# td4x_core_flat

Figure 1. Clock nets (td4x_core_flat).
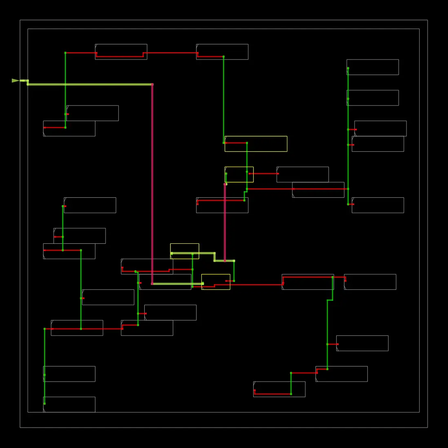

`src/rtl/td4x_if.sv`:
```
// td4x_if: instruction-fetch bus between the td4x core (master) and instruction memory (slave).
interface td4x_if #(parameter int DW = 4, parameter int AW = 4);
    logic [AW-1:0]   imem_addr;
    logic            imem_req;
    logic            imem_ack;
    logic [DW+3:0]   imem_data;
    modport master (output imem_addr, output imem_req, input imem_ack, input imem_data);
    modport slave  (input imem_addr, input imem_req, output imem_ack, output imem_data);
endinterface

```
`src/rtl/td4x_core.sv`:
```
// td4x_core: TD4-style 4-bit CPU with fetch/execute/halt FSM, two registers, carry flag and output port.
module td4x_core #(
    parameter int DW = 4,
    parameter int AW = 4
) (
    input  logic          clk,
    input  logic          reset,
    td4x_if.master        bus,
    input  logic [DW-1:0] inp,
    output logic [DW-1:0] outp,
    output logic          out_valid,
    output logic          halted,
    output logic          cflag
);
    localparam logic [1:0] S_FETCH = 2'd0;
    localparam logic [1:0] S_EXEC  = 2'd1;
    localparam logic [1:0] S_HALT  = 2'd2;

    logic [1:0]    r_state;
    logic [AW-1:0] r_pc;
    logic [DW-1:0] r_a, r_b, r_out;
    logic [DW+3:0] r_ir;
    logic          r_c, r_ov;
    logic [3:0]    w_op;
    logic [DW-1:0] w_imm;
    logic [DW:0]   w_sum_a, w_sum_b;
    logic          w_taken;

    always_comb begin
        w_op    = r_ir[DW+3:DW];
        w_imm   = r_ir[DW-1:0];
        w_sum_a = {1'b0, r_a} + {1'b0, w_imm};
        w_sum_b = {1'b0, r_b} + {1'b0, w_imm};
        w_taken = (w_op == 4'b1111) || (w_op == 4'b1110 && !r_c) || (w_op == 4'b1100 && r_c);
    end

    assign bus.imem_req  = (r_state == S_FETCH);
    assign bus.imem_addr = r_pc;
    assign outp      = r_out;
    assign out_valid = r_ov;
    assign halted    = (r_state == S_HALT);
    assign cflag     = r_c;

    always_ff @(posedge clk or posedge reset) begin
        if (reset) begin
            r_state <= S_FETCH;
            r_pc    <= '0;
            r_a     <= '0;
            r_b     <= '0;
            r_ir    <= '0;
            r_c     <= 1'b0;
            r_out   <= '0;
            r_ov    <= 1'b0;
        end else begin
            r_ov <= 1'b0;
            case (r_state)
                S_FETCH: if (bus.imem_ack) begin
                    r_ir    <= bus.imem_data;
                    r_state <= S_EXEC;
                end
                S_EXEC: begin
                    // Only the two ADD opcodes leave a carry behind; they override this clear below.
                    r_c     <= 1'b0;
                    r_pc    <= w_taken ? w_imm[AW-1:0] : r_pc + 1'b1;
                    r_state <= (w_op == 4'b1000) ? S_HALT : S_FETCH;
                    case (w_op)
                        4'b0000: {r_c, r_a} <= w_sum_a;
                        4'b0001: r_a <= r_b;
                        4'b0010: r_a <= inp;
                        4'b0011: r_a <= w_imm;
                        4'b0100: r_b <= r_a;
                        4'b0101: {r_c, r_b} <= w_sum_b;
                        4'b0110: r_b <= inp;
                        4'b0111: r_b <= w_imm;
                        4'b1001: begin r_out <= r_b;   r_ov <= 1'b1; end
                        4'b1010: begin r_out <= r_a;   r_ov <= 1'b1; end
                        4'b1011: begin r_out <= w_imm; r_ov <= 1'b1; end
                        default: ;
                    endcase
                end
                default: ;
            endcase
        end
    end
endmodule

```
`src/flat_wrapper.sv`:
```
// flat-port wrapper written by rule: the top's interface ports become plain ports
module td4x_core_flat 
#(
    parameter int DW = 4,
    parameter int AW = 4
)
  (clk, reset, inp, outp, out_valid, halted, cflag, bus_imem_addr, bus_imem_req, bus_imem_ack, bus_imem_data);
  td4x_if #(.DW(DW), .AW(AW)) bus_i ();
  input  logic clk;
  input  logic reset;
  input  logic [DW-1:0] inp;
  output logic [DW-1:0] outp;
  output logic out_valid;
  output logic halted;
  output logic cflag;
  output wire logic [$bits(bus_i.imem_addr)-1:0] bus_imem_addr;
  output wire logic [$bits(bus_i.imem_req)-1:0] bus_imem_req;
  input wire logic [$bits(bus_i.imem_ack)-1:0] bus_imem_ack;
  input wire logic [$bits(bus_i.imem_data)-1:0] bus_imem_data;
  assign bus_imem_addr = bus_i.imem_addr;
  assign bus_imem_req = bus_i.imem_req;
  assign bus_i.imem_ack = bus_imem_ack;
  assign bus_i.imem_data = bus_imem_data;
  td4x_core #(.DW(DW), .AW(AW)) u_core (.clk(clk), .reset(reset), .bus(bus_i), .inp(inp), .outp(outp), .out_valid(out_valid), .halted(halted), .cflag(cflag));
endmodule
```
`config.mk`:
```
export PLATFORM = sky130hd
export DESIGN_NAME = td4x_core_flat
export DESIGN_NICKNAME = d
export VERILOG_FILES = /design/src/rtl/td4x_if.sv /design/src/rtl/td4x_core.sv /design/src/flat_wrapper.sv
export SDC_FILE = /design/constraint.sdc
export NUM_CORES = 1
export LEC_CHECK = 0
export CELL_PAD_IN_SITES_DETAIL_PLACEMENT = 2
export CELL_PAD_IN_SITES_GLOBAL_PLACEMENT = 2
export CORE_MARGIN = 1
export CORE_UTILIZATION = 35
export DETAILED_ROUTE_END_ITERATION = 8
export PLACE_DENSITY_LB_ADDON = 0.08
export SLEW_MARGIN = 10
export SYNTH_ARGS = -nofsm -noshare
export SYNTH_HDL_FRONTEND = slang
export SYNTH_SLANG_ARGS = --single-unit
```
`constraint.sdc`:
```
create_clock -name clk -period 5.55 [get_ports clk]
set_clock_uncertainty 0.15 [all_clocks]
set_input_delay 0.8325 -clock clk [delete_from_list [all_inputs] [get_ports clk]]
set_output_delay 0.8325 -clock clk [all_outputs]
set_load 0.1 [all_outputs]
```
# multicycle_controller

[config.mk]
export PLATFORM = sky130hd
export DESIGN_NAME = multicycle_controller
export DESIGN_NICKNAME = d
export VERILOG_FILES = /design/src/rtl/multicycle_controller.sv
export SDC_FILE = /design/constraint.sdc
export NUM_CORES = 1
export LEC_CHECK = 0
export CORE_MARGIN = 2
export CORE_UTILIZATION = 41
export CTS_BUF_LIST = sky130_fd_sc_hd__clkbuf_8 sky130_fd_sc_hd__clkbuf_16
export DETAILED_ROUTE_END_ITERATION = 8
export GPL_TIMING_DRIVEN = 0
export HOLD_SLACK_MARGIN = 0.02
export MAX_ROUTING_LAYER = met4
export PLACE_DENSITY = 0.79
export SYNTH_ARGS = -nofsm -noshare
export SYNTH_HDL_FRONTEND = slang
export SYNTH_SLANG_ARGS = --single-unit
[constraint.sdc]
create_clock -name clk -period 2.3 [get_ports clk]
set_input_delay 0.575 -clock clk [delete_from_list [all_inputs] [get_ports clk]]
set_output_delay 0.575 -clock clk [all_outputs]
set_load 0.01 [all_outputs]
[src/rtl/multicycle_controller.sv]
// rtl/multicycle_controller.sv - multicycle RV32I control FSM sequencing a shared ALU/memory datapath
module multicycle_controller (
    input  logic       clk,
    input  logic       rst_n,
    input  logic [6:0] opcode,
    input  logic [2:0] funct3,
    input  logic       funct7_5,
    input  logic       EQ,
    input  logic       mem_ready,
    output logic       PCWrite,
    output logic       IRWrite,
    output logic       AdrSrc,
    output logic       MemRead,
    output logic       MemWrite,
    output logic       RegWrite,
    output logic [1:0] ResultSrc,
    output logic [1:0] ALUSrcA,
    output logic [1:0] ALUSrcB,
    output logic [2:0] ALUctrl,
    output logic [1:0] ImmSrc,
    output logic       instr_done,
    output logic       illegal
);

    localparam logic [6:0] OP_LW  = 7'b0000011;
    localparam logic [6:0] OP_SW  = 7'b0100011;
    localparam logic [6:0] OP_R   = 7'b0110011;
    localparam logic [6:0] OP_I   = 7'b0010011;
    localparam logic [6:0] OP_BR  = 7'b1100011;
    localparam logic [6:0] OP_JAL = 7'b1101111;

    localparam logic [2:0] ALU_ADD  = 3'b000;
    localparam logic [2:0] ALU_SUB  = 3'b001;
    localparam logic [2:0] ALU_AND  = 3'b010;
    localparam logic [2:0] ALU_OR   = 3'b011;
    localparam logic [2:0] ALU_SLT  = 3'b101;
    localparam logic [2:0] ALU_IDLE = 3'b111;

    typedef enum logic [3:0] {
        S_START, S_FETCH, S_DECODE, S_MEMADR, S_MEMRD, S_MEMWB, S_MEMWR,
        S_EXECR, S_EXECI, S_ALUWB, S_BRANCH, S_JAL, S_ERROR
    } state_t;

    state_t     state, state_nx;
    logic       funct3_ok;
    logic [2:0] alu_op;

    always_ff @(posedge clk or negedge rst_n) begin
        if (!rst_n) begin
            state <= S_START;
        end else begin
            state <= state_nx;
        end
    end

    // Only the ALU funct3 values this core implements; everything else traps.
    assign funct3_ok = (funct3 == 3'b000) || (funct3 == 3'b010) ||
                       (funct3 == 3'b110) || (funct3 == 3'b111);

    // funct7_5 selects sub only for register-register ops; there is no subi.
    always_comb begin
        alu_op = ALU_IDLE;
        case (funct3)
            3'b000:  alu_op = (funct7_5 && (opcode == OP_R)) ? ALU_SUB : ALU_ADD;
            3'b010:  alu_op = ALU_SLT;
            3'b110:  alu_op = ALU_OR;
            3'b111:  alu_op = ALU_AND;
            default: alu_op = ALU_IDLE;
        endcase
    end

    always_comb begin
        state_nx   = state;
        PCWrite    = 1'b0;
        IRWrite    = 1'b0;
        AdrSrc     = 1'b0;
        MemRead    = 1'b0;
        MemWrite   = 1'b0;
        RegWrite   = 1'b0;
        ResultSrc  = 2'b00;
        ALUSrcA    = 2'b00;
        ALUSrcB    = 2'b00;
        ALUctrl    = ALU_IDLE;
        instr_done = 1'b0;
        illegal    = 1'b0;
        case (opcode)
            OP_SW:   ImmSrc = 2'b01;
            OP_BR:   ImmSrc = 2'b10;
            OP_JAL:  ImmSrc = 2'b11;
            default: ImmSrc = 2'b00;
        endcase

        case (state)
            S_START: state_nx = S_FETCH;
            S_FETCH: begin
                MemRead   = 1'b1;
                ALUSrcB   = 2'b10;
                ALUctrl   = ALU_ADD;
                ResultSrc = 2'b10;
                IRWrite   = mem_ready;
                PCWrite   = mem_ready;
                if (mem_ready) state_nx = S_DECODE;
            end
            S_DECODE: begin
                ALUSrcA = 2'b01;
                ALUSrcB = 2'b01;
                ALUctrl = ALU_ADD;
                case (opcode)
                    OP_LW, OP_SW: state_nx = (funct3 == 3'b010) ? S_MEMADR : S_ERROR;
                    OP_R:         state_nx = funct3_ok ? S_EXECR : S_ERROR;
                    OP_I:         state_nx = funct3_ok ? S_EXECI : S_ERROR;
                    OP_BR:        state_nx = (funct3[2:1] == 2'b00) ? S_BRANCH : S_ERROR;
                    OP_JAL:       state_nx = S_JAL;
                    default:      state_nx = S_ERROR;
                endcase
            end
            S_MEMADR: begin
                ALUSrcA  = 2'b10;
                ALUSrcB  = 2'b01;
                ALUctrl  = ALU_ADD;
                state_nx = (opcode == OP_LW) ? S_MEMRD : S_MEMWR;
            end
            S_MEMRD: begin
                AdrSrc  = 1'b1;
                MemRead = 1'b1;
                if (mem_ready) state_nx = S_MEMWB;
            end
            S_MEMWB: begin
                ResultSrc  = 2'b01;
                RegWrite   = 1'b1;
                instr_done = 1'b1;
                state_nx   = S_FETCH;
            end
            S_MEMWR: begin
                AdrSrc     = 1'b1;
                MemWrite   = 1'b1;
                instr_done = mem_ready;
                if (mem_ready) state_nx = S_FETCH;
            end
            S_EXECR: begin
                ALUSrcA  = 2'b10;
                ALUctrl  = alu_op;
                state_nx = S_ALUWB;
            end
            S_EXECI: begin
                ALUSrcA  = 2'b10;
                ALUSrcB  = 2'b01;
                ALUctrl  = alu_op;
                state_nx = S_ALUWB;
            end
            S_ALUWB: begin
                RegWrite   = 1'b1;
                instr_done = 1'b1;
                state_nx   = S_FETCH;
            end
            S_BRANCH: begin
                ALUSrcA    = 2'b10;
                ALUctrl    = ALU_SUB;
                ImmSrc     = 2'b10;
                PCWrite    = funct3[0] ^ EQ;
                instr_done = 1'b1;
                state_nx   = S_FETCH;
            end
            S_JAL: begin
                ALUSrcA  = 2'b01;
                ALUSrcB  = 2'b10;
                ALUctrl  = ALU_ADD;
                PCWrite  = 1'b1;
                state_nx = S_ALUWB;
            end
            S_ERROR: illegal = 1'b1;
            default: state_nx = S_ERROR;
        endcase
    end

endmodule

Figure 2. Sequential cells colored by netlist name (td4x_core_flat).
Other sequential cells in the stronger gray, the rest of the logic in the fainter gray.
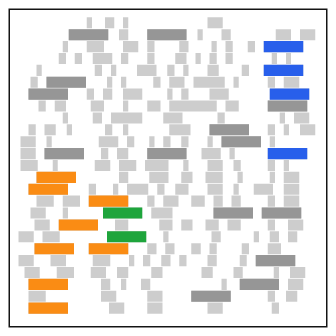
color	netlist name	sequential cells
orange	`u_core.r_ir`	8
green	`u_core.r_state`	2
blue	`u_core.outp`	4
not colored	14

## Picture notes: Figure 1
clock sink total: 28
FF+latch count: 28
CTS Buf Count: 3
clock buf count: 3

==> reports/metrics.csv, td4x_core_flat <==
metric,value,unit
row cnt,25,
non-clock inverter count,8,
Mapped Area,1730,um^2
largest net degree at the start of global routing,29,
yosys stat chip area,1730,um^2
most frequent logic cells in the routed design,"dfrtp_1, clkdlybuf4s50_1, nand2_1",
Layout area overhead,21.6,%
CP Cell Sequence,nor2b_1 > clkdlybuf4s50_1,
max reg flops,8,
"area leader, netlist",dfrtp_1,
clock root cell,clkbuf_8,
crit end category,output pin,
CP max FO,8,
outcome,"complete, no violations",
chip area,5230,um^2
filler instances,520,
core area,4720,um^2
Post-synth mux share,8.47,%
cell total in the yosys stat output,186,
Post-CTS Setup Bufs,0,
first-pass GRT wire length,8020,um
gr usage total,20.3,%
logic area,956,um^2
met1 usage,26.8,%
Ys Warns,0,
synth unique cells,41,
WL/cell,17.0,um
RSZ-0062 raised after global routing,false,
WL met2,2330,um
die height,72.3,um
crit path DRT,4.57,ns
Flop area,701,um^2
Cells after Synth,186,
flop share of the area,33.3,%
==> td4x_core_flat: per-stage QoR <==
step / cell area [um^2] / hold slack (ns) / setup slack, ns / utilization, %
after floorplan: 1730 / 0.326 / 2.78 / -
after CTS: 2100 / 0.348 / 2.51 / 44.5
final: 2100 / 0.341 / 2.53 / 44.5
after global routing: 2100 / 0.389 / 2.45 / 44.5
after detailed placement: 2030 / 0.325 / 2.83 / 43.0
after global placement: 2030 / 0.310 / 2.86 / 43.0
==> td4x_core_flat: path summary, 6_finish.rpt <==
kind                                           end               from  slack [ns]
setup / recovery                            halted  u_core.r_state[1]        2.53
hold / removal                      u_core.outp[3]     u_core.outp[3]        0.34
setup reg to reg                     u_core.r_a[3]     u_core.r_ir[4]        3.40
hold reg to reg                     u_core.outp[3]     u_core.outp[3]        0.34
max in group asynchronous            u_core.r_a[3]              reset        3.93
min in group asynchronous  u_core.bus.imem_addr[3]              reset        0.84
==> td4x_core_flat: worst max-delay path, delay by kind of cell, from the launching register on <==
family	cells	cell delay [ns]
simple gates	1	0.16
flops	1	0.47
buf+inv	1	1.14
Figure 3. I/O pins on the die edge (multicycle_controller).
Pins as bars across the die edge, other pins in gray.
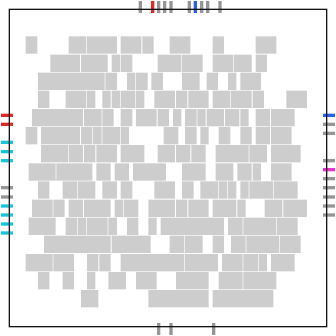
color	port	pins	direction	edge
blue	`ALUSrcA`	2	output	1 north, 1 east
cyan	`opcode`	7	input	west
magenta	`RegWrite`	1	output	east
red	`funct3`	3	input	2 west, 1 north
all pins by edge	11 west, 10 north, 10 east, 3 south

==> reports/metrics.csv, multicycle_controller <==
metric,value,unit
outcome,"complete, no violations",
ANT cells,0,
WL/cell,13.8,um
nets,171,
die height,47.4,um
Setup Skew,0.00395,ns
clk latency late pin,0.22,ns
Worst-Margin Slew,0.313,ns
CTS Buf Count,3,
post-route cell area,1280,um^2
share of layout cells above drive strength 1,33.8,%
CTS clock-pin slew for the worst setup and hold paths,0.03,ns
total gr overflow,0,
largest net degree at the start of global routing,11,
CTS tree,yes,
core area,1750,um^2
Worst path max stage delay,0.24,ns
final non-filler cell total,179,
Cells after Synth,112,
yosys stat chip area,773,um^2
ratio of final minimum period to clock period,98.6,%
==> multicycle_controller: worst paths after layout <==
kind | from | end | cells past startpoint
max | opcode[2] | ALUctrl[0] | 7
min | rst_n | state[0] | 1
max reg2reg | state[1] | state[1] | 5
min reg2reg | state[3] | state[3] | 3
max in group asynchronous | rst_n | state[2] | 1
min in group clk | state[3] | state[3] | 3
==> multicycle_controller: cell families after synthesis <==
| group | after synthesis | share of synthesized area, % |
|---|---|---|
| AND-OR/OR-AND | 38 | 33.8 |
| flip-flops | 4 | 12.9 |
| buffers and inverters | 12 | 5.99 |
| AND/OR/NAND/NOR | 54 | 42.7 |
| XOR/XNOR | 4 | 4.53 |
==> multicycle_controller: final cells by class <==
type	instances	area (um^2)
plain buffers	7	60.1
clock buffers	3	41.3
fillers	146	465
inverters	4	15.0
multi-input cells	96	694
flip-flops and latches	4	103
well taps	25	31.3
repair buffers	40	335
==> multicycle_controller: metal layers <==
layer	up-vias	wire length [um]	track usage [%]	part of all wire, %
met2	52	1230	41.6	50
li1	499	-	-	-
met3	8	150	3.40	6.1
met1	473	1020	27.9	41
met4	0	65	8.89	2.6
met5	-	0	-	0

==> gallery <==
Clock network drawn from the DEF.
panel A
Scale bar: 20 um.
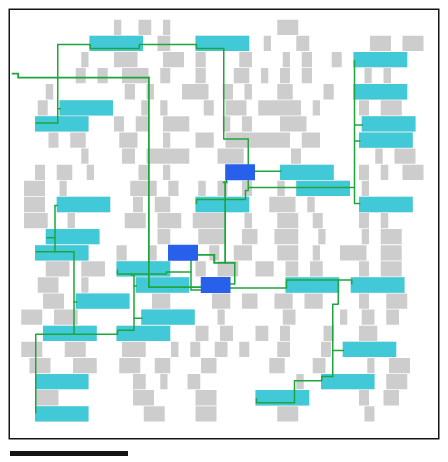
panel B
Scale bar: 10 um.
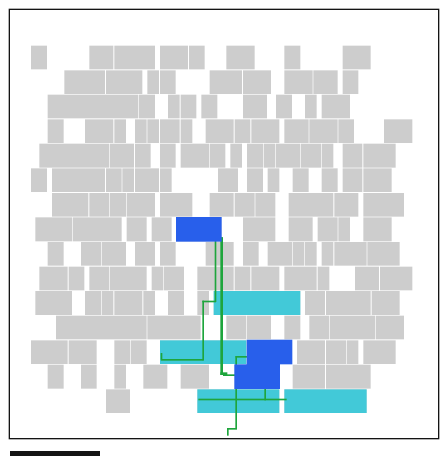
Panel A is td4x_core_flat.
Panel B is multicycle_controller.
Of these, most sequential cells: panel A
Of these, largest die: panel A


# fr_access_arbiter_flat

Figure 4. Clock network drawn from the DEF (fr_access_arbiter_flat).
Scale bar: 20 um.
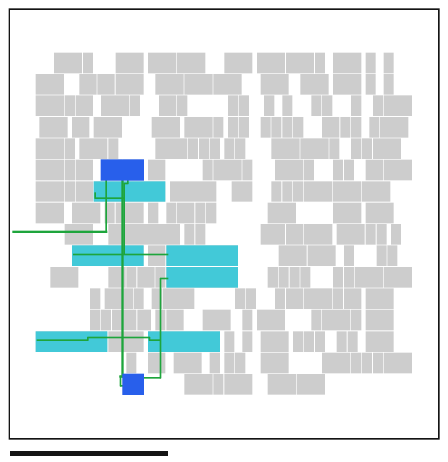

===== src/rtl/fr_access_arbiter_pkg.sv =====
// Shared types and constants for the file-register access arbiter.
package fr_access_arbiter_pkg;

  localparam int unsigned FR_ADDR_W    = 5;
  localparam int unsigned FR_DATA_W    = 8;
  localparam int unsigned FR_MAX_BURST = 4;
  localparam int unsigned BURST_W      = 4;

  typedef enum logic [1:0] {
    CPU_OWN = 2'd0,
    EXT_ACC = 2'd1,
    EXT_ACK = 2'd2
  } state_t;

endpackage


===== src/rtl/fr_access_arbiter_if.sv =====
// External-master request/acknowledge channel into the FR arbiter.
interface fr_access_arbiter_if
  import fr_access_arbiter_pkg::*;
#(
  parameter int unsigned ADDR_W = FR_ADDR_W,
  parameter int unsigned DATA_W = FR_DATA_W
) ();

  logic              i_ext_req;
  logic              i_ext_we;
  logic [ADDR_W-1:0] i_ext_addr;
  logic [DATA_W-1:0] i_ext_wdata;
  logic              o_ext_ack;
  logic [DATA_W-1:0] o_ext_rdata;

  modport slave (
    input  i_ext_req, i_ext_we, i_ext_addr, i_ext_wdata,
    output o_ext_ack, o_ext_rdata
  );

  modport master (
    output i_ext_req, i_ext_we, i_ext_addr, i_ext_wdata,
    input  o_ext_ack, o_ext_rdata
  );

endinterface


===== src/rtl/fr_access_arbiter_fr_port_mux.sv =====
// Combinational CPU/external source select for the FR port.
module fr_access_arbiter_fr_port_mux
  import fr_access_arbiter_pkg::*;
#(
  parameter int unsigned ADDR_W = FR_ADDR_W,
  parameter int unsigned DATA_W = FR_DATA_W
) (
  input  logic              ext_sel,
  input  logic              cpu_re,
  input  logic              cpu_we,
  input  logic [ADDR_W-1:0] cpu_addr,
  input  logic [DATA_W-1:0] cpu_wdata,
  input  logic              ext_we,
  input  logic [ADDR_W-1:0] ext_addr,
  input  logic [DATA_W-1:0] ext_wdata,
  output logic              fr_re_c,
  output logic              fr_we_c,
  output logic [ADDR_W-1:0] fr_addr_c,
  output logic [DATA_W-1:0] fr_wdata_c
);

  always_comb begin
    fr_re_c    = cpu_re;
    fr_we_c    = cpu_we;
    fr_addr_c  = cpu_addr;
    fr_wdata_c = cpu_wdata;
    if (ext_sel) begin
      fr_re_c    = !ext_we;
      fr_we_c    = ext_we;
      fr_addr_c  = ext_addr;
      fr_wdata_c = ext_wdata;
    end
  end

endmodule


===== src/rtl/fr_access_arbiter.sv =====
// Shares the single-port FR between the CPU and one external master, stalling
// the CPU only at instruction boundaries and bounding external bursts.
module fr_access_arbiter
  import fr_access_arbiter_pkg::*;
#(
  parameter int unsigned ADDR_W    = FR_ADDR_W,
  parameter int unsigned DATA_W    = FR_DATA_W,
  parameter int unsigned MAX_BURST = FR_MAX_BURST
) (
  input  logic              i_clk,
  input  logic              i_rst,
  input  logic              i_cpu_boundary,
  input  logic              i_cpu_FRr,
  input  logic              i_cpu_FRw,
  input  logic [ADDR_W-1:0] i_cpu_addr,
  input  logic [DATA_W-1:0] i_cpu_wdata,
  fr_access_arbiter_if.slave ext,
  output logic              o_cpu_en,
  output logic              o_fr_re,
  output logic              o_fr_we,
  output logic [ADDR_W-1:0] o_fr_addr,
  output logic [DATA_W-1:0] o_fr_wdata,
  input  logic [DATA_W-1:0] i_fr_rdata
);

  localparam logic [BURST_W-1:0] BURST_LIMIT = BURST_W'(MAX_BURST);

  state_t               state_q, state_d;
  logic [BURST_W-1:0]   burst_cnt_q, burst_cnt_d;
  logic                 grant_now_c;
  logic                 mux_re_c, mux_we_c;
  logic [ADDR_W-1:0]    mux_addr_c;
  logic [DATA_W-1:0]    mux_wdata_c;

  always_ff @(posedge i_clk or posedge i_rst) begin
    if (i_rst) begin
      state_q     <= CPU_OWN;
      burst_cnt_q <= '0;
    end else begin
      state_q     <= state_d;
      burst_cnt_q <= burst_cnt_d;
    end
  end

  // Grant drops o_cpu_en in the same cycle so the control unit stays in select.
  always_comb begin
    state_d     = state_q;
    burst_cnt_d = burst_cnt_q;
    grant_now_c = !i_rst && (state_q == CPU_OWN) && ext.i_ext_req &&
                  i_cpu_boundary && (burst_cnt_q < BURST_LIMIT);
    o_cpu_en    = (state_q == CPU_OWN) && !grant_now_c;
    case (state_q)
      CPU_OWN: if (grant_now_c) state_d = EXT_ACC;
      EXT_ACC: state_d = EXT_ACK;
      EXT_ACK: begin
        state_d = CPU_OWN;
        if (burst_cnt_q != '1) burst_cnt_d = burst_cnt_q + BURST_W'(1);
      end
      default: state_d = CPU_OWN;
    endcase
    // Any executed instruction cycle restores the external burst allowance.
    if (o_cpu_en && !i_cpu_boundary) burst_cnt_d = '0;
  end

  fr_access_arbiter_fr_port_mux #(
    .ADDR_W (ADDR_W),
    .DATA_W (DATA_W)
  ) u_fr_port_mux (
    .ext_sel    (state_q != CPU_OWN),
    .cpu_re     (i_cpu_FRr),
    .cpu_we     (i_cpu_FRw),
    .cpu_addr   (i_cpu_addr),
    .cpu_wdata  (i_cpu_wdata),
    .ext_we     (ext.i_ext_we),
    .ext_addr   (ext.i_ext_addr),
    .ext_wdata  (ext.i_ext_wdata),
    .fr_re_c    (mux_re_c),
    .fr_we_c    (mux_we_c),
    .fr_addr_c  (mux_addr_c),
    .fr_wdata_c (mux_wdata_c)
  );

  // FR strobes are silent in the ack cycle and everything is quiet in reset.
  always_comb begin
    o_fr_re         = mux_re_c && !i_rst && (state_q != EXT_ACK);
    o_fr_we         = mux_we_c && !i_rst && (state_q != EXT_ACK);
    o_fr_addr       = i_rst ? '0 : mux_addr_c;
    o_fr_wdata      = i_rst ? '0 : mux_wdata_c;
    ext.o_ext_ack   = !i_rst && (state_q == EXT_ACK);
    ext.o_ext_rdata = (ext.o_ext_ack && !ext.i_ext_we) ? i_fr_rdata : '0;
  end

endmodule


===== src/flat_wrapper.sv =====
// flat-port wrapper written by rule: the top's interface ports become plain ports
module fr_access_arbiter_flat import fr_access_arbiter_pkg::*;
#(
  parameter int unsigned ADDR_W    = FR_ADDR_W,
  parameter int unsigned DATA_W    = FR_DATA_W,
  parameter int unsigned MAX_BURST = FR_MAX_BURST
)
  (i_clk, i_rst, i_cpu_boundary, i_cpu_FRr, i_cpu_FRw, i_cpu_addr, i_cpu_wdata, o_cpu_en, o_fr_re, o_fr_we, o_fr_addr, o_fr_wdata, i_fr_rdata, ext_i_ext_req, ext_i_ext_we, ext_i_ext_addr, ext_i_ext_wdata, ext_o_ext_ack, ext_o_ext_rdata);
  fr_access_arbiter_if #(.ADDR_W(ADDR_W), .DATA_W(DATA_W)) ext_i ();
  input  logic i_clk;
  input  logic i_rst;
  input  logic i_cpu_boundary;
  input  logic i_cpu_FRr;
  input  logic i_cpu_FRw;
  input  logic [ADDR_W-1:0] i_cpu_addr;
  input  logic [DATA_W-1:0] i_cpu_wdata;
  output logic o_cpu_en;
  output logic o_fr_re;
  output logic o_fr_we;
  output logic [ADDR_W-1:0] o_fr_addr;
  output logic [DATA_W-1:0] o_fr_wdata;
  input  logic [DATA_W-1:0] i_fr_rdata;
  input wire logic [$bits(ext_i.i_ext_req)-1:0] ext_i_ext_req;
  input wire logic [$bits(ext_i.i_ext_we)-1:0] ext_i_ext_we;
  input wire logic [$bits(ext_i.i_ext_addr)-1:0] ext_i_ext_addr;
  input wire logic [$bits(ext_i.i_ext_wdata)-1:0] ext_i_ext_wdata;
  output wire logic [$bits(ext_i.o_ext_ack)-1:0] ext_o_ext_ack;
  output wire logic [$bits(ext_i.o_ext_rdata)-1:0] ext_o_ext_rdata;
  assign ext_i.i_ext_req = ext_i_ext_req;
  assign ext_i.i_ext_we = ext_i_ext_we;
  assign ext_i.i_ext_addr = ext_i_ext_addr;
  assign ext_i.i_ext_wdata = ext_i_ext_wdata;
  assign ext_o_ext_ack = ext_i.o_ext_ack;
  assign ext_o_ext_rdata = ext_i.o_ext_rdata;
  fr_access_arbiter #(.ADDR_W(ADDR_W), .DATA_W(DATA_W), .MAX_BURST(MAX_BURST)) u_core (.i_clk(i_clk), .i_rst(i_rst), .i_cpu_boundary(i_cpu_boundary), .i_cpu_FRr(i_cpu_FRr), .i_cpu_FRw(i_cpu_FRw), .i_cpu_addr(i_cpu_addr), .i_cpu_wdata(i_cpu_wdata), .ext(ext_i), .o_cpu_en(o_cpu_en), .o_fr_re(o_fr_re), .o_fr_we(o_fr_we), .o_fr_addr(o_fr_addr), .o_fr_wdata(o_fr_wdata), .i_fr_rdata(i_fr_rdata));
endmodule

===== config.mk =====
export PLATFORM = sky130hd
export DESIGN_NAME = fr_access_arbiter_flat
export DESIGN_NICKNAME = d
export VERILOG_FILES = /design/src/rtl/fr_access_arbiter_pkg.sv /design/src/rtl/fr_access_arbiter_if.sv /design/src/rtl/fr_access_arbiter_fr_port_mux.sv /design/src/rtl/fr_access_arbiter.sv /design/src/flat_wrapper.sv
export SDC_FILE = /design/constraint.sdc
export NUM_CORES = 1
export LEC_CHECK = 0
export ABC_AREA = 1
export CORE_MARGIN = 3
export CORE_UTILIZATION = 35
export CTS_CLUSTER_DIAMETER = 50
export DETAILED_ROUTE_END_ITERATION = 12
export PLACE_DENSITY_LB_ADDON = 0.05
export SLEW_MARGIN = 20
export SYNTH_ARGS = -nofsm -noshare
export SYNTH_HDL_FRONTEND = slang
export SYNTH_HIERARCHICAL = 1
export SYNTH_SLANG_ARGS = --single-unit

===== constraint.sdc =====
create_clock -name i_clk -period 3.1 [get_ports i_clk]
set_clock_uncertainty 0.15 [all_clocks]
set_input_delay 0.465 -clock i_clk [delete_from_list [all_inputs] [get_ports i_clk]]
set_output_delay 0.465 -clock i_clk [all_outputs]
set_load 0.02 [all_outputs]

# exec_sequencer

### config.mk
export PLATFORM = sky130hd
export DESIGN_NAME = exec_sequencer
export DESIGN_NICKNAME = d
export VERILOG_FILES = /design/src/rtl/exec_sequencer.sv
export SDC_FILE = /design/constraint.sdc
export NUM_CORES = 1
export LEC_CHECK = 0
export CORE_ASPECT_RATIO = 0.6
export CORE_MARGIN = 4
export CORE_UTILIZATION = 32
export DETAILED_ROUTE_END_ITERATION = 12
export PLACE_DENSITY = 0.79
export SETUP_SLACK_MARGIN = 0.02
export SYNTH_ARGS = -nofsm -noshare
export SYNTH_HDL_FRONTEND = slang
export SYNTH_SLANG_ARGS = --single-unit
export TNS_END_PERCENT = 20
### constraint.sdc
create_clock -name CLK -period 1.9 [get_ports CLK]
set_input_delay 0.285 -clock CLK [delete_from_list [all_inputs] [get_ports CLK]]
set_output_delay 0.285 -clock CLK [all_outputs]
set_load 0.02 [all_outputs]
### src/rtl/exec_sequencer.sv
// exec_sequencer: run controller for the EnDMe core, owning the data-memory port mux between host and core.
// Optional watchdog enabled by defining EXEC_SEQ_TIMEOUT_EN (limit set by MAX_CYCLES).
module exec_sequencer #(
    parameter int CNT_W = 16
`ifdef EXEC_SEQ_TIMEOUT_EN
    ,
    parameter int unsigned MAX_CYCLES = 32'h0000_FFFF
`endif
) (
    input  logic             CLK,
    input  logic             RESET,
    input  logic             host_start,
    input  logic             host_req,
    input  logic             host_we,
    input  logic [7:0]       host_addr,
    input  logic [7:0]       host_wdata,
    output logic             host_gnt,
    output logic [7:0]       host_rdata,
    input  logic [7:0]       mem_rdata,
    input  logic [7:0]       core_addr,
    input  logic [7:0]       core_wdata,
    input  logic             core_we,
    input  logic             core_halt,
    output logic             core_reset,
    output logic [7:0]       mem_addr,
    output logic [7:0]       mem_wdata,
    output logic             mem_we,
    output logic             busy,
    output logic             done,
    output logic             timeout,
    output logic [CNT_W-1:0] cycle_count,
    output logic [2:0]       state_dbg
);

    // Encoding is visible on state_dbg: 0 IDLE, 1 RST_CORE, 2 RUN, 3 DRAIN, 4 DONE.
    typedef enum logic [2:0] {
        IDLE     = 3'd0,
        RST_CORE = 3'd1,
        RUN      = 3'd2,
        DRAIN    = 3'd3,
        DONE     = 3'd4
    } state_t;

    state_t           state;
    state_t           state_next;
    logic [CNT_W-1:0] count_next;
    logic             timeout_next;

`ifdef EXEC_SEQ_TIMEOUT_EN
    localparam logic [CNT_W-1:0] WD_LAST = CNT_W'(MAX_CYCLES - 1);
`endif

    always_ff @(posedge CLK) begin
        if (RESET) begin
            state       <= IDLE;
            cycle_count <= '0;
            timeout     <= 1'b0;
        end else begin
            state       <= state_next;
            cycle_count <= count_next;
            timeout     <= timeout_next;
        end
    end

    // Handshake: host_req is a level held (with host_we/addr/wdata stable) until
    // host_gnt; the access completes in the cycle host_gnt is high, and a
    // refused request has no side effects.
    always_comb begin
        state_next   = state;
        count_next   = cycle_count;
        timeout_next = timeout;
        core_reset   = 1'b1;
        host_gnt     = 1'b0;
        mem_addr     = host_addr;
        mem_wdata    = host_wdata;
        mem_we       = 1'b0;
        busy         = 1'b0;
        done         = 1'b0;

        case (state)
            IDLE: begin
                host_gnt = host_req;
                mem_we   = host_req & host_we;
                if (host_start) state_next = RST_CORE;
            end
            RST_CORE: begin
                busy         = 1'b1;
                count_next   = '0;
                timeout_next = 1'b0;
                state_next   = RUN;
            end
            RUN: begin
                busy       = 1'b1;
                core_reset = 1'b0;
                mem_addr   = core_addr;
                mem_wdata  = core_wdata;
                mem_we     = core_we;
                if (cycle_count != {CNT_W{1'b1}}) count_next = cycle_count + CNT_W'(1);
                // A halt in the final watchdog cycle wins, so timeout stays clear.
                if (core_halt) begin
                    state_next = DRAIN;
                end
`ifdef EXEC_SEQ_TIMEOUT_EN
                else if (cycle_count == WD_LAST) begin
                    timeout_next = 1'b1;
                    state_next   = DRAIN;
                end
`endif
            end
            DRAIN: begin
                busy       = 1'b1;
                mem_addr   = core_addr;
                mem_wdata  = core_wdata;
                state_next = DONE;
            end
            DONE: begin
                done     = 1'b1;
                host_gnt = host_req;
                mem_we   = host_req & host_we;
                if (host_start) state_next = RST_CORE;
            end
            default: state_next = IDLE;
        endcase
    end

    assign host_rdata = mem_rdata;
    assign state_dbg  = state;

endmodule

Figure 5. Clock nets (exec_sequencer).
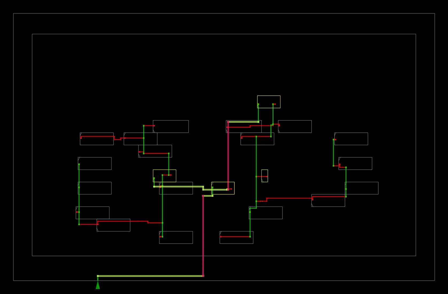
CTS Buf Count: 3
Clk power: 291 uW
clk latency late pin: 0.26 ns
Setup Skew: 0.00288 ns
clock sink total: 19

==> reports/metrics.csv, exec_sequencer <==
metric,value,unit
GR Util met3,3.70,%
filler instances,402,
synth unique cells,46,
gr usage total,17.0,%
Via density,5.07,
Clk pwr share,25.7,%
outcome,"complete, no violations",
DR top layer,met4,
syn nets,244,
Cells on Worst Hold Path,2,
Post-synth top cells,"nand2_1, dfxtp_1, nand3_1",
Max Slew Vio Count,0,
logic area,881,um^2
Ys Warns,0,
RSZ-0062 raised after global routing,false,
[exec_sequencer: worst register-to-register path: cells and delay by family, from the launching register on]
family                     cells  cell delay (ns)
buffers and inverters          1             0.22
and+or+nand+nor                2             0.29
adders and majority gates      1             0.18
DFF                            1             0.43
AOI/OAI and AO/OA              2             0.58
[exec_sequencer: area by class of cell]
| cell class | instances | area share (%) |
|---|---|---|
| Inverter | 3 | 0.485 |
| Multi-Input combinational cell | 154 | 38.0 |
| Timing Repair Buffer | 99 | 39.9 |
| Tap cell | 60 | 3.23 |
| Sequential cell | 19 | 16.5 |
| Clock buffer | 4 | 1.94 |
[exec_sequencer: sequential cells by signal, indices dropped and copies added, names as in the netlist]
register / flops
cycle_count: 16
state_dbg: 3
[exec_sequencer: stage by stage]
step	instances	cell area, um^2	setup TNS, ns	hold slack, ns
global route	339	2320	0	0.541
CTS	338	2290	-0.128	0.523
finish	339	2320	0	0.524
detailed placement	332	2250	0	0.513
floorplan	196	1390	0	0.472
global placement	332	2250	0	0.504
[exec_sequencer: timing repair]
action	4_1_cts	5_1_grt
pin swaps	0	1
buffers inserted	2	1
endpoints found under the setup margin	20	15
hold buffers	0	0
resized	20	9
Figure 6. I/O pins on the die edge (fr_access_arbiter_flat).
Pins as bars across the die edge, other pins in gray.
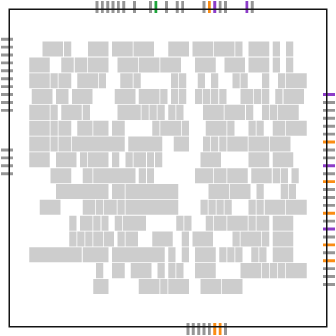
color	port	pins	direction	edge
orange	`o_fr_wdata`	8	output	5 east, 2 south, 1 north
green	`o_fr_re`	1	output	north
purple	`ext_i_ext_addr`	5	input	3 east, 2 north

## Picture notes: Figure 4
[cyan] flip-flops | count: 6
[green] clock wires | length: 108 um
[blue] clock-net drivers | count: 3
routed clock nets	4

==> reports/metrics.csv, fr_access_arbiter_flat <==
metric,value,unit
Setup TNS Final,0,ns
met2 GRT Util,28.9,%
Routed WL,2360,um
share of layout cells above drive strength 1,15.2,%
placed cell count,228,
Reg2Reg Capture Point,u_core/burst_cnt_q[2],
synth unique cells,21,
crit path buf inv count,3,
dominant register cell,dfrtp_1,
Cells on Worst Hold Path,1,
"area fraction in and, or, nand and nor cells",57.3,%
"worst slack, placed",0.364,ns
most frequent logic cells in the routed design,"clkdlybuf4s50_1, nand2_1, inv_1",
yosys stat chip area,817,um^2
area post-placement,1450,um^2
die height,54.3,um
reg-to-reg setup timing slack,1.76,ns
"antenna viol nets, final",0,
nets,248,
clk latency late pin,0.25,ns
outcome,"complete, no violations",
clock sink total,6,
H-tree Lvls,1,
CP Launch Point,u_core/state_q[0],
Max Slew Vio Count,0,
Final Hold Violating Endpoints,0,
fr_access_arbiter_flat: worst max-delay path by stage:
stage	to	slack (ns)
6_report	o_fr_re	0.28
3_5_place_dp	ext_o_ext_rdata[7]	0.36
2_1_floorplan	o_fr_wdata[2]	1.16
4_1_cts	o_fr_re	0.25
5_1_grt	o_fr_re	0.12
3_3_place_gp	ext_o_ext_rdata[4]	0.44
fr_access_arbiter_flat: synth_stat cells, types with 3 or more instances:
cell     count
nand2_1     51
inv_1       25
nor2_1      18
nand2_2      8
nor2_2       8
dfrtp_1      6
inv_2        4
buf_6        3
nand3_1      3
nand4_1      3
fr_access_arbiter_flat: where the power goes:
part           leakage (uW)  switching (uW)  internal [uW]  total (uW)
combinational      0.000678            83.7           96.3         180
sequential        0.0000823            4.28           81.7        86.0
clock             0.0000138            30.9           44.0        74.9
total              0.000774             119            222         341
fr_access_arbiter_flat: area by class of cell:
type,count,share of cell area [%]
Tap cell,27,2.29
Inverter,30,7.99
Multi-Input combinational cell,99,33.3
Sequential cell,6,10.2
Clock buffer,3,1.53
Timing Repair Buffer,66,44.7
fr_access_arbiter_flat: sequential cells by signal, indices dropped and copies added, names as in the netlist:
signal,count
u_core/burst_cnt_q,4
u_core/state_q,2

# pulse_meter

Figure 7. Wiring by layer (pulse_meter).
Scale bar: 20 um.
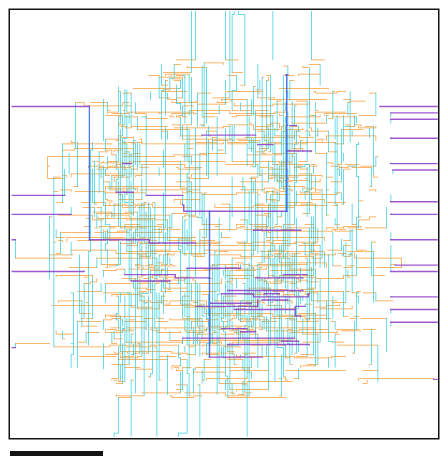

<file path="config.mk">
export PLATFORM = sky130hd
export DESIGN_NAME = pulse_meter
export DESIGN_NICKNAME = d
export VERILOG_FILES = /design/src/rtl/pulse_meter.sv
export SDC_FILE = /design/constraint.sdc
export NUM_CORES = 1
export LEC_CHECK = 0
export CORE_MARGIN = 8
export CORE_UTILIZATION = 58
export CTS_BUF_LIST = sky130_fd_sc_hd__clkbuf_4 sky130_fd_sc_hd__clkbuf_8
export CTS_CLUSTER_SIZE = 25
export DETAILED_ROUTE_END_ITERATION = 8
export GPL_ROUTABILITY_DRIVEN = 0
export HOLD_SLACK_MARGIN = 0.05
export PLACE_DENSITY = 0.85
export SETUP_SLACK_MARGIN = 0.15
export SLEW_MARGIN = 0
export SYNTH_ARGS = -nofsm -noshare
export SYNTH_HDL_FRONTEND = slang
export SYNTH_SLANG_ARGS = --single-unit
</file>
<file path="constraint.sdc">
create_clock -name clock -period 2.6 [get_ports clock]
set_clock_uncertainty 0.15 [all_clocks]
set_input_delay 0.65 -clock clock [delete_from_list [all_inputs] [get_ports clock]]
set_output_delay 0.65 -clock clock [all_outputs]
set_load 0.01 [all_outputs]
</file>
<file path="src/rtl/pulse_meter.sv">
// Measures high/low time and period of a divided pulse stream, flags out-of-tolerance
// periods and asserts lock after LOCK_N consecutive good periods.
module pulse_meter #(
  parameter int unsigned CNT_W    = 8,
  parameter int unsigned EXP_HALF = 2,
  parameter int unsigned TOL      = 0,
  parameter int unsigned LOCK_N   = 3
) (
  input  logic             clock,
  input  logic             reset,
  input  logic             enable,
  input  logic             pulse_in,
  output logic             rise_tick,
  output logic             fall_tick,
  output logic [CNT_W-1:0] high_cnt,
  output logic [CNT_W-1:0] low_cnt,
  output logic [CNT_W:0]   period,
  output logic             valid,
  output logic             error,
  output logic             overflow,
  output logic             lock
);

  localparam int unsigned      LK_W    = (LOCK_N < 1) ? 1 : $clog2(LOCK_N + 1);
  localparam logic [CNT_W-1:0] CNT_MAX = '1;
  localparam logic [CNT_W-1:0] EXP_V   = CNT_W'(EXP_HALF);
  localparam logic [CNT_W-1:0] TOL_V   = CNT_W'(TOL);
  localparam logic [LK_W-1:0]  LOCK_V  = LK_W'(LOCK_N);

  typedef enum logic [1:0] {IDLE, WAIT_RISE, MEAS_HIGH, MEAS_LOW} state_t;

  state_t             r_state, w_state_nxt;
  logic               r_s1, r_s2, r_s3;
  logic [CNT_W-1:0]   r_hcnt, w_hcnt_nxt;
  logic [CNT_W-1:0]   r_lcnt, w_lcnt_nxt;
  logic [CNT_W-1:0]   r_hcap, w_hcap_nxt;
  logic               r_sat, w_sat_nxt;
  logic [LK_W-1:0]    r_lock_cnt, w_lock_cnt_nxt;
  logic [CNT_W-1:0]   w_high_nxt, w_low_nxt;
  logic [CNT_W:0]     w_period_nxt;
  logic               w_valid_nxt, w_error_nxt, w_ovf_nxt, w_lock_nxt;
  logic               w_good;

  function automatic logic [CNT_W-1:0] abs_diff(input logic [CNT_W-1:0] a,
                                                input logic [CNT_W-1:0] b);
    return (a > b) ? a - b : b - a;
  endfunction

  // Edge ticks run whenever out of reset, independent of enable and FSM state.
  always_ff @(posedge clock or negedge reset) begin
    if (!reset) begin
      r_s1      <= 1'b0;
      r_s2      <= 1'b0;
      r_s3      <= 1'b0;
      rise_tick <= 1'b0;
      fall_tick <= 1'b0;
    end else begin
      r_s1      <= pulse_in;
      r_s2      <= r_s1;
      r_s3      <= r_s2;
      rise_tick <= r_s2 & ~r_s3;
      fall_tick <= ~r_s2 & r_s3;
    end
  end

  always_ff @(posedge clock or negedge reset) begin
    if (!reset) begin
      r_state    <= IDLE;
      r_hcnt     <= '0;
      r_lcnt     <= '0;
      r_hcap     <= '0;
      r_sat      <= 1'b0;
      r_lock_cnt <= '0;
      high_cnt   <= '0;
      low_cnt    <= '0;
      period     <= '0;
      valid      <= 1'b0;
      error      <= 1'b0;
      overflow   <= 1'b0;
      lock       <= 1'b0;
    end else begin
      r_state    <= w_state_nxt;
      r_hcnt     <= w_hcnt_nxt;
      r_lcnt     <= w_lcnt_nxt;
      r_hcap     <= w_hcap_nxt;
      r_sat      <= w_sat_nxt;
      r_lock_cnt <= w_lock_cnt_nxt;
      high_cnt   <= w_high_nxt;
      low_cnt    <= w_low_nxt;
      period     <= w_period_nxt;
      valid      <= w_valid_nxt;
      error      <= w_error_nxt;
      overflow   <= w_ovf_nxt;
      lock       <= w_lock_nxt;
    end
  end

  assign w_good = ~r_sat
                & (abs_diff(r_hcap, EXP_V) <= TOL_V)
                & (abs_diff(r_lcnt, EXP_V) <= TOL_V);

  always_comb begin
    w_state_nxt    = r_state;
    w_hcnt_nxt     = r_hcnt;
    w_lcnt_nxt     = r_lcnt;
    w_hcap_nxt     = r_hcap;
    w_sat_nxt      = r_sat;
    w_lock_cnt_nxt = r_lock_cnt;
    w_high_nxt     = high_cnt;
    w_low_nxt      = low_cnt;
    w_period_nxt   = period;
    w_valid_nxt    = 1'b0;
    w_error_nxt    = 1'b0;
    w_ovf_nxt      = overflow;
    w_lock_nxt     = lock;

    if (!enable) begin
      w_state_nxt    = IDLE;
      w_hcnt_nxt     = '0;
      w_lcnt_nxt     = '0;
      w_sat_nxt      = 1'b0;
      w_lock_cnt_nxt = '0;
      w_lock_nxt     = 1'b0;
    end else begin
      case (r_state)
        IDLE: w_state_nxt = WAIT_RISE;
        WAIT_RISE: begin
          if (rise_tick) begin
            w_state_nxt = MEAS_HIGH;
            w_hcnt_nxt  = 1;
            w_sat_nxt   = 1'b0;
          end
        end
        MEAS_HIGH: begin
          if (fall_tick) begin
            w_state_nxt = MEAS_LOW;
            w_hcap_nxt  = r_hcnt;
            w_lcnt_nxt  = 1;
          end else if (r_hcnt != CNT_MAX) begin
            w_hcnt_nxt = r_hcnt + 1'b1;
          end else begin
            w_sat_nxt = 1'b1;
            w_ovf_nxt = 1'b1;
          end
        end
        MEAS_LOW: begin
          if (rise_tick) begin
            // Publish and restart on the same tick so no period is skipped.
            w_high_nxt   = r_hcap;
            w_low_nxt    = r_lcnt;
            w_period_nxt = {1'b0, r_hcap} + {1'b0, r_lcnt};
            w_valid_nxt  = 1'b1;
            w_error_nxt  = ~w_good;
            w_ovf_nxt    = r_sat;
            if (w_good) begin
              if (r_lock_cnt != LOCK_V) w_lock_cnt_nxt = r_lock_cnt + 1'b1;
              w_lock_nxt = (w_lock_cnt_nxt == LOCK_V);
            end else begin
              w_lock_cnt_nxt = '0;
              w_lock_nxt     = 1'b0;
            end
            w_state_nxt = MEAS_HIGH;
            w_hcnt_nxt  = 1;
            w_sat_nxt   = 1'b0;
          end else if (r_lcnt != CNT_MAX) begin
            w_lcnt_nxt = r_lcnt + 1'b1;
          end else begin
            w_sat_nxt = 1'b1;
            w_ovf_nxt = 1'b1;
          end
        end
        default: w_state_nxt = IDLE;
      endcase
    end
  end

endmodule

</file>
# lcd_pixel_writer

--- config.mk ---
export PLATFORM = sky130hd
export DESIGN_NAME = lcd_pixel_writer
export DESIGN_NICKNAME = d
export VERILOG_FILES = /design/src/rtl/lcd_pixel_writer_pkg.sv /design/src/rtl/lcd_bus_byte.sv /design/src/rtl/lcd_pixel_writer.sv
export SDC_FILE = /design/constraint.sdc
export NUM_CORES = 1
export LEC_CHECK = 0
export ABC_AREA = 1
export CAP_MARGIN = 15
export CORE_UTILIZATION = 61
export DETAILED_ROUTE_END_ITERATION = 7
export HOLD_SLACK_MARGIN = 0.08
export PLACE_DENSITY = 0.94
export REMOVE_ABC_BUFFERS = 1
export SLEW_MARGIN = 20
export SYNTH_ARGS = -nofsm -noshare
export SYNTH_HDL_FRONTEND = slang
export SYNTH_HIERARCHICAL = 1
export SYNTH_SLANG_ARGS = --single-unit
--- constraint.sdc ---
create_clock -name clock -period 3.3 [get_ports clock]
set_input_delay 0.33 -clock clock [delete_from_list [all_inputs] [get_ports clock]]
set_output_delay 0.33 -clock clock [all_outputs]
set_load 0.03 [all_outputs]
--- src/rtl/lcd_pixel_writer_pkg.sv ---
// rtl/lcd_pixel_writer_pkg.sv - shared constants and types for the LCD pixel writer
package lcd_pkg;

    localparam logic [7:0] CMD_CASET = 8'h2A;
    localparam logic [7:0] CMD_PASET = 8'h2B;
    localparam logic [7:0] CMD_RAMWR = 8'h2C;

    typedef enum logic [1:0] {
        BYTE_IDLE = 2'd0,
        BYTE_LOW  = 2'd1,
        BYTE_HIGH = 2'd2
    } byte_state_t;

    typedef struct packed {
        logic [7:0]  x;
        logic [8:0]  y;
        logic [15:0] color;
    } pixel_t;

    function automatic logic is_clipped(input pixel_t p, input int scr_w, input int scr_h);
        return ({2'b00, p.x} >= 10'(scr_w)) || ({1'b0, p.y} >= 10'(scr_h));
    endfunction

endpackage

--- src/rtl/lcd_bus_byte.sv ---
// rtl/lcd_bus_byte.sv - one 8080 bus write: data/dc set up at the low edge, wr_n low then high
module lcd_bus_byte
    import lcd_pkg::*;
#(
    parameter int WR_LOW_CYC  = 2,
    parameter int WR_HIGH_CYC = 2
) (
    input  logic       clock,
    input  logic       reset_n,
    input  logic       i_start,
    input  logic [7:0] i_byte,
    input  logic       i_dc,
    output logic [7:0] o_d,
    output logic       o_dc,
    output logic       o_wr_n,
    output logic       o_done
);

    localparam int MAX_CYC = (WR_LOW_CYC > WR_HIGH_CYC) ? WR_LOW_CYC : WR_HIGH_CYC;
    localparam int CW      = $clog2(MAX_CYC + 1);
    localparam logic [CW-1:0] LOW_LAST  = CW'(WR_LOW_CYC - 1);
    localparam logic [CW-1:0] HIGH_LAST = CW'(WR_HIGH_CYC - 1);

    byte_state_t   r_state;
    logic [CW-1:0] r_cnt;
    logic [7:0]    r_d;
    logic          r_dc;
    logic          r_wr_n;

    // done is combinational so the next byte can start on the very edge the high phase ends
    assign o_done = (r_state == BYTE_HIGH) && (r_cnt == HIGH_LAST);
    assign o_d    = r_d;
    assign o_dc   = r_dc;
    assign o_wr_n = r_wr_n;

    always_ff @(posedge clock or negedge reset_n) begin
        if (!reset_n) begin
            r_state <= BYTE_IDLE;
            r_cnt   <= '0;
            r_d     <= 8'h00;
            r_dc    <= 1'b1;
            r_wr_n  <= 1'b1;
        end else if (i_start) begin
            r_state <= BYTE_LOW;
            r_cnt   <= '0;
            r_d     <= i_byte;
            r_dc    <= i_dc;
            r_wr_n  <= 1'b0;
        end else begin
            case (r_state)
                BYTE_LOW: begin
                    if (r_cnt == LOW_LAST) begin
                        r_state <= BYTE_HIGH;
                        r_cnt   <= '0;
                        r_wr_n  <= 1'b1;
                    end else begin
                        r_cnt <= r_cnt + 1'b1;
                    end
                end
                BYTE_HIGH: begin
                    if (r_cnt == HIGH_LAST) begin
                        r_state <= BYTE_IDLE;
                        r_cnt   <= '0;
                    end else begin
                        r_cnt <= r_cnt + 1'b1;
                    end
                end
                default: begin
                    r_state <= BYTE_IDLE;
                    r_cnt   <= '0;
                end
            endcase
        end
    end

endmodule

--- src/rtl/lcd_pixel_writer.sv ---
// rtl/lcd_pixel_writer.sv - pixel writes to ILI9341 CASET/PASET/RAMWR byte stream with window cache
module lcd_pixel_writer
    import lcd_pkg::*;
#(
    parameter int WR_LOW_CYC  = 2,
    parameter int WR_HIGH_CYC = 2,
    parameter int SCREEN_W    = 240,
    parameter int SCREEN_H    = 320
) (
    input  logic        clock,
    input  logic        reset_n,
    input  logic        en_i,
    input  logic [7:0]  px_x_i,
    input  logic [8:0]  px_y_i,
    input  logic [15:0] px_color_i,
    input  logic        px_req_i,
    output logic        px_ack_o,
    output logic        busy_o,
    output logic [7:0]  lcd_d_o,
    output logic        lcd_dc_o,
    output logic        lcd_wr_n_o,
    output logic        lcd_cs_n_o
);

    localparam logic [3:0] ST_IDLE  = 4'd0;
    localparam logic [3:0] ST_LOAD  = 4'd1;
    localparam logic [3:0] ST_CMD_X = 4'd2;
    localparam logic [3:0] ST_ARG_X = 4'd3;
    localparam logic [3:0] ST_CMD_Y = 4'd4;
    localparam logic [3:0] ST_ARG_Y = 4'd5;
    localparam logic [3:0] ST_CMD_W = 4'd6;
    localparam logic [3:0] ST_COL_H = 4'd7;
    localparam logic [3:0] ST_COL_L = 4'd8;

    logic       r_hold_full;
    pixel_t     r_hold;
    pixel_t     r_work;
    logic       r_ack;
    logic [3:0] r_state;
    logic [1:0] r_arg_idx;
    logic [7:0] r_last_x;
    logic [8:0] r_last_y;
    logic       r_xv;
    logic       r_yv;
    logic       r_cs_n;

    pixel_t     w_in_px;
    logic       w_accept;
    logic       w_clip;
    logic       w_need_x;
    logic       w_need_y;
    logic       w_done;
    logic       w_start;
    logic [3:0] w_next_state;
    logic [1:0] w_next_idx;
    logic       w_set_x;
    logic       w_set_y;
    logic [7:0] w_byte;
    logic       w_dc;

    assign w_in_px  = '{x: px_x_i, y: px_y_i, color: px_color_i};
    assign w_accept = en_i && px_req_i && !r_hold_full && !r_ack;
    assign w_clip   = is_clipped(w_in_px, SCREEN_W, SCREEN_H);
    assign w_need_x = !(r_xv && ({1'b0, r_work.x} == {1'b0, r_last_x}));
    assign w_need_y = !(r_yv && (r_work.y == r_last_y));

    always_comb begin
        w_start      = 1'b0;
        w_next_state = r_state;
        w_next_idx   = r_arg_idx;
        w_set_x      = 1'b0;
        w_set_y      = 1'b0;
        case (r_state)
            ST_IDLE: begin
                if (r_hold_full) w_next_state = ST_LOAD;
            end
            ST_LOAD: begin
                w_start      = 1'b1;
                w_next_idx   = 2'd0;
                w_next_state = w_need_x ? ST_CMD_X : (w_need_y ? ST_CMD_Y : ST_CMD_W);
            end
            ST_CMD_X: begin
                if (w_done) begin
                    w_start      = 1'b1;
                    w_next_state = ST_ARG_X;
                    w_next_idx   = 2'd0;
                end
            end
            ST_ARG_X: begin
                if (w_done) begin
                    w_start = 1'b1;
                    if (r_arg_idx != 2'd3) begin
                        w_next_idx = r_arg_idx + 2'd1;
                    end else begin
                        w_set_x      = 1'b1;
                        w_next_idx   = 2'd0;
                        w_next_state = w_need_y ? ST_CMD_Y : ST_CMD_W;
                    end
                end
            end
            ST_CMD_Y: begin
                if (w_done) begin
                    w_start      = 1'b1;
                    w_next_state = ST_ARG_Y;
                    w_next_idx   = 2'd0;
                end
            end
            ST_ARG_Y: begin
                if (w_done) begin
                    w_start = 1'b1;
                    if (r_arg_idx != 2'd3) begin
                        w_next_idx = r_arg_idx + 2'd1;
                    end else begin
                        w_set_y      = 1'b1;
                        w_next_idx   = 2'd0;
                        w_next_state = ST_CMD_W;
                    end
                end
            end
            ST_CMD_W: begin
                if (w_done) begin
                    w_start      = 1'b1;
                    w_next_state = ST_COL_H;
                end
            end
            ST_COL_H: begin
                if (w_done) begin
                    w_start      = 1'b1;
                    w_next_state = ST_COL_L;
                end
            end
            ST_COL_L: begin
                if (w_done) w_next_state = ST_IDLE;
            end
            default: w_next_state = ST_IDLE;
        endcase
    end

    // The byte launched on a start edge is the one belonging to the state being entered
    always_comb begin
        w_byte = 8'h00;
        w_dc   = 1'b1;
        case (w_next_state)
            ST_CMD_X: begin
                w_byte = CMD_CASET;
                w_dc   = 1'b0;
            end
            ST_ARG_X: w_byte = w_next_idx[0] ? r_work.x : 8'h00;
            ST_CMD_Y: begin
                w_byte = CMD_PASET;
                w_dc   = 1'b0;
            end
            ST_ARG_Y: w_byte = w_next_idx[0] ? r_work.y[7:0] : {7'b0, r_work.y[8]};
            ST_CMD_W: begin
                w_byte = CMD_RAMWR;
                w_dc   = 1'b0;
            end
            ST_COL_H: w_byte = r_work.color[15:8];
            ST_COL_L: w_byte = r_work.color[7:0];
            default: begin
                w_byte = 8'h00;
                w_dc   = 1'b1;
            end
        endcase
    end

    always_ff @(posedge clock or negedge reset_n) begin
        if (!reset_n) begin
            r_hold_full <= 1'b0;
            r_hold      <= '0;
            r_work      <= '0;
            r_ack       <= 1'b0;
            r_state     <= ST_IDLE;
            r_arg_idx   <= 2'd0;
            r_last_x    <= 8'h00;
            r_last_y    <= 9'h000;
            r_xv        <= 1'b0;
            r_yv        <= 1'b0;
            r_cs_n      <= 1'b1;
        end else begin
            r_ack <= w_accept;
            // Clipped pixels are acked but never occupy the holding register
            if (w_accept) begin
                r_hold <= w_in_px;
                if (!w_clip) r_hold_full <= 1'b1;
            end else if ((r_state == ST_IDLE) && r_hold_full) begin
                r_hold_full <= 1'b0;
                r_work      <= r_hold;
            end
            r_state   <= w_next_state;
            r_arg_idx <= w_next_idx;
            if (w_set_x) begin
                r_xv     <= 1'b1;
                r_last_x <= r_work.x;
            end
            if (w_set_y) begin
                r_yv     <= 1'b1;
                r_last_y <= r_work.y;
            end
            if (w_start) begin
                r_cs_n <= 1'b0;
            end else if ((r_state == ST_COL_L) && w_done && !r_hold_full) begin
                r_cs_n <= 1'b1;
            end
        end
    end

    lcd_bus_byte #(
        .WR_LOW_CYC (WR_LOW_CYC),
        .WR_HIGH_CYC(WR_HIGH_CYC)
    ) u_bus_byte (
        .clock  (clock),
        .reset_n(reset_n),
        .i_start(w_start),
        .i_byte (w_byte),
        .i_dc   (w_dc),
        .o_d    (lcd_d_o),
        .o_dc   (lcd_dc_o),
        .o_wr_n (lcd_wr_n_o),
        .o_done (w_done)
    );

    assign px_ack_o   = r_ack;
    assign busy_o     = r_hold_full || (r_state != ST_IDLE);
    assign lcd_cs_n_o = r_cs_n;

endmodule

==> layout pictures side by side <==
I/O pins on the die edge.
Pins as bars across the die edge, other pins in gray.
shot_01.png
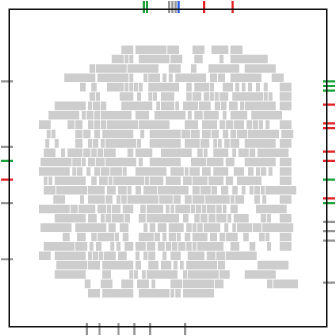
shot_02.png
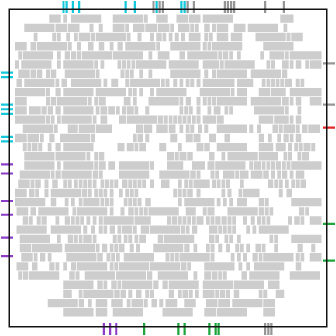
shot_02.png -> lcd_pixel_writer
shot_01.png -> pulse_meter
The one with the most pins is shot_02.png.

Key to shot_01.png:
color	port	pins	direction	edge
blue	`valid`	1	output	north
red	`period`	9	output	6 east, 2 north, 1 west
green	`high_cnt`	8	output	5 east, 2 north, 1 west
all pins by edge	15 east, 8 north, 6 west, 6 south

Figure 8. Wiring by layer (lcd_pixel_writer).
Scale bar: 20 um.
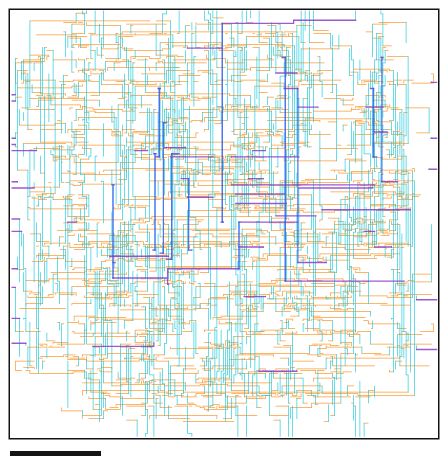
color	layer	wire length
cyan	M2	5330 um
blue	M4	307 um
purple	M3	376 um
orange	M1	4860 um

==> reports/metrics.csv, lcd_pixel_writer <==
metric,value,unit
Final min period,2.90,ns
CP max FO,18,
"area leader, netlist",dfrtp_1,
Well Taps,105,
Final Hold Violating Endpoints,0,
cts repair resizes,0,
final setup fails,0,
Slew headroom,48.9,%
Clk power,761,uW
crit path buf inv count,5,
CP max-delay cell,nor2_1,
"area fraction in and, or, nand and nor cells",27.3,%
Hold Crit Start,u_bus_byte/o_wr_n,
dominant register cell,dfrtp_1,
ratio of final minimum period to clock period,87.8,%
H-tree Lvls,3,
logic area,1970,um^2
Worst path max stage delay,0.46,ns
count of plain and timing-repair buffers,55,
Psw,1700,uW
CTS Hold Bufs,0,
placed cell count,790,
outcome,"complete, no violations",
r2r worst-path depth,17,
Logic pwr share,34.0,%
fraction of registers with async set/reset,100,%
"worst slack, placed",0.440,ns
yosys stat chip area,5130,um^2
signal buffers share of area,9.20,%
clock buf count,9,
ANT cells,0,
first-pass detailed-route iteration total,5,
first-pass GRT wire length,18800,um
CTS Buf Count,9,
Init Core Util,62.7,%
crit path launch type,flop,
crit path DRT,3.56,ns
Routed WL,10900,um
[lcd_pixel_writer: state kept, by name, indices dropped and copies added (netlist names)]
register / count
r_xv: 1
u_bus_byte/r_state: 2
u_bus_byte/r_cnt: 2
r_work: 33
px_ack_o: 1
r_last_y: 9
lcd_cs_n_o: 1
r_last_x: 8
r_state: 4
u_bus_byte/o_wr_n: 1
r_arg_idx: 2
r_yv: 1
r_hold: 33
r_hold_full: 1
u_bus_byte/o_dc: 1
u_bus_byte/o_d: 8
[lcd_pixel_writer: cell usage in the layout (no fill, tap or decap), drive strengths merged]
cell type	instances
o211ai	1
and3	1
o21bai	1
dlygate4sd3	1
buf	6
a32o	2
clkinv	4
o21ai	83
nor3	4
clkdlybuf4s50	48
dfstp	3
a21oi	8
nand3b	1
nor4	1
clkbuf	9
dfrtp	105
or2	2
inv	92
nand3	16
ha	4
nand4	27
xnor2	1
nand2	231
nor2	50
[lcd_pixel_writer: routing by layer]
metal	vias to the layer above	share of wire, %	global-route usage (%)
li1	2134	-	-
met1	2003	45	36.4
met2	99	49	45.6
met3	28	3.5	3.88
met4	0	2.8	11.2
met5	-	0	0
Figure 9. Clock network drawn from the DEF (pulse_meter).
Scale bar: 20 um.
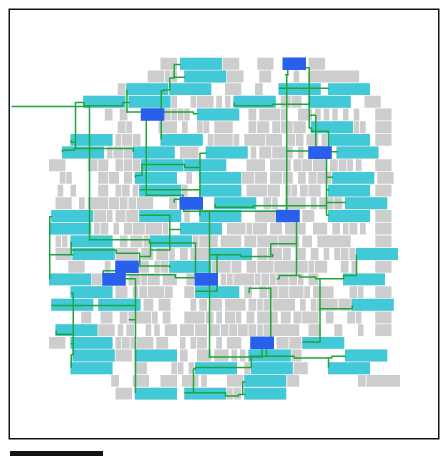
[blue] clock-net drivers | count: 9
[green] clock wires | length: 808 um
[cyan] flip-flops | count: 63
flops lie	spread over the die

Figure 10. Clock nets (pulse_meter).
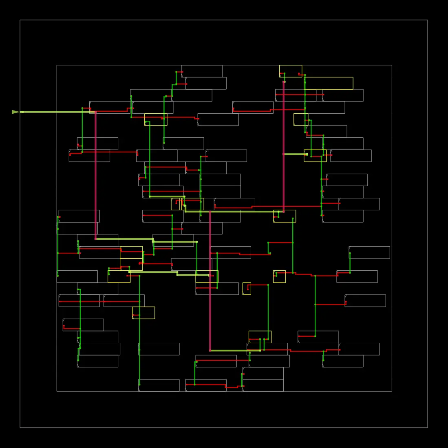
CTS Buf Count: 9
Clk power: 877 uW
FF+latch count: 63

About Figure 7:
color	layer	wire length
purple	M3	495 um
blue	M4	89.1 um
cyan	M2	3540 um
orange	M1	3130 um

==> reports/metrics.csv, pulse_meter <==
metric,value,unit
outcome,"complete, no violations",
multi-input combinational area share,39.8,%
chip area,8420,um^2
"delay-heaviest family, CP",simple AND/OR/NAND/NOR gates,
Comb power,224,uW
Lkg Pwr,0.00188,uW
Buffers on Ports,34,
crit end category,flop,
filler instances,425,
Layout area overhead,19.9,%
first-pass GRT wire length,12500,um
clock buf count,11,
main logic family after synthesis,simple AND/OR/NAND/NOR gates,
clock root cell,clkbuf_8,
CTS tree,yes,
non-clock inverter count,18,
synth unique cells,54,
Post-synth mux share,3.61,%
Dominant cell area share,47.4,%
clock network share of area,5.20,%
Yosys reg bits,63,
Vias,2649,
syn nets,370,
Well Taps,72,
CTS Hold Bufs,0,
chip width,91.8,um
Flop pwr share,48.7,%
cts repair resizes,0,
final setup fails,0,
clk latency late pin,0.34,ns
largest net degree at the start of global routing,64,
Final Util,72.1,%
Final Hold Violating Endpoints,0,
Seq power,1050,uW
WL/cell,15.4,um
Worst Hold Class,in2async,
Flop area,1580,um^2
CP max FO,9,
Worst Path Arrival,2.44,ns
Setup TNS Final,0,ns
Cells after Synth,349,
share of layout cells above drive strength 1,12.8,%
post-route cell area,3990,um^2
Worst-Margin Slew,0.492,ns
GR Util met3,6.44,%
DR top layer,met4,
r2r worst-path depth,7,
Post-CTS Setup Bufs,0,
worst setup path category,reg2reg,
CP Cell Sequence,buf_4 > ha_1 > and3_1 > a31oi_2 > o21ai_2 > or3_1 > a21oi_1,
-- pulse_meter: how the worst max path moves through the flow --
| stage | start | endpoint | cells after the start |
|---|---|---|---|
| global placement | enable | r_hcnt[6] | 5 |
| detailed placement | enable | r_hcnt[6] | 5 |
| floorplan | r_lcnt[0] | r_lock_cnt[0] | 8 |
| global route | r_lcnt[0] | r_lock_cnt[0] | 8 |
| CTS | r_lcnt[0] | r_lock_cnt[0] | 8 |
| finish | r_lcnt[1] | r_lcnt[3] | 7 |
-- pulse_meter: sequential cells by signal, summed over array words and instances (netlist names) --
name        cells
error           1
fall_tick       1
high_cnt        8
lock            1
low_cnt         8
overflow        1
period          9
r_hcap          8
r_hcnt          8
r_lcnt          8
r_lock_cnt      2
r_s1            1
r_s2            1
r_s3            1
r_sat           1
r_state         2
rise_tick       1
valid           1
-- pulse_meter: cell usage in the layout, fill, tap and decap left out, types with 7 or more instances in the layout --
cell type         n
nor3_1            8
o21ai_0          34
nor2_1           17
inv_1            18
clkdlybuf4s50_1  33
clkbuf_8         11
nand2_1          67
a21oi_1          15
ha_1             16
nand2b_1          8
buf_4            14
mux2_2            8
dfrtp_1          62
nand3_1           7

# pll_lock_monitor

Figure 11. Sequential cells colored by netlist name (pll_lock_monitor).
Other sequential cells in the stronger gray, the rest of the logic in the fainter gray.
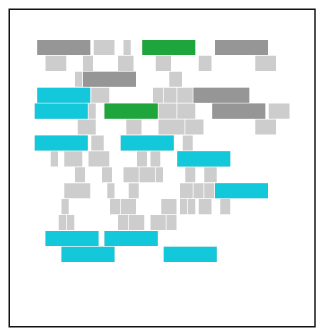

===== config.mk =====
export PLATFORM = sky130hd
export DESIGN_NAME = pll_lock_monitor
export DESIGN_NICKNAME = d
export VERILOG_FILES = /design/src/rtl/pll_lock_monitor.sv
export SDC_FILE = /design/constraint.sdc
export NUM_CORES = 1
export LEC_CHECK = 0
export CAP_MARGIN = 30
export CORE_AREA = 4 4 48 50
export DETAILED_ROUTE_END_ITERATION = 10
export DIE_AREA = 0 0 52 54
export GPL_TIMING_DRIVEN = 0
export SLEW_MARGIN = 30
export SYNTH_ARGS = -nofsm -noshare
export SYNTH_HDL_FRONTEND = slang
export SYNTH_SLANG_ARGS = --single-unit

===== constraint.sdc =====
create_clock -name clk -period 1.8 [get_ports clk]
set_input_delay 0.45 -clock clk [delete_from_list [all_inputs] [get_ports clk]]
set_output_delay 0.45 -clock clk [all_outputs]
set_load 0.005 [all_outputs]

===== src/rtl/pll_lock_monitor.sv =====
// PLL lock qualification: holds sys_reset until lock is stable for STABLE_CYCLES.
// Optional LOCK_LOSS_COUNT_EN adds a saturating 8-bit loss_count output.
module pll_lock_monitor #(
    parameter int unsigned STABLE_CYCLES = 1024
) (
    input  logic       clk,
    input  logic       reset,
    input  logic       locked,
    output logic       sys_reset,
    output logic       ready,
    output logic       lock_lost
`ifdef LOCK_LOSS_COUNT_EN
    ,
    output logic [7:0] loss_count
`endif
);

    localparam int CW = (STABLE_CYCLES > 1) ? $clog2(STABLE_CYCLES) : 1;
    localparam logic [CW-1:0] LAST = CW'(STABLE_CYCLES - 1);

    typedef enum logic [1:0] {
        IDLE      = 2'd0,
        STABILIZE = 2'd1,
        RUN       = 2'd2
    } state_t;

    state_t        state, state_d;
    logic [CW-1:0] cnt, cnt_d;
    logic          sync_q1, locked_s;
    logic          lost_d;

    // locked is asynchronous to clk
    always_ff @(posedge clk or posedge reset) begin
        if (reset) begin
            sync_q1  <= 1'b0;
            locked_s <= 1'b0;
        end else begin
            sync_q1  <= locked;
            locked_s <= sync_q1;
        end
    end

    always_ff @(posedge clk or posedge reset) begin
        if (reset) begin
            state     <= IDLE;
            cnt       <= '0;
            sys_reset <= 1'b1;
            ready     <= 1'b0;
            lock_lost <= 1'b0;
        end else begin
            state     <= state_d;
            cnt       <= cnt_d;
            sys_reset <= (state_d != RUN);
            ready     <= (state_d == RUN);
            lock_lost <= lost_d;
        end
    end

    always_comb begin
        state_d = state;
        cnt_d   = cnt;
        lost_d  = 1'b0;
        unique case (state)
            IDLE: begin
                cnt_d = '0;
                if (locked_s) begin
                    state_d = STABILIZE;
                end
            end
            STABILIZE: begin
                if (!locked_s) begin
                    state_d = IDLE;
                    cnt_d   = '0;
                end else if (cnt == LAST) begin
                    state_d = RUN;
                    cnt_d   = '0;
                end else begin
                    cnt_d = cnt + CW'(1);
                end
            end
            RUN: begin
                cnt_d = '0;
                if (!locked_s) begin
                    state_d = IDLE;
                    lost_d  = 1'b1;
                end
            end
            default: begin
                state_d = IDLE;
                cnt_d   = '0;
            end
        endcase
    end

`ifdef LOCK_LOSS_COUNT_EN
    // Saturates rather than wraps so a flapping PLL stays visible
    always_ff @(posedge clk or posedge reset) begin
        if (reset) begin
            loss_count <= 8'd0;
        end else if (lost_d && (loss_count != 8'hFF)) begin
            loss_count <= loss_count + 8'd1;
        end
    end
`endif

endmodule

# mash_dsm

==> src/rtl/mash_dsm.sv <==
// MASH 1-1-1 delta-sigma modulator (order 1..3) driving a fractional-N divider.
// Emits a signed per-cycle correction and the resulting divide ratio n_int + correction.
module mash_dsm #(
    parameter int unsigned WIDTH  = 16,
    parameter int unsigned ORDER  = 3,
    parameter int unsigned NINT_W = 8
) (
    input  logic              clk,
    input  logic              rst_n,
    input  logic              en,
    input  logic [WIDTH-1:0]  frac,
    input  logic              frac_load,
    input  logic              dither_en,
    input  logic [NINT_W-1:0] n_int,
    output logic [3:0]        dsm_out,
    output logic [NINT_W-1:0] div_ratio,
    output logic              out_valid
);
    localparam int unsigned SUM_W  = WIDTH + 1;
    localparam int unsigned LFSR_W = 15;

    if (ORDER == 0 || ORDER > 3) begin : g_bad_order
        $error("mash_dsm: ORDER must be 1, 2 or 3");
    end

    logic [WIDTH-1:0]  frac_reg;
    logic [WIDTH-1:0]  acc1;
    logic [WIDTH-1:0]  acc2;
    logic [WIDTH-1:0]  acc3;
    logic              c2_d;
    logic              c3_d;
    logic              c3_dd;
    logic [LFSR_W-1:0] lfsr;
    logic              lfsr_fb;

    logic [SUM_W-1:0]  s1;
    logic [SUM_W-1:0]  s2;
    logic [SUM_W-1:0]  s3;
    logic              c1;
    logic              c2;
    logic              c3;
    logic [3:0]        y_c;
    logic [NINT_W-1:0] ratio_c;

    // x^15 + x^14 + 1 feedback; new bit enters at lfsr[0], the dither tap
    assign lfsr_fb = lfsr[LFSR_W-1] ^ lfsr[LFSR_W-2];

    // Cascaded accumulators and noise-cancellation network; unused stages stay at zero
    always_comb begin
        s1 = SUM_W'(acc1) + SUM_W'(frac_reg) + SUM_W'(dither_en & lfsr[0]);
        s2 = '0;
        s3 = '0;
        if (ORDER >= 2) begin
            s2 = SUM_W'(acc2) + SUM_W'(s1[WIDTH-1:0]);
        end
        if (ORDER >= 3) begin
            s3 = SUM_W'(acc3) + SUM_W'(s2[WIDTH-1:0]);
        end
        c1 = s1[WIDTH];
        c2 = s2[WIDTH];
        c3 = s3[WIDTH];

        // 4-bit modular arithmetic yields the two's complement result directly
        y_c = 4'(c1);
        if (ORDER >= 2) begin
            y_c = y_c + 4'(c2) - 4'(c2_d);
        end
        if (ORDER >= 3) begin
            y_c = y_c + 4'(c3) - {2'b00, c3_d, 1'b0} + 4'(c3_dd);
        end
        ratio_c = n_int + NINT_W'($signed(y_c));
    end

    // Modulator state, fraction register and registered outputs
    always_ff @(posedge clk or negedge rst_n) begin
        if (!rst_n) begin
            frac_reg  <= '0;
            acc1      <= '0;
            acc2      <= '0;
            acc3      <= '0;
            c2_d      <= 1'b0;
            c3_d      <= 1'b0;
            c3_dd     <= 1'b0;
            lfsr      <= LFSR_W'(1);
            dsm_out   <= '0;
            div_ratio <= '0;
            out_valid <= 1'b0;
        end else begin
            out_valid <= en;
            if (frac_load) begin
                frac_reg <= frac;
            end
            if (en) begin
                acc1      <= s1[WIDTH-1:0];
                acc2      <= s2[WIDTH-1:0];
                acc3      <= s3[WIDTH-1:0];
                c2_d      <= c2;
                c3_dd     <= c3_d;
                c3_d      <= c3;
                lfsr      <= {lfsr[LFSR_W-2:0], lfsr_fb};
                dsm_out   <= y_c;
                div_ratio <= ratio_c;
            end
        end
    end

endmodule

==> config.mk <==
export PLATFORM = sky130hd
export DESIGN_NAME = mash_dsm
export DESIGN_NICKNAME = d
export VERILOG_FILES = /design/src/rtl/mash_dsm.sv
export SDC_FILE = /design/constraint.sdc
export NUM_CORES = 1
export LEC_CHECK = 0
export ABC_CLOCK_PERIOD_IN_PS = 6900
export CORE_MARGIN = 3
export CORE_UTILIZATION = 50
export DETAILED_ROUTE_END_ITERATION = 7
export PLACE_DENSITY = 0.77
export REMOVE_ABC_BUFFERS = 1
export SYNTH_ARGS = -nofsm -noshare
export SYNTH_HDL_FRONTEND = slang
export SYNTH_SLANG_ARGS = --single-unit
==> constraint.sdc <==
create_clock -name clk -period 6.9 [get_ports clk]
set_input_delay 1.035 -clock clk [delete_from_list [all_inputs] [get_ports clk]]
set_output_delay 1.035 -clock clk [all_outputs]
set_load 0.05 [all_outputs]
# sequential_divider

===== config.mk =====
export PLATFORM = sky130hd
export DESIGN_NAME = sequential_divider
export DESIGN_NICKNAME = d
export VERILOG_FILES = /design/src/rtl/sequential_divider.sv
export SDC_FILE = /design/constraint.sdc
export NUM_CORES = 1
export LEC_CHECK = 0
export CAP_MARGIN = 20
export CELL_PAD_IN_SITES_DETAIL_PLACEMENT = 0
export CELL_PAD_IN_SITES_GLOBAL_PLACEMENT = 1
export CORE_UTILIZATION = 38
export CTS_CLUSTER_SIZE = 10
export DETAILED_ROUTE_END_ITERATION = 8
export GPL_TIMING_DRIVEN = 0
export PLACE_DENSITY_LB_ADDON = 0.25
export SLEW_MARGIN = 20
export SYNTH_ARGS = -nofsm -noshare
export SYNTH_HDL_FRONTEND = slang
export SYNTH_SLANG_ARGS = --single-unit

===== constraint.sdc =====
create_clock -name clk -period 2.9 [get_ports clk]
set_input_delay 0.58 -clock clk [delete_from_list [all_inputs] [get_ports clk]]
set_output_delay 0.58 -clock clk [all_outputs]
set_load 0.02 [all_outputs]

===== src/rtl/sequential_divider.sv =====
// Multi-cycle unsigned restoring divider, one quotient bit per clock.
// Define SEQDIV_EARLY_EXIT_EN to finish at once when dividend < divisor.
module sequential_divider #(
    parameter int WIDTH   = 16,
    parameter int WIDTH_C = 5
) (
    input  logic             clk,
    input  logic             reset,
    input  logic             start,
    input  logic [WIDTH-1:0] dividend,
    input  logic [WIDTH-1:0] divisor,
    output logic             ready,
    output logic             valid,
    output logic [WIDTH-1:0] quotient,
    output logic [WIDTH-1:0] remainder,
    output logic             div_by_zero,
    output logic [1:0]       dbg_state
);

    typedef enum logic [1:0] {
        IDLE = 2'd0,
        CALC = 2'd1,
        DONE = 2'd2
    } state_t;

    localparam logic [WIDTH_C-1:0] LAST_STEP = WIDTH_C'(WIDTH - 1);

    state_t             state_q, state_d;
    logic [WIDTH-1:0]   p_q, p_d;
    logic [WIDTH-1:0]   q_q, q_d;
    logic [WIDTH-1:0]   d_q, d_d;
    logic [WIDTH_C-1:0] count_q, count_d;
    logic               dbz_q, dbz_d;

    // Shifted partial remainder needs WIDTH+1 bits; once reduced it is
    // always below the divisor, so the stored copy fits in WIDTH bits.
    logic [WIDTH:0]     p_shift;
    logic [WIDTH-1:0]   p_sub;

    always_ff @(posedge clk or negedge reset) begin
        if (!reset) begin
            state_q <= IDLE;
            p_q     <= '0;
            q_q     <= '0;
            d_q     <= '0;
            count_q <= '0;
            dbz_q   <= 1'b0;
        end else begin
            state_q <= state_d;
            p_q     <= p_d;
            q_q     <= q_d;
            d_q     <= d_d;
            count_q <= count_d;
            dbz_q   <= dbz_d;
        end
    end

    always_comb begin
        state_d = state_q;
        p_d     = p_q;
        q_d     = q_q;
        d_d     = d_q;
        count_d = count_q;
        dbz_d   = dbz_q;
        p_shift = {p_q, q_q[WIDTH-1]};
        // Only used when p_shift >= divisor, so the top bit cancels out.
        p_sub   = p_shift[WIDTH-1:0] - d_q;

        case (state_q)
            IDLE: begin
                if (start) begin
                    d_d     = divisor;
                    count_d = '0;
                    if (divisor == '0) begin
                        state_d = DONE;
                        p_d     = dividend;
                        q_d     = '1;
                        dbz_d   = 1'b1;
                    end
`ifdef SEQDIV_EARLY_EXIT_EN
                    else if (dividend < divisor) begin
                        state_d = DONE;
                        p_d     = dividend;
                        q_d     = '0;
                        dbz_d   = 1'b0;
                    end
`endif
                    else begin
                        state_d = CALC;
                        p_d     = '0;
                        q_d     = dividend;
                        dbz_d   = 1'b0;
                    end
                end
            end
            CALC: begin
                if (p_shift >= {1'b0, d_q}) begin
                    p_d = p_sub;
                    q_d = {q_q[WIDTH-2:0], 1'b1};
                end else begin
                    p_d = p_shift[WIDTH-1:0];
                    q_d = {q_q[WIDTH-2:0], 1'b0};
                end
                count_d = count_q + WIDTH_C'(1);
                if (count_q == LAST_STEP) begin
                    state_d = DONE;
                end
            end
            DONE: begin
                state_d = IDLE;
            end
            default: begin
                state_d = IDLE;
            end
        endcase
    end

    assign ready       = (state_q == IDLE);
    assign valid       = (state_q == DONE);
    assign quotient    = q_q;
    assign remainder   = p_q;
    assign div_by_zero = dbz_q;
    assign dbg_state   = state_q;

endmodule



==> gallery <==
Clock nets.
Plate I
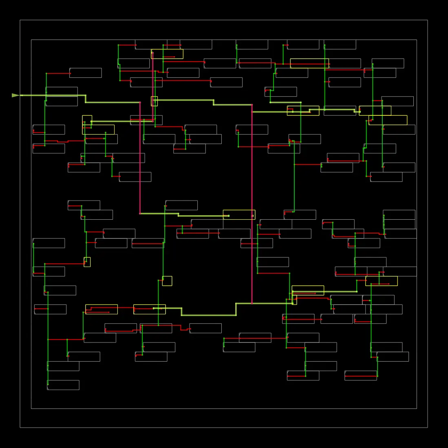
Plate II
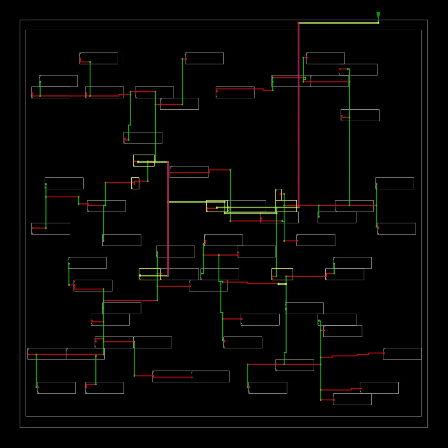
Plate III
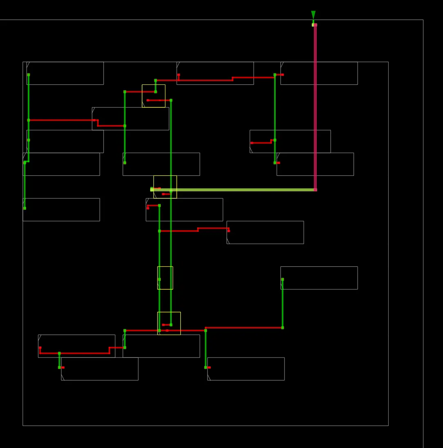
pll_lock_monitor is Plate III.
sequential_divider is Plate II.
mash_dsm is Plate I.

Figure 12. Sequential cells colored by netlist name (mash_dsm).
Other sequential cells in the stronger gray, the rest of the logic in the fainter gray.
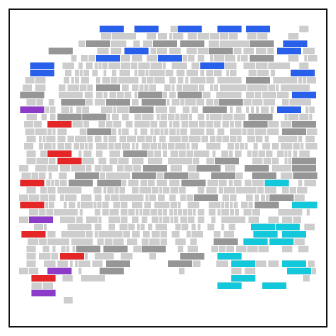
color	netlist name	sequential cells
red	`div_ratio`	8
cyan	`lfsr`	15
purple	`dsm_out`	4
blue	`frac_reg`	16

==> reports/metrics.csv, mash_dsm <==
metric,value,unit
Max Slew Vio Count,0,
Ys Warns,0,
"delay-heaviest family, CP",AND-OR/OR-AND gates,
final non-filler cell total,908,
Vias,5232,
chip area,13700,um^2
Worst Hold Class,reg2reg,
Most Crowded Layer GR,met2,
CTS clock-pin slew for the worst setup and hold paths,0.07,ns
clock sink total,95,
ratio of final minimum period to clock period,99.0,%
yosys stat chip area,6180,um^2
met2 GRT Util,40.3,%
Post-synth mux share,13.3,%
Hold Crit Start,div_ratio[4],
main logic family after synthesis,AND-OR/OR-AND gates,
Top area cell types,"dfrtp_1, mux2_2, ha_1, xnor2_1, a21oi_1",
area post-placement,7360,um^2
chip width,117,um
number of global-route vias before repair,5398,
placed cell count,864,
crit path launch type,input pin,
cell total in the yosys stat output,586,
CP max FO,4,
hold slack,0.489,ns
max_cap viols,0,
post-synthesis xor/xnor area fraction,5.10,%
met1 WL,6370,um
Yosys reg bits,95,
Setup TNS Final,0,ns
outcome,"complete, no violations",
crit path buf inv count,6,
fraction of registers with async set/reset,100,%
count of library flops with an enable pin,0,
final setup fails,0,
largest net degree at the start of global routing,52,
"antenna viol nets, final",0,
first-pass detailed-route iteration total,5,
Worst-Margin Slew,0.910,ns
gr usage total,22.9,%
Via density,5.76,
Final min period,6.83,ns
Final Hold Violating Endpoints,0,
"count leader, synth",dfrtp_1,
area share of fa/ha/maj cells after synthesis,14.6,%
DR DRC count,0,
core area,11800,um^2
Init Core Util,52.6,%
io pins,42,
Setup Skew,0.00626,ns
Post-synth top cells,"dfrtp_1, mux2_2, ha_1",
Cells after Synth,586,
crit end category,flop,
CP Launch Point,dither_en,
## mash_dsm: timing repair
action	in CTS	in global routing
setup endpoints to repair	6	7
gates resized	37	44
pin swaps	24	47
setup buffers	13	15
## mash_dsm: area by class of cell
cell class | instances | area [um^2]
multi-input combinational | 446 | 3960
fill | 816 | 3520
sequential | 95 | 2380
timing repair buffer | 156 | 1270
clock buffer | 10 | 229
tap | 164 | 205
inverter | 31 | 116
clock inverter | 6 | 85.1
## mash_dsm: path summary, 6_finish.rpt
path                                      to  slack (ns)  cells after the start
worst max-delay path            div_ratio[7]        0.07                     34
worst min-delay path            div_ratio[4]        0.49                      1
worst max register to register  div_ratio[7]        0.45                     33
min in group asynchronous            lfsr[8]        0.69                      1
worst min register to register  div_ratio[4]        0.49                      1
max in group asynchronous           acc2[11]        5.11                      2
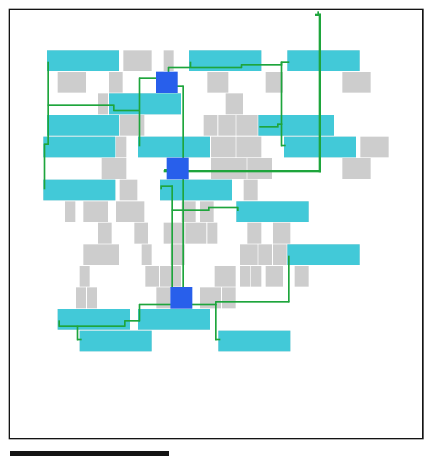
Figure 13: pll_lock_monitor, clock network drawn from the DEF.
Scale bar: 20 um.
[green] clock wires | length: 217 um
[cyan] flip-flops | count: 17
[blue] clock-net drivers | count: 3
routed clock nets	4

About Figure 11:
color	netlist name	sequential cells
cyan	`cnt`	10
green	`state`	2

==> reports/metrics.csv, pll_lock_monitor <==
metric,value,unit
outcome,"complete, no violations",
Reg2Reg Capture Point,state[1],
first-pass GRT wire length,2320,um
chip area,2810,um^2
Buffers on Ports,5,
Cells after Synth,65,
core area,1900,um^2
final setup fails,0,
RSZ-0062 raised after global routing,true,
Final Hold Violating Endpoints,0,
row cnt,16,
Worst Path Arrival,1.30,ns
hold path endpoint,locked_s,
share of layout cells above drive strength 1,10.8,%
Yosys reg bits,17,
Cells on Worst Hold Path,0,
synth unique cells,24,
CP Launch Point,sys_reset,
Init Core Util,37.7,%
clock tree buffer depth,2,
## pll_lock_monitor: through the flow
| stage | setup slack (ns) | TNS, ns | util (%) | cells |
|---|---|---|---|---|
| detailed placement | -0.0336 | -0.0797 | 42.1 | 97 |
| global placement | 0.0378 | 0 | 42.1 | 97 |
| finish | 0.0540 | 0 | 43.8 | 101 |
| global route | -0.0269 | -0.0792 | 43.8 | 101 |
| floorplan | 0.343 | 0 | - | 65 |
| CTS | 0.0302 | 0 | 43.8 | 101 |
## pll_lock_monitor: routing by layer
layer / part of all wire (%) / track usage [%] / vias to the layer above
met1: 46 / 15.6 / 232
met4: 1.6 / 7.86 / 0
met5: 0 / 0 / -
met3: 2.5 / 3.32 / 2
li1: - / - / 251
met2: 50 / 16.3 / 5
## pll_lock_monitor: layout make-up
class	instances	area (um^2)
sequential	17	427
fill	190	1070
clock buffer	3	22.5
timing repair buffer	5	50.0
clock inverter	1	5.00
inverter	4	15.0
tap	27	33.8
multi-input combinational	44	280
Figure 14. Clock network drawn from the DEF (sequential_divider).
Scale bar: 20 um.
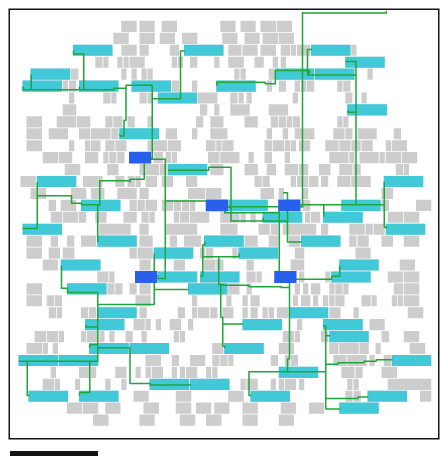
[cyan] flip-flops | count: 56
[green] clock wires | length: 809 um
[blue] clock-net drivers | count: 5
flops lie	spread over the die

==> reports/metrics.csv, sequential_divider <==
metric,value,unit
outcome,"complete, no violations",
largest net degree at the start of global routing,56,
count of library flops with an enable pin,0,
placed cell count,581,
Worst-Margin Slew,0.632,ns
Worst Hold Class,in2async,
WL/cell,17.1,um
worst setup path category,reg2reg,
total gr overflow,0,
number of global-route vias before repair,3123,
Max Slew Vio Count,0,
met1 usage,30.4,%
most frequent logic cells in the routed design,"clkdlybuf4s50_1, dfrtp_1, nand2_1",
worst reg2reg path startpoint,remainder[2],
Worst path max stage delay,0.45,ns
Routed WL,10000,um
post-synthesis xor/xnor area fraction,2.52,%
-- sequential_divider: final cells by class --
class	count	area (um^2)
repair buffers	72	736
clock inverters	1	5.00
plain buffers	24	116
clock buffers	6	72.6
multi-input cells	300	1900
inverters	21	78.8
flip-flops and latches	56	1400
well taps	108	135
fillers	863	4320
-- sequential_divider: state kept, by name (all words and copies together) (netlist names) --
| register | count |
|---|---|
| d_q | 16 |
| quotient | 16 |
| remainder | 16 |
| count_q | 5 |
| dbg_state | 2 |
| div_by_zero | 1 |
-- sequential_divider: Yosys cell counts, types with 2 or more instances --
library cell,count
a211oi_1,5
a21o_1,5
a21oi_1,13
a22o_1,2
a22oi_1,12
a31oi_1,3
and3_1,2
buf_1,2
buf_2,2
clkbuf_1,18
dfrtp_1,56
ha_1,18
inv_1,21
mux2_2,2
mux2i_1,9
nand2_1,49
nand2b_1,5
nand3_1,8
nand4_1,2
nor2_1,36
nor2b_1,3
nor3_1,18
nor4_1,5
nor4b_1,2
o21a_1,3
o21ai_0,38
o21bai_1,4
o22ai_1,4
o31ai_1,17
or3_1,3
or4_1,3
xnor2_1,4
xor2_1,6

# lsu_mem_port_flat

Figure 15. Clock nets (lsu_mem_port_flat).
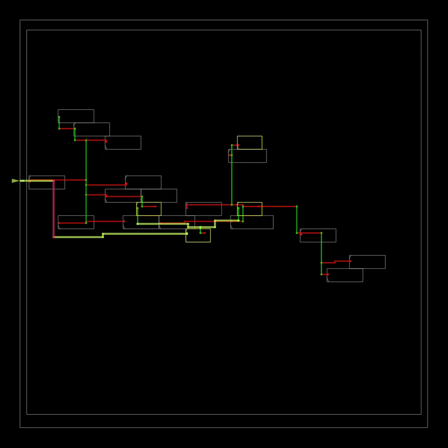

`src/rtl/rv32i_pkg.sv`:
```
// Shared RV32I load/store definitions: funct3 width/sign codes, LSU state
// encoding and the store byte-lane helpers.
package rv32i_pkg;

  localparam logic [2:0] F3_B  = 3'b000;
  localparam logic [2:0] F3_H  = 3'b001;
  localparam logic [2:0] F3_W  = 3'b010;
  localparam logic [2:0] F3_BU = 3'b100;
  localparam logic [2:0] F3_HU = 3'b101;

  typedef enum logic {
    IDLE      = 1'b0,
    LOAD_WAIT = 1'b1
  } lsu_state_e;

  // Byte enables for a store of width f3 at byte offset off within the word.
  function automatic logic [3:0] store_mask(input logic [2:0] f3, input logic [1:0] off);
    case (f3)
      F3_B:    return 4'b0001 << off;
      F3_H:    return 4'b0011 << off;
      F3_W:    return 4'b1111;
      default: return 4'b0000;
    endcase
  endfunction

  // Replicating the datum across lanes lets the mask alone pick the target lane.
  function automatic logic [31:0] store_lanes(input logic [2:0] f3, input logic [31:0] wdata);
    case (f3)
      F3_B:    return {4{wdata[7:0]}};
      F3_H:    return {2{wdata[15:0]}};
      default: return wdata;
    endcase
  endfunction

endpackage

```
`src/rtl/lsu_mem_port_if.sv`:
```
// Core-side request/response bus of the load/store unit.
interface lsu_mem_port_if;
  logic        req_valid;
  logic        req_ready;
  logic        req_we;
  logic [2:0]  req_funct3;
  logic [31:0] req_addr;
  logic [31:0] req_wdata;
  logic        rsp_valid;
  logic [31:0] rsp_data;
  logic        misaligned;
  logic        access_fault;

  modport master (
    output req_valid, req_we, req_funct3, req_addr, req_wdata,
    input  req_ready, rsp_valid, rsp_data, misaligned, access_fault
  );

  modport slave (
    input  req_valid, req_we, req_funct3, req_addr, req_wdata,
    output req_ready, rsp_valid, rsp_data, misaligned, access_fault
  );
endinterface

```
`src/rtl/lsu_load_align.sv`:
```
// Combinational load alignment: picks the addressed byte/half out of a RAM
// word and sign- or zero-extends it according to funct3.
module lsu_load_align
  import rv32i_pkg::*;
(
  input  logic [31:0] i_word,
  input  logic [1:0]  i_off,
  input  logic [2:0]  i_funct3,
  output logic [31:0] o_data
);

  logic [7:0]  w_lane [4];
  logic [7:0]  w_byte;
  logic [15:0] w_half;

  genvar gi;
  generate
    for (gi = 0; gi < 4; gi++) begin : g_lane
      assign w_lane[gi] = i_word[8*gi +: 8];
    end
  endgenerate

  assign w_byte = w_lane[i_off];
  assign w_half = i_off[1] ? {w_lane[3], w_lane[2]} : {w_lane[1], w_lane[0]};

  always_comb begin
    o_data = i_word;
    case (i_funct3)
      F3_B:    o_data = {{24{w_byte[7]}}, w_byte};
      F3_H:    o_data = {{16{w_half[15]}}, w_half};
      F3_BU:   o_data = {24'h0, w_byte};
      F3_HU:   o_data = {16'h0, w_half};
      default: o_data = i_word;
    endcase
  end

endmodule

```
`src/rtl/lsu_mem_port.sv`:
```
// RV32I load/store unit in front of a byte-masked synchronous-read data RAM.
// Stores complete in the request cycle; a load holds the port for one extra cycle.
module lsu_mem_port
  import rv32i_pkg::*;
#(
  parameter int ADDR_W      = 8,
  parameter bit RANGE_CHECK = 1'b1
) (
  input  logic              clk,
  input  logic              rst_n,
  lsu_mem_port_if.slave     core,
  output logic              mem_w_en,
  output logic [ADDR_W-1:0] mem_address,
  output logic [3:0]        mem_masking,
  output logic [31:0]       mem_write_data,
  input  logic [31:0]       mem_read_data
);

  lsu_state_e        r_state;
  lsu_state_e        w_state_next;
  logic [1:0]        r_off;
  logic [2:0]        r_f3;
  logic [ADDR_W-1:0] r_word_addr;
  logic              r_misaligned;
  logic              r_access_fault;

  logic w_f3_illegal;
  logic w_range_fault;
  logic w_misaligned_req;
  logic w_accept;
  logic w_fault;
  logic w_misal;
  logic w_legal;
  logic w_load_go;

  always_comb begin
    w_f3_illegal = 1'b0;
    if (core.req_we)
      w_f3_illegal = !((core.req_funct3 == F3_B) || (core.req_funct3 == F3_H) ||
                       (core.req_funct3 == F3_W));
    else
      w_f3_illegal = (core.req_funct3 == 3'b011) || (core.req_funct3 == 3'b110) ||
                     (core.req_funct3 == 3'b111);
  end

  generate
    if (RANGE_CHECK) begin : g_range_check
      assign w_range_fault = |core.req_addr[31:ADDR_W+2];
    end else begin : g_no_range_check
      assign w_range_fault = 1'b0;
    end
  endgenerate

  // funct3[1:0] encodes the access width for both signed and unsigned loads.
  assign w_misaligned_req = ((core.req_funct3[1:0] == 2'b01) && core.req_addr[0]) ||
                            ((core.req_funct3[1:0] == 2'b10) && (core.req_addr[1:0] != 2'b00));

  assign w_accept  = rst_n && (r_state == IDLE) && core.req_valid;
  assign w_fault   = w_accept && (w_f3_illegal || w_range_fault);
  assign w_misal   = w_accept && !w_fault && w_misaligned_req;
  assign w_legal   = w_accept && !w_fault && !w_misaligned_req;
  assign w_load_go = w_legal && !core.req_we;

  always_ff @(posedge clk) begin
    if (!rst_n) r_state <= IDLE;
    else        r_state <= w_state_next;
  end

  always_comb begin
    w_state_next = r_state;
    case (r_state)
      IDLE:      if (w_load_go) w_state_next = LOAD_WAIT;
      LOAD_WAIT: w_state_next = IDLE;
      default:   w_state_next = IDLE;
    endcase
  end

  // Outputs are qualified by rst_n so a load dropped by reset never responds.
  always_comb begin
    core.req_ready = 1'b0;
    core.rsp_valid = 1'b0;
    mem_w_en       = 1'b0;
    mem_address    = core.req_addr[ADDR_W+1:2];
    mem_masking    = store_mask(core.req_funct3, core.req_addr[1:0]);
    case (r_state)
      IDLE: begin
        core.req_ready = rst_n;
        mem_w_en       = w_legal && core.req_we;
      end
      LOAD_WAIT: begin
        core.rsp_valid = rst_n;
        mem_address    = r_word_addr;
        mem_masking    = 4'b0000;
      end
      default: ;
    endcase
  end

  assign mem_write_data = store_lanes(core.req_funct3, core.req_wdata);

  always_ff @(posedge clk) begin
    if (!rst_n) begin
      r_off          <= 2'b00;
      r_f3           <= 3'b000;
      r_word_addr    <= '0;
      r_misaligned   <= 1'b0;
      r_access_fault <= 1'b0;
    end else begin
      r_misaligned   <= w_misal;
      r_access_fault <= w_fault;
      if (w_load_go) begin
        r_off       <= core.req_addr[1:0];
        r_f3        <= core.req_funct3;
        r_word_addr <= core.req_addr[ADDR_W+1:2];
      end
    end
  end

  assign core.misaligned   = r_misaligned;
  assign core.access_fault = r_access_fault;

  lsu_load_align u_load_align (
    .i_word   (mem_read_data),
    .i_off    (r_off),
    .i_funct3 (r_f3),
    .o_data   (core.rsp_data)
  );

endmodule

```
`src/flat_wrapper.sv`:
```
// flat-port wrapper written by rule: the top's interface ports become plain ports
module lsu_mem_port_flat import rv32i_pkg::*;
#(
  parameter int ADDR_W      = 8,
  parameter bit RANGE_CHECK = 1'b1
)
  (clk, rst_n, mem_w_en, mem_address, mem_masking, mem_write_data, mem_read_data, core_req_valid, core_req_we, core_req_funct3, core_req_addr, core_req_wdata, core_req_ready, core_rsp_valid, core_rsp_data, core_misaligned, core_access_fault);
  lsu_mem_port_if core_i ();
  input  logic clk;
  input  logic rst_n;
  output logic mem_w_en;
  output logic [ADDR_W-1:0] mem_address;
  output logic [3:0] mem_masking;
  output logic [31:0] mem_write_data;
  input  logic [31:0] mem_read_data;
  input wire logic [$bits(core_i.req_valid)-1:0] core_req_valid;
  input wire logic [$bits(core_i.req_we)-1:0] core_req_we;
  input wire logic [$bits(core_i.req_funct3)-1:0] core_req_funct3;
  input wire logic [$bits(core_i.req_addr)-1:0] core_req_addr;
  input wire logic [$bits(core_i.req_wdata)-1:0] core_req_wdata;
  output wire logic [$bits(core_i.req_ready)-1:0] core_req_ready;
  output wire logic [$bits(core_i.rsp_valid)-1:0] core_rsp_valid;
  output wire logic [$bits(core_i.rsp_data)-1:0] core_rsp_data;
  output wire logic [$bits(core_i.misaligned)-1:0] core_misaligned;
  output wire logic [$bits(core_i.access_fault)-1:0] core_access_fault;
  assign core_i.req_valid = core_req_valid;
  assign core_i.req_we = core_req_we;
  assign core_i.req_funct3 = core_req_funct3;
  assign core_i.req_addr = core_req_addr;
  assign core_i.req_wdata = core_req_wdata;
  assign core_req_ready = core_i.req_ready;
  assign core_rsp_valid = core_i.rsp_valid;
  assign core_rsp_data = core_i.rsp_data;
  assign core_misaligned = core_i.misaligned;
  assign core_access_fault = core_i.access_fault;
  lsu_mem_port #(.ADDR_W(ADDR_W), .RANGE_CHECK(RANGE_CHECK)) u_core (.clk(clk), .rst_n(rst_n), .core(core_i), .mem_w_en(mem_w_en), .mem_address(mem_address), .mem_masking(mem_masking), .mem_write_data(mem_write_data), .mem_read_data(mem_read_data));
endmodule
```
`config.mk`:
```
export PLATFORM = sky130hd
export DESIGN_NAME = lsu_mem_port_flat
export DESIGN_NICKNAME = d
export VERILOG_FILES = /design/src/rtl/rv32i_pkg.sv /design/src/rtl/lsu_mem_port_if.sv /design/src/rtl/lsu_load_align.sv /design/src/rtl/lsu_mem_port.sv /design/src/flat_wrapper.sv
export SDC_FILE = /design/constraint.sdc
export NUM_CORES = 1
export LEC_CHECK = 0
export CORE_UTILIZATION = 33
export CTS_CLUSTER_DIAMETER = 80
export DETAILED_ROUTE_END_ITERATION = 12
export PLACE_DENSITY_LB_ADDON = 0.15
export SKIP_LAST_GASP = 1
export SLEW_MARGIN = 20
export SYNTH_ARGS = -nofsm -noshare
export SYNTH_HDL_FRONTEND = slang
export SYNTH_HIERARCHICAL = 1
export SYNTH_SLANG_ARGS = --single-unit
```
`constraint.sdc`:
```
create_clock -name clk -period 2.2 [get_ports clk]
set_input_delay 0.33 -clock clk [delete_from_list [all_inputs] [get_ports clk]]
set_output_delay 0.33 -clock clk [all_outputs]
set_load 0.01 [all_outputs]
```
# unified_mem_arbiter

## config.mk

```make
export PLATFORM = sky130hd
export DESIGN_NAME = unified_mem_arbiter
export DESIGN_NICKNAME = d
export VERILOG_FILES = /design/src/rtl/unified_mem_arbiter.sv
export SDC_FILE = /design/constraint.sdc
export NUM_CORES = 1
export LEC_CHECK = 0
export CAP_MARGIN = 20
export CORE_AREA = 2 2 192 194
export DETAILED_ROUTE_END_ITERATION = 8
export DIE_AREA = 0 0 194 196
export DONT_BUFFER_PORTS = 1
export GPL_ROUTABILITY_DRIVEN = 0
export PLACE_DENSITY = 0.41
export SLEW_MARGIN = 20
export SYNTH_ARGS = -nofsm -noshare
export SYNTH_HDL_FRONTEND = slang
export SYNTH_SLANG_ARGS = --single-unit
```

## constraint.sdc

```tcl
create_clock -name clk -period 2.7 [get_ports clk]
set_input_delay 0.27 -clock clk [delete_from_list [all_inputs] [get_ports clk]]
set_output_delay 0.27 -clock clk [all_outputs]
set_load 0.05 [all_outputs]
```

## src/rtl/unified_mem_arbiter.sv

```systemverilog
// Arbiter sharing one fixed-latency single-port memory between the fetch (IF) and data (D) ports.
// One access is in flight at a time; D has priority unless IF has been starved STARVE_LIMIT times.
module unified_mem_arbiter #(
  parameter int unsigned ADDR_W       = 64,
  parameter int unsigned DATA_W       = 64,
  parameter int unsigned MEM_LATENCY  = 2,
  parameter int unsigned STARVE_LIMIT = 4
) (
  input  logic              clk,
  input  logic              reset,
  input  logic              if_req,
  input  logic [ADDR_W-1:0] if_addr,
  output logic [31:0]       if_rdata,
  output logic              if_ack,
  input  logic              d_req,
  input  logic              d_we,
  input  logic [ADDR_W-1:0] d_addr,
  input  logic [DATA_W-1:0] d_wdata,
  output logic [DATA_W-1:0] d_rdata,
  output logic              d_ack,
  output logic              mem_req,
  output logic              mem_we,
  output logic [ADDR_W-1:0] mem_addr,
  output logic [DATA_W-1:0] mem_wdata,
  input  logic [DATA_W-1:0] mem_rdata,
  output logic              stall_if,
  output logic              stall_mem
);

  localparam int unsigned CntW    = $clog2(MEM_LATENCY + 2);
  localparam int unsigned StarveW = $clog2(STARVE_LIMIT + 1);
  // The busy window spans the strobe cycle plus MEM_LATENCY cycles; data is sampled when cnt is 1.
  localparam logic [CntW-1:0]    CntLoad   = CntW'(MEM_LATENCY + 1);
  localparam logic [StarveW-1:0] StarveMax = StarveW'(STARVE_LIMIT);

  typedef enum logic [1:0] {StIdle, StBusyIf, StBusyD, StDone} state_e;

  state_e              state_q, state_d;
  logic [CntW-1:0]     cnt_q, cnt_d;
  logic [StarveW-1:0]  starve_q, starve_d;
  logic [ADDR_W-1:0]   addr_q, addr_d;
  logic [DATA_W-1:0]   wdata_q, wdata_d;
  logic                we_q, we_d;
  logic                owner_d_q, owner_d_d;
  logic [31:0]         if_rdata_q, if_rdata_d;
  logic [DATA_W-1:0]   d_rdata_q, d_rdata_d;
  logic                grant_if, grant_d;
  logic                busy;

  assign busy = (state_q == StBusyIf) || (state_q == StBusyD);

  always_comb begin
    state_d    = state_q;
    cnt_d      = cnt_q;
    starve_d   = starve_q;
    addr_d     = addr_q;
    wdata_d    = wdata_q;
    we_d       = we_q;
    owner_d_d  = owner_d_q;
    if_rdata_d = if_rdata_q;
    d_rdata_d  = d_rdata_q;
    grant_if   = 1'b0;
    grant_d    = 1'b0;

    case (state_q)
      StIdle: begin
        if (d_req && !(if_req && starve_q == StarveMax)) begin
          grant_d = 1'b1;
        end else if (if_req) begin
          grant_if = 1'b1;
        end

        if (grant_d) begin
          state_d   = StBusyD;
          cnt_d     = CntLoad;
          addr_d    = d_addr;
          wdata_d   = d_wdata;
          we_d      = d_we;
          owner_d_d = 1'b1;
          if (if_req && starve_q != StarveMax) begin
            starve_d = starve_q + StarveW'(1);
          end
        end else if (grant_if) begin
          state_d   = StBusyIf;
          cnt_d     = CntLoad;
          addr_d    = if_addr;
          we_d      = 1'b0;
          owner_d_d = 1'b0;
          starve_d  = '0;
        end

        if (!if_req) begin
          starve_d = '0;
        end
      end

      StBusyIf, StBusyD: begin
        cnt_d = cnt_q - CntW'(1);
        if (cnt_q == CntW'(1)) begin
          state_d = StDone;
          if (state_q == StBusyIf) begin
            if_rdata_d = mem_rdata[31:0];
          end else if (!we_q) begin
            d_rdata_d = mem_rdata;
          end
        end
      end

      StDone:  state_d = StIdle;
      default: state_d = StIdle;
    endcase
  end

  always_ff @(posedge clk) begin
    if (reset) begin
      state_q    <= StIdle;
      cnt_q      <= '0;
      starve_q   <= '0;
      addr_q     <= '0;
      wdata_q    <= '0;
      we_q       <= 1'b0;
      owner_d_q  <= 1'b0;
      if_rdata_q <= '0;
      d_rdata_q  <= '0;
    end else begin
      state_q    <= state_d;
      cnt_q      <= cnt_d;
      starve_q   <= starve_d;
      addr_q     <= addr_d;
      wdata_q    <= wdata_d;
      we_q       <= we_d;
      owner_d_q  <= owner_d_d;
      if_rdata_q <= if_rdata_d;
      d_rdata_q  <= d_rdata_d;
    end
  end

  assign mem_req   = busy && (cnt_q == CntLoad);
  assign mem_we    = mem_req & we_q;
  assign mem_addr  = addr_q;
  assign mem_wdata = wdata_q;
  assign if_ack    = (state_q == StDone) & ~owner_d_q;
  assign d_ack     = (state_q == StDone) & owner_d_q;
  assign if_rdata  = if_rdata_q;
  assign d_rdata   = d_rdata_q;
  assign stall_if  = if_req & ~if_ack;
  assign stall_mem = d_req & ~d_ack;

endmodule

```

# dec16_seq

==> src/rtl/dec16_seq.sv <==
// Multi-cycle 16-bit decrementer: subtracts one a 4-bit slice per cycle, stopping as soon
// as the borrow is absorbed. Operand and result each move through a valid/ready handshake.
module dec16_seq #(
  parameter int unsigned WIDTH = 16,
  parameter int unsigned SLICE = 4
) (
  input  logic             clk,
  input  logic             rst,
  input  logic             in_valid,
  output logic             in_ready,
  input  logic [WIDTH-1:0] inp,
  output logic             out_valid,
  input  logic             out_ready,
  output logic [WIDTH-1:0] out,
  output logic             zero,
  output logic             negative,
  output logic             borrow,
  output logic             overflow,
  output logic             busy
);

  localparam int unsigned NSLICE = WIDTH / SLICE;
  localparam int unsigned IDXW   = (NSLICE > 1) ? $clog2(NSLICE) : 1;
  localparam logic [IDXW-1:0]  LastIdx = IDXW'(NSLICE - 1);
  localparam logic [WIDTH-1:0] MinNeg  = {1'b1, {(WIDTH-1){1'b0}}};

  typedef enum logic [1:0] {StIdle, StCalc, StDone} state_e;

  state_e            r_state, w_state_nxt;
  logic [WIDTH-1:0]  r_work;
  logic [IDXW-1:0]   r_idx;
  logic              r_borrow;
  logic              r_ovf_cap;
  logic [WIDTH-1:0]  r_out;
  logic              r_zero, r_neg, r_borrow_o, r_ovf;

  logic [SLICE-1:0]  w_slice;
  logic [SLICE-1:0]  w_slice_new;
  logic              w_bout;
  logic              w_last;
  logic              w_finish;
  logic [WIDTH-1:0]  w_work_nxt;

  always_comb begin
    w_slice     = r_work[r_idx*SLICE +: SLICE];
    w_slice_new = w_slice - {{(SLICE-1){1'b0}}, r_borrow};
    w_bout      = (w_slice == '0) && r_borrow;
    w_last      = (r_idx == LastIdx);
    w_finish    = !w_bout || w_last;
    // Upper slices are left untouched, so they pass through unchanged.
    w_work_nxt  = r_work;
    w_work_nxt[r_idx*SLICE +: SLICE] = w_slice_new;
  end

  always_comb begin
    w_state_nxt = r_state;
    unique case (r_state)
      StIdle:  if (in_valid) w_state_nxt = StCalc;
      StCalc:  if (w_finish) w_state_nxt = StDone;
      StDone:  if (out_ready) w_state_nxt = StIdle;
      default: w_state_nxt = StIdle;
    endcase
  end

  always_ff @(posedge clk or negedge rst) begin
    if (!rst) begin
      r_state    <= StIdle;
      r_work     <= '0;
      r_idx      <= '0;
      r_borrow   <= 1'b0;
      r_ovf_cap  <= 1'b0;
      r_out      <= '0;
      r_zero     <= 1'b0;
      r_neg      <= 1'b0;
      r_borrow_o <= 1'b0;
      r_ovf      <= 1'b0;
    end else begin
      r_state <= w_state_nxt;
      unique case (r_state)
        StIdle: begin
          if (in_valid) begin
            r_work    <= inp;
            r_idx     <= '0;
            r_borrow  <= 1'b1;
            r_ovf_cap <= (inp == MinNeg);
          end
        end
        StCalc: begin
          r_work   <= w_work_nxt;
          r_borrow <= w_bout;
          if (w_finish) begin
            r_out      <= w_work_nxt;
            r_zero     <= (w_work_nxt == '0);
            r_neg      <= w_work_nxt[WIDTH-1];
            // Only a borrow leaving the top slice is an unsigned underflow.
            r_borrow_o <= w_bout && w_last;
            r_ovf      <= r_ovf_cap;
          end else begin
            r_idx <= r_idx + 1'b1;
          end
        end
        default: ;
      endcase
    end
  end

  assign in_ready  = (r_state == StIdle);
  assign out_valid = (r_state == StDone);
  assign busy      = (r_state != StIdle);
  assign out       = r_out;
  assign zero      = r_zero;
  assign negative  = r_neg;
  assign borrow    = r_borrow_o;
  assign overflow  = r_ovf;

endmodule

==> config.mk <==
export PLATFORM = sky130hd
export DESIGN_NAME = dec16_seq
export DESIGN_NICKNAME = d
export VERILOG_FILES = /design/src/rtl/dec16_seq.sv
export SDC_FILE = /design/constraint.sdc
export NUM_CORES = 1
export LEC_CHECK = 0
export CORE_UTILIZATION = 55
export DETAILED_ROUTE_END_ITERATION = 8
export HOLD_SLACK_MARGIN = 0.02
export PLACE_DENSITY_LB_ADDON = 0.2
export SYNTH_ARGS = -nofsm -noshare
export SYNTH_HDL_FRONTEND = slang
export SYNTH_SLANG_ARGS = --single-unit
==> constraint.sdc <==
create_clock -name clk -period 8.3 [get_ports clk]
set_input_delay 1.66 -clock clk [delete_from_list [all_inputs] [get_ports clk]]
set_output_delay 1.66 -clock clk [all_outputs]
set_load 0.005 [all_outputs]
# rf_write_arbiter

### src/rtl/rf_write_arbiter.sv
// Register-bank write-port arbiter: round-robin grant over NUM_REQ write-back
// sources, registered write stage, and a pending-write scoreboard for RAW hazards.
module rf_write_arbiter #(
  parameter int DATA_WIDTH = 32,
  parameter int NUM_REG    = 32,
  parameter int NUM_REQ    = 3,
  localparam int SELECT_WIDTH = $clog2(NUM_REG)
) (
  input  logic                                    clk,
  input  logic                                    rst,
  input  logic [NUM_REQ-1:0]                      i_req_valid,
  input  logic [NUM_REQ-1:0][SELECT_WIDTH-1:0]    i_req_select,
  input  logic [NUM_REQ-1:0][DATA_WIDTH-1:0]      i_req_data,
  output logic [NUM_REQ-1:0]                      o_req_ready,
  input  logic                                    i_reserve_valid,
  input  logic [SELECT_WIDTH-1:0]                 i_reserve_select,
  output logic [NUM_REG-1:0]                      o_pending,
  output logic                                    o_write_enable,
  output logic [SELECT_WIDTH-1:0]                 o_write_select,
  output logic [DATA_WIDTH-1:0]                   o_write_data
);

  localparam int PTR_W = (NUM_REQ > 1) ? $clog2(NUM_REQ) : 1;
  localparam logic [PTR_W:0] NREQ = (PTR_W + 1)'(NUM_REQ);

  logic [PTR_W-1:0]   ptr;
  logic [PTR_W-1:0]   ptr_next;
  logic [PTR_W-1:0]   gnt_idx;
  logic [NUM_REQ-1:0] grant;
  logic               xfer;
  logic [NUM_REG-1:0] pending_q;
  logic [NUM_REG-1:0] pending_next;
  logic [NUM_REG-1:0] set_mask;
  logic [NUM_REG-1:0] clr_mask;

  // Search from ptr upward; the extra sum bit keeps (ptr + i) from wrapping
  // before the explicit modulo-NUM_REQ correction.
  always_comb begin : arbitrate
    logic [PTR_W:0]   sum;
    logic [PTR_W-1:0] idx;
    sum     = '0;
    idx     = '0;
    grant   = '0;
    gnt_idx = '0;
    xfer    = 1'b0;
    for (int unsigned i = 0; i < NUM_REQ; i++) begin
      sum = {1'b0, ptr} + (PTR_W + 1)'(i);
      idx = PTR_W'((sum >= NREQ) ? sum - NREQ : sum);
      if (!xfer && i_req_valid[idx]) begin
        xfer    = 1'b1;
        gnt_idx = idx;
      end
    end
    if (rst) begin
      xfer = 1'b0;
    end
    if (xfer) begin
      grant[gnt_idx] = 1'b1;
    end
  end

  assign o_req_ready = grant;
  assign ptr_next    = (gnt_idx == PTR_W'(NUM_REQ - 1)) ? '0 : gnt_idx + 1'b1;

  // Register 0 is never reserved; a same-cycle reserve overrides the clear.
  always_comb begin
    set_mask = '0;
    clr_mask = '0;
    for (int unsigned r = 1; r < NUM_REG; r++) begin
      if (i_reserve_valid && (i_reserve_select == SELECT_WIDTH'(r))) begin
        set_mask[r] = 1'b1;
      end
      if (xfer && (i_req_select[gnt_idx] == SELECT_WIDTH'(r))) begin
        clr_mask[r] = 1'b1;
      end
    end
    pending_next = (pending_q & ~clr_mask) | set_mask;
  end

  assign o_pending = pending_q;

  always_ff @(posedge clk or posedge rst) begin
    if (rst) begin
      ptr            <= '0;
      o_write_enable <= 1'b0;
      o_write_select <= '0;
      o_write_data   <= '0;
      pending_q      <= '0;
    end else begin
      pending_q <= pending_next;
      if (xfer) begin
        ptr            <= ptr_next;
        o_write_select <= i_req_select[gnt_idx];
        o_write_data   <= i_req_data[gnt_idx];
        o_write_enable <= (i_req_select[gnt_idx] != '0);
      end else begin
        o_write_enable <= 1'b0;
      end
    end
  end

endmodule

### config.mk
export PLATFORM = sky130hd
export DESIGN_NAME = rf_write_arbiter
export DESIGN_NICKNAME = d
export VERILOG_FILES = /design/src/rtl/rf_write_arbiter.sv
export SDC_FILE = /design/constraint.sdc
export NUM_CORES = 1
export LEC_CHECK = 0
export CAP_MARGIN = 10
export CELL_PAD_IN_SITES_DETAIL_PLACEMENT = 1
export CELL_PAD_IN_SITES_GLOBAL_PLACEMENT = 1
export CORE_MARGIN = 3
export CORE_UTILIZATION = 32
export CTS_BUF_LIST = sky130_fd_sc_hd__clkbuf_4 sky130_fd_sc_hd__clkbuf_8
export DETAILED_ROUTE_END_ITERATION = 6
export GPL_ROUTABILITY_DRIVEN = 0
export PLACE_DENSITY = 0.87
export SETUP_SLACK_MARGIN = 0.05
export SYNTH_ARGS = -nofsm -noshare
export SYNTH_HDL_FRONTEND = slang
export SYNTH_SLANG_ARGS = --single-unit
### constraint.sdc
create_clock -name clk -period 3.7 [get_ports clk]
set_input_delay 0.37 -clock clk [delete_from_list [all_inputs] [get_ports clk]]
set_output_delay 0.37 -clock clk [all_outputs]
set_load 0.05 [all_outputs]
Figure 16. Wiring by layer (rf_write_arbiter).
Scale bar: 50 um.
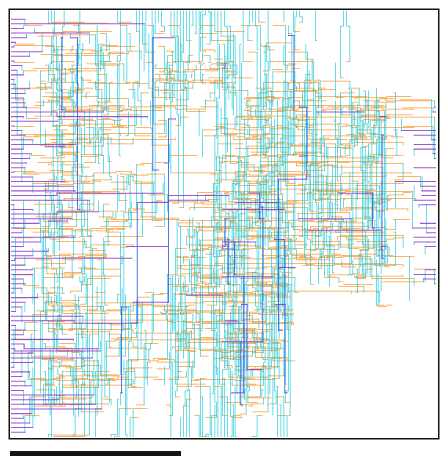
color	layer	wire length
orange	M1	6860 um
cyan	M2	9010 um
blue	M4	551 um
purple	M3	1280 um

==> reports/metrics.csv, rf_write_arbiter <==
metric,value,unit
DR DRC count,0,
share of layout cells above drive strength 1,8.36,%
"Power, Total",7230,uW
Worst-Margin Slew,0.818,ns
cell total in the yosys stat output,520,
main logic family after synthesis,AND-OR/OR-AND gates,
Post-synth mux share,2.63,%
CP Launch Point,ptr[1],
post-synthesis xor/xnor area fraction,0,%
gr usage total,22.1,%
r2r worst-path depth,11,
Top area cell types,"dfrtp_1, nand2_1, a311oi_1, a21o_1, o221ai_1",
chip width,125,um
area share of fa/ha/maj cells after synthesis,1.10,%
RSZ-0062 raised after global routing,false,
ratio of final minimum period to clock period,91.6,%
hold slack,0.308,ns
post-route cell area,6900,um^2
first-pass GRT wire length,28100,um
Final Util,49.5,%
Final min period,3.39,ns
placed cell count,870,
Cells after Synth,520,
Worst path max stage delay,0.56,ns
Vias,4987,
Reg2Reg Capture Point,o_write_data[20],
Setup Skew,0.0119,ns
WL/cell,20.0,um
number of global-route vias before repair,5375,
CTS clock-pin slew for the worst setup and hold paths,0.08,ns
Layout area overhead,51.1,%
row cnt,43,
Max Slew Vio Count,0,
Init Core Util,32.8,%
synth unique cells,61,
crit path launch type,flop,
OpenROAD warnings,29,
io pins,195,
Via density,5.63,
core area,13900,um^2
CP max-delay cell,o21ai_2,
syn nets,646,
worst reg2reg path startpoint,ptr[0],
outcome,"complete, no violations",
total gr overflow,0,
clock root cell,clkbuf_8,
worst setup path category,reg2out,
"antenna viol nets, final",0,
Worst Path Arrival,3.02,ns
count of library flops with an enable pin,0,
die height,125,um
Slew headroom,45.4,%
"area leader, netlist",dfrtp_1,
cts repair resizes,1,
largest net degree at the start of global routing,52,
CTS tree,yes,
final non-filler cell total,886,
area post-placement,6680,um^2
Buffers on Ports,193,
"Seq/Total Area, Yosys",38.9,%
worst IR drop on VDD,0.409,mV
CP max FO,15,
==> rf_write_arbiter: power by group <==
part / switching, uW / internal (uW) / leakage, uW
sequential: 259 / 1140 / 0.000772
combinational: 3400 / 1770 / 0.00212
clock: 330 / 328 / 0.000103
==> rf_write_arbiter: worst max path at each step <==
stage	endpoint	slack (ns)	depth (start not counted)
2_1_floorplan	o_req_ready[2]	0.24	10
3_3_place_gp	o_req_ready[0]	0.62	8
3_5_place_dp	o_req_ready[0]	0.35	8
4_1_cts	o_req_ready[1]	0.11	8
5_1_grt	o_req_ready[0]	0.12	8
6_report	o_req_ready[1]	0.31	8
==> rf_write_arbiter: final cells by class <==
class                           instances  area, um^2  area share, %
Clock buffer                           10         138           2.00
Sequential cell                        71        1780           25.8
Tap cell                              180         225           3.27
Clock inverter                          5        57.6          0.834
Timing Repair Buffer                  204        2040           29.6
Inverter                               35         131           1.90
Multi-Input combinational cell        381        2520           36.6
==> rf_write_arbiter: layer usage <==
layer	track usage (%)	part of all wire (%)	vias up
met1	24.7	39	2463
met2	39.8	51	195
li1	-	-	2282
met4	8.99	3.1	0
met5	0	0	-
met3	5.89	7.2	47
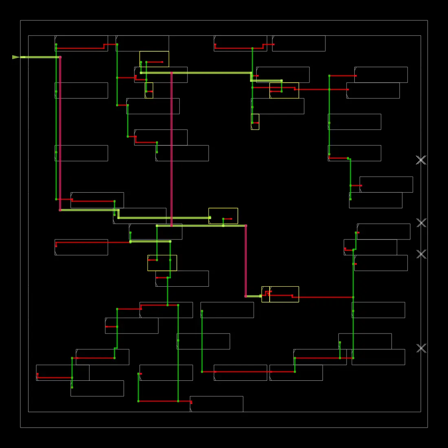
Figure 17: dec16_seq, clock nets.
clk latency late pin: 0.30 ns
Setup Skew: 0.00765 ns
clock sink total: 41
FF+latch count: 41
Clk power: 126 uW

==> reports/metrics.csv, dec16_seq <==
metric,value,unit
outcome,finished with violations,
failing checks,DRC,
Post-CTS Setup Bufs,0,
chip width,70.6,um
H-tree Lvls,2,
Flop pwr share,32.7,%
setup ws final,4.57,ns
Setup TNS Final,0,ns
worst IR drop on VDD,0.177,mV
Post-synth mux share,7.05,%
area fraction in compound gates,26.5,%
Vias,2318,
Routed WL,6570,um
area share of fa/ha/maj cells after synthesis,3.86,%
drt initial violations,236,
Ys Warns,0,
hold path endpoint,out[12],
die height,70.6,um
max_cap viols,0,
r2r worst-path depth,9,
number of global-route vias before repair,2229,
"Seq/Total Area, Yosys",39.6,%
initial antenna violation count,0,
chip area,4990,um^2
DR DRC count,9,
worst setup path category,reg2out,
area post-placement,2980,um^2
"area fraction in and, or, nand and nor cells",16.3,%
f_max,268,MHz
"antenna viol nets, final",0,
Cells on Worst Hold Path,1,
main logic family after synthesis,AND-OR/OR-AND gates,
DP HPWL,4820,um
Buffers on Ports,42,
post-synthesis xor/xnor area fraction,0.676,%
post-route cell area,3060,um^2
worst reg2reg path startpoint,r_idx[0],
CP max FO,19,
Logic pwr share,57.3,%
count of library flops with an enable pin,0,
## dec16_seq: Yosys cell counts (all sizes together) (4+ instances only)
master	number
inv	13
nor2	30
a21oi	37
clkbuf	11
buf	8
mux4	4
nand2b	4
nor3	4
ha	8
nand2	11
nor2b	4
nor4	5
a211oi	4
o22a	15
a22o	4
dfrtp	41
mux2i	7
a22oi	4
o22ai	16
## dec16_seq: critical path, cell delays in order, from the launching register on
cell,delay [ns]
dfrtp_1,0.44
clkinv_1,0.50
nor2_1,0.30
clkdlybuf4s50_1,0.54
## dec16_seq: registers in the layout, summed over array words and instances, names as in the netlist
signal     cells
r_ovf_cap      1
borrow         1
r_work        16
r_borrow       1
zero           1
overflow       1
r_idx          2
r_state        2
out           16
## dec16_seq: per-layer routing
metal  track usage (%)  wire [um]  vias to the layer above
met1              38.1       2720                     1088
met3              7.41        646                       21
met2              45.2       3000                      144
met4              11.8        206                        0
li1                  -          -                     1065
met5                 0          0                        -
## dec16_seq: final cells by class
type | count | area share, %
clock buffers | 8 | 2.61
inverters | 14 | 1.72
multi-input cells | 193 | 46.0
flip-flops and latches | 41 | 33.5
well taps | 52 | 2.12
repair buffers | 44 | 14.1
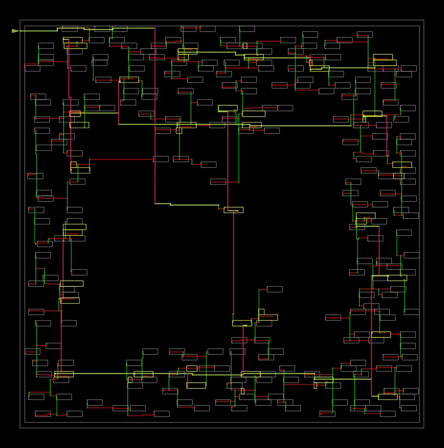
Figure 18: unified_mem_arbiter, clock nets.
Setup Skew: 0.0157 ns
clock buf count: 36

==> reports/metrics.csv, unified_mem_arbiter <==
metric,value,unit
count of plain and timing-repair buffers,253,
H-tree Lvls,1,
number of global-route vias before repair,8396,
chip area,38000,um^2
cell total in the yosys stat output,1125,
"Power, Total",14100,uW
clock network share of area,7.53,%
DP HPWL,20000,um
Pwr top,sequential cells,
CTS Buf Count,27,
fraction of registers with async set/reset,0,%
"area leader, netlist",dfxtp_1,
worst setup path category,reg2reg,
io pins,491,
r2r worst-path depth,7,
worst reg2reg path startpoint,state_q[0],
Setup TNS Final,0,ns
Worst Hold Class,in2reg,
Comb power,3010,uW
CTS clock-pin slew for the worst setup and hold paths,0.06,ns
Ys Warns,0,
count of library flops with an enable pin,0,
logic area,3720,um^2
filler instances,3807,
area share of fa/ha/maj cells after synthesis,1.28,%
"area fraction in and, or, nand and nor cells",21.3,%
crit path launch type,flop,
Clk power,3890,uW
CP Cell Sequence,inv_1 > ha_1 > o21ai_4 > buf_4 > a21oi_1 > a211oi_1 > dlygate4sd3_1,
post-synthesis xor/xnor area fraction,0,%
outcome,"complete, no violations",
Well Taps,468,
Most Crowded Layer GR,met2,
yosys stat chip area,8810,um^2
Hold Crit Start,reset,
Synth Area per Inst,7.83,um^2
nets,1586,
non-clock inverter count,6,
first-pass GRT wire length,48100,um
gr usage total,15.8,%
dominant register cell,dfxtp_1,
final setup fails,0,
initial antenna violation count,0,
Post-synth mux share,0.114,%
met1 usage,17.8,%
Logic pwr share,21.3,%
die height,196,um
WL/cell,17.7,um
Layout area overhead,42.1,%
Worst path max stage delay,0.58,ns
ANT cells,0,
Slew headroom,43.2,%
Vias,8414,
Final min period,2.54,ns
synth unique cells,35,
Top area cell types,"dfxtp_1, nand2_1, a21oi_1, a211oi_1, nor2_1",
CP max-delay cell,dlygate4sd3_1,
total gr overflow,0,
WL met2,16100,um
GR Util met3,4.85,%
Psw,6100,uW
==> unified_mem_arbiter: timing repair <==
action,4_1_cts,5_1_grt
setup endpoints to repair,0,43
resized,0,2
hold endpoints to repair,233,0
buffers inserted,0,0
hold buffers,234,0
==> unified_mem_arbiter: per-stage QoR <==
stage,area [um^2],hold WS [ns],utilization (%),setup WS (ns),cells
after global routing,12500,0.282,34.7,0.00642,1801
after global placement,9210,0.359,25.5,0.540,1521
after floorplan,8810,0.406,-,0.699,1125
after CTS,12500,0.252,34.7,0.111,1801
after detailed placement,9210,0.358,25.5,0.519,1521
final,12500,0.306,34.7,0.158,1801
==> unified_mem_arbiter: cells in the final DEF (no fill, tap or decap), types with 2 or more instances in the layout <==
cell and n:
bufinv_16 5, ha_1 9, nand2b_1 2, nor2_1 72
dfxtp_1 233, clkbuf_8 5, a21oi_1 228, clkbuf_1 4
clkinvlp_4 3, and2_1 4, inv_1 5, nand2_1 388
nor2b_1 3, clkinv_2 2, nand2_2 2, buf_4 12
a211oi_1 64, buf_12 6, dlygate4sd3_1 233, clkbuf_16 27
nand4_1 2
Figure 19. Sequential cells colored by netlist name (lsu_mem_port_flat).
Other sequential cells in the stronger gray, the rest of the logic in the fainter gray.
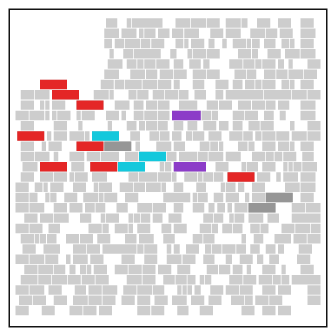
color	netlist name	sequential cells
red	`u_core/r_word_addr`	8
cyan	`u_core/r_f3`	3
purple	`u_core/r_off`	2

Figure 20. Clock network drawn from the DEF (lsu_mem_port_flat).
Scale bar: 20 um.
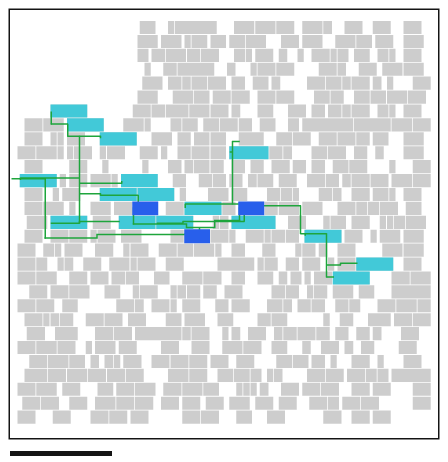
[cyan] flip-flops | count: 16
[blue] clock-net drivers | count: 3
[green] clock wires | length: 245 um
routed clock nets	4

About Figure 15:
clock sink total: 16
FF+latch count: 16

==> reports/metrics.csv, lsu_mem_port_flat <==
metric,value,unit
Layout area overhead,104,%
RSZ-0062 raised after global routing,true,
ANT cells,0,
area share of fa/ha/maj cells after synthesis,0,%
Routed WL,8520,um
outcome,finished with violations,
share of layout cells above drive strength 1,28.4,%
Via density,5.10,
hold slack,0.455,ns
setup ws final,-0.0930,ns
failing checks,setup timing,
cell total in the yosys stat output,283,
final setup fails,16,
clk latency late pin,0.25,ns
Power Density,266,nW/um^2
[lsu_mem_port_flat: power by group]
group / switching [uW] / internal [uW] / total (uW)
Combinational: 237 / 403 / 641
Clock: 106 / 159 / 265
Sequential: 0.341 / 289 / 290
Total: 344 / 851 / 1200
[lsu_mem_port_flat: cells in the final DEF, fill, tap and decap left out, drive strengths merged, types with 6 or more instances in the layout]
| cell | netlist | layout |
|---|---|---|
| buf | 22 | 66 |
| nand2 | 59 | 59 |
| nand3b | 9 | 9 |
| a21oi | 17 | 17 |
| o22a | 8 | 8 |
| dfxtp | 16 | 16 |
| a221o | 8 | 8 |
| mux2i | 35 | 35 |
| nor2 | 14 | 14 |
| mux2 | 24 | 24 |
| nor2b | 10 | 10 |
| clkbuf | 13 | 16 |
| a22o | 8 | 8 |
| dlygate4sd2 | 0 | 24 |
| clkdlybuf4s50 | 0 | 130 |
| nor4 | 6 | 6 |
[lsu_mem_port_flat: layer usage]
metal	GRT usage, %	part of all wire (%)	vias up
li1	-	-	1426
met1	26.1	39	1316
met2	44.6	52	109
met3	5.93	6.9	18
met4	3.70	2.0	0
met5	0	0	-

## Gallery

I/O pins on the die edge.
Pins as bars across the die edge, other pins in gray.
(a)
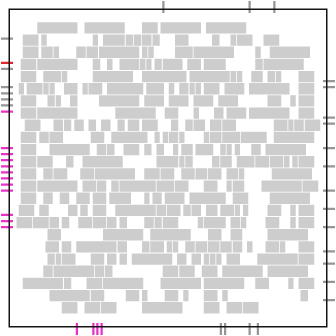
(b)
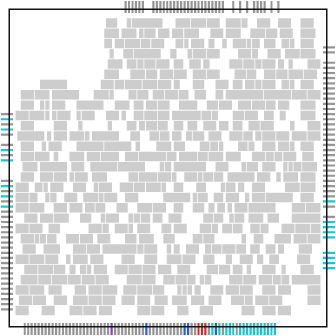
(c)
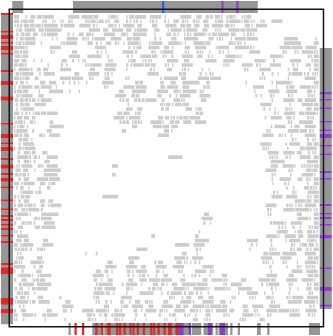
(d)
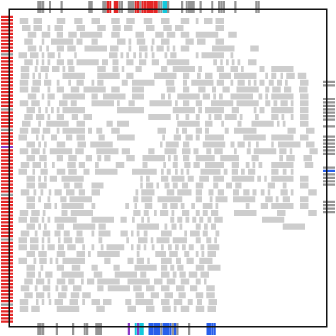
Of these, most pins: (c)
Of these, fewest pins: (a)
| from | picture |
|---|---|
| unified_mem_arbiter | (c) |
| dec16_seq | (a) |
| lsu_mem_port_flat | (b) |
| rf_write_arbiter | (d) |


# exhaustive_sweep_capture

Figure 21. Clock nets (exhaustive_sweep_capture).
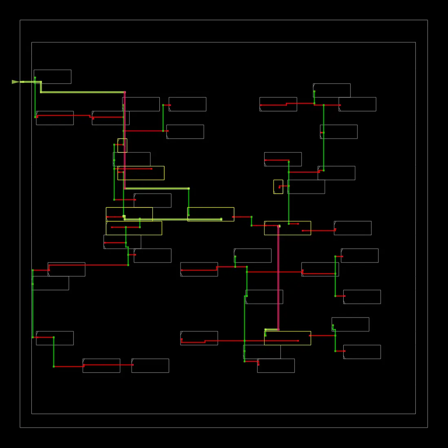

===== src/rtl/exhaustive_sweep_capture.sv =====
// Exhaustive input sweep generator with per-vector response capture
// and MISR compaction of all responses against a golden signature.
module exhaustive_sweep_capture #(
    parameter int               N_IN   = 2,
    parameter int               N_OUT  = 1,
    parameter int               SETTLE = 0,
    parameter int               GRAY   = 0,
    parameter int               SIG_W  = 16,
    parameter logic [SIG_W-1:0] POLY   = 16'h1021,
    parameter logic [SIG_W-1:0] SEED   = '0
) (
    input  logic             CK,
    input  logic             reset,
    input  logic             start,
    input  logic             hold,
    input  logic [SIG_W-1:0] golden,
    output logic [N_IN-1:0]  dut_in,
    input  logic [N_OUT-1:0] dut_out,
    output logic             vec_valid,
    output logic [N_IN-1:0]  vec_pattern,
    output logic [N_OUT-1:0] vec_response,
    output logic             busy,
    output logic             done,
    output logic [SIG_W-1:0] signature,
    output logic             pass
);

    typedef enum logic [1:0] {
        S_IDLE  = 2'd0,
        S_DRIVE = 2'd1,
        S_DONE  = 2'd2
    } state_t;

    localparam logic [N_IN:0] LAST     = {1'b0, {N_IN{1'b1}}};
    localparam logic [7:0]    SETTLE_C = 8'(SETTLE);
    localparam bit            USE_GRAY = (GRAY != 0);

    state_t           state;
    state_t           state_next;
    logic [N_IN:0]    idx;
    logic [N_IN:0]    idx_inc;
    logic [7:0]       cnt;
    logic             take_start;
    logic             capture;
    logic             last;
    logic [N_IN-1:0]  pat_next;
    logic [SIG_W-1:0] resp_ext;
    logic [SIG_W-1:0] sig_step;

    assign take_start = start && (state == S_IDLE || state == S_DONE);
    assign capture    = (state == S_DRIVE) && !hold && (cnt == SETTLE_C);
    assign last       = (idx == LAST);
    assign idx_inc    = idx + 1'b1;

    // Pattern for the next vector, prepared so dut_in moves with idx.
    always_comb begin
        pat_next = idx_inc[N_IN-1:0];
        if (USE_GRAY) begin
            pat_next = idx_inc[N_IN-1:0] ^ (idx_inc[N_IN-1:0] >> 1);
        end
    end

    always_comb begin
        resp_ext = '0;
        resp_ext[N_OUT-1:0] = dut_out;
    end

    assign sig_step = {signature[SIG_W-2:0], 1'b0}
                    ^ (signature[SIG_W-1] ? POLY : '0)
                    ^ resp_ext;

    always_ff @(posedge CK) begin
        if (reset) begin
            state <= S_IDLE;
        end else begin
            state <= state_next;
        end
    end

    always_comb begin
        state_next = state;
        unique case (state)
            S_IDLE:  if (take_start) state_next = S_DRIVE;
            S_DRIVE: if (capture && last) state_next = S_DONE;
            S_DONE:  if (take_start) state_next = S_DRIVE;
            default: state_next = S_IDLE;
        endcase
    end

    assign busy = (state == S_DRIVE);
    assign done = (state == S_DONE);

    always_ff @(posedge CK) begin
        if (reset) begin
            idx          <= '0;
            cnt          <= '0;
            signature    <= SEED;
            dut_in       <= '0;
            vec_valid    <= 1'b0;
            vec_pattern  <= '0;
            vec_response <= '0;
            pass         <= 1'b0;
        end else begin
            vec_valid <= 1'b0;
            if (take_start) begin
                idx       <= '0;
                cnt       <= '0;
                signature <= SEED;
                dut_in    <= '0;
                pass      <= 1'b0;
            end else if (state == S_DRIVE && !hold) begin
                if (capture) begin
                    vec_valid    <= 1'b1;
                    vec_pattern  <= dut_in;
                    vec_response <= dut_out;
                    signature    <= sig_step;
                    if (last) begin
                        // Verdict is frozen at DONE entry.
                        pass <= (sig_step == golden);
                    end else begin
                        idx    <= idx_inc;
                        cnt    <= '0;
                        dut_in <= pat_next;
                    end
                end else begin
                    cnt <= cnt + 8'd1;
                end
            end
        end
    end

endmodule


===== config.mk =====
export PLATFORM = sky130hd
export DESIGN_NAME = exhaustive_sweep_capture
export DESIGN_NICKNAME = d
export VERILOG_FILES = /design/src/rtl/exhaustive_sweep_capture.sv
export SDC_FILE = /design/constraint.sdc
export NUM_CORES = 1
export LEC_CHECK = 0
export CORE_MARGIN = 2
export CORE_UTILIZATION = 30
export CTS_BUF_LIST = sky130_fd_sc_hd__clkbuf_16
export CTS_CLUSTER_DIAMETER = 80
export DETAILED_ROUTE_END_ITERATION = 16
export GPL_TIMING_DRIVEN = 0
export HOLD_SLACK_MARGIN = 0.06
export PLACE_DENSITY_LB_ADDON = 0.08
export SYNTH_ARGS = -nofsm -noshare
export SYNTH_HDL_FRONTEND = slang
export SYNTH_SLANG_ARGS = --single-unit

===== constraint.sdc =====
create_clock -name CK -period 3.75 [get_ports CK]
set_input_delay 1.125 -clock CK [delete_from_list [all_inputs] [get_ports CK]]
set_output_delay 1.125 -clock CK [all_outputs]
set_load 0.005 [all_outputs]

# sifh_hist_engine

<file path="config.mk">
export PLATFORM = sky130hd
export DESIGN_NAME = sifh_hist_engine
export DESIGN_NICKNAME = d
export VERILOG_FILES = /design/src/rtl/sifh_hist_engine_pkg.sv /design/src/rtl/sifh_hist_engine_peak_tracker.sv /design/src/rtl/sifh_hist_engine.sv
export SDC_FILE = /design/constraint.sdc
export NUM_CORES = 1
export LEC_CHECK = 0
export CAP_MARGIN = 40
export CORE_MARGIN = 3
export CORE_UTILIZATION = 55
export DETAILED_ROUTE_END_ITERATION = 6
export PLACE_DENSITY = 0.85
export RECOVER_POWER = 100
export SYNTH_ARGS = -nofsm -noshare
export SYNTH_HDL_FRONTEND = slang
export SYNTH_HIERARCHICAL = 1
export SYNTH_SLANG_ARGS = --single-unit
</file>
<file path="constraint.sdc">
create_clock -name clk -period 5.4 [get_ports clk]
set_input_delay 0.54 -clock clk [delete_from_list [all_inputs] [get_ports clk]]
set_output_delay 0.54 -clock clk [all_outputs]
set_load 0.005 [all_outputs]
</file>
<file path="src/rtl/sifh_hist_engine_pkg.sv">
// Shared types and helpers for the SiFH histogram engine.
package sifh_pkg;

    localparam int unsigned SIFH_NP   = 16;
    localparam int unsigned SIFH_NB   = 8;
    localparam int unsigned SIFH_NPIX = 4;
    localparam int unsigned SIFH_CW   = 16;

    typedef enum logic [2:0] {
        ST_CLEAR,
        ST_ACCUM,
        ST_DRAIN,
        ST_FIND,
        ST_REPORT
    } state_t;

    // RAM address is {pixel, bin}; callers truncate to their address width.
    function automatic int unsigned sifh_addr(input int unsigned pixel,
                                              input int unsigned bin,
                                              input int unsigned nb);
        return (pixel << nb) | bin;
    endfunction

endpackage

</file>
<file path="src/rtl/sifh_hist_engine_peak_tracker.sv">
// Running max/argmax over a histogram scan; strict compare keeps the lowest bin on ties.
module sifh_peak_tracker #(
    parameter int unsigned NB = 8,
    parameter int unsigned CW = 16
) (
    input  logic          clk,
    input  logic          res,
    input  logic          clr,
    input  logic          upd,
    input  logic [NB-1:0] bin,
    input  logic [CW-1:0] count,
    output logic [NB-1:0] max_bin,
    output logic [CW-1:0] max_count
);

    always_ff @(posedge clk) begin
        if (res || clr) begin
            max_bin   <= '0;
            max_count <= '0;
        end else if (upd && (count > max_count)) begin
            max_bin   <= bin;
            max_count <= count;
        end
    end

endmodule

</file>
<file path="src/rtl/sifh_hist_engine.sv">
// Multi-pixel SiFH histogram engine: pipelined RMW accumulation into external RAM,
// read-clear peak scan per pixel at frame end. Define SIFH_SATURATE_EN for saturating counts.
module sifh_hist_engine
    import sifh_pkg::*;
#(
    parameter  int unsigned NP   = SIFH_NP,
    parameter  int unsigned NB   = SIFH_NB,
    parameter  int unsigned NPIX = SIFH_NPIX,
    parameter  int unsigned CW   = SIFH_CW,
    localparam int unsigned PW   = (NPIX > 1) ? $clog2(NPIX) : 1,
    localparam int unsigned AW   = PW + NB
) (
    input  logic          clk,
    input  logic          res,
    input  logic          in_valid,
    output logic          in_ready,
    input  logic [PW-1:0] in_pixel,
    input  logic [NP-1:0] in_tof,
    input  logic          frame_end,
    output logic [AW-1:0] waddr,
    output logic [CW-1:0] wdata,
    output logic          wen,
    output logic [AW-1:0] raddr,
    output logic          ren,
    input  logic [CW-1:0] rdata,
    output logic          peak_valid,
    input  logic          peak_ready,
    output logic [PW-1:0] peak_pixel,
    output logic [NB-1:0] peak_bin,
    output logic [CW-1:0] peak_count,
    output logic          busy
);

    localparam logic [AW-1:0] CLR_LAST = AW'(NPIX * (2 ** NB) - 1);
    localparam logic [NB-1:0] BIN_LAST = '1;
    localparam logic [PW-1:0] PIX_LAST = PW'(NPIX - 1);
    localparam logic [PW:0]   NPIX_W   = (PW + 1)'(NPIX);

    state_t        state;
    logic          clr_wen;
    logic [AW-1:0] clr_addr;
    logic          s1_valid;
    logic [AW-1:0] s1_addr;
    logic          prev_valid;
    logic [AW-1:0] prev_addr;
    logic [CW-1:0] prev_data;
    logic [PW-1:0] cur_pix;
    logic [NB-1:0] bin_cnt;
    logic          rd_done;
    logic          fz_valid;
    logic [NB-1:0] fz_bin;

    logic          pix_ok;
    logic          ev_rd;
    logic          find_rd;
    logic [AW-1:0] ev_addr;
    logic [AW-1:0] find_raddr;
    logic [AW-1:0] fz_addr;
    logic [CW-1:0] base;
    logic [CW-1:0] inc;
    logic          trk_clr;
    logic          unused_tof;

    assign unused_tof = ^in_tof;

    assign pix_ok     = {1'b0, in_pixel} < NPIX_W;
    assign ev_rd      = in_ready & in_valid & pix_ok;
    assign find_rd    = (state == ST_FIND) & ~rd_done;
    assign ev_addr    = AW'(sifh_addr(32'(in_pixel), 32'(in_tof[NP-1 -: NB]), NB));
    assign find_raddr = AW'(sifh_addr(32'(cur_pix), 32'(bin_cnt), NB));
    assign fz_addr    = AW'(sifh_addr(32'(cur_pix), 32'(fz_bin), NB));

    // Read-first RAM returns stale data when the same address was written last cycle.
    always_comb begin
        base = (prev_valid && (prev_addr == s1_addr)) ? prev_data : rdata;
`ifdef SIFH_SATURATE_EN
        inc = (base == '1) ? base : base + CW'(1);
`else
        inc = base + CW'(1);
`endif
    end

    assign ren   = ev_rd | find_rd;
    assign raddr = find_rd ? find_raddr : (ev_rd ? ev_addr : '0);
    assign wen   = s1_valid | clr_wen | fz_valid;
    assign waddr = s1_valid ? s1_addr : (clr_wen ? clr_addr : (fz_valid ? fz_addr : '0));
    assign wdata = s1_valid ? inc : '0;
    assign busy  = (state != ST_ACCUM);

    assign trk_clr    = (state == ST_DRAIN) | ((state == ST_REPORT) & peak_ready);
    assign peak_pixel = cur_pix;

    sifh_peak_tracker #(
        .NB(NB),
        .CW(CW)
    ) u_tracker (
        .clk      (clk),
        .res      (res),
        .clr      (trk_clr),
        .upd      (fz_valid),
        .bin      (fz_bin),
        .count    (rdata),
        .max_bin  (peak_bin),
        .max_count(peak_count)
    );

    always_ff @(posedge clk) begin
        if (res) begin
            state      <= ST_CLEAR;
            clr_wen    <= 1'b0;
            clr_addr   <= '0;
            in_ready   <= 1'b0;
            s1_valid   <= 1'b0;
            s1_addr    <= '0;
            prev_valid <= 1'b0;
            prev_addr  <= '0;
            prev_data  <= '0;
            cur_pix    <= '0;
            bin_cnt    <= '0;
            rd_done    <= 1'b0;
            fz_valid   <= 1'b0;
            fz_bin     <= '0;
            peak_valid <= 1'b0;
        end else begin
            s1_valid   <= ev_rd;
            s1_addr    <= ev_addr;
            prev_valid <= s1_valid;
            prev_addr  <= s1_addr;
            prev_data  <= inc;
            fz_valid   <= find_rd;
            fz_bin     <= bin_cnt;

            case (state)
                ST_CLEAR: begin
                    if (!clr_wen) begin
                        clr_wen <= 1'b1;
                    end else if (clr_addr == CLR_LAST) begin
                        clr_wen  <= 1'b0;
                        state    <= ST_ACCUM;
                        in_ready <= 1'b1;
                    end else begin
                        clr_addr <= clr_addr + AW'(1);
                    end
                end
                ST_ACCUM: begin
                    if (frame_end) begin
                        state    <= ST_DRAIN;
                        in_ready <= 1'b0;
                    end
                end
                ST_DRAIN: begin
                    state   <= ST_FIND;
                    cur_pix <= '0;
                    bin_cnt <= '0;
                    rd_done <= 1'b0;
                end
                ST_FIND: begin
                    if (find_rd) begin
                        if (bin_cnt == BIN_LAST) rd_done <= 1'b1;
                        else                     bin_cnt <= bin_cnt + NB'(1);
                    end
                    if (fz_valid && (fz_bin == BIN_LAST)) begin
                        state      <= ST_REPORT;
                        peak_valid <= 1'b1;
                    end
                end
                ST_REPORT: begin
                    if (peak_ready) begin
                        peak_valid <= 1'b0;
                        if (cur_pix == PIX_LAST) begin
                            state    <= ST_ACCUM;
                            in_ready <= 1'b1;
                        end else begin
                            state   <= ST_FIND;
                            cur_pix <= cur_pix + PW'(1);
                            bin_cnt <= '0;
                            rd_done <= 1'b0;
                        end
                    end
                end
                default: state <= ST_CLEAR;
            endcase
        end
    end

endmodule

</file>
# apb_req_master

File: src/rtl/apb_req_master.sv
// APB master that turns a valid/ready request into one APB transfer
// and returns a registered valid/ready response, with an optional PREADY timeout.
module apb_req_master #(
  parameter int ADDR_WIDTH = 8,
  parameter int DATA_WIDTH = 32,
  parameter int TIMEOUT    = 16
) (
  input  logic                  PCLK,
  input  logic                  PRESETn,
  input  logic                  req_valid,
  output logic                  req_ready,
  input  logic                  req_write,
  input  logic [ADDR_WIDTH-1:0] req_addr,
  input  logic [DATA_WIDTH-1:0] req_wdata,
  output logic                  rsp_valid,
  input  logic                  rsp_ready,
  output logic [DATA_WIDTH-1:0] rsp_rdata,
  output logic                  rsp_err,
  output logic                  PSEL,
  output logic                  PENABLE,
  output logic                  PWRITE,
  output logic [ADDR_WIDTH-1:0] PADDR,
  output logic [DATA_WIDTH-1:0] PWDATA,
  input  logic [DATA_WIDTH-1:0] PRDATA,
  input  logic                  PREADY,
  input  logic                  PSLVERR
);

  localparam int unsigned   CW   = (TIMEOUT < 2) ? 1 : $clog2(TIMEOUT + 1);
  localparam logic [CW-1:0] LAST = (TIMEOUT == 0) ? '0 : CW'(TIMEOUT - 1);

  typedef enum logic [1:0] {IDLE, SETUP, ACCESS, RESP} state_t;

  state_t                state, state_d;
  logic [CW-1:0]         wait_cnt, wait_cnt_d;
  logic                  timeout_hit;
  logic                  psel_d, penable_d, pwrite_d;
  logic                  rsp_valid_d, rsp_err_d, req_ready_d;
  logic [ADDR_WIDTH-1:0] paddr_d;
  logic [DATA_WIDTH-1:0] pwdata_d, rsp_rdata_d;

  always_comb begin
    state_d     = state;
    wait_cnt_d  = wait_cnt;
    paddr_d     = PADDR;
    pwrite_d    = PWRITE;
    pwdata_d    = PWDATA;
    rsp_rdata_d = rsp_rdata;
    rsp_err_d   = rsp_err;
    timeout_hit = (TIMEOUT != 0) && (wait_cnt == LAST);

    unique case (state)
      IDLE: begin
        if (req_valid && req_ready) begin
          state_d  = SETUP;
          paddr_d  = req_addr;
          pwrite_d = req_write;
          pwdata_d = req_write ? req_wdata : '0;
        end
      end
      SETUP: begin
        state_d    = ACCESS;
        wait_cnt_d = '0;
      end
      ACCESS: begin
        if (PREADY) begin
          state_d     = RESP;
          rsp_rdata_d = PWRITE ? '0 : PRDATA;
          rsp_err_d   = PSLVERR;
        end else if (timeout_hit) begin
          state_d     = RESP;
          rsp_rdata_d = '0;
          rsp_err_d   = 1'b1;
        end else if (wait_cnt != '1) begin
          wait_cnt_d = wait_cnt + 1'b1;
        end
      end
      RESP: begin
        if (rsp_ready) state_d = IDLE;
      end
    endcase

    // Handshake/strobe outputs are registered from the next state
    psel_d      = (state_d == SETUP) || (state_d == ACCESS);
    penable_d   = (state_d == ACCESS);
    rsp_valid_d = (state_d == RESP);
    req_ready_d = (state_d == IDLE);
  end

  always_ff @(posedge PCLK or negedge PRESETn) begin
    if (!PRESETn) begin
      state     <= IDLE;
      wait_cnt  <= '0;
      PSEL      <= 1'b0;
      PENABLE   <= 1'b0;
      PWRITE    <= 1'b0;
      PADDR     <= '0;
      PWDATA    <= '0;
      rsp_valid <= 1'b0;
      rsp_rdata <= '0;
      rsp_err   <= 1'b0;
      req_ready <= 1'b0;
    end else begin
      state     <= state_d;
      wait_cnt  <= wait_cnt_d;
      PSEL      <= psel_d;
      PENABLE   <= penable_d;
      PWRITE    <= pwrite_d;
      PADDR     <= paddr_d;
      PWDATA    <= pwdata_d;
      rsp_valid <= rsp_valid_d;
      rsp_rdata <= rsp_rdata_d;
      rsp_err   <= rsp_err_d;
      req_ready <= req_ready_d;
    end
  end

endmodule

File: config.mk
export PLATFORM = sky130hd
export DESIGN_NAME = apb_req_master
export DESIGN_NICKNAME = d
export VERILOG_FILES = /design/src/rtl/apb_req_master.sv
export SDC_FILE = /design/constraint.sdc
export NUM_CORES = 1
export LEC_CHECK = 0
export CAP_MARGIN = 20
export CORE_MARGIN = 10
export CORE_UTILIZATION = 27
export DETAILED_ROUTE_END_ITERATION = 10
export GPL_ROUTABILITY_DRIVEN = 0
export MAX_ROUTING_LAYER = met4
export PLACE_DENSITY_LB_ADDON = 0.3
export SLEW_MARGIN = 20
export SYNTH_ARGS = -nofsm -noshare
export SYNTH_HDL_FRONTEND = slang
export SYNTH_SLANG_ARGS = --single-unit
File: constraint.sdc
create_clock -name PCLK -period 3.8 [get_ports PCLK]
set_input_delay 0.38 -clock PCLK [delete_from_list [all_inputs] [get_ports PCLK]]
set_output_delay 0.38 -clock PCLK [all_outputs]
set_load 0.02 [all_outputs]
# uart_tx_arbiter

--- src/rtl/uart_tx_arbiter.sv ---
// uart_tx_arbiter
// Lets N_REQ requesters share one uart_tx transmitter. A one-cycle request
// pulse latches that requester's byte into its own slot and marks the slot
// pending. A round-robin FSM hands the pending bytes to uart_tx one at a time
// using a tx_start / tx_busy handshake.
//
// Ports
//   clk        system clock; all logic runs on the rising edge
//   rst_n      asynchronous active-low reset with synchronous release
//   req_pulse  one-cycle request strobe, one bit per requester
//   req_data   requester bytes; slot i = req_data[i*DATA_W +: DATA_W]
//   tx_busy    uart_tx busy flag, high from accept until the stop bit is done
//   tx_start   one-cycle start strobe to uart_tx
//   tx_data    byte to uart_tx; held from tx_start until the next grant
//   grant_id   index of the requester currently or most recently served
//   pending    requester flags that are latched and not yet issued
//   overrun    sticky flags: a pulse arrived while that slot was pending
//   tx_err     one-cycle pulse when tx_busy fails to rise within ACK_TIMEOUT

module uart_tx_arbiter #(
    parameter int N_REQ       = 4,
    parameter int DATA_W      = 8,
    parameter int ACK_TIMEOUT = 15,
    localparam int GID_W      = (N_REQ > 1) ? $clog2(N_REQ) : 1
) (
    input  logic                      clk,
    input  logic                      rst_n,
    input  logic [N_REQ-1:0]          req_pulse,
    input  logic [N_REQ*DATA_W-1:0]   req_data,
    input  logic                      tx_busy,
    output logic                      tx_start,
    output logic [DATA_W-1:0]         tx_data,
    output logic [GID_W-1:0]          grant_id,
    output logic [N_REQ-1:0]          pending,
    output logic [N_REQ-1:0]          overrun,
    output logic                      tx_err
);

    typedef enum logic [1:0] {
        IDLE      = 2'd0,
        START     = 2'd1,
        WAIT_BUSY = 2'd2,
        WAIT_DONE = 2'd3
    } state_t;

    localparam logic [7:0] TIMEOUT_LIMIT = 8'(ACK_TIMEOUT);

    state_t              state_q;
    logic                tx_start_q;
    logic [DATA_W-1:0]   tx_data_q;
    logic [GID_W-1:0]    grant_q;
    logic [N_REQ-1:0]    pending_q;
    logic [N_REQ-1:0]    pending_d;
    logic [N_REQ-1:0]    overrun_q;
    logic [N_REQ-1:0]    overrun_d;
    logic                tx_err_q;
    logic [7:0]          cnt_q;
    logic [7:0]          cnt_inc;
    logic [N_REQ-1:0]    slot_we;
    logic [DATA_W-1:0]   slot_q [N_REQ];

    logic                pick_valid;
    logic [GID_W-1:0]    pick_idx;
    logic [GID_W-1:0]    cand;

    // Per-requester capture. The slot being issued this cycle (START) is
    // released; a pulse landing in that same cycle re-arms it with new data
    // and is not treated as an overrun.
    for (genvar gi = 0; gi < N_REQ; gi++) begin : g_req
        logic clear_now;
        assign clear_now     = (state_q == START) && (grant_q == GID_W'(gi));
        assign pending_d[gi] = req_pulse[gi] | (pending_q[gi] & ~clear_now);
        assign overrun_d[gi] = overrun_q[gi] | (req_pulse[gi] & pending_q[gi] & ~clear_now);
        assign slot_we[gi]   = req_pulse[gi] & (~pending_q[gi] | clear_now);
    end

    // Slot data needs no reset: it is only read after its pending bit is set.
    always_ff @(posedge clk) begin
        for (int i = 0; i < N_REQ; i++) begin
            if (slot_we[i]) begin
                slot_q[i] <= req_data[i*DATA_W +: DATA_W];
            end
        end
    end

    // Round-robin pick: scan grant+1, grant+2, ... wrapping. The loop runs
    // from the farthest offset down so the nearest pending requester wins.
    always_comb begin
        pick_valid = 1'b0;
        pick_idx   = grant_q;
        cand       = grant_q;
        for (int k = N_REQ; k >= 1; k--) begin
            cand = GID_W'((int'(grant_q) + k) % N_REQ);
            if (pending_q[cand]) begin
                pick_valid = 1'b1;
                pick_idx   = cand;
            end
        end
    end

    assign cnt_inc = cnt_q + 8'd1;

    always_ff @(posedge clk or negedge rst_n) begin
        if (!rst_n) begin
            state_q    <= IDLE;
            tx_start_q <= 1'b0;
            tx_data_q  <= '0;
            grant_q    <= GID_W'(N_REQ - 1);
            pending_q  <= '0;
            overrun_q  <= '0;
            tx_err_q   <= 1'b0;
            cnt_q      <= '0;
        end else begin
            pending_q  <= pending_d;
            overrun_q  <= overrun_d;
            tx_start_q <= 1'b0;
            tx_err_q   <= 1'b0;
            case (state_q)
                IDLE: begin
                    if (pick_valid) begin
                        grant_q    <= pick_idx;
                        tx_data_q  <= slot_q[pick_idx];
                        tx_start_q <= 1'b1;
                        state_q    <= START;
                    end
                end
                START: begin
                    cnt_q   <= '0;
                    state_q <= WAIT_BUSY;
                end
                WAIT_BUSY: begin
                    if (tx_busy) begin
                        state_q <= WAIT_DONE;
                    end else begin
                        cnt_q <= cnt_inc;
                        // Transmitter never acknowledged: drop the byte.
                        if (cnt_inc == TIMEOUT_LIMIT) begin
                            tx_err_q <= 1'b1;
                            state_q  <= IDLE;
                        end
                    end
                end
                WAIT_DONE: begin
                    if (!tx_busy) begin
                        state_q <= IDLE;
                    end
                end
                default: state_q <= IDLE;
            endcase
        end
    end

    assign tx_start = tx_start_q;
    assign tx_data  = tx_data_q;
    assign grant_id = grant_q;
    assign pending  = pending_q;
    assign overrun  = overrun_q;
    assign tx_err   = tx_err_q;

endmodule

--- config.mk ---
export PLATFORM = sky130hd
export DESIGN_NAME = uart_tx_arbiter
export DESIGN_NICKNAME = d
export VERILOG_FILES = /design/src/rtl/uart_tx_arbiter.sv
export SDC_FILE = /design/constraint.sdc
export NUM_CORES = 1
export LEC_CHECK = 0
export CORE_MARGIN = 8
export CORE_UTILIZATION = 33
export DETAILED_ROUTE_END_ITERATION = 8
export PLACE_DENSITY = 0.64
export SLEW_MARGIN = 25
export SYNTH_ARGS = -nofsm -noshare
export SYNTH_HDL_FRONTEND = slang
export SYNTH_SLANG_ARGS = --single-unit
--- constraint.sdc ---
create_clock -name clk -period 8.85 [get_ports clk]
set_input_delay 2.655 -clock clk [delete_from_list [all_inputs] [get_ports clk]]
set_output_delay 2.655 -clock clk [all_outputs]
set_load 0.05 [all_outputs]
# execute_cycle

$ cat src/rtl/execute_cycle.sv
// EX stage of the 5-stage RV32I pipeline: operand forwarding, ALU, branch/jump
// resolution and the EX/MEM pipeline register that feeds memory_cycle.
module execute_cycle #(
  parameter int XLEN       = 32,
  parameter int REG_ADDR_W = 5
) (
  input  logic                  clk,
  input  logic                  rst,
  input  logic                  RegWriteE,
  input  logic                  MemWriteE,
  input  logic [1:0]            ResultSrcE,
  input  logic                  ALUSrcE,
  input  logic                  BranchE,
  input  logic                  JumpE,
  input  logic [2:0]            ALUControlE,
  input  logic [XLEN-1:0]       RD1_E,
  input  logic [XLEN-1:0]       RD2_E,
  input  logic [XLEN-1:0]       Imm_Ext_E,
  input  logic [REG_ADDR_W-1:0] RD_E,
  input  logic [XLEN-1:0]       PCE,
  input  logic [XLEN-1:0]       PCPlus4E,
  input  logic [XLEN-1:0]       ResultW,
  input  logic [1:0]            ForwardA_E,
  input  logic [1:0]            ForwardB_E,
  output logic                  PCSrcE,
  output logic [XLEN-1:0]       PCTargetE,
  output logic                  RegWriteM,
  output logic                  MemWriteM,
  output logic [1:0]            ResultSrcM,
  output logic [REG_ADDR_W-1:0] RD_M,
  output logic [XLEN-1:0]       PCPlus4M,
  output logic [XLEN-1:0]       WriteDataM,
  output logic [XLEN-1:0]       ALU_ResultM
);

  typedef enum logic [2:0] {
    ALU_ADD  = 3'b000,
    ALU_SUB  = 3'b001,
    ALU_AND  = 3'b010,
    ALU_OR   = 3'b011,
    ALU_XOR  = 3'b100,
    ALU_SLT  = 3'b101,
    ALU_RSV6 = 3'b110,
    ALU_RSV7 = 3'b111
  } aluOp_e;

  typedef enum logic [1:0] {
    FWD_REG  = 2'b00,
    FWD_WB   = 2'b01,
    FWD_MEM  = 2'b10,
    FWD_RSV  = 2'b11
  } fwdSel_e;

  aluOp_e          aluOp;
  fwdSel_e         fwdSelA;
  fwdSel_e         fwdSelB;
  logic [XLEN-1:0] srcA;
  logic [XLEN-1:0] fwdB;
  logic [XLEN-1:0] srcB;
  logic [XLEN-1:0] aluResult;
  logic            signedLess;
  logic            zeroE;

  assign aluOp   = aluOp_e'(ALUControlE);
  assign fwdSelA = fwdSel_e'(ForwardA_E);
  assign fwdSelB = fwdSel_e'(ForwardB_E);

  // The MEM-stage source is the registered ALU_ResultM, never the live ALU
  // output, so forwarding cannot close a combinational loop.
  always_comb begin
    unique case (fwdSelA)
      FWD_WB:  srcA = ResultW;
      FWD_MEM: srcA = ALU_ResultM;
      default: srcA = RD1_E;
    endcase
  end

  always_comb begin
    unique case (fwdSelB)
      FWD_WB:  fwdB = ResultW;
      FWD_MEM: fwdB = ALU_ResultM;
      default: fwdB = RD2_E;
    endcase
  end

  assign srcB       = ALUSrcE ? Imm_Ext_E : fwdB;
  assign signedLess = $signed(srcA) < $signed(srcB);

  always_comb begin
    // NOTE: assigning a default first keeps every path driven, so no latch is inferred.
    aluResult = '0;
    unique case (aluOp)
      ALU_ADD: aluResult = srcA + srcB;
      ALU_SUB: aluResult = srcA - srcB;
      ALU_AND: aluResult = srcA & srcB;
      ALU_OR:  aluResult = srcA | srcB;
      ALU_XOR: aluResult = srcA ^ srcB;
      ALU_SLT: aluResult = {{(XLEN-1){1'b0}}, signedLess};
      default: aluResult = '0;
    endcase
  end

  assign zeroE     = (aluResult == '0);
  assign PCSrcE    = (zeroE & BranchE) | JumpE;
  assign PCTargetE = PCE + Imm_Ext_E;

  // Store data is the forwarded rs2 value, independent of ALUSrcE.
  always_ff @(posedge clk or negedge rst) begin
    if (!rst) begin
      RegWriteM   <= 1'b0;
      MemWriteM   <= 1'b0;
      ResultSrcM  <= '0;
      RD_M        <= '0;
      PCPlus4M    <= '0;
      WriteDataM  <= '0;
      ALU_ResultM <= '0;
    end else begin
      // NOTE: non-blocking assignments make every register sample pre-edge values.
      RegWriteM   <= RegWriteE;
      MemWriteM   <= MemWriteE;
      ResultSrcM  <= ResultSrcE;
      RD_M        <= RD_E;
      PCPlus4M    <= PCPlus4E;
      WriteDataM  <= fwdB;
      ALU_ResultM <= aluResult;
    end
  end

endmodule

$ cat config.mk
export PLATFORM = sky130hd
export DESIGN_NAME = execute_cycle
export DESIGN_NICKNAME = d
export VERILOG_FILES = /design/src/rtl/execute_cycle.sv
export SDC_FILE = /design/constraint.sdc
export NUM_CORES = 1
export LEC_CHECK = 0
export CELL_PAD_IN_SITES_DETAIL_PLACEMENT = 1
export CELL_PAD_IN_SITES_GLOBAL_PLACEMENT = 2
export CORE_UTILIZATION = 29
export DETAILED_ROUTE_END_ITERATION = 8
export GPL_TIMING_DRIVEN = 1
export PLACE_DENSITY = 0.93
export SETUP_SLACK_MARGIN = 0.3
export SYNTH_ARGS = -nofsm -noshare
export SYNTH_HDL_FRONTEND = slang
export SYNTH_SLANG_ARGS = --single-unit
$ cat constraint.sdc
create_clock -name clk -period 11.39 [get_ports clk]
set_input_delay 2.278 -clock clk [delete_from_list [all_inputs] [get_ports clk]]
set_output_delay 2.278 -clock clk [all_outputs]
set_load 0.03 [all_outputs]
Figure 22. I/O pins on the die edge (exhaustive_sweep_capture).
Pins as bars across the die edge, other pins in gray.
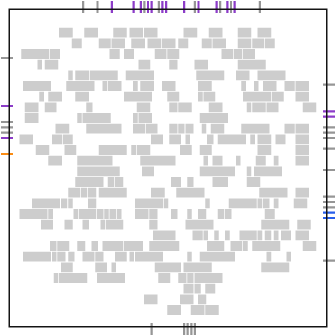
color	port	pins	direction	edge
blue	`dut_in`	2	output	east
orange	`dut_out`	1	input	west
purple	`golden`	16	input	12 north, 2 east, 2 west

## Picture notes: Figure 21
clk latency late pin: 0.27 ns
clock buf count: 5
FF+latch count: 34

==> reports/metrics.csv, exhaustive_sweep_capture <==
metric,value,unit
outcome,"complete, no violations",
Lkg Pwr,0.00103,uW
Hold Crit Start,vec_pattern[0],
Dominant cell area share,38.7,%
Power Density,367,nW/um^2
Post-CTS Setup Bufs,0,
clock tree buffer depth,2,
"Seq/Total Area, Yosys",38.7,%
CP Cell Sequence,clkdlybuf4s50_1 > nor3b_4 > nand3_2 > o21ai_1 > nor2_1,
first-pass GRT wire length,6510,um
io pins,46,
DR DRC count,0,
"count leader, synth",dfxtp_1,
DR top layer,met4,
post-synthesis xor/xnor area fraction,11.9,%
CTS tree,yes,
chip area,6490,um^2
nets,264,
"worst slack, placed",0.645,ns
Most Crowded Layer GR,met2,
Crit. path cell count,5,
max reg flops,16,
-- exhaustive_sweep_capture: stage by stage --
stage | util [%] | instances | power, uW | hold slack, ns | instance area (um^2)
2_1_floorplan | - | 188 | 416 | 0.453 | 1760
3_5_place_dp | 41.1 | 304 | 455 | 0.448 | 2290
3_3_place_gp | 41.1 | 304 | 455 | 0.444 | 2290
4_1_cts | 44.0 | 312 | 917 | 0.456 | 2450
5_1_grt | 44.0 | 312 | 943 | 0.469 | 2450
6_report | 44.0 | 312 | 902 | 0.453 | 2450
-- exhaustive_sweep_capture: power by group --
group | internal [uW] | total [uW] | switching [uW]
registers | 365 | 368 | 3.18
clock network | 310 | 455 | 145
logic | 43.3 | 78.0 | 34.7
-- exhaustive_sweep_capture: final cells by class --
class | instances | area [um^2] | area share (%)
Tap cell | 72 | 90.1 | 3.67
Multi-Input combinational cell | 131 | 928 | 37.8
Clock inverter | 3 | 40.0 | 1.63
Inverter | 3 | 11.3 | 0.459
Timing Repair Buffer | 44 | 440 | 17.9
Buffer | 20 | 139 | 5.66
Sequential cell | 34 | 681 | 27.7
Clock buffer | 5 | 125 | 5.10
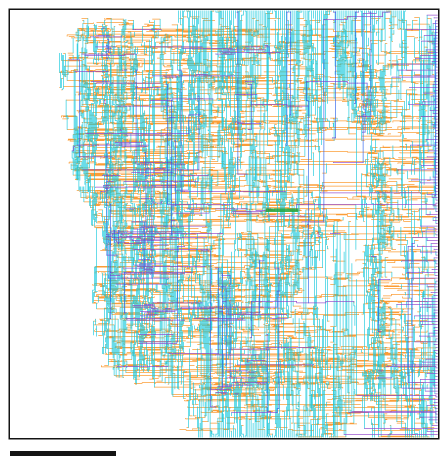
Figure 23: execute_cycle, wiring by layer.
Scale bar: 50 um.
color	layer	wire length
blue	M4	1960 um
purple	M3	3420 um
orange	M1	22.9 mm
cyan	M2	26.6 mm
green	M5	13.8 um

==> reports/metrics.csv, execute_cycle <==
metric,value,unit
CP max FO,10,
hold slack,0.713,ns
Switching Fraction,47.1,%
Final min period,10.74,ns
total gr overflow,0,
logic area,7910,um^2
DR DRC count,0,
clock buf count,9,
Clk pwr share,17.4,%
Crit. path cell count,20,
gr usage total,26.3,%
Cells after Synth,1476,
Flop area,2630,um^2
Via density,5.56,
multi-input combinational area share,50.3,%
"count leader, synth",inv_1,
FF+latch count,105,
clock sink total,105,
r2r worst-path depth,15,
"Seq/Total Area, Yosys",22.8,%
io pins,351,
initial antenna violation count,5,
Hold Crit Start,ALU_ResultM[17],
critical path's most frequent cell,ha_1,
outcome,"complete, no violations",
ratio of final minimum period to clock period,94.3,%
Well Taps,518,
Flop pwr share,23.3,%
count of library flops with an enable pin,0,
CP max-delay cell,clkdlybuf4s50_1,
Slew headroom,39.2,%
execute_cycle: routing by layer:
layer	track usage [%]	vias to the layer above	routed length, um
met1	32.7	6263	22900
li1	-	5910	-
met4	10.0	2	1960
met2	45.6	551	26600
met5	0	-	13
met3	3.87	104	3420
execute_cycle: registers in the layout (all words and copies together), names as in the netlist:
| name | flops |
|---|---|
| ALU_ResultM | 32 |
| PCPlus4M | 32 |
| WriteDataM | 32 |
| RD_M | 5 |
| ResultSrcM | 2 |
| MemWriteM | 1 |
| RegWriteM | 1 |
execute_cycle: power groups by stage:
| stage | Clock [uW] | Sequential (uW) | Combinational, uW |
|---|---|---|---|
| 3_3_place_gp | 0 | 469 | 1130 |
| 2_1_floorplan | 0 | 549 | 621 |
| 6_report | 344 | 462 | 1170 |
| 5_1_grt | 362 | 466 | 1250 |
| 3_5_place_dp | 0 | 469 | 1150 |
| 4_1_cts | 351 | 462 | 1160 |
execute_cycle: metrics by stage:
step	power (uW)	setup slack (ns)
3_5_place_dp	1620	0.604
5_1_grt	2080	0.334
2_1_floorplan	1170	1.80
6_report	1980	0.651
4_1_cts	1970	0.592
3_3_place_gp	1600	0.781
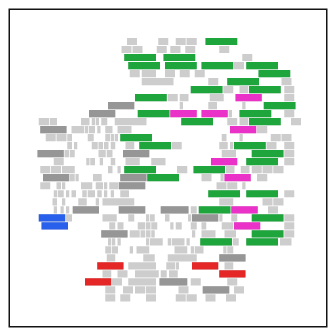
Figure 24: uart_tx_arbiter, sequential cells colored by netlist name.
Other sequential cells in the stronger gray, the rest of the logic in the fainter gray.
color	netlist name	sequential cells
green	`slot_q`	32
red	`overrun`	4
blue	`state_q`	2
magenta	`tx_data`	8

Figure 25. Clock network drawn from the DEF (uart_tx_arbiter).
Scale bar: 20 um.
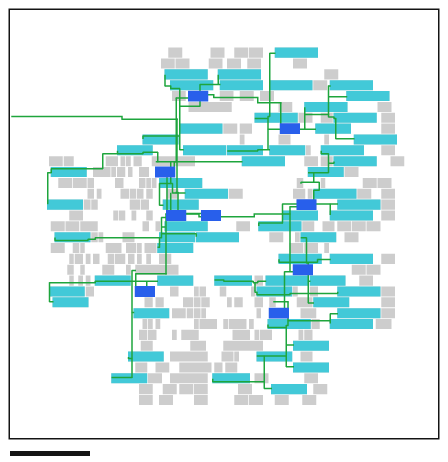
[cyan] flip-flops | count: 62
[green] clock wires | length: 796 um
[blue] clock-net drivers | count: 9
routed clock nets	10

==> reports/metrics.csv, uart_tx_arbiter <==
metric,value,unit
Slew headroom,49.4,%
yosys stat chip area,2750,um^2
OpenROAD warnings,30,
io pins,59,
Power Density,320,nW/um^2
DR DRC count,0,
Worst path max stage delay,0.87,ns
Dominant cell area share,35.0,%
Via density,4.91,
r2r worst-path depth,8,
dominant register cell,edfxtp_1,
Synth Area per Inst,13.2,um^2
outcome,"complete, no violations",
f_max,217,MHz
count of library flops with an enable pin,32,
uart_tx_arbiter: registers in the layout (all words and copies together), names as in the netlist:
register	cells
slot_q	32
state_q	2
tx_err	1
tx_start	1
pending	4
cnt_q	8
overrun	4
tx_data	8
grant_id	2
uart_tx_arbiter: cells in the final DEF (no fill, tap or decap), types with 4 or more instances in the layout:
cell type / Yosys / final
nand2b_1: 7 / 7
o221ai_1: 7 / 7
inv_1: 8 / 8
clkdlybuf4s50_1: 0 / 58
nand2_1: 29 / 29
nand3_1: 5 / 5
ha_1: 6 / 6
mux2i_1: 15 / 15
edfxtp_1: 32 / 32
a31o_2: 4 / 4
o21ai_0: 13 / 13
nor2_1: 7 / 7
clkbuf_8: 0 / 9
and2_1: 4 / 4
dfrtp_1: 28 / 28
uart_tx_arbiter: layout make-up:
class	instances	area, um^2
Clock buffer	9	124
Clock inverter	7	113
Fill cell	765	4480
Inverter	8	30.0
Multi-Input combinational cell	131	950
Sequential cell	62	1710
Tap cell	105	131
Timing Repair Buffer	59	588
uart_tx_arbiter: layer usage:
metal	up-vias	global-route usage, %	part of all wire (%)
met2	55	16.9	46
li1	889	-	-
met3	6	3.84	5.6
met4	0	4.82	0.82
met5	-	0	0
met1	921	14.5	48
Figure 26. Clock network drawn from the DEF (apb_req_master).
Scale bar: 50 um.
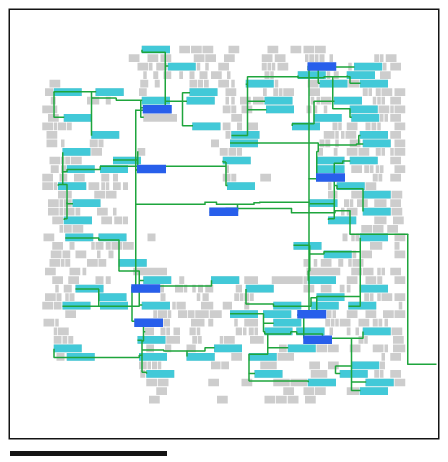
[blue] clock-net drivers | count: 9
[green] clock wires | length: 1250 um
[cyan] flip-flops | count: 85
flops lie	spread over the die

==> reports/metrics.csv, apb_req_master <==
metric,value,unit
Crit. path cell count,6,
Dominant cell area share,58.2,%
CP max-delay cell,nor3_1,
initial antenna violation count,0,
outcome,"complete, no violations",
Via density,4.56,
CP max FO,7,
number of global-route vias before repair,3162,
Setup TNS Final,0,ns
OpenROAD warnings,29,
share of layout cells above drive strength 1,6.63,%
Cells after Synth,370,
Final Hold Violating Endpoints,0,
Seq power,1590,uW
Clk pwr share,21.0,%
"delay-heaviest family, CP",simple AND/OR/NAND/NOR gates,
fraction of registers with async set/reset,100,%
critical path's most frequent cell,ha_1,
io pins,157,
logic area,1390,um^2
Comb power,2190,uW
dominant register cell,dfrtp_1,
Logic pwr share,45.7,%
crit path buf inv count,0,
"count leader, synth",nand2_1,
Worst Hold Class,in2async,
reg-to-reg setup timing slack,1.62,ns
Switching Fraction,37.4,%
Layout area overhead,55.3,%
crit path DRT,4.01,ns
row cnt,42,
Worst path max stage delay,0.62,ns
"Seq/Total Area, Yosys",58.2,%
r2r worst-path depth,6,
RSZ-0062 raised after global routing,false,
Flop area,2130,um^2
yosys stat chip area,3650,um^2
Lkg Pwr,0.00240,uW
crit path to,wait_cnt[2],
Slew headroom,47.5,%
cts repair resizes,0,
die height,136,um
gr usage total,11.9,%
first-pass detailed-route iteration total,8,
CTS Buf Count,9,
DR DRC count,0,
Synth Area per Inst,9.88,um^2
DP HPWL,7910,um
first-pass GRT wire length,17000,um
WL/cell,15.9,um
chip width,136,um
count of library flops with an enable pin,0,
clk latency late pin,0.34,ns
[apb_req_master: cell families (layout without fill, tap and decap cells)]
family                     after synthesis  in the layout  synth area share [%]
and+or+nand+nor                        124            124                  14.0
buffers and inverters                   36            179                  4.59
adders and majority gates                6              6                  2.05
AOI/OAI and AO/OA                      110            110                  17.9
muxes                                    9              9                  3.29
DFF                                     85             85                  58.2
[apb_req_master: stage by stage]
step | instance area, um^2 | setup WS (ns) | total power (uW) | instances
floorplan | 3650 | 1.82 | 2690 | 370
global placement | 5340 | 1.68 | 3780 | 674
detailed placement | 5340 | 1.60 | 3830 | 674
CTS | 5680 | 1.59 | 4860 | 689
global route | 5680 | 1.42 | 5100 | 689
finish | 5680 | 1.62 | 4780 | 689
[apb_req_master: final cells by class]
class | count | area share (%)
Sequential cell | 85 | 37.5
Timing Repair Buffer | 160 | 28.0
Multi-Input combinational cell | 249 | 24.5
Clock buffer | 9 | 3.97
Tap cell | 176 | 3.88
Clock inverter | 6 | 1.96
Inverter | 4 | 0.265
[apb_req_master: metal layers]
layer | share of wire [%] | global-route usage [%]
met4 | 1.2 | 5.33
met3 | 9.0 | 3.76
met5 | 0 | -
met2 | 43 | 16.9
met1 | 47 | 15.3
Figure 27. Sequential cells colored by netlist name (sifh_hist_engine).
Other sequential cells in the stronger gray, the rest of the logic in the fainter gray.
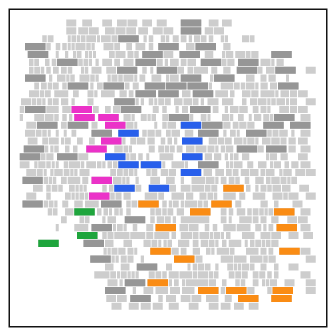
color	netlist name	sequential cells
green	`state`	3
blue	`clr_addr`	10
magenta	`fz_bin`	8
orange	`u_tracker/max_count`	16
not colored	61

Figure 28. I/O pins on the die edge (sifh_hist_engine).
Pins as bars across the die edge, other pins in gray.
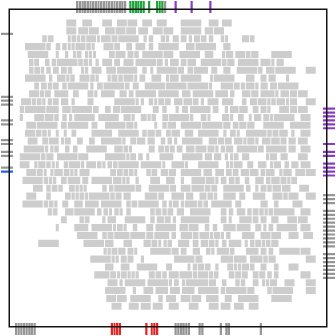
color	port	pins	direction	edge
red	`peak_bin`	8	output	south
purple	`wdata`	16	output	13 east, 3 north
green	`waddr`	10	output	north
blue	`peak_ready`	1	input	west
all pins by edge	33 north, 33 east, 28 south, 12 west

==> reports/metrics.csv, sifh_hist_engine <==
metric,value,unit
hold path endpoint,prev_addr[8],
worst IR drop on VDD,0.183,mV
gr usage total,26.8,%
final setup fails,0,
failing checks,"capacitance limit, slew limit",
Worst Path Arrival,4.81,ns
Comb power,136,uW
Power Density,194,nW/um^2
r2r worst-path depth,10,
outcome,finished with violations,
Logic pwr share,10.1,%
row cnt,37,
Post-synth mux share,1.07,%
most frequent logic cells in the routed design,"dfxtp_1, nand2_1, nand3_1, dlygate4sd3_1, nor2_1",
yosys stat chip area,5860,um^2
Clk power,451,uW
Yosys reg bits,98,
"Power, Total",1340,uW
RD Place Congestion,0.932,
Worst Hold Class,reg2reg,
area fraction in compound gates,17.1,%
H-tree Lvls,3,
Init Core Util,56.8,%
final non-filler cell total,941,
Max Slew Vio Count,87,
area share of fa/ha/maj cells after synthesis,4.48,%
max_cap viols,1,
initial antenna violation count,0,
drt initial violations,467,
post-route cell area,6930,um^2
Worst-Margin Slew,3.71,ns
first-pass detailed-route iteration total,5,
Synth Area per Inst,7.98,um^2
Routed WL,15900,um
first-pass GRT wire length,25600,um
CTS Hold Bufs,0,
sifh_hist_engine: per-layer routing:
layer | track usage, % | vias to the layer above | part of all wire, % | wire [um]
li1 | - | 2787 | - | -
met4 | 9.35 | 0 | 2.2 | 349
met1 | 33.5 | 2651 | 41 | 6550
met2 | 46.4 | 275 | 50 | 7940
met3 | 4.62 | 40 | 6.9 | 1090
met5 | 0 | - | 0 | 0
sifh_hist_engine: how the worst max path moves through the flow:
stage	depth (start not counted)	startpoint	endpoint	slack, ns
2_1_floorplan	11	s1_addr[3]	wdata[8]	2.56
3_3_place_gp	11	s1_addr[3]	wdata[12]	1.51
3_5_place_dp	11	s1_addr[6]	wdata[12]	1.39
4_1_cts	11	s1_addr[3]	wdata[12]	0.95
5_1_grt	8	res	u_tracker/max_count[0]	0.45
6_report	8	res	u_tracker/max_count[0]	0.84
sifh_hist_engine: cell type report:
type / count / area [um^2]
clock inverters: 6 / 50.0
flip-flops and latches: 98 / 1960
inverters: 26 / 97.6
multi-input cells: 555 / 3470
well taps: 136 / 170
repair buffers: 110 / 1060
fillers: 857 / 3390
clock buffers: 10 / 128

# mem_wb_flat

Figure 29. Clock network drawn from the DEF (mem_wb_flat).
Scale bar: 20 um.
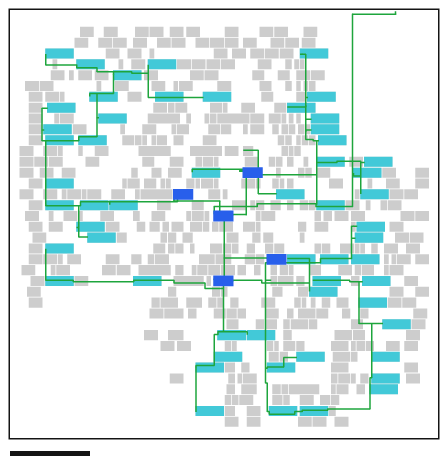

[src/rtl/mem_wb_if.sv]
// MEM->WB stage bus: incoming MEM-stage instruction, pipeline control, and register-bank write port.
// Optional WB_BYPASS_EN adds the forwarding lookup ports.
interface mem_wb_if #(
  parameter int unsigned CNT_W = 16
);

  logic              stall;
  logic              flush;
  logic              in_valid;
  logic              in_regwrite;
  logic              in_memtoreg;
  logic [4:0]        in_wreg;
  logic [31:0]       in_alu;
  logic [31:0]       in_memdata;
  logic [2:0]        in_loadop;
  logic [1:0]        in_addr_lo;

  logic [4:0]        WriteRegister;
  logic [31:0]       WriteData;
  logic              RegWrite;
  logic              out_valid;
  logic              misalign_err;
  logic [CNT_W-1:0]  retired;

`ifdef WB_BYPASS_EN
  logic [4:0]        fwd_ar1;
  logic [4:0]        fwd_ar2;
  logic              fwd_hit1;
  logic              fwd_hit2;
  logic [31:0]       fwd_dr1;
  logic [31:0]       fwd_dr2;

  modport master (
    output stall, flush, in_valid, in_regwrite, in_memtoreg, in_wreg,
           in_alu, in_memdata, in_loadop, in_addr_lo, fwd_ar1, fwd_ar2,
    input  WriteRegister, WriteData, RegWrite, out_valid, misalign_err,
           retired, fwd_hit1, fwd_hit2, fwd_dr1, fwd_dr2
  );

  modport slave (
    input  stall, flush, in_valid, in_regwrite, in_memtoreg, in_wreg,
           in_alu, in_memdata, in_loadop, in_addr_lo, fwd_ar1, fwd_ar2,
    output WriteRegister, WriteData, RegWrite, out_valid, misalign_err,
           retired, fwd_hit1, fwd_hit2, fwd_dr1, fwd_dr2
  );
`else
  modport master (
    output stall, flush, in_valid, in_regwrite, in_memtoreg, in_wreg,
           in_alu, in_memdata, in_loadop, in_addr_lo,
    input  WriteRegister, WriteData, RegWrite, out_valid, misalign_err,
           retired
  );

  modport slave (
    input  stall, flush, in_valid, in_regwrite, in_memtoreg, in_wreg,
           in_alu, in_memdata, in_loadop, in_addr_lo,
    output WriteRegister, WriteData, RegWrite, out_valid, misalign_err,
           retired
  );
`endif

endinterface

[src/rtl/mem_wb.sv]
// MEM/WB pipeline register: load extraction/extension, misaligned-load detection, retire counter.
// Define WB_BYPASS_EN to add the combinational write-back forwarding lookup.
module mem_wb #(
  parameter int unsigned CNT_W = 16
) (
  input  logic     clk,
  input  logic     rst_n,
  mem_wb_if.slave  bus
);

  localparam int unsigned XLEN  = 32;
  localparam int unsigned REG_W = 5;

  typedef enum logic [2:0] {
    LD_W  = 3'b000,
    LD_B  = 3'b001,
    LD_BU = 3'b010,
    LD_H  = 3'b011,
    LD_HU = 3'b100
  } loadop_e;

  logic [7:0]       byte_sel;
  logic [15:0]      half_sel;
  logic [XLEN-1:0]  load_data;
  logic [XLEN-1:0]  result;
  logic             is_byte;
  logic             is_half;
  logic             is_word;
  logic             misaligned;
  logic             wr_en;

  logic             valid_q;
  logic             regwrite_q;
  logic [REG_W-1:0] wreg_q;
  logic [XLEN-1:0]  wdata_q;
  logic             err_q;
  logic [CNT_W-1:0] retired_q;

  // Little-endian lane selection and width/sign extension of the loaded word
  always_comb begin
    byte_sel  = 8'h00;
    half_sel  = 16'h0000;
    load_data = bus.in_memdata;
    is_byte   = 1'b0;
    is_half   = 1'b0;

    case (bus.in_addr_lo)
      2'd0:    byte_sel = bus.in_memdata[7:0];
      2'd1:    byte_sel = bus.in_memdata[15:8];
      2'd2:    byte_sel = bus.in_memdata[23:16];
      default: byte_sel = bus.in_memdata[31:24];
    endcase
    half_sel = bus.in_addr_lo[1] ? bus.in_memdata[31:16] : bus.in_memdata[15:0];

    case (bus.in_loadop)
      LD_B: begin
        is_byte   = 1'b1;
        load_data = {{24{byte_sel[7]}}, byte_sel};
      end
      LD_BU: begin
        is_byte   = 1'b1;
        load_data = {24'h000000, byte_sel};
      end
      LD_H: begin
        is_half   = 1'b1;
        load_data = {{16{half_sel[15]}}, half_sel};
      end
      LD_HU: begin
        is_half   = 1'b1;
        load_data = {16'h0000, half_sel};
      end
      default: load_data = bus.in_memdata;
    endcase

    is_word = !is_byte && !is_half;
    result  = bus.in_memtoreg ? load_data : bus.in_alu;
  end

  // Misalignment only matters for a real load; it kills the write but not the instruction
  always_comb begin
    misaligned = bus.in_valid && bus.in_memtoreg &&
                 ((is_half && bus.in_addr_lo[0]) ||
                  (is_word && (bus.in_addr_lo != 2'd0)));
    wr_en      = bus.in_valid && bus.in_regwrite && !misaligned &&
                 (bus.in_wreg != REG_W'(0));
  end

  // Stage register: reset > flush > stall > capture
  always_ff @(posedge clk) begin
    if (!rst_n) begin
      valid_q    <= 1'b0;
      regwrite_q <= 1'b0;
      wreg_q     <= '0;
      wdata_q    <= '0;
      err_q      <= 1'b0;
      retired_q  <= '0;
    end else if (bus.flush) begin
      valid_q    <= 1'b0;
      regwrite_q <= 1'b0;
      wreg_q     <= '0;
      wdata_q    <= '0;
    end else if (!bus.stall) begin
      valid_q    <= bus.in_valid;
      regwrite_q <= wr_en;
      wreg_q     <= bus.in_wreg;
      wdata_q    <= result;
      if (misaligned) begin
        err_q <= 1'b1;
      end
      if (bus.in_valid) begin
        retired_q <= retired_q + CNT_W'(1);
      end
    end
  end

  assign bus.out_valid     = valid_q;
  assign bus.RegWrite      = regwrite_q;
  assign bus.WriteRegister = wreg_q;
  assign bus.WriteData     = wdata_q;
  assign bus.misalign_err  = err_q;
  assign bus.retired       = retired_q;

`ifdef WB_BYPASS_EN
  // Forward the value being written back to a same-cycle register read
  always_comb begin
    bus.fwd_hit1 = regwrite_q && (wreg_q == bus.fwd_ar1);
    bus.fwd_hit2 = regwrite_q && (wreg_q == bus.fwd_ar2);
    bus.fwd_dr1  = bus.fwd_hit1 ? wdata_q : '0;
    bus.fwd_dr2  = bus.fwd_hit2 ? wdata_q : '0;
  end
`endif

endmodule

[src/flat_wrapper.sv]
// flat-port wrapper written by rule: the top's interface ports become plain ports
module mem_wb_flat 
#(
  parameter int unsigned CNT_W = 16
)
  (clk, rst_n, bus_stall, bus_flush, bus_in_valid, bus_in_regwrite, bus_in_memtoreg, bus_in_wreg, bus_in_alu, bus_in_memdata, bus_in_loadop, bus_in_addr_lo, bus_WriteRegister, bus_WriteData, bus_RegWrite, bus_out_valid, bus_misalign_err, bus_retired);
  mem_wb_if #(.CNT_W(CNT_W)) bus_i ();
  input  logic clk;
  input  logic rst_n;
  input wire logic [$bits(bus_i.stall)-1:0] bus_stall;
  input wire logic [$bits(bus_i.flush)-1:0] bus_flush;
  input wire logic [$bits(bus_i.in_valid)-1:0] bus_in_valid;
  input wire logic [$bits(bus_i.in_regwrite)-1:0] bus_in_regwrite;
  input wire logic [$bits(bus_i.in_memtoreg)-1:0] bus_in_memtoreg;
  input wire logic [$bits(bus_i.in_wreg)-1:0] bus_in_wreg;
  input wire logic [$bits(bus_i.in_alu)-1:0] bus_in_alu;
  input wire logic [$bits(bus_i.in_memdata)-1:0] bus_in_memdata;
  input wire logic [$bits(bus_i.in_loadop)-1:0] bus_in_loadop;
  input wire logic [$bits(bus_i.in_addr_lo)-1:0] bus_in_addr_lo;
  output wire logic [$bits(bus_i.WriteRegister)-1:0] bus_WriteRegister;
  output wire logic [$bits(bus_i.WriteData)-1:0] bus_WriteData;
  output wire logic [$bits(bus_i.RegWrite)-1:0] bus_RegWrite;
  output wire logic [$bits(bus_i.out_valid)-1:0] bus_out_valid;
  output wire logic [$bits(bus_i.misalign_err)-1:0] bus_misalign_err;
  output wire logic [$bits(bus_i.retired)-1:0] bus_retired;
  assign bus_i.stall = bus_stall;
  assign bus_i.flush = bus_flush;
  assign bus_i.in_valid = bus_in_valid;
  assign bus_i.in_regwrite = bus_in_regwrite;
  assign bus_i.in_memtoreg = bus_in_memtoreg;
  assign bus_i.in_wreg = bus_in_wreg;
  assign bus_i.in_alu = bus_in_alu;
  assign bus_i.in_memdata = bus_in_memdata;
  assign bus_i.in_loadop = bus_in_loadop;
  assign bus_i.in_addr_lo = bus_in_addr_lo;
  assign bus_WriteRegister = bus_i.WriteRegister;
  assign bus_WriteData = bus_i.WriteData;
  assign bus_RegWrite = bus_i.RegWrite;
  assign bus_out_valid = bus_i.out_valid;
  assign bus_misalign_err = bus_i.misalign_err;
  assign bus_retired = bus_i.retired;
  mem_wb #(.CNT_W(CNT_W)) u_core (.clk(clk), .rst_n(rst_n), .bus(bus_i));
endmodule
[config.mk]
export PLATFORM = sky130hd
export DESIGN_NAME = mem_wb_flat
export DESIGN_NICKNAME = d
export VERILOG_FILES = /design/src/rtl/mem_wb_if.sv /design/src/rtl/mem_wb.sv /design/src/flat_wrapper.sv
export SDC_FILE = /design/constraint.sdc
export NUM_CORES = 1
export LEC_CHECK = 0
export CAP_MARGIN = 10
export CORE_MARGIN = 2
export CORE_UTILIZATION = 30
export CTS_BUF_LIST = sky130_fd_sc_hd__clkbuf_4 sky130_fd_sc_hd__clkbuf_8
export DETAILED_ROUTE_END_ITERATION = 7
export GPL_ROUTABILITY_DRIVEN = 0
export PLACE_DENSITY = 0.62
export SKIP_CTS_REPAIR_TIMING = 1
export SYNTH_ARGS = -nofsm -noshare
export SYNTH_HDL_FRONTEND = slang
export SYNTH_SLANG_ARGS = --single-unit
[constraint.sdc]
create_clock -name clk -period 4.5 [get_ports clk]
set_input_delay 0.45 -clock clk [delete_from_list [all_inputs] [get_ports clk]]
set_output_delay 0.45 -clock clk [all_outputs]
set_load 0.005 [all_outputs]
# store_drain_buffer_flat

### config.mk
export PLATFORM = sky130hd
export DESIGN_NAME = store_drain_buffer_flat
export DESIGN_NICKNAME = d
export VERILOG_FILES = /design/src/rtl/store_drain_buffer_pkg.sv /design/src/rtl/store_drain_buffer_if.sv /design/src/rtl/store_drain_buffer_fwd_merge.sv /design/src/rtl/store_drain_buffer.sv /design/src/flat_wrapper.sv
export SDC_FILE = /design/constraint.sdc
export NUM_CORES = 1
export LEC_CHECK = 0
export CORE_ASPECT_RATIO = 0.8
export CORE_MARGIN = 3
export CORE_UTILIZATION = 55
export CTS_CLUSTER_DIAMETER = 30
export DETAILED_ROUTE_END_ITERATION = 6
export PLACE_DENSITY = 0.78
export SETUP_SLACK_MARGIN = 0.3
export SKIP_CTS_REPAIR_TIMING = 1
export SLEW_MARGIN = 0
export SYNTH_ARGS = -nofsm -noshare
export SYNTH_HDL_FRONTEND = slang
export SYNTH_HIERARCHICAL = 1
export SYNTH_SLANG_ARGS = --single-unit
### constraint.sdc
create_clock -name clk -period 5.75 [get_ports clk]
set_input_delay 0.575 -clock clk [delete_from_list [all_inputs] [get_ports clk]]
set_output_delay 0.575 -clock clk [all_outputs]
set_load 0.01 [all_outputs]
### src/rtl/store_drain_buffer_pkg.sv
// ---------------------------------------------------------------------------
// store_drain_buffer_pkg
// Shared types for the post-commit store drain buffer.
//   sdb_state_t : drain FSM states (IDLE, REQ, RESP)
//   sdb_entry_t : one buffered store (valid, addr, data, byte enables)
// Store address/data widths come from ADDR_WIDTH / DATA_WIDTH, which the
// project normally provides through constants.vh; fallbacks are given here
// so the file also elaborates on its own.
// Optional feature macro used elsewhere in this slice: STORE_DRAIN_FWD_EN.
// ---------------------------------------------------------------------------
`ifndef ADDR_WIDTH
`define ADDR_WIDTH 32
`endif
`ifndef DATA_WIDTH
`define DATA_WIDTH 32
`endif

package store_drain_buffer_pkg;

  localparam int SDB_ADDR_W = `ADDR_WIDTH;
  localparam int SDB_DATA_W = `DATA_WIDTH;
  localparam int SDB_BE_W   = SDB_DATA_W / 8;

  typedef enum logic [1:0] {
    IDLE = 2'd0,
    REQ  = 2'd1,
    RESP = 2'd2
  } sdb_state_t;

  typedef struct packed {
    logic                  valid;
    logic [SDB_ADDR_W-1:0] addr;
    logic [SDB_DATA_W-1:0] data;
    logic [SDB_BE_W-1:0]   be;
  } sdb_entry_t;

endpackage

### src/rtl/store_drain_buffer_if.sv
// ---------------------------------------------------------------------------
// store_drain_buffer_if
// Bundles the store-queue side (in_*) and the data-memory write port side
// (mem_*) of the store drain buffer.
//   slave  : the buffer's view (accepts stores, issues memory writes)
//   master : the environment's view (offers stores, services writes)
// Parameters ADDR_W / DATA_W default to ADDR_WIDTH / DATA_WIDTH.
// ---------------------------------------------------------------------------
`ifndef ADDR_WIDTH
`define ADDR_WIDTH 32
`endif
`ifndef DATA_WIDTH
`define DATA_WIDTH 32
`endif

interface store_drain_buffer_if #(
  parameter int ADDR_W = `ADDR_WIDTH,
  parameter int DATA_W = `DATA_WIDTH
);

  localparam int BE_W = DATA_W / 8;

  logic              in_valid;
  logic              in_ready;
  logic [ADDR_W-1:0] in_addr;
  logic [DATA_W-1:0] in_data;
  logic [BE_W-1:0]   in_be;

  logic              mem_req_valid;
  logic              mem_req_ready;
  logic [ADDR_W-1:0] mem_addr;
  logic [DATA_W-1:0] mem_data;
  logic [BE_W-1:0]   mem_be;
  logic              mem_ack;

  modport slave (
    input  in_valid, in_addr, in_data, in_be, mem_req_ready, mem_ack,
    output in_ready, mem_req_valid, mem_addr, mem_data, mem_be
  );

  modport master (
    output in_valid, in_addr, in_data, in_be, mem_req_ready, mem_ack,
    input  in_ready, mem_req_valid, mem_addr, mem_data, mem_be
  );

endinterface

### src/rtl/store_drain_buffer_fwd_merge.sv
// ---------------------------------------------------------------------------
// sdb_fwd_merge
// Combinational load-forwarding lookup over the drain buffer contents.
// Only instantiated when STORE_DRAIN_FWD_EN is defined.
// Ports:
//   entries  : buffer storage, indexed by physical slot
//   head     : slot of the oldest entry (age 0)
//   fwd_addr : load address; low byte-offset bits are ignored
//   fwd_hit  : at least one byte forwarded
//   fwd_data : merged bytes, youngest matching store wins per byte
//   fwd_be   : which bytes of fwd_data are valid
// ---------------------------------------------------------------------------
module sdb_fwd_merge
  import store_drain_buffer_pkg::*;
#(
  parameter int DEPTH  = 4,
  parameter int ADDR_W = SDB_ADDR_W,
  parameter int DATA_W = SDB_DATA_W
) (
  input  sdb_entry_t                 entries [DEPTH],
  input  logic [$clog2(DEPTH)-1:0]   head,
  input  logic [ADDR_W-1:0]          fwd_addr,
  output logic                       fwd_hit,
  output logic [DATA_W-1:0]          fwd_data,
  output logic [DATA_W/8-1:0]        fwd_be
);

  localparam int PTR_W = $clog2(DEPTH);
  localparam int BE_W  = DATA_W / 8;
  localparam int OFF_W = $clog2(BE_W);

  logic [PTR_W-1:0]  idx;
  logic [ADDR_W-1:0] entry_addr;

  // Walk from oldest to youngest so a younger match overwrites older bytes.
  always_comb begin
    fwd_data   = '0;
    fwd_be     = '0;
    idx        = '0;
    entry_addr = '0;
    for (int age = 0; age < DEPTH; age++) begin
      idx        = head + PTR_W'(age);
      entry_addr = ADDR_W'(entries[idx].addr);
      if (entries[idx].valid && ((entry_addr >> OFF_W) == (fwd_addr >> OFF_W))) begin
        for (int b = 0; b < BE_W; b++) begin
          if (entries[idx].be[b]) begin
            fwd_data[8*b +: 8] = entries[idx].data[8*b +: 8];
            fwd_be[b]          = 1'b1;
          end
        end
      end
    end
  end

  assign fwd_hit = |fwd_be;

endmodule

### src/rtl/store_drain_buffer.sv
// ---------------------------------------------------------------------------
// store_drain_buffer
// Post-commit write buffer behind the store queue. Committed stores are held
// in a circular FIFO and written to data memory in program order, one write
// outstanding at a time; an entry retires only when its write is acked.
// Ports:
//   clk, reset : clock and asynchronous active-low reset
//   bus        : store_drain_buffer_if.slave (in_* store side, mem_* write port)
//   count      : occupied entries
//   empty      : no entries and drain FSM idle (for fence/drain logic)
// Optional (macro STORE_DRAIN_FWD_EN): fwd_addr/fwd_hit/fwd_data/fwd_be,
// a zero-latency load-forwarding lookup over all buffered stores.
// ---------------------------------------------------------------------------
`ifndef ADDR_WIDTH
`define ADDR_WIDTH 32
`endif
`ifndef DATA_WIDTH
`define DATA_WIDTH 32
`endif

module store_drain_buffer
  import store_drain_buffer_pkg::*;
#(
  parameter int DEPTH  = 4,
  parameter int ADDR_W = `ADDR_WIDTH,
  parameter int DATA_W = `DATA_WIDTH
) (
  input  logic                     clk,
  input  logic                     reset,
  store_drain_buffer_if.slave      bus,
  output logic [$clog2(DEPTH):0]   count,
  output logic                     empty
`ifdef STORE_DRAIN_FWD_EN
  ,
  input  logic [ADDR_W-1:0]        fwd_addr,
  output logic                     fwd_hit,
  output logic [DATA_W-1:0]        fwd_data,
  output logic [DATA_W/8-1:0]      fwd_be
`endif
);

  localparam int PTR_W = $clog2(DEPTH);
  localparam int CNT_W = PTR_W + 1;
  localparam int BE_W  = DATA_W / 8;
  localparam logic [CNT_W-1:0] FULL_CNT = CNT_W'(DEPTH);

  sdb_entry_t       entries_q [DEPTH];
  sdb_entry_t       entries_d [DEPTH];
  logic [PTR_W-1:0] head_q, head_d;
  logic [PTR_W-1:0] tail_q, tail_d;
  logic [CNT_W-1:0] count_q, count_d;
  sdb_state_t       state_q, state_d;

  logic       in_ready;
  logic       push;
  logic       pop;
  logic       req_active;
  sdb_entry_t head_entry;

  // No same-cycle bypass: readiness depends on the registered count only.
  assign in_ready = (count_q < FULL_CNT);
  assign push     = bus.in_valid && in_ready;
  assign pop      = (state_q == RESP) && bus.mem_ack;

  // Storage update and drain FSM. The head slot is never written here while
  // it is being requested, since a push only lands at head when count is 0.
  always_comb begin
    entries_d = entries_q;
    head_d    = head_q;
    tail_d    = tail_q;
    count_d   = count_q;
    state_d   = state_q;

    if (push) begin
      entries_d[tail_q] = '{valid: 1'b1,
                            addr:  bus.in_addr,
                            data:  bus.in_data,
                            be:    bus.in_be};
      tail_d = tail_q + PTR_W'(1);
    end

    if (pop) begin
      entries_d[head_q].valid = 1'b0;
      head_d = head_q + PTR_W'(1);
    end

    count_d = count_q + CNT_W'(push) - CNT_W'(pop);

    case (state_q)
      IDLE: begin
        if (count_q != '0) state_d = REQ;
      end
      REQ: begin
        if (bus.mem_req_ready) state_d = RESP;
      end
      RESP: begin
        if (pop) state_d = (count_d != '0) ? REQ : IDLE;
      end
      default: state_d = IDLE;
    endcase
  end

  always_ff @(posedge clk or negedge reset) begin
    if (!reset) begin
      state_q <= IDLE;
      head_q  <= '0;
      tail_q  <= '0;
      count_q <= '0;
      for (int i = 0; i < DEPTH; i++) entries_q[i] <= '0;
    end else begin
      state_q   <= state_d;
      head_q    <= head_d;
      tail_q    <= tail_d;
      count_q   <= count_d;
      entries_q <= entries_d;
    end
  end

  // Request fields are forced to zero outside REQ so reset and idle look clean.
  assign head_entry        = entries_q[head_q];
  assign req_active        = (state_q == REQ) && head_entry.valid;
  assign bus.in_ready      = in_ready;
  assign bus.mem_req_valid = req_active;
  assign bus.mem_addr      = req_active ? ADDR_W'(head_entry.addr) : '0;
  assign bus.mem_data      = req_active ? DATA_W'(head_entry.data) : '0;
  assign bus.mem_be        = req_active ? BE_W'(head_entry.be)     : '0;

  assign count = count_q;
  assign empty = (count_q == '0) && (state_q == IDLE);

`ifdef STORE_DRAIN_FWD_EN
  sdb_fwd_merge #(
    .DEPTH  (DEPTH),
    .ADDR_W (ADDR_W),
    .DATA_W (DATA_W)
  ) u_fwd_merge (
    .entries  (entries_q),
    .head     (head_q),
    .fwd_addr (fwd_addr),
    .fwd_hit  (fwd_hit),
    .fwd_data (fwd_data),
    .fwd_be   (fwd_be)
  );
`endif

  // A write acknowledge is only meaningful while a write is outstanding.
  ack_only_in_resp: assert property (@(posedge clk) disable iff (!reset)
    bus.mem_ack |-> (state_q == RESP));

endmodule

### src/flat_wrapper.sv
// flat-port wrapper written by rule: the top's interface ports become plain ports
module store_drain_buffer_flat import store_drain_buffer_pkg::*;
#(
  parameter int DEPTH  = 4,
  parameter int ADDR_W = `ADDR_WIDTH,
  parameter int DATA_W = `DATA_WIDTH
)
  (clk, reset, count, empty, bus_in_valid, bus_in_addr, bus_in_data, bus_in_be, bus_mem_req_ready, bus_mem_ack, bus_in_ready, bus_mem_req_valid, bus_mem_addr, bus_mem_data, bus_mem_be);
  store_drain_buffer_if #(.ADDR_W(ADDR_W), .DATA_W(DATA_W)) bus_i ();
  input  logic clk;
  input  logic reset;
  output logic [$clog2(DEPTH):0] count;
  output logic empty;
  input wire logic [$bits(bus_i.in_valid)-1:0] bus_in_valid;
  input wire logic [$bits(bus_i.in_addr)-1:0] bus_in_addr;
  input wire logic [$bits(bus_i.in_data)-1:0] bus_in_data;
  input wire logic [$bits(bus_i.in_be)-1:0] bus_in_be;
  input wire logic [$bits(bus_i.mem_req_ready)-1:0] bus_mem_req_ready;
  input wire logic [$bits(bus_i.mem_ack)-1:0] bus_mem_ack;
  output wire logic [$bits(bus_i.in_ready)-1:0] bus_in_ready;
  output wire logic [$bits(bus_i.mem_req_valid)-1:0] bus_mem_req_valid;
  output wire logic [$bits(bus_i.mem_addr)-1:0] bus_mem_addr;
  output wire logic [$bits(bus_i.mem_data)-1:0] bus_mem_data;
  output wire logic [$bits(bus_i.mem_be)-1:0] bus_mem_be;
  assign bus_i.in_valid = bus_in_valid;
  assign bus_i.in_addr = bus_in_addr;
  assign bus_i.in_data = bus_in_data;
  assign bus_i.in_be = bus_in_be;
  assign bus_i.mem_req_ready = bus_mem_req_ready;
  assign bus_i.mem_ack = bus_mem_ack;
  assign bus_in_ready = bus_i.in_ready;
  assign bus_mem_req_valid = bus_i.mem_req_valid;
  assign bus_mem_addr = bus_i.mem_addr;
  assign bus_mem_data = bus_i.mem_data;
  assign bus_mem_be = bus_i.mem_be;
  store_drain_buffer #(.DEPTH(DEPTH), .ADDR_W(ADDR_W), .DATA_W(DATA_W)) u_core (.clk(clk), .reset(reset), .bus(bus_i), .count(count), .empty(empty));
endmodule

==> notes/layouts.md <==
Pictures saved along the way, in no particular order.

Clock nets.
image #1
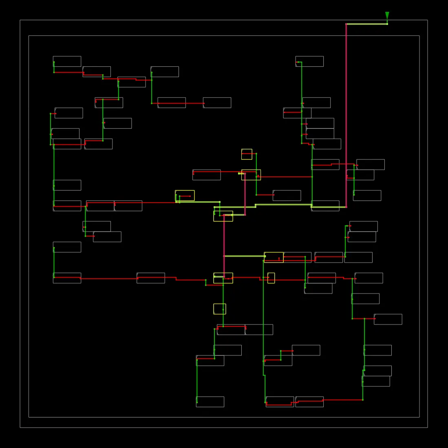
image #2
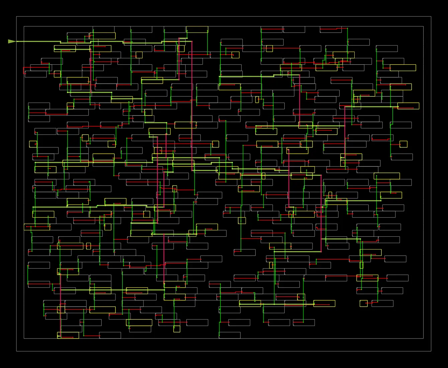
Image #2 is store_drain_buffer_flat.
Image #1 is mem_wb_flat.
The one with the most clock buffers is image #2.
The one with the most sequential cells is image #2.

Figure 30. Clock network drawn from the DEF (store_drain_buffer_flat).
Scale bar: 50 um.
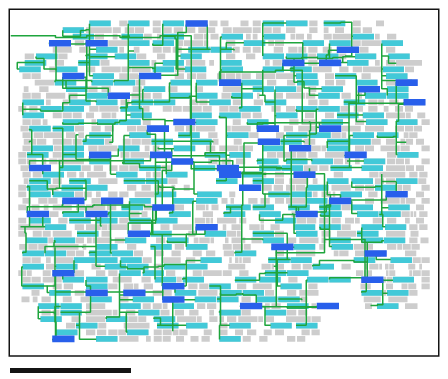
[cyan] flip-flops | count: 285
[blue] clock-net drivers | count: 49
[green] clock wires | length: 3750 um
routed clock nets	50
flops lie	spread over the die

Figure 31. Wiring by layer (store_drain_buffer_flat).
Scale bar: 50 um.
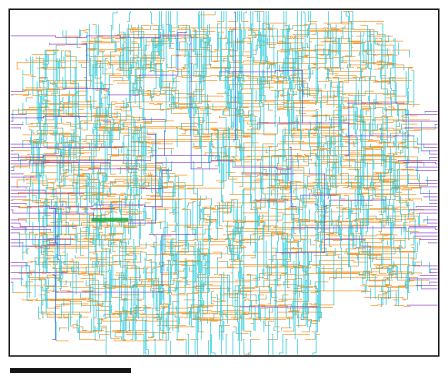
color	layer	wire length
blue	M4	380 um
purple	M3	1610 um
green	M5	13.8 um
orange	M1	12500 um
cyan	M2	13600 um

==> reports/metrics.csv, store_drain_buffer_flat <==
metric,value,unit
Reg2Reg Capture Point,u_core/state_q[0],
max_cap viols,0,
largest net degree at the start of global routing,137,
Layout area overhead,25.9,%
reg-to-reg setup timing slack,2.89,ns
clock root cell,clkbuf_16,
r2r worst-path depth,7,
Init Core Util,56.7,%
initial antenna violation count,1,
Mapped Area,12900,um^2
dominant register cell,dfrtp_1,
met3 routed WL,1610,um
Top cell excl fill/tap,dfrtp_1,
die height,143,um
logic area,5420,um^2
outcome,finished with violations,
worst reg2reg path startpoint,u_core/count[2],
clock network share of area,10.7,%
Flop area,7140,um^2
Yosys reg bits,285,
chip width,177,um
RSZ-0062 raised after global routing,false,
worst setup path category,reg2out,
Slew headroom,24.9,%
synth unique cells,29,
met2 GRT Util,37.0,%
Via density,5.82,
multi-input combinational area share,33.4,%
first-pass GRT wire length,45400,um
Dominant cell area share,55.3,%
crit path launch type,flop,
met1 WL,12500,um
number of global-route vias before repair,8262,
placed cell count,1203,
Biggest Area Class,flip-flops and latches,
filler instances,1442,
Logic Gate Count,452,
Lkg Pwr,0.00711,uW
Power Density,652,nW/um^2
count of library flops with an enable pin,0,
DR DRC count,0,
core area,22700,um^2
fraction of registers with async set/reset,100,%
DP HPWL,15500,um
failing checks,hold timing,
FF+latch count,285,
Final Hold Violating Endpoints,3,
GR Util met3,5.34,%
DR top layer,met5,
Most Crowded Layer GR,met2,
chip area,25300,um^2
Worst Hold Class,in2async,
Max Slew Vio Count,0,
final setup fails,0,
CP max FO,41,
area post-placement,14500,um^2
met1 usage,31.8,%
Synth Area per Inst,16.0,um^2
cell total in the yosys stat output,805,
CTS clock-pin slew for the worst setup and hold paths,0.05,ns
Cells after Synth,805,
CTS Buf Count,49,
signal buffers share of area,9.39,%
hold slack,-0.00769,ns
==> store_drain_buffer_flat: through the flow <==
step | power (uW) | setup WS, ns | util, %
after floorplan | 6220 | 3.26 | -
after global placement | 7480 | 2.13 | 63.7
after detailed placement | 7610 | 2.13 | 63.7
after CTS | 10700 | 1.53 | 71.4
after global routing | 11200 | 1.39 | 71.4
final | 10600 | 1.63 | 71.4
==> store_drain_buffer_flat: worst max-delay path, stage by stage (launching register included) <==
cell and delay [ns]:
dfrtp_4 0.86, buf_4 0.80, mux4_2 0.61, and3_1 0.23, clkdlybuf4s50_1 0.48
==> store_drain_buffer_flat: report_power, final <==
part | switching (uW) | total [uW] | internal, uW
Combinational | 1550 | 3990 | 2430
Clock | 1040 | 3000 | 1960
Sequential | 568 | 3600 | 3030
==> store_drain_buffer_flat: kinds of logic after synthesis <==
| logic type | Yosys count | synth area share (%) |
|---|---|---|
| muxes | 342 | 35.9 |
| DFF | 285 | 55.3 |
| and+or+nand+nor | 85 | 4.01 |
| buffers and inverters | 68 | 2.92 |
| AOI/OAI and AO/OA | 11 | 0.437 |
| adders and majority gates | 10 | 1.03 |
| xor gates and xnor gates | 4 | 0.379 |
Figure 32. I/O pins on the die edge (mem_wb_flat).
Pins as bars across the die edge, other pins in gray.
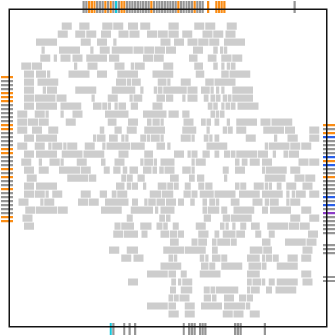
color	port	pins	direction	edge
purple	`bus_RegWrite`	1	output	east
blue	`bus_in_wreg`	5	input	east
orange	`bus_WriteData`	32	output	15 north, 13 west, 4 east
cyan	`bus_in_addr_lo`	2	input	1 north, 1 south
all pins by edge	51 north, 37 west, 33 east, 16 south

Figure 33. Wiring by layer (mem_wb_flat).
Scale bar: 20 um.
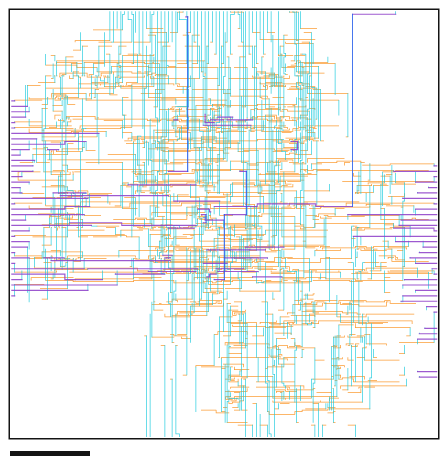
color	layer	wire length
cyan	M2	4860 um
orange	M1	4890 um
purple	M3	868 um
blue	M4	116 um

Notes on Figure 29 above:
[cyan] flip-flops | count: 56
[green] clock wires | length: 760 um
[blue] clock-net drivers | count: 5
flops lie	spread over the die

==> reports/metrics.csv, mem_wb_flat <==
metric,value,unit
outcome,"complete, no violations",
count of plain and timing-repair buffers,138,
Final min period,2.85,ns
Well Taps,136,
dominant register cell,dfxtp_1,
f_max,351,MHz
reg-to-reg setup timing slack,2.88,ns
Logic pwr share,22.9,%
FF+latch count,56,
ANT cells,0,
ratio of final minimum period to clock period,63.4,%
"area leader, netlist",dfxtp_1,
count of library flops with an enable pin,0,
CP Launch Point,bus_in_addr_lo[1],
crit path DRT,4.71,ns
"Power, Total",1050,uW
non-clock inverter count,12,
crit path buf inv count,1,
clock sink total,56,
Cells after Synth,362,
Worst-Margin Slew,1.17,ns
CP max FO,26,
hold slack,0.465,ns
Synth Area per Inst,8.88,um^2
cell total in the yosys stat output,362,
worst setup path category,in2reg,
Top area cell types,"dfxtp_1, nand2_1, a222oi_1, mux2i_1, mux4_2",
Setup TNS Final,0,ns
max reg flops,32,
Max Slew Vio Count,0,
syn nets,444,
Dominant cell area share,34.9,%
CP Cell Sequence,clkdlybuf4s50_1 > mux4_2 > nand3b_1 > nand2_2 > a211oi_1 > o21ai_1,
Cells on Worst Hold Path,2,
clock network share of area,1.91,%
Buffers on Ports,136,
Clk pwr share,27.8,%
worst reg2reg path startpoint,u_core.bus.retired[0],
[mem_wb_flat: kinds of logic after synthesis]
group                      share of synthesized area, %
AOI/OAI and AO/OA                                  24.9
xor gates and xnor gates                           2.73
adders and majority gates                         0.389
buffers and inverters                              5.53
DFF                                                34.9
muxes                                              8.57
and+or+nand+nor                                    23.0
[mem_wb_flat: worst min-delay path, delay by kind of cell (launching register included)]
| family | cells | cell delay (ns) |
|---|---|---|
| AND/OR/NAND/NOR | 1 | 0.05 |
| flip-flops | 1 | 0.33 |
| AND-OR/OR-AND | 1 | 0.05 |
[mem_wb_flat: cells in the final DEF, fill, tap and decap left out, types with 6 or more instances in the layout]
cell type / synthesis / layout
a21boi_1: 6 / 6
a21oi_1: 14 / 14
a222oi_1: 16 / 16
and2_1: 12 / 12
clkdlybuf4s50_1: 0 / 136
dfxtp_1: 56 / 56
inv_1: 11 / 11
mux2i_1: 14 / 14
mux4_2: 6 / 6
nand2_1: 52 / 52
nand2b_1: 7 / 7
nand3_1: 6 / 6
nor2_1: 10 / 9
o211ai_1: 6 / 6
o21ai_0: 24 / 24
o21ai_1: 9 / 9
o221ai_1: 7 / 7
or3_1: 8 / 8
xnor2_1: 6 / 6

# led_breath_sequencer

## src/rtl/led_breath_sequencer_pkg.sv

```systemverilog
`default_nettype none
`timescale 1ns/1ps
// ============================================================================
// Module      : led_breath_sequencer_pkg
// Description : Shared encodings for the LED-bar breathing sequencer:
//               pattern codes, FSM state codes, default bar size and the
//               start-index helper used when a sequence (re)starts.
// Revision    : 1.0 - initial release
// ============================================================================
package led_breath_sequencer_pkg;

  localparam int NUM_LED_DEF = 8;
  // Index arithmetic is done on 3 bits; led_select pads the upper bit with 0.
  localparam int IDX_W       = 3;

  // Pattern encodings (value of the 2-bit pattern input)
  localparam logic [1:0] PAT_FIXED      = 2'd0;
  localparam logic [1:0] PAT_CHASE_UP   = 2'd1;
  localparam logic [1:0] PAT_CHASE_DOWN = 2'd2;
  localparam logic [1:0] PAT_PINGPONG   = 2'd3;

  // Sequencer FSM state encodings
  localparam logic [1:0] ST_IDLE   = 2'd0;
  localparam logic [1:0] ST_BREATH = 2'd1;
  localparam logic [1:0] ST_GAP    = 2'd2;

  // LED index a sequence starts on when leaving IDLE.
  function automatic logic [IDX_W-1:0] start_index(
    input logic [1:0]       pat,
    input logic [IDX_W-1:0] fsel,
    input logic [IDX_W-1:0] last
  );
    case (pat)
      PAT_FIXED:      return fsel;
      PAT_CHASE_DOWN: return last;
      default:        return '0;
    endcase
  endfunction

endpackage

`default_nettype wire

```

## src/rtl/led_period_timer.sv

```systemverilog
`default_nettype none
`timescale 1ns/1ps
// ============================================================================
// Module      : led_period_timer
// Description : Free-running modulo-PERIOD counter. period_tick is a
//               combinational decode of the last count (PERIOD-1), so it is
//               high for exactly one cycle per period.
// Ports       : clk          in  system clock
//               rst_n        in  asynchronous active-low reset
//               period_tick  out 1-cycle pulse on the last cycle of a period
// Revision    : 1.0 - initial release
// ============================================================================
module led_period_timer #(
  parameter int PERIOD = 600
) (
  input  logic clk,
  input  logic rst_n,
  output logic period_tick
);

  localparam int              CNT_W      = (PERIOD > 1) ? $clog2(PERIOD) : 1;
  localparam logic [CNT_W-1:0] c_cnt_last = CNT_W'(PERIOD - 1);

  logic [CNT_W-1:0] r_cnt;

  // Never gated: the count must stay phase-aligned with the breath driver.
  always_ff @(posedge clk or negedge rst_n) begin
    if (!rst_n) begin
      r_cnt <= '0;
    end else if (r_cnt == c_cnt_last) begin
      r_cnt <= '0;
    end else begin
      r_cnt <= r_cnt + CNT_W'(1);
    end
  end

  assign period_tick = (r_cnt == c_cnt_last);

endmodule

`default_nettype wire

```

## src/rtl/led_breath_sequencer.sv

```systemverilog
`default_nettype none
`timescale 1ns/1ps
// ============================================================================
// Module      : led_breath_sequencer
// Description : Chooses which LED of the bar the breathing driver animates,
//               how many breath periods it stays there and when dark gaps are
//               inserted. All sequencing happens on period boundaries; only
//               enable=0 acts immediately (on the next clock edge).
// Ports       : clk          in  system clock
//               rst_n        in  asynchronous active-low reset
//               enable       in  1 = run sequence, 0 = go dark
//               pattern      in  FIXED / CHASE_UP / CHASE_DOWN / PINGPONG
//               fixed_sel    in  LED index for the FIXED pattern
//               led_select   out LED index to the breath driver (MSB = 0)
//               led_gate     out 1 = pass driver output, 0 = force dark
//               period_tick  out pulse on the last cycle of every period
//               step_pulse   out pulse with period_tick when led_select moves
// Revision    : 1.0 - initial release
// ============================================================================
module led_breath_sequencer
  import led_breath_sequencer_pkg::*;
#(
  parameter int PERIOD  = 600,
  parameter int REPEATS = 2,
  parameter int GAP     = 1,
  parameter int NUM_LED = NUM_LED_DEF
) (
  input  logic       clk,
  input  logic       rst_n,
  input  logic       enable,
  input  logic [1:0] pattern,
  input  logic [2:0] fixed_sel,
  output logic [3:0] led_select,
  output logic       led_gate,
  output logic       period_tick,
  output logic       step_pulse
);

  localparam int REP_W    = $clog2(REPEATS + 1);
  localparam int GAP_W    = (GAP > 0) ? $clog2(GAP + 1) : 1;
  localparam int GAP_LAST = (GAP > 0) ? GAP - 1 : 0;

  localparam logic [REP_W-1:0] c_rep_last = REP_W'(REPEATS - 1);
  localparam logic [GAP_W-1:0] c_gap_last = GAP_W'(GAP_LAST);
  localparam logic [IDX_W-1:0] c_idx_last = IDX_W'(NUM_LED - 1);

  // Registered state
  logic [1:0]       r_state;
  logic [IDX_W-1:0] r_idx;
  logic             r_gate;
  logic [REP_W-1:0] r_rep;
  logic [GAP_W-1:0] r_gap;
  logic             r_dir;   // 1 = ascending (PINGPONG only)
  logic [1:0]       r_pat;   // pattern seen at the previous boundary

  // Next-state wires
  logic [1:0]       w_state_nx;
  logic [IDX_W-1:0] w_idx_nx;
  logic             w_gate_nx;
  logic [REP_W-1:0] w_rep_nx;
  logic [GAP_W-1:0] w_gap_nx;
  logic             w_dir_nx;

  logic             w_tick;
  logic             w_enter_pp;
  logic             w_dir_eff;
  logic [IDX_W-1:0] w_adv_idx;
  logic             w_adv_dir;

  led_period_timer #(
    .PERIOD (PERIOD)
  ) u_timer (
    .clk         (clk),
    .rst_n       (rst_n),
    .period_tick (w_tick)
  );

  // Switching into PINGPONG starts upward unless already parked on the top
  // LED; the decision is made from the index held at this boundary.
  assign w_enter_pp = (pattern == PAT_PINGPONG) && (r_pat != PAT_PINGPONG);
  assign w_dir_eff  = w_enter_pp ? (r_idx != c_idx_last) : r_dir;

  // Next LED index when a visit ends, computed with the current pattern.
  always_comb begin
    w_adv_idx = r_idx;
    w_adv_dir = w_dir_eff;
    case (pattern)
      PAT_FIXED: begin
        w_adv_idx = fixed_sel;
      end
      PAT_CHASE_UP: begin
        w_adv_idx = (r_idx == c_idx_last) ? '0 : r_idx + IDX_W'(1);
      end
      PAT_CHASE_DOWN: begin
        w_adv_idx = (r_idx == '0) ? c_idx_last : r_idx - IDX_W'(1);
      end
      default: begin
        // Reverse at the ends without repeating the end index.
        if (w_dir_eff) begin
          if (r_idx == c_idx_last) begin
            w_adv_idx = r_idx - IDX_W'(1);
            w_adv_dir = 1'b0;
          end else begin
            w_adv_idx = r_idx + IDX_W'(1);
          end
        end else begin
          if (r_idx == '0) begin
            w_adv_idx = IDX_W'(1);
            w_adv_dir = 1'b1;
          end else begin
            w_adv_idx = r_idx - IDX_W'(1);
          end
        end
      end
    endcase
  end

  always_comb begin
    w_state_nx = r_state;
    w_idx_nx   = r_idx;
    w_gate_nx  = r_gate;
    w_rep_nx   = r_rep;
    w_gap_nx   = r_gap;
    w_dir_nx   = r_dir;
    if (!enable) begin
      // Going dark is immediate; led_select is left where it was.
      w_state_nx = ST_IDLE;
      w_gate_nx  = 1'b0;
      w_rep_nx   = '0;
      w_gap_nx   = '0;
    end else if (w_tick) begin
      w_dir_nx = w_dir_eff;
      case (r_state)
        ST_IDLE: begin
          w_state_nx = ST_BREATH;
          w_idx_nx   = start_index(pattern, fixed_sel, c_idx_last);
          w_dir_nx   = 1'b1;
          w_gate_nx  = 1'b1;
          w_rep_nx   = '0;
        end
        ST_BREATH: begin
          if (r_rep != c_rep_last) begin
            w_rep_nx = r_rep + REP_W'(1);
          end else begin
            w_rep_nx = '0;
            if (GAP > 0) begin
              w_state_nx = ST_GAP;
              w_gate_nx  = 1'b0;
              w_gap_nx   = '0;
            end else begin
              w_idx_nx = w_adv_idx;
              w_dir_nx = w_adv_dir;
            end
          end
        end
        ST_GAP: begin
          if (r_gap == c_gap_last) begin
            w_state_nx = ST_BREATH;
            w_gate_nx  = 1'b1;
            w_gap_nx   = '0;
            w_idx_nx   = w_adv_idx;
            w_dir_nx   = w_adv_dir;
          end else begin
            w_gap_nx = r_gap + GAP_W'(1);
          end
        end
        default: begin
          w_state_nx = ST_IDLE;
          w_gate_nx  = 1'b0;
        end
      endcase
    end
  end

  always_ff @(posedge clk or negedge rst_n) begin
    if (!rst_n) begin
      r_state <= ST_IDLE;
      r_idx   <= '0;
      r_gate  <= 1'b0;
      r_rep   <= '0;
      r_gap   <= '0;
      r_dir   <= 1'b1;
      r_pat   <= PAT_FIXED;
    end else begin
      r_state <= w_state_nx;
      r_idx   <= w_idx_nx;
      r_gate  <= w_gate_nx;
      r_rep   <= w_rep_nx;
      r_gap   <= w_gap_nx;
      r_dir   <= w_dir_nx;
      if (w_tick) begin
        r_pat <= pattern;
      end
    end
  end

  assign led_select  = {{(4 - IDX_W){1'b0}}, r_idx};
  assign led_gate    = r_gate;
  assign period_tick = w_tick;
  // Announces, during the boundary cycle, that the index moves on this edge.
  assign step_pulse  = w_tick && (w_idx_nx != r_idx);

endmodule

`default_nettype wire
```

## config.mk

```make
export PLATFORM = sky130hd
export DESIGN_NAME = led_breath_sequencer
export DESIGN_NICKNAME = d
export VERILOG_FILES = /design/src/rtl/led_breath_sequencer_pkg.sv /design/src/rtl/led_period_timer.sv /design/src/rtl/led_breath_sequencer.sv
export SDC_FILE = /design/constraint.sdc
export NUM_CORES = 1
export LEC_CHECK = 0
export CAP_MARGIN = 20
export CORE_MARGIN = 4
export CORE_UTILIZATION = 56
export CTS_BUF_LIST = sky130_fd_sc_hd__clkbuf_4 sky130_fd_sc_hd__clkbuf_8 sky130_fd_sc_hd__clkbuf_16
export DETAILED_ROUTE_END_ITERATION = 10
export GPL_TIMING_DRIVEN = 0
export PLACE_DENSITY = 0.79
export REMOVE_ABC_BUFFERS = 1
export SYNTH_ARGS = -nofsm -noshare
export SYNTH_HDL_FRONTEND = slang
export SYNTH_HIERARCHICAL = 1
export SYNTH_SLANG_ARGS = --single-unit
```

## constraint.sdc

```tcl
create_clock -name clk -period 3.2 [get_ports clk]
set_input_delay 0.64 -clock clk [delete_from_list [all_inputs] [get_ports clk]]
set_output_delay 0.64 -clock clk [all_outputs]
set_load 0.01 [all_outputs]
```

# spi_master_tx

$ cat src/rtl/spi_master_tx.sv
// SPI mode-0 master: one DATA_W frame per accept, SS-to-SS-high in CLK_DIV*(2*DATA_W+2) cycles after accept.
// Backpressure: o_ready stays low from accept until the inter-frame gap ends; requests meanwhile are dropped.
module spi_master_tx #(
  parameter int DATA_W  = 8,
  parameter int CLK_DIV = 4
) (
  input  logic              i_clk,
  input  logic              i_rst_n,
  input  logic              i_valid,
  input  logic [DATA_W-1:0] i_data,
  output logic              o_ready,
  output logic              o_busy,
  output logic [DATA_W-1:0] o_rx_data,
  output logic              o_rx_valid,
  output logic              o_spi_clk,
  output logic              o_spi_mosi,
  input  logic              i_spi_miso,
  output logic              o_spi_ss
);

  localparam int              BW       = (DATA_W > 1) ? $clog2(DATA_W) : 1;
  localparam logic [7:0]      DIV_M1   = 8'(CLK_DIV - 1);
  localparam logic [BW-1:0]   LAST_BIT = BW'(DATA_W - 1);

  generate
    if (CLK_DIV < 2 || CLK_DIV > 255) begin : g_bad_div
      $error("spi_master_tx: CLK_DIV must be within 2..255");
    end
    if (DATA_W < 2) begin : g_bad_width
      $error("spi_master_tx: DATA_W must be at least 2");
    end
  endgenerate

  typedef enum logic [2:0] {IDLE, SETUP, SHIFT, HOLD, GAP} state_t;

  state_t              state_q, state_d;
  logic [7:0]          cnt_q, cnt_d;
  logic [BW-1:0]       bit_q, bit_d;
  logic [DATA_W-1:0]   tx_q, tx_d;
  logic [DATA_W-1:0]   rx_sr_q, rx_sr_d;
  logic [DATA_W-1:0]   rx_data_q, rx_data_d;
  logic                ready_q, ready_d;
  logic                busy_q, busy_d;
  logic                rx_valid_q, rx_valid_d;
  logic                sclk_q, sclk_d;
  logic                mosi_q, mosi_d;
  logic                ss_q, ss_d;

  always_comb begin
    state_d    = state_q;
    cnt_d      = (cnt_q != 8'd0) ? cnt_q - 8'd1 : cnt_q;
    bit_d      = bit_q;
    tx_d       = tx_q;
    rx_sr_d    = rx_sr_q;
    rx_data_d  = rx_data_q;
    ready_d    = ready_q;
    busy_d     = busy_q;
    rx_valid_d = 1'b0;
    sclk_d     = sclk_q;
    mosi_d     = mosi_q;
    ss_d       = ss_q;

    case (state_q)
      IDLE: begin
        if (i_valid && ready_q) begin
          state_d = SETUP;
          cnt_d   = DIV_M1;
          bit_d   = '0;
          tx_d    = i_data;
          ready_d = 1'b0;
          busy_d  = 1'b1;
          ss_d    = 1'b0;
          mosi_d  = i_data[DATA_W-1];
        end
      end
      SETUP: begin
        if (cnt_q == 8'd0) begin
          state_d = SHIFT;
          cnt_d   = DIV_M1;
          sclk_d  = 1'b1;
          rx_sr_d = {rx_sr_q[DATA_W-2:0], i_spi_miso};
        end
      end
      SHIFT: begin
        if (cnt_q == 8'd0) begin
          cnt_d = DIV_M1;
          if (sclk_q) begin
            // Falling edge: present the next bit; zero fill keeps MOSI low once the word is spent.
            sclk_d = 1'b0;
            tx_d   = tx_q << 1;
            mosi_d = tx_q[DATA_W-2];
          end else if (bit_q == LAST_BIT) begin
            state_d = HOLD;
            mosi_d  = 1'b0;
          end else begin
            sclk_d  = 1'b1;
            bit_d   = bit_q + 1'b1;
            rx_sr_d = {rx_sr_q[DATA_W-2:0], i_spi_miso};
          end
        end
      end
      HOLD: begin
        if (cnt_q == 8'd0) begin
          state_d    = GAP;
          cnt_d      = DIV_M1;
          ss_d       = 1'b1;
          rx_data_d  = rx_sr_q;
          rx_valid_d = 1'b1;
        end
      end
      GAP: begin
        if (cnt_q == 8'd0) begin
          state_d = IDLE;
          ready_d = 1'b1;
          busy_d  = 1'b0;
        end
      end
      default: state_d = IDLE;
    endcase
  end

  always_ff @(posedge i_clk or negedge i_rst_n) begin
    if (!i_rst_n) begin
      state_q    <= IDLE;
      cnt_q      <= 8'd0;
      bit_q      <= '0;
      tx_q       <= '0;
      rx_sr_q    <= '0;
      rx_data_q  <= '0;
      ready_q    <= 1'b1;
      busy_q     <= 1'b0;
      rx_valid_q <= 1'b0;
      sclk_q     <= 1'b0;
      mosi_q     <= 1'b0;
      ss_q       <= 1'b1;
    end else begin
      state_q    <= state_d;
      cnt_q      <= cnt_d;
      bit_q      <= bit_d;
      tx_q       <= tx_d;
      rx_sr_q    <= rx_sr_d;
      rx_data_q  <= rx_data_d;
      ready_q    <= ready_d;
      busy_q     <= busy_d;
      rx_valid_q <= rx_valid_d;
      sclk_q     <= sclk_d;
      mosi_q     <= mosi_d;
      ss_q       <= ss_d;
    end
  end

  assign o_ready    = ready_q;
  assign o_busy     = busy_q;
  assign o_rx_data  = rx_data_q;
  assign o_rx_valid = rx_valid_q;
  assign o_spi_clk  = sclk_q;
  assign o_spi_mosi = mosi_q;
  assign o_spi_ss   = ss_q;

endmodule

$ cat config.mk
export PLATFORM = sky130hd
export DESIGN_NAME = spi_master_tx
export DESIGN_NICKNAME = d
export VERILOG_FILES = /design/src/rtl/spi_master_tx.sv
export SDC_FILE = /design/constraint.sdc
export NUM_CORES = 1
export LEC_CHECK = 0
export CORE_ASPECT_RATIO = 0.6
export CORE_MARGIN = 2
export CORE_UTILIZATION = 54
export DETAILED_ROUTE_END_ITERATION = 6
export PLACE_DENSITY = 0.78
export SYNTH_ARGS = -nofsm -noshare
export SYNTH_HDL_FRONTEND = slang
export SYNTH_SLANG_ARGS = --single-unit
$ cat constraint.sdc
create_clock -name i_clk -period 3 [get_ports i_clk]
set_input_delay 0.9 -clock i_clk [delete_from_list [all_inputs] [get_ports i_clk]]
set_output_delay 0.9 -clock i_clk [all_outputs]
set_load 0.005 [all_outputs]
# instr_fetch

File: config.mk
export PLATFORM = sky130hd
export DESIGN_NAME = instr_fetch
export DESIGN_NICKNAME = d
export VERILOG_FILES = /design/src/rtl/instr_fetch.sv
export SDC_FILE = /design/constraint.sdc
export NUM_CORES = 1
export LEC_CHECK = 0
export CAP_MARGIN = 5
export CORE_MARGIN = 3
export CORE_UTILIZATION = 35
export DETAILED_ROUTE_END_ITERATION = 12
export PLACE_DENSITY_LB_ADDON = 0.08
export SLEW_MARGIN = 25
export SYNTH_ARGS = -nofsm -noshare
export SYNTH_HDL_FRONTEND = slang
export SYNTH_SLANG_ARGS = --single-unit
File: constraint.sdc
create_clock -name clk -period 2.99 [get_ports clk]
set_clock_uncertainty 0.15 [all_clocks]
set_input_delay 0.598 -clock clk [delete_from_list [all_inputs] [get_ports clk]]
set_output_delay 0.598 -clock clk [all_outputs]
set_load 0.02 [all_outputs]
File: src/rtl/instr_fetch.sv
// ---------------------------------------------------------------------------
// instr_fetch
// Producer side of the 9-bit instruction interface consumed by the control
// unit. It holds the program counter and reads a synchronous instruction
// memory. Each instruction word is presented with a valid/ready handshake.
// Jump targets come from a small programmable lookup table (LUT), because a
// 9-bit instruction cannot carry an absolute target.
//
// Ports:
//   clk, rst_n            clock (rising edge), async active-low reset
//   start                 pulse: begin execution at PC 0 (from IDLE or DONE)
//   done                  sticky: program reached HALT_WORD
//   imem_en / imem_addr   instruction-memory read request
//   imem_rdata            read data, valid the cycle after imem_en
//   instr_o / pc_o        presented instruction and its PC
//   instr_valid / ready   handshake with the control unit
//   redirect_i            taken jump for the instruction being accepted
//   target_idx_i          LUT index that supplies the jump target
//   lut_we/waddr/wdata    LUT write port (honoured only in IDLE or DONE)
//   issue_count           count of accepted instructions
//
// Optional feature, selected by the macro INSTR_FETCH_PERF_CNT_EN:
//   defined   -> issue_count is a saturating 16-bit handshake counter
//   undefined -> issue_count is tied to zero
// ---------------------------------------------------------------------------
module instr_fetch #(
    parameter int                  PC_W      = 10,
    parameter int                  INSTR_W   = 9,
    parameter int                  LUT_AW    = 4,
    parameter logic [INSTR_W-1:0]  HALT_WORD = 9'h1FF
) (
    input  logic                clk,
    input  logic                rst_n,
    input  logic                start,
    output logic                done,
    output logic                imem_en,
    output logic [PC_W-1:0]     imem_addr,
    input  logic [INSTR_W-1:0]  imem_rdata,
    output logic [INSTR_W-1:0]  instr_o,
    output logic                instr_valid,
    input  logic                instr_ready,
    output logic [PC_W-1:0]     pc_o,
    input  logic                redirect_i,
    input  logic [LUT_AW-1:0]   target_idx_i,
    input  logic                lut_we,
    input  logic [LUT_AW-1:0]   lut_waddr,
    input  logic [PC_W-1:0]     lut_wdata,
    output logic [15:0]         issue_count
);

    localparam int LUT_N = 1 << LUT_AW;

    localparam logic [2:0] S_IDLE  = 3'd0;
    localparam logic [2:0] S_FETCH = 3'd1;
    localparam logic [2:0] S_LOAD  = 3'd2;
    localparam logic [2:0] S_ISSUE = 3'd3;
    localparam logic [2:0] S_DONE  = 3'd4;

    logic [2:0]         state_q, state_d;
    logic [PC_W-1:0]    pc_q, pc_d;
    logic [INSTR_W-1:0] instr_q, instr_d;
    logic [PC_W-1:0]    pc_out_q, pc_out_d;
    logic               valid_q, valid_d;
    logic               done_q, done_d;
    logic [PC_W-1:0]    lut_q [LUT_N];
    logic [PC_W-1:0]    lut_d [LUT_N];

    logic               handshake;
    logic               start_ok;
    logic               idle_or_done;

    assign idle_or_done = (state_q == S_IDLE) || (state_q == S_DONE);
    assign handshake    = (state_q == S_ISSUE) && valid_q && instr_ready;
    assign start_ok     = start && idle_or_done;

    // Next-state logic for the FSM, PC, presented instruction and LUT.
    // The LUT is only writable while no program is running, so a redirect
    // always sees a stable table.
    always_comb begin
        state_d  = state_q;
        pc_d     = pc_q;
        instr_d  = instr_q;
        pc_out_d = pc_out_q;
        valid_d  = valid_q;
        done_d   = done_q;
        lut_d    = lut_q;

        if (lut_we && idle_or_done) begin
            lut_d[lut_waddr] = lut_wdata;
        end

        case (state_q)
            S_IDLE: begin
                if (start_ok) begin
                    state_d = S_FETCH;
                    pc_d    = '0;
                end
            end
            S_FETCH: begin
                state_d = S_LOAD;
            end
            S_LOAD: begin
                instr_d  = imem_rdata;
                pc_out_d = pc_q;
                valid_d  = 1'b1;
                state_d  = S_ISSUE;
            end
            S_ISSUE: begin
                if (handshake) begin
                    valid_d = 1'b0;
                    if (instr_q == HALT_WORD) begin
                        state_d = S_DONE;
                        done_d  = 1'b1;
                    end else begin
                        // Redirect reads the registered table: a same-cycle
                        // write could never happen here anyway.
                        if (redirect_i) begin
                            pc_d = lut_q[target_idx_i];
                        end else begin
                            pc_d = pc_q + PC_W'(1);
                        end
                        state_d = S_FETCH;
                    end
                end
            end
            S_DONE: begin
                if (start_ok) begin
                    state_d = S_FETCH;
                    pc_d    = '0;
                    done_d  = 1'b0;
                end
            end
            default: begin
                state_d = S_IDLE;
            end
        endcase
    end

    // State registers; reset discards any in-flight fetch immediately.
    always_ff @(posedge clk or negedge rst_n) begin
        if (!rst_n) begin
            state_q  <= S_IDLE;
            pc_q     <= '0;
            instr_q  <= '0;
            pc_out_q <= '0;
            valid_q  <= 1'b0;
            done_q   <= 1'b0;
            for (int i = 0; i < LUT_N; i++) begin
                lut_q[i] <= '0;
            end
        end else begin
            state_q  <= state_d;
            pc_q     <= pc_d;
            instr_q  <= instr_d;
            pc_out_q <= pc_out_d;
            valid_q  <= valid_d;
            done_q   <= done_d;
            lut_q    <= lut_d;
        end
    end

    // The address is forced to zero outside FETCH so the memory bus is
    // quiet whenever no read is requested.
    assign imem_en     = (state_q == S_FETCH);
    assign imem_addr   = (state_q == S_FETCH) ? pc_q : '0;
    assign instr_o     = instr_q;
    assign pc_o        = pc_out_q;
    assign instr_valid = valid_q;
    assign done        = done_q;

`ifdef INSTR_FETCH_PERF_CNT_EN
    logic [15:0] cnt_q, cnt_d;

    // Counts every accepted instruction, including the halt word; a new
    // run clears it and it sticks at all-ones rather than wrapping.
    always_comb begin
        cnt_d = cnt_q;
        if (start_ok) begin
            cnt_d = '0;
        end else if (handshake && (cnt_q != 16'hFFFF)) begin
            cnt_d = cnt_q + 16'd1;
        end
    end

    always_ff @(posedge clk or negedge rst_n) begin
        if (!rst_n) begin
            cnt_q <= '0;
        end else begin
            cnt_q <= cnt_d;
        end
    end

    assign issue_count = cnt_q;
`else
    assign issue_count = 16'h0;
`endif

endmodule

# tlu_event_packer_flat

$ cat config.mk
export PLATFORM = sky130hd
export DESIGN_NAME = tlu_event_packer_flat
export DESIGN_NICKNAME = d
export VERILOG_FILES = /design/src/rtl/tlu_event_packer_if.sv /design/src/rtl/tlu_event_packer.sv /design/src/flat_wrapper.sv
export SDC_FILE = /design/constraint.sdc
export NUM_CORES = 1
export LEC_CHECK = 0
export ABC_AREA = 1
export CAP_MARGIN = 20
export CELL_PAD_IN_SITES_DETAIL_PLACEMENT = 2
export CELL_PAD_IN_SITES_GLOBAL_PLACEMENT = 2
export CORE_MARGIN = 4
export CORE_UTILIZATION = 35
export CTS_CLUSTER_SIZE = 10
export DETAILED_ROUTE_END_ITERATION = 16
export GPL_ROUTABILITY_DRIVEN = 1
export PLACE_DENSITY_LB_ADDON = 0.1
export SLEW_MARGIN = 20
export SYNTH_ARGS = -nofsm -noshare
export SYNTH_HDL_FRONTEND = slang
export SYNTH_SLANG_ARGS = --single-unit
export TNS_END_PERCENT = 30
$ cat constraint.sdc
create_clock -name BUS_CLK -period 2.2 [get_ports BUS_CLK]
set_input_delay 0.44 -clock BUS_CLK [delete_from_list [all_inputs] [get_ports BUS_CLK]]
set_output_delay 0.44 -clock BUS_CLK [all_outputs]
set_load 0.05 [all_outputs]
$ cat src/rtl/tlu_event_packer_if.sv
// Bus interface for tlu_event_packer: upstream 16-bit FIFO read port and
// downstream 32-bit valid/ready word stream. The master modport is the packer
// side; the slave modport is the surrounding FIFO/consumer side.
interface tlu_event_packer_if;
    logic        SRC_EMPTY;
    logic [15:0] SRC_DATA;
    logic        SRC_READ;
    logic [31:0] OUT_DATA;
    logic        OUT_VALID;
    logic        OUT_LAST;
    logic        OUT_READY;

    modport master (
        input  SRC_EMPTY,
        input  SRC_DATA,
        input  OUT_READY,
        output SRC_READ,
        output OUT_DATA,
        output OUT_VALID,
        output OUT_LAST
    );

    modport slave (
        output SRC_EMPTY,
        output SRC_DATA,
        output OUT_READY,
        input  SRC_READ,
        input  OUT_DATA,
        input  OUT_VALID,
        input  OUT_LAST
    );
endinterface

$ cat src/rtl/tlu_event_packer.sv
// tlu_event_packer: collects eight 16-bit TLU words from the upstream FIFO into
// a single event buffer, then emits them as four 32-bit words (last flagged).
// Optional trigger-ID continuity check: define TLU_EVENT_PACKER_ID_CHECK_EN.
// Without it, ID_ERR and ID_ERR_CNT are tied to zero.
module tlu_event_packer #(
    parameter int unsigned EVENT_CNT_WIDTH = 16
) (
    input  logic                       BUS_CLK,
    input  logic                       RST,
    tlu_event_packer_if.master         bus,
    output logic [EVENT_CNT_WIDTH-1:0] EVENT_CNT,
    output logic [7:0]                 ID_ERR_CNT,
    output logic                       ID_ERR
);

    typedef enum logic [1:0] {
        IDLE  = 2'd0,
        FETCH = 2'd1,
        SEND  = 2'd2
    } state_t;

    state_t                     r_state;
    state_t                     w_state_nxt;
    logic [2:0]                 r_w;
    logic [2:0]                 w_w_nxt;
    logic [1:0]                 r_k;
    logic [1:0]                 w_k_nxt;
    logic [15:0]                r_slot [8];
    logic [EVENT_CNT_WIDTH-1:0] r_event_cnt;

    logic                       w_rd;
    logic                       w_fetch_done;
    logic                       w_event_done;
    logic                       w_valid;
    logic                       w_last;

    // State, word index and output index registers.
    always_ff @(posedge BUS_CLK) begin
        if (RST) begin
            r_state <= IDLE;
            r_w     <= 3'd0;
            r_k     <= 2'd0;
        end else begin
            r_state <= w_state_nxt;
            r_w     <= w_w_nxt;
            r_k     <= w_k_nxt;
        end
    end

    // Next-state logic and handshake decode.
    always_comb begin
        w_state_nxt  = r_state;
        w_w_nxt      = r_w;
        w_k_nxt      = r_k;
        w_rd         = 1'b0;
        w_fetch_done = 1'b0;
        w_event_done = 1'b0;
        w_valid      = 1'b0;
        w_last       = 1'b0;
        unique case (r_state)
            IDLE: begin
                if (!bus.SRC_EMPTY) begin
                    w_state_nxt = FETCH;
                    w_w_nxt     = 3'd0;
                end
            end
            FETCH: begin
                // Empty FIFO simply stalls with W held.
                w_rd = !bus.SRC_EMPTY;
                if (w_rd) begin
                    w_w_nxt = r_w + 3'd1;
                    if (r_w == 3'd7) begin
                        w_state_nxt  = SEND;
                        w_fetch_done = 1'b1;
                        w_k_nxt      = 2'd0;
                    end
                end
            end
            SEND: begin
                w_valid = 1'b1;
                w_last  = (r_k == 2'd3);
                if (bus.OUT_READY) begin
                    w_k_nxt = r_k + 2'd1;
                    if (r_k == 2'd3) begin
                        w_state_nxt  = IDLE;
                        w_event_done = 1'b1;
                    end
                end
            end
            default: begin
                w_state_nxt = IDLE;
            end
        endcase
    end

    // Event buffer: one 16-bit slot per upstream word.
    always_ff @(posedge BUS_CLK) begin
        if (RST) begin
            for (int i = 0; i < 8; i++) begin
                r_slot[i] <= 16'd0;
            end
        end else if (w_rd) begin
            r_slot[r_w] <= bus.SRC_DATA;
        end
    end

    // Delivered-event counter, saturating.
    always_ff @(posedge BUS_CLK) begin
        if (RST) begin
            r_event_cnt <= '0;
        end else if (w_event_done && (r_event_cnt != '1)) begin
            r_event_cnt <= r_event_cnt + 1'b1;
        end
    end

    assign bus.SRC_READ  = w_rd;
    assign bus.OUT_VALID = w_valid;
    assign bus.OUT_LAST  = w_last;
    // Zero outside SEND so the bus idles at 0 after reset.
    assign bus.OUT_DATA  = w_valid ? {r_slot[{r_k, 1'b1}], r_slot[{r_k, 1'b0}]} : 32'd0;
    assign EVENT_CNT     = r_event_cnt;

`ifdef TLU_EVENT_PACKER_ID_CHECK_EN
    logic [31:0] r_last_id;
    logic        r_id_valid;
    logic        r_id_err;
    logic [7:0]  r_id_err_cnt;
    logic [31:0] w_trig_id;
    logic        w_id_mismatch;

    // Slot 7 is still on SRC_DATA during the final fetch cycle.
    assign w_trig_id     = {bus.SRC_DATA, r_slot[6]};
    assign w_id_mismatch = r_id_valid && (w_trig_id != (r_last_id + 32'd1));

    // Trigger-ID reference tracking; first event after reset only loads it.
    always_ff @(posedge BUS_CLK) begin
        if (RST) begin
            r_last_id    <= 32'd0;
            r_id_valid   <= 1'b0;
            r_id_err     <= 1'b0;
            r_id_err_cnt <= 8'd0;
        end else begin
            r_id_err <= 1'b0;
            if (w_fetch_done) begin
                r_last_id  <= w_trig_id;
                r_id_valid <= 1'b1;
                if (w_id_mismatch) begin
                    r_id_err <= 1'b1;
                    if (r_id_err_cnt != 8'hff) begin
                        r_id_err_cnt <= r_id_err_cnt + 8'd1;
                    end
                end
            end
        end
    end

    assign ID_ERR     = r_id_err;
    assign ID_ERR_CNT = r_id_err_cnt;
`else
    assign ID_ERR     = 1'b0;
    assign ID_ERR_CNT = 8'd0;
`endif

endmodule

$ cat src/flat_wrapper.sv
// flat-port wrapper written by rule: the top's interface ports become plain ports
module tlu_event_packer_flat 
#(
    parameter int unsigned EVENT_CNT_WIDTH = 16
)
  (BUS_CLK, RST, EVENT_CNT, ID_ERR_CNT, ID_ERR, bus_SRC_EMPTY, bus_SRC_DATA, bus_OUT_READY, bus_SRC_READ, bus_OUT_DATA, bus_OUT_VALID, bus_OUT_LAST);
  tlu_event_packer_if bus_i ();
  input  logic BUS_CLK;
  input  logic RST;
  output logic [EVENT_CNT_WIDTH-1:0] EVENT_CNT;
  output logic [7:0] ID_ERR_CNT;
  output logic ID_ERR;
  input wire logic [$bits(bus_i.SRC_EMPTY)-1:0] bus_SRC_EMPTY;
  input wire logic [$bits(bus_i.SRC_DATA)-1:0] bus_SRC_DATA;
  input wire logic [$bits(bus_i.OUT_READY)-1:0] bus_OUT_READY;
  output wire logic [$bits(bus_i.SRC_READ)-1:0] bus_SRC_READ;
  output wire logic [$bits(bus_i.OUT_DATA)-1:0] bus_OUT_DATA;
  output wire logic [$bits(bus_i.OUT_VALID)-1:0] bus_OUT_VALID;
  output wire logic [$bits(bus_i.OUT_LAST)-1:0] bus_OUT_LAST;
  assign bus_i.SRC_EMPTY = bus_SRC_EMPTY;
  assign bus_i.SRC_DATA = bus_SRC_DATA;
  assign bus_i.OUT_READY = bus_OUT_READY;
  assign bus_SRC_READ = bus_i.SRC_READ;
  assign bus_OUT_DATA = bus_i.OUT_DATA;
  assign bus_OUT_VALID = bus_i.OUT_VALID;
  assign bus_OUT_LAST = bus_i.OUT_LAST;
  tlu_event_packer #(.EVENT_CNT_WIDTH(EVENT_CNT_WIDTH)) u_core (.BUS_CLK(BUS_CLK), .RST(RST), .bus(bus_i), .EVENT_CNT(EVENT_CNT), .ID_ERR_CNT(ID_ERR_CNT), .ID_ERR(ID_ERR));
endmodule
Figure 34. I/O pins on the die edge (instr_fetch).
Pins as bars across the die edge, other pins in gray.
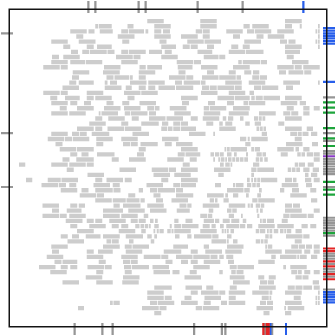
color	port	pins	direction	edge
green	`pc_o`	10	output	east
red	`imem_rdata`	9	input	6 east, 3 south
purple	`imem_en`	1	output	east
blue	`issue_count`	16	output	13 east, 2 south, 1 north

==> reports/metrics.csv, instr_fetch <==
metric,value,unit
outcome,"complete, no violations",
crit end category,output pin,
share of layout cells above drive strength 1,40.5,%
Crit. path cell count,4,
Most Crowded Layer GR,met2,
Lkg Pwr,0.00527,uW
final setup fails,0,
"worst slack, placed",0.170,ns
worst IR drop on VDD,0.250,mV
CTS Hold Bufs,1,
Post-synth top cells,"dfrtp_1, mux2_2, mux4_2",
Well Taps,330,
Worst path max stage delay,0.60,ns
clk latency late pin,0.43,ns
max_cap viols,0,
setup ws final,0.148,ns
WL/cell,20.9,um
crit path DRT,2.24,ns
Power Density,474,nW/um^2
Final Hold Violating Endpoints,0,
met1 usage,22.2,%
Worst Hold Class,reg2reg,
"Power, Total",5190,uW
Slew headroom,55.1,%
main logic family after synthesis,multiplexers,
flop share of the area,44.3,%
multi-input combinational area share,37.0,%
GR Util met3,2.93,%
most frequent logic cells in the routed design,"dfrtp_1, mux2_2, clkdlybuf4s50_1",
CTS Buf Count,17,
hold path endpoint,lut_q[116],
"count leader, synth",dfrtp_1,
final non-filler cell total,1044,
RSZ-0062 raised after global routing,false,
initial antenna violation count,0,
Reg2Reg Capture Point,lut_q[115],
"delay-heaviest family, CP",buffers and inverters,
post-synthesis xor/xnor area fraction,0.478,%
count of library flops with an enable pin,0,
-- instr_fetch: routing by layer --
layer | share of wire [%] | wire length [um] | vias up
li1 | - | - | 2432
met1 | 47 | 10300 | 2865
met4 | 1.3 | 278 | 0
met5 | 0 | 0 | -
met2 | 48 | 10500 | 122
met3 | 3.7 | 814 | 16
-- instr_fetch: metrics by stage --
step                cell area [um^2]  utilization (%)
finish                         10900             43.0
global route                   10900             43.0
CTS                            10900             43.0
detailed placement             10400             40.6
global placement               10400             40.6
floorplan                       9210                -
-- instr_fetch: cell families after synthesis --
| group | Yosys count |
|---|---|
| fa+ha+maj | 1 |
| buf+inv | 51 |
| simple gates | 94 |
| mux | 235 |
| flops | 194 |
| xor+xnor | 5 |
| other cells | 1 |
| compound gates | 30 |
-- instr_fetch: flip-flops by register name (all words and copies together), names as in the netlist --
name / flops
done: 1
instr_valid: 1
pc_o: 10
lut_q: 160
pc_q: 10
instr_o: 9
state_q: 3
-- instr_fetch: where the power goes --
part	internal (uW)	switching [uW]
combinational	94.1	173
sequential	2620	0
clock	1250	1050
total	3970	1220
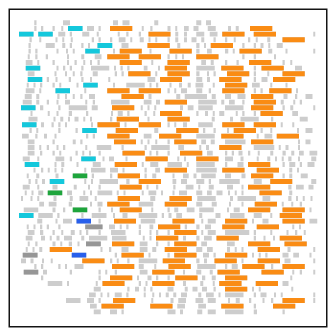
Figure 35: tlu_event_packer_flat, sequential cells colored by netlist name.
Other sequential cells in the stronger gray, the rest of the logic in the fainter gray.
color	netlist name	sequential cells
blue	`u_core.r_k`	2
cyan	`u_core.EVENT_CNT`	16
orange	`u_core.r_slot`	128
green	`u_core.r_w`	3
not colored	4

==> reports/metrics.csv, tlu_event_packer_flat <==
metric,value,unit
Psw,2820,uW
post-route cell area,9410,um^2
clock network share of area,5.73,%
final setup fails,29,
Final min period,2.34,ns
outcome,finished with violations,
number of global-route vias before repair,6471,
CTS clock-pin slew for the worst setup and hold paths,0.06,ns
Comb power,2210,uW
Crit. path cell count,7,
Cells after Synth,782,
Vias,5972,
hold slack,0.496,ns
flop share of the area,46.2,%
DP HPWL,15500,um
Post-synth mux share,0,%
setup ws final,-0.139,ns
FF+latch count,153,
Power Density,889,nW/um^2
multi-input combinational area share,28.6,%
filler instances,2169,
met1 usage,29.7,%
met2 GRT Util,38.7,%
signal buffers share of area,13.9,%
post-synthesis xor/xnor area fraction,0.121,%
failing checks,setup timing,
-- tlu_event_packer_flat: synthesized netlist by cell type, types with 3 or more instances --
master | n | area (um^2)
buf_1 | 4 | 15.0
edfxtp_1 | 128 | 3840
dfxtp_1 | 25 | 500
clkbuf_1 | 17 | 63.8
nand3_1 | 12 | 60.1
o21ai_0 | 70 | 350
nor2_1 | 308 | 1160
nand2_1 | 73 | 274
buf_2 | 5 | 25.0
inv_1 | 45 | 169
nor2_8 | 3 | 60.1
buf_4 | 9 | 67.6
nand2_4 | 9 | 101
nor2_4 | 9 | 101
buf_6 | 7 | 78.8
ha_1 | 4 | 50.1
a21oi_1 | 38 | 190
-- tlu_event_packer_flat: flip-flops by register name (all words and copies together) (netlist names), named ones only --
| signal | flops |
|---|---|
| u_core.r_slot | 128 |
| u_core.EVENT_CNT | 16 |
| u_core.r_w | 3 |
| u_core.r_k | 2 |
| u_core.r_state | 2 |
-- tlu_event_packer_flat: timing repair --
action	4_1_cts	5_1_grt
buffers inserted	2	0
resized	79	73
pin swaps	10	28
endpoints found under the setup margin	32	35
cloned	5	4
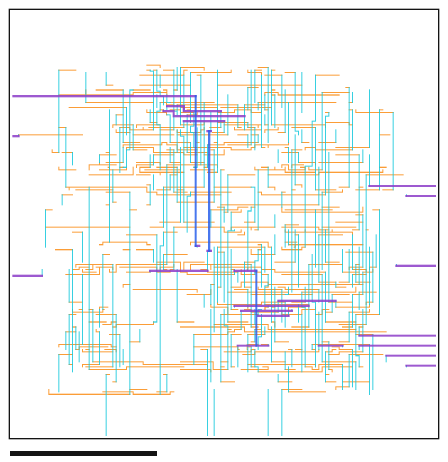
Figure 36: led_breath_sequencer, wiring by layer.
Scale bar: 20 um.
color	layer	wire length
blue	M4	46.9 um
purple	M3	152 um
cyan	M2	1380 um
orange	M1	1360 um

Figure 37. I/O pins on the die edge (led_breath_sequencer).
Pins as bars across the die edge, other pins in gray.
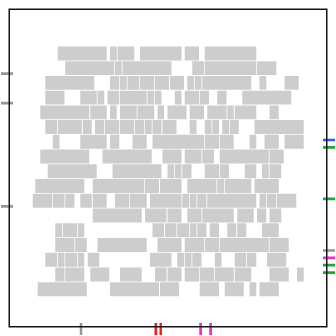
color	port	pins	direction	edge
green	`led_select`	4	output	east
blue	`step_pulse`	1	output	east
red	`pattern`	2	input	south
magenta	`fixed_sel`	3	input	2 south, 1 east

==> reports/metrics.csv, led_breath_sequencer <==
metric,value,unit
Switching Fraction,21.8,%
Flop pwr share,58.3,%
CP Cell Sequence,clkdlybuf4s18_2 > nand2_2 > or3_4 > and3_1 > o31a_1 > mux2i_1 > nand3_1 > buf_2,
reg-to-reg setup timing slack,1.15,ns
Post-synth top cells,"dfrtp_1, nand2_1, nor2_1",
Final Hold Violating Endpoints,0,
clock root cell,clkbuf_4,
Worst path max stage delay,0.43,ns
placed cell count,189,
Psw,94.4,uW
Slew headroom,38.7,%
"Power, Total",434,uW
Top area cell types,"dfrtp_1, mux2i_1, ha_1, nand2_1, nor2_1",
CP max-delay cell,or3_4,
share of layout cells above drive strength 1,23.0,%
Lkg Pwr,0.000710,uW
r2r worst-path depth,6,
worst IR drop on VDD,0.305,mV
Most Crowded Layer GR,met2,
ratio of final minimum period to clock period,96.7,%
Via density,5.98,
post-route cell area,1700,um^2
io pins,15,
met3 routed WL,151,um
max reg flops,10,
outcome,"complete, no violations",
Regs by FF count,"u_timer/r_cnt x10, r_idx x3",
Flop area,505,um^2
count of library flops with an enable pin,0,
cell total in the yosys stat output,156,
[led_breath_sequencer: power by group through the flow]
stage	clock network [uW]	registers (uW)	logic [uW]
after CTS	149	253	37.2
after global routing	162	253	41.1
after detailed placement	0	258	35.8
after floorplan	0	258	15.8
after global placement	0	258	35.0
final	144	253	37.2
[led_breath_sequencer: cell type report]
class | count | share of cell area (%)
clock buffers | 4 | 2.13
flip-flops and latches | 20 | 29.7
repair buffers | 22 | 11.4
inverters | 10 | 2.35
multi-input cells | 118 | 52.3
well taps | 28 | 2.06
[led_breath_sequencer: cells by family (layout without fill, tap and decap cells)]
family / after synthesis / after routing / synth area share [%]
other cells: 1 / 1 / 0.264
simple gates: 66 / 66 / 26.8
flops: 20 / 20 / 35.4
mux: 10 / 10 / 7.32
buf+inv: 18 / 36 / 6.61
compound gates: 31 / 31 / 16.1
fa+ha+maj: 5 / 5 / 4.41
xor+xnor: 5 / 5 / 3.09
[led_breath_sequencer: critical path, delay by kind of cell]
kind	cells	cell delay, ns
buffers and inverters	2	0.46
AOI/OAI and AO/OA	1	0.33
and+or+nand+nor	4	0.85
muxes	1	0.18
Figure 38. Sequential cells colored by netlist name (spi_master_tx).
Other sequential cells in the stronger gray, the rest of the logic in the fainter gray.
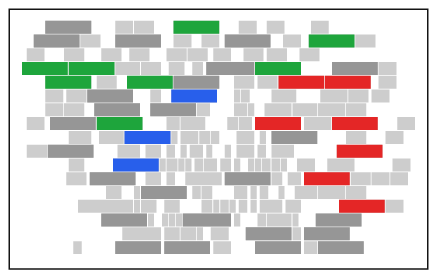
color	netlist name	sequential cells
blue	`state_q`	3
red	`tx_q`	7
green	`o_rx_data`	8

Figure 39. I/O pins on the die edge (spi_master_tx).
Pins as bars across the die edge, other pins in gray.
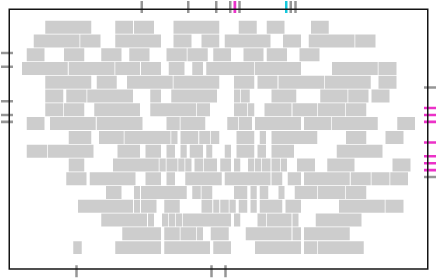
color	port	pins	direction	edge
cyan	`o_spi_ss`	1	output	north
magenta	`i_data`	8	input	7 east, 1 north
all pins by edge	9 east, 9 north, 5 west, 3 south

==> reports/metrics.csv, spi_master_tx <==
metric,value,unit
outcome,"complete, no violations",
Internal Power,864,uW
Init Core Util,55.3,%
main logic family after synthesis,multiplexers,
Ys Warns,0,
ratio of final minimum period to clock period,81.1,%
Flop pwr share,54.2,%
clock network share of area,4.95,%
share of layout cells above drive strength 1,27.0,%
flop share of the area,45.4,%
largest net degree at the start of global routing,44,
Setup TNS Final,0,ns
"area leader, netlist",dfrtp_1,
io pins,26,
CTS clock-pin slew for the worst setup and hold paths,0.08,ns
post-route cell area,2380,um^2
met1 usage,27.6,%
CP max-delay cell,a211oi_4,
Top cell excl fill/tap,dfrtp_1,
Lkg Pwr,0.00115,uW
cell total in the yosys stat output,157,
FF+latch count,43,
Biggest Area Class,flip-flops and latches,
clock tree buffer depth,2,
Logic Gate Count,105,
core area,3590,um^2
drt initial violations,59,
syn nets,173,
clk latency late pin,0.29,ns
"count leader, synth",dfrtp_1,
gr usage total,19.4,%
row cnt,17,
total gr overflow,0,
Layout area overhead,19.6,%
nets,200,
Dominant cell area share,51.6,%
Worst path max stage delay,0.52,ns
f_max,411,MHz
crit end category,flop,
area post-placement,2260,um^2
worst setup path category,reg2reg,
met1 WL,1840,um
die height,51.0,um
"area fraction in and, or, nand and nor cells",11.5,%
Worst Path Arrival,2.61,ns
Vias,1290,
Worst-Margin Slew,0.937,ns
-- spi_master_tx: power by group through the flow --
stage | Sequential (uW) | Combinational (uW) | Clock (uW)
after global placement | 591 | 29.5 | 0
after floorplan | 591 | 4.59 | 0
after detailed placement | 591 | 30.4 | 0
after global routing | 579 | 33.2 | 494
after CTS | 579 | 30.8 | 466
final | 579 | 29.7 | 461
-- spi_master_tx: worst paths after layout --
path | startpoint | to | slack [ns] | cells past startpoint
worst max-delay path | cnt_q[1] | rx_sr_q[0] | 0.57 | 6
worst min-delay path | tx_q[0] | tx_q[0] | 0.51 | 1
worst max register to register | cnt_q[1] | rx_sr_q[0] | 0.57 | 6
worst min register to register | tx_q[0] | tx_q[0] | 0.51 | 1
max in group asynchronous | i_rst_n | cnt_q[1] | 1.67 | 1
min in group asynchronous | i_rst_n | cnt_q[4] | 0.75 | 1
-- spi_master_tx: worst register-to-register path: stages, from the launching register on --
cell      delay, ns
dfrtp_1        0.42
inv_1          0.07
ha_1           0.17
nor3b_2        0.44
nand2_2        0.28
a211oi_4       0.53
mux2_2         0.41


==> notes/layouts.md <==
Pictures saved along the way, in no particular order.

Clock network drawn from the DEF.
picture 1
Scale bar: 20 um.
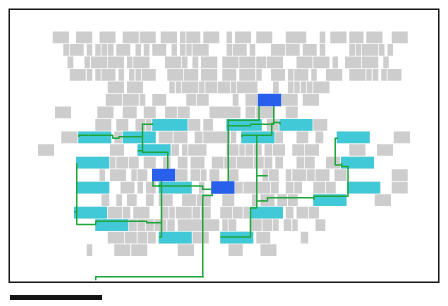
picture 2
Scale bar: 20 um.
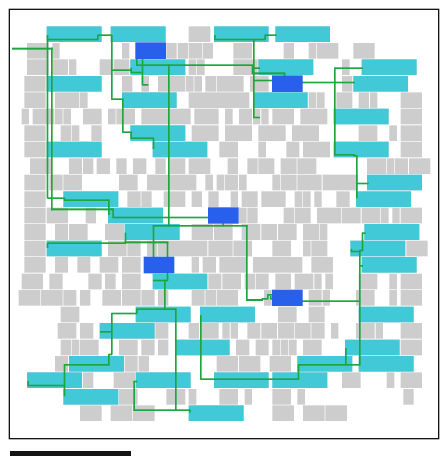
picture 3
Scale bar: 20 um.
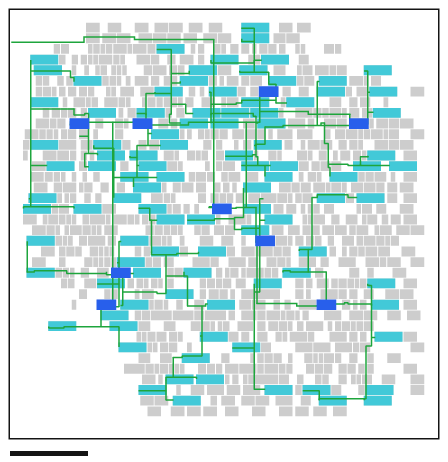
picture 4
Scale bar: 50 um.
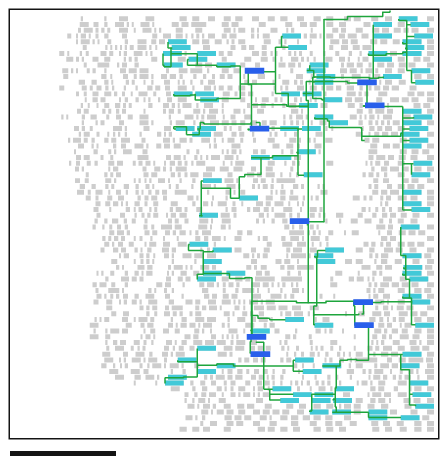
picture 5
Scale bar: 50 um.
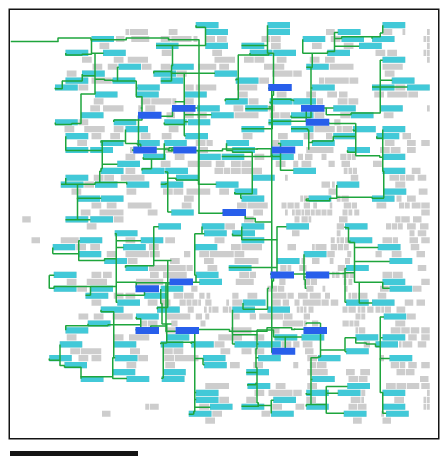
picture 6
Scale bar: 20 um.
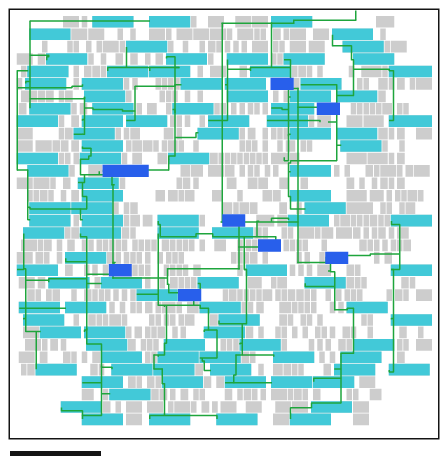
For execute_cycle, see picture 4.
For sifh_hist_engine, see picture 3.
For exec_sequencer, see picture 1.
For lcd_pixel_writer, see picture 6.
For dec16_seq, see picture 2.
For instr_fetch, see picture 5.
- largest die: picture 4

Key to picture 5:
[blue] clock-net drivers | count: 17
[cyan] flip-flops | count: 194
[green] clock wires | length: 2480 um
flops lie	spread over the die
routed clock nets	18


==> screenshots <==
Clock network drawn from the DEF.
(a)
Scale bar: 20 um.
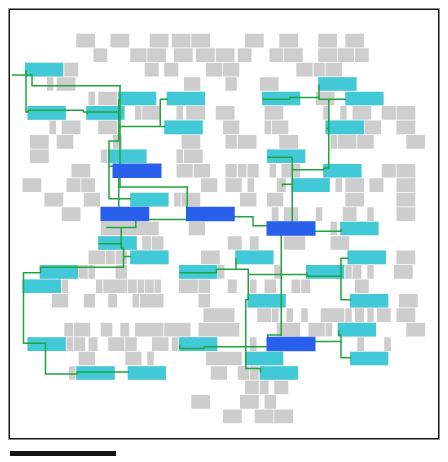
(b)
Scale bar: 20 um.
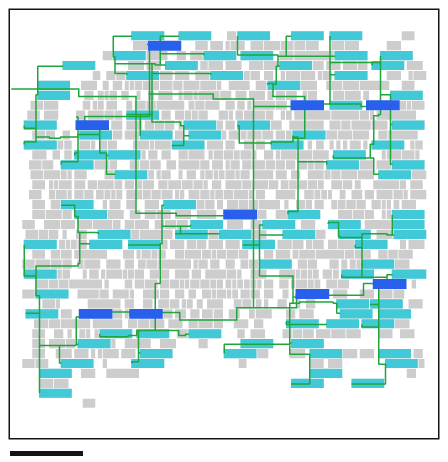
(c)
Scale bar: 20 um.
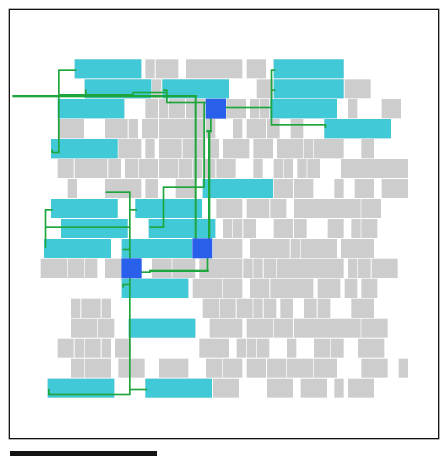
(d)
Scale bar: 50 um.
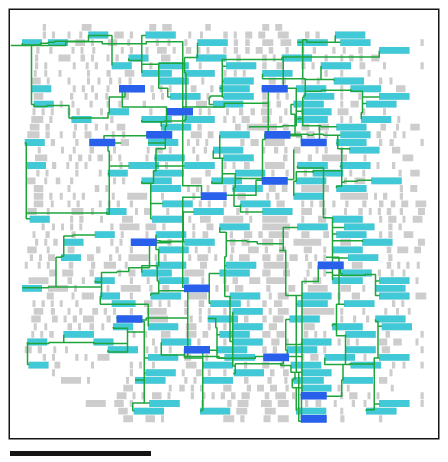
(e)
Scale bar: 20 um.
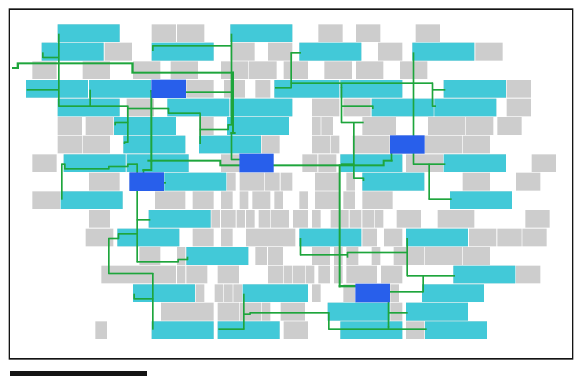
(f)
Scale bar: 50 um.
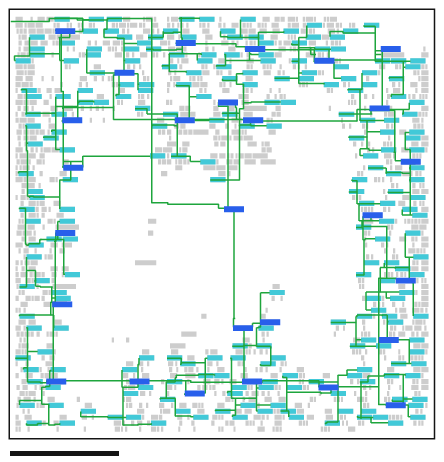
- smallest die: (c)
- largest die: (f)
- led_breath_sequencer = (c)
- spi_master_tx = (e)
- exhaustive_sweep_capture = (a)
- mash_dsm = (b)
- unified_mem_arbiter = (f)
- tlu_event_packer_flat = (d)

Power is estimated from default activity; no workload was simulated.
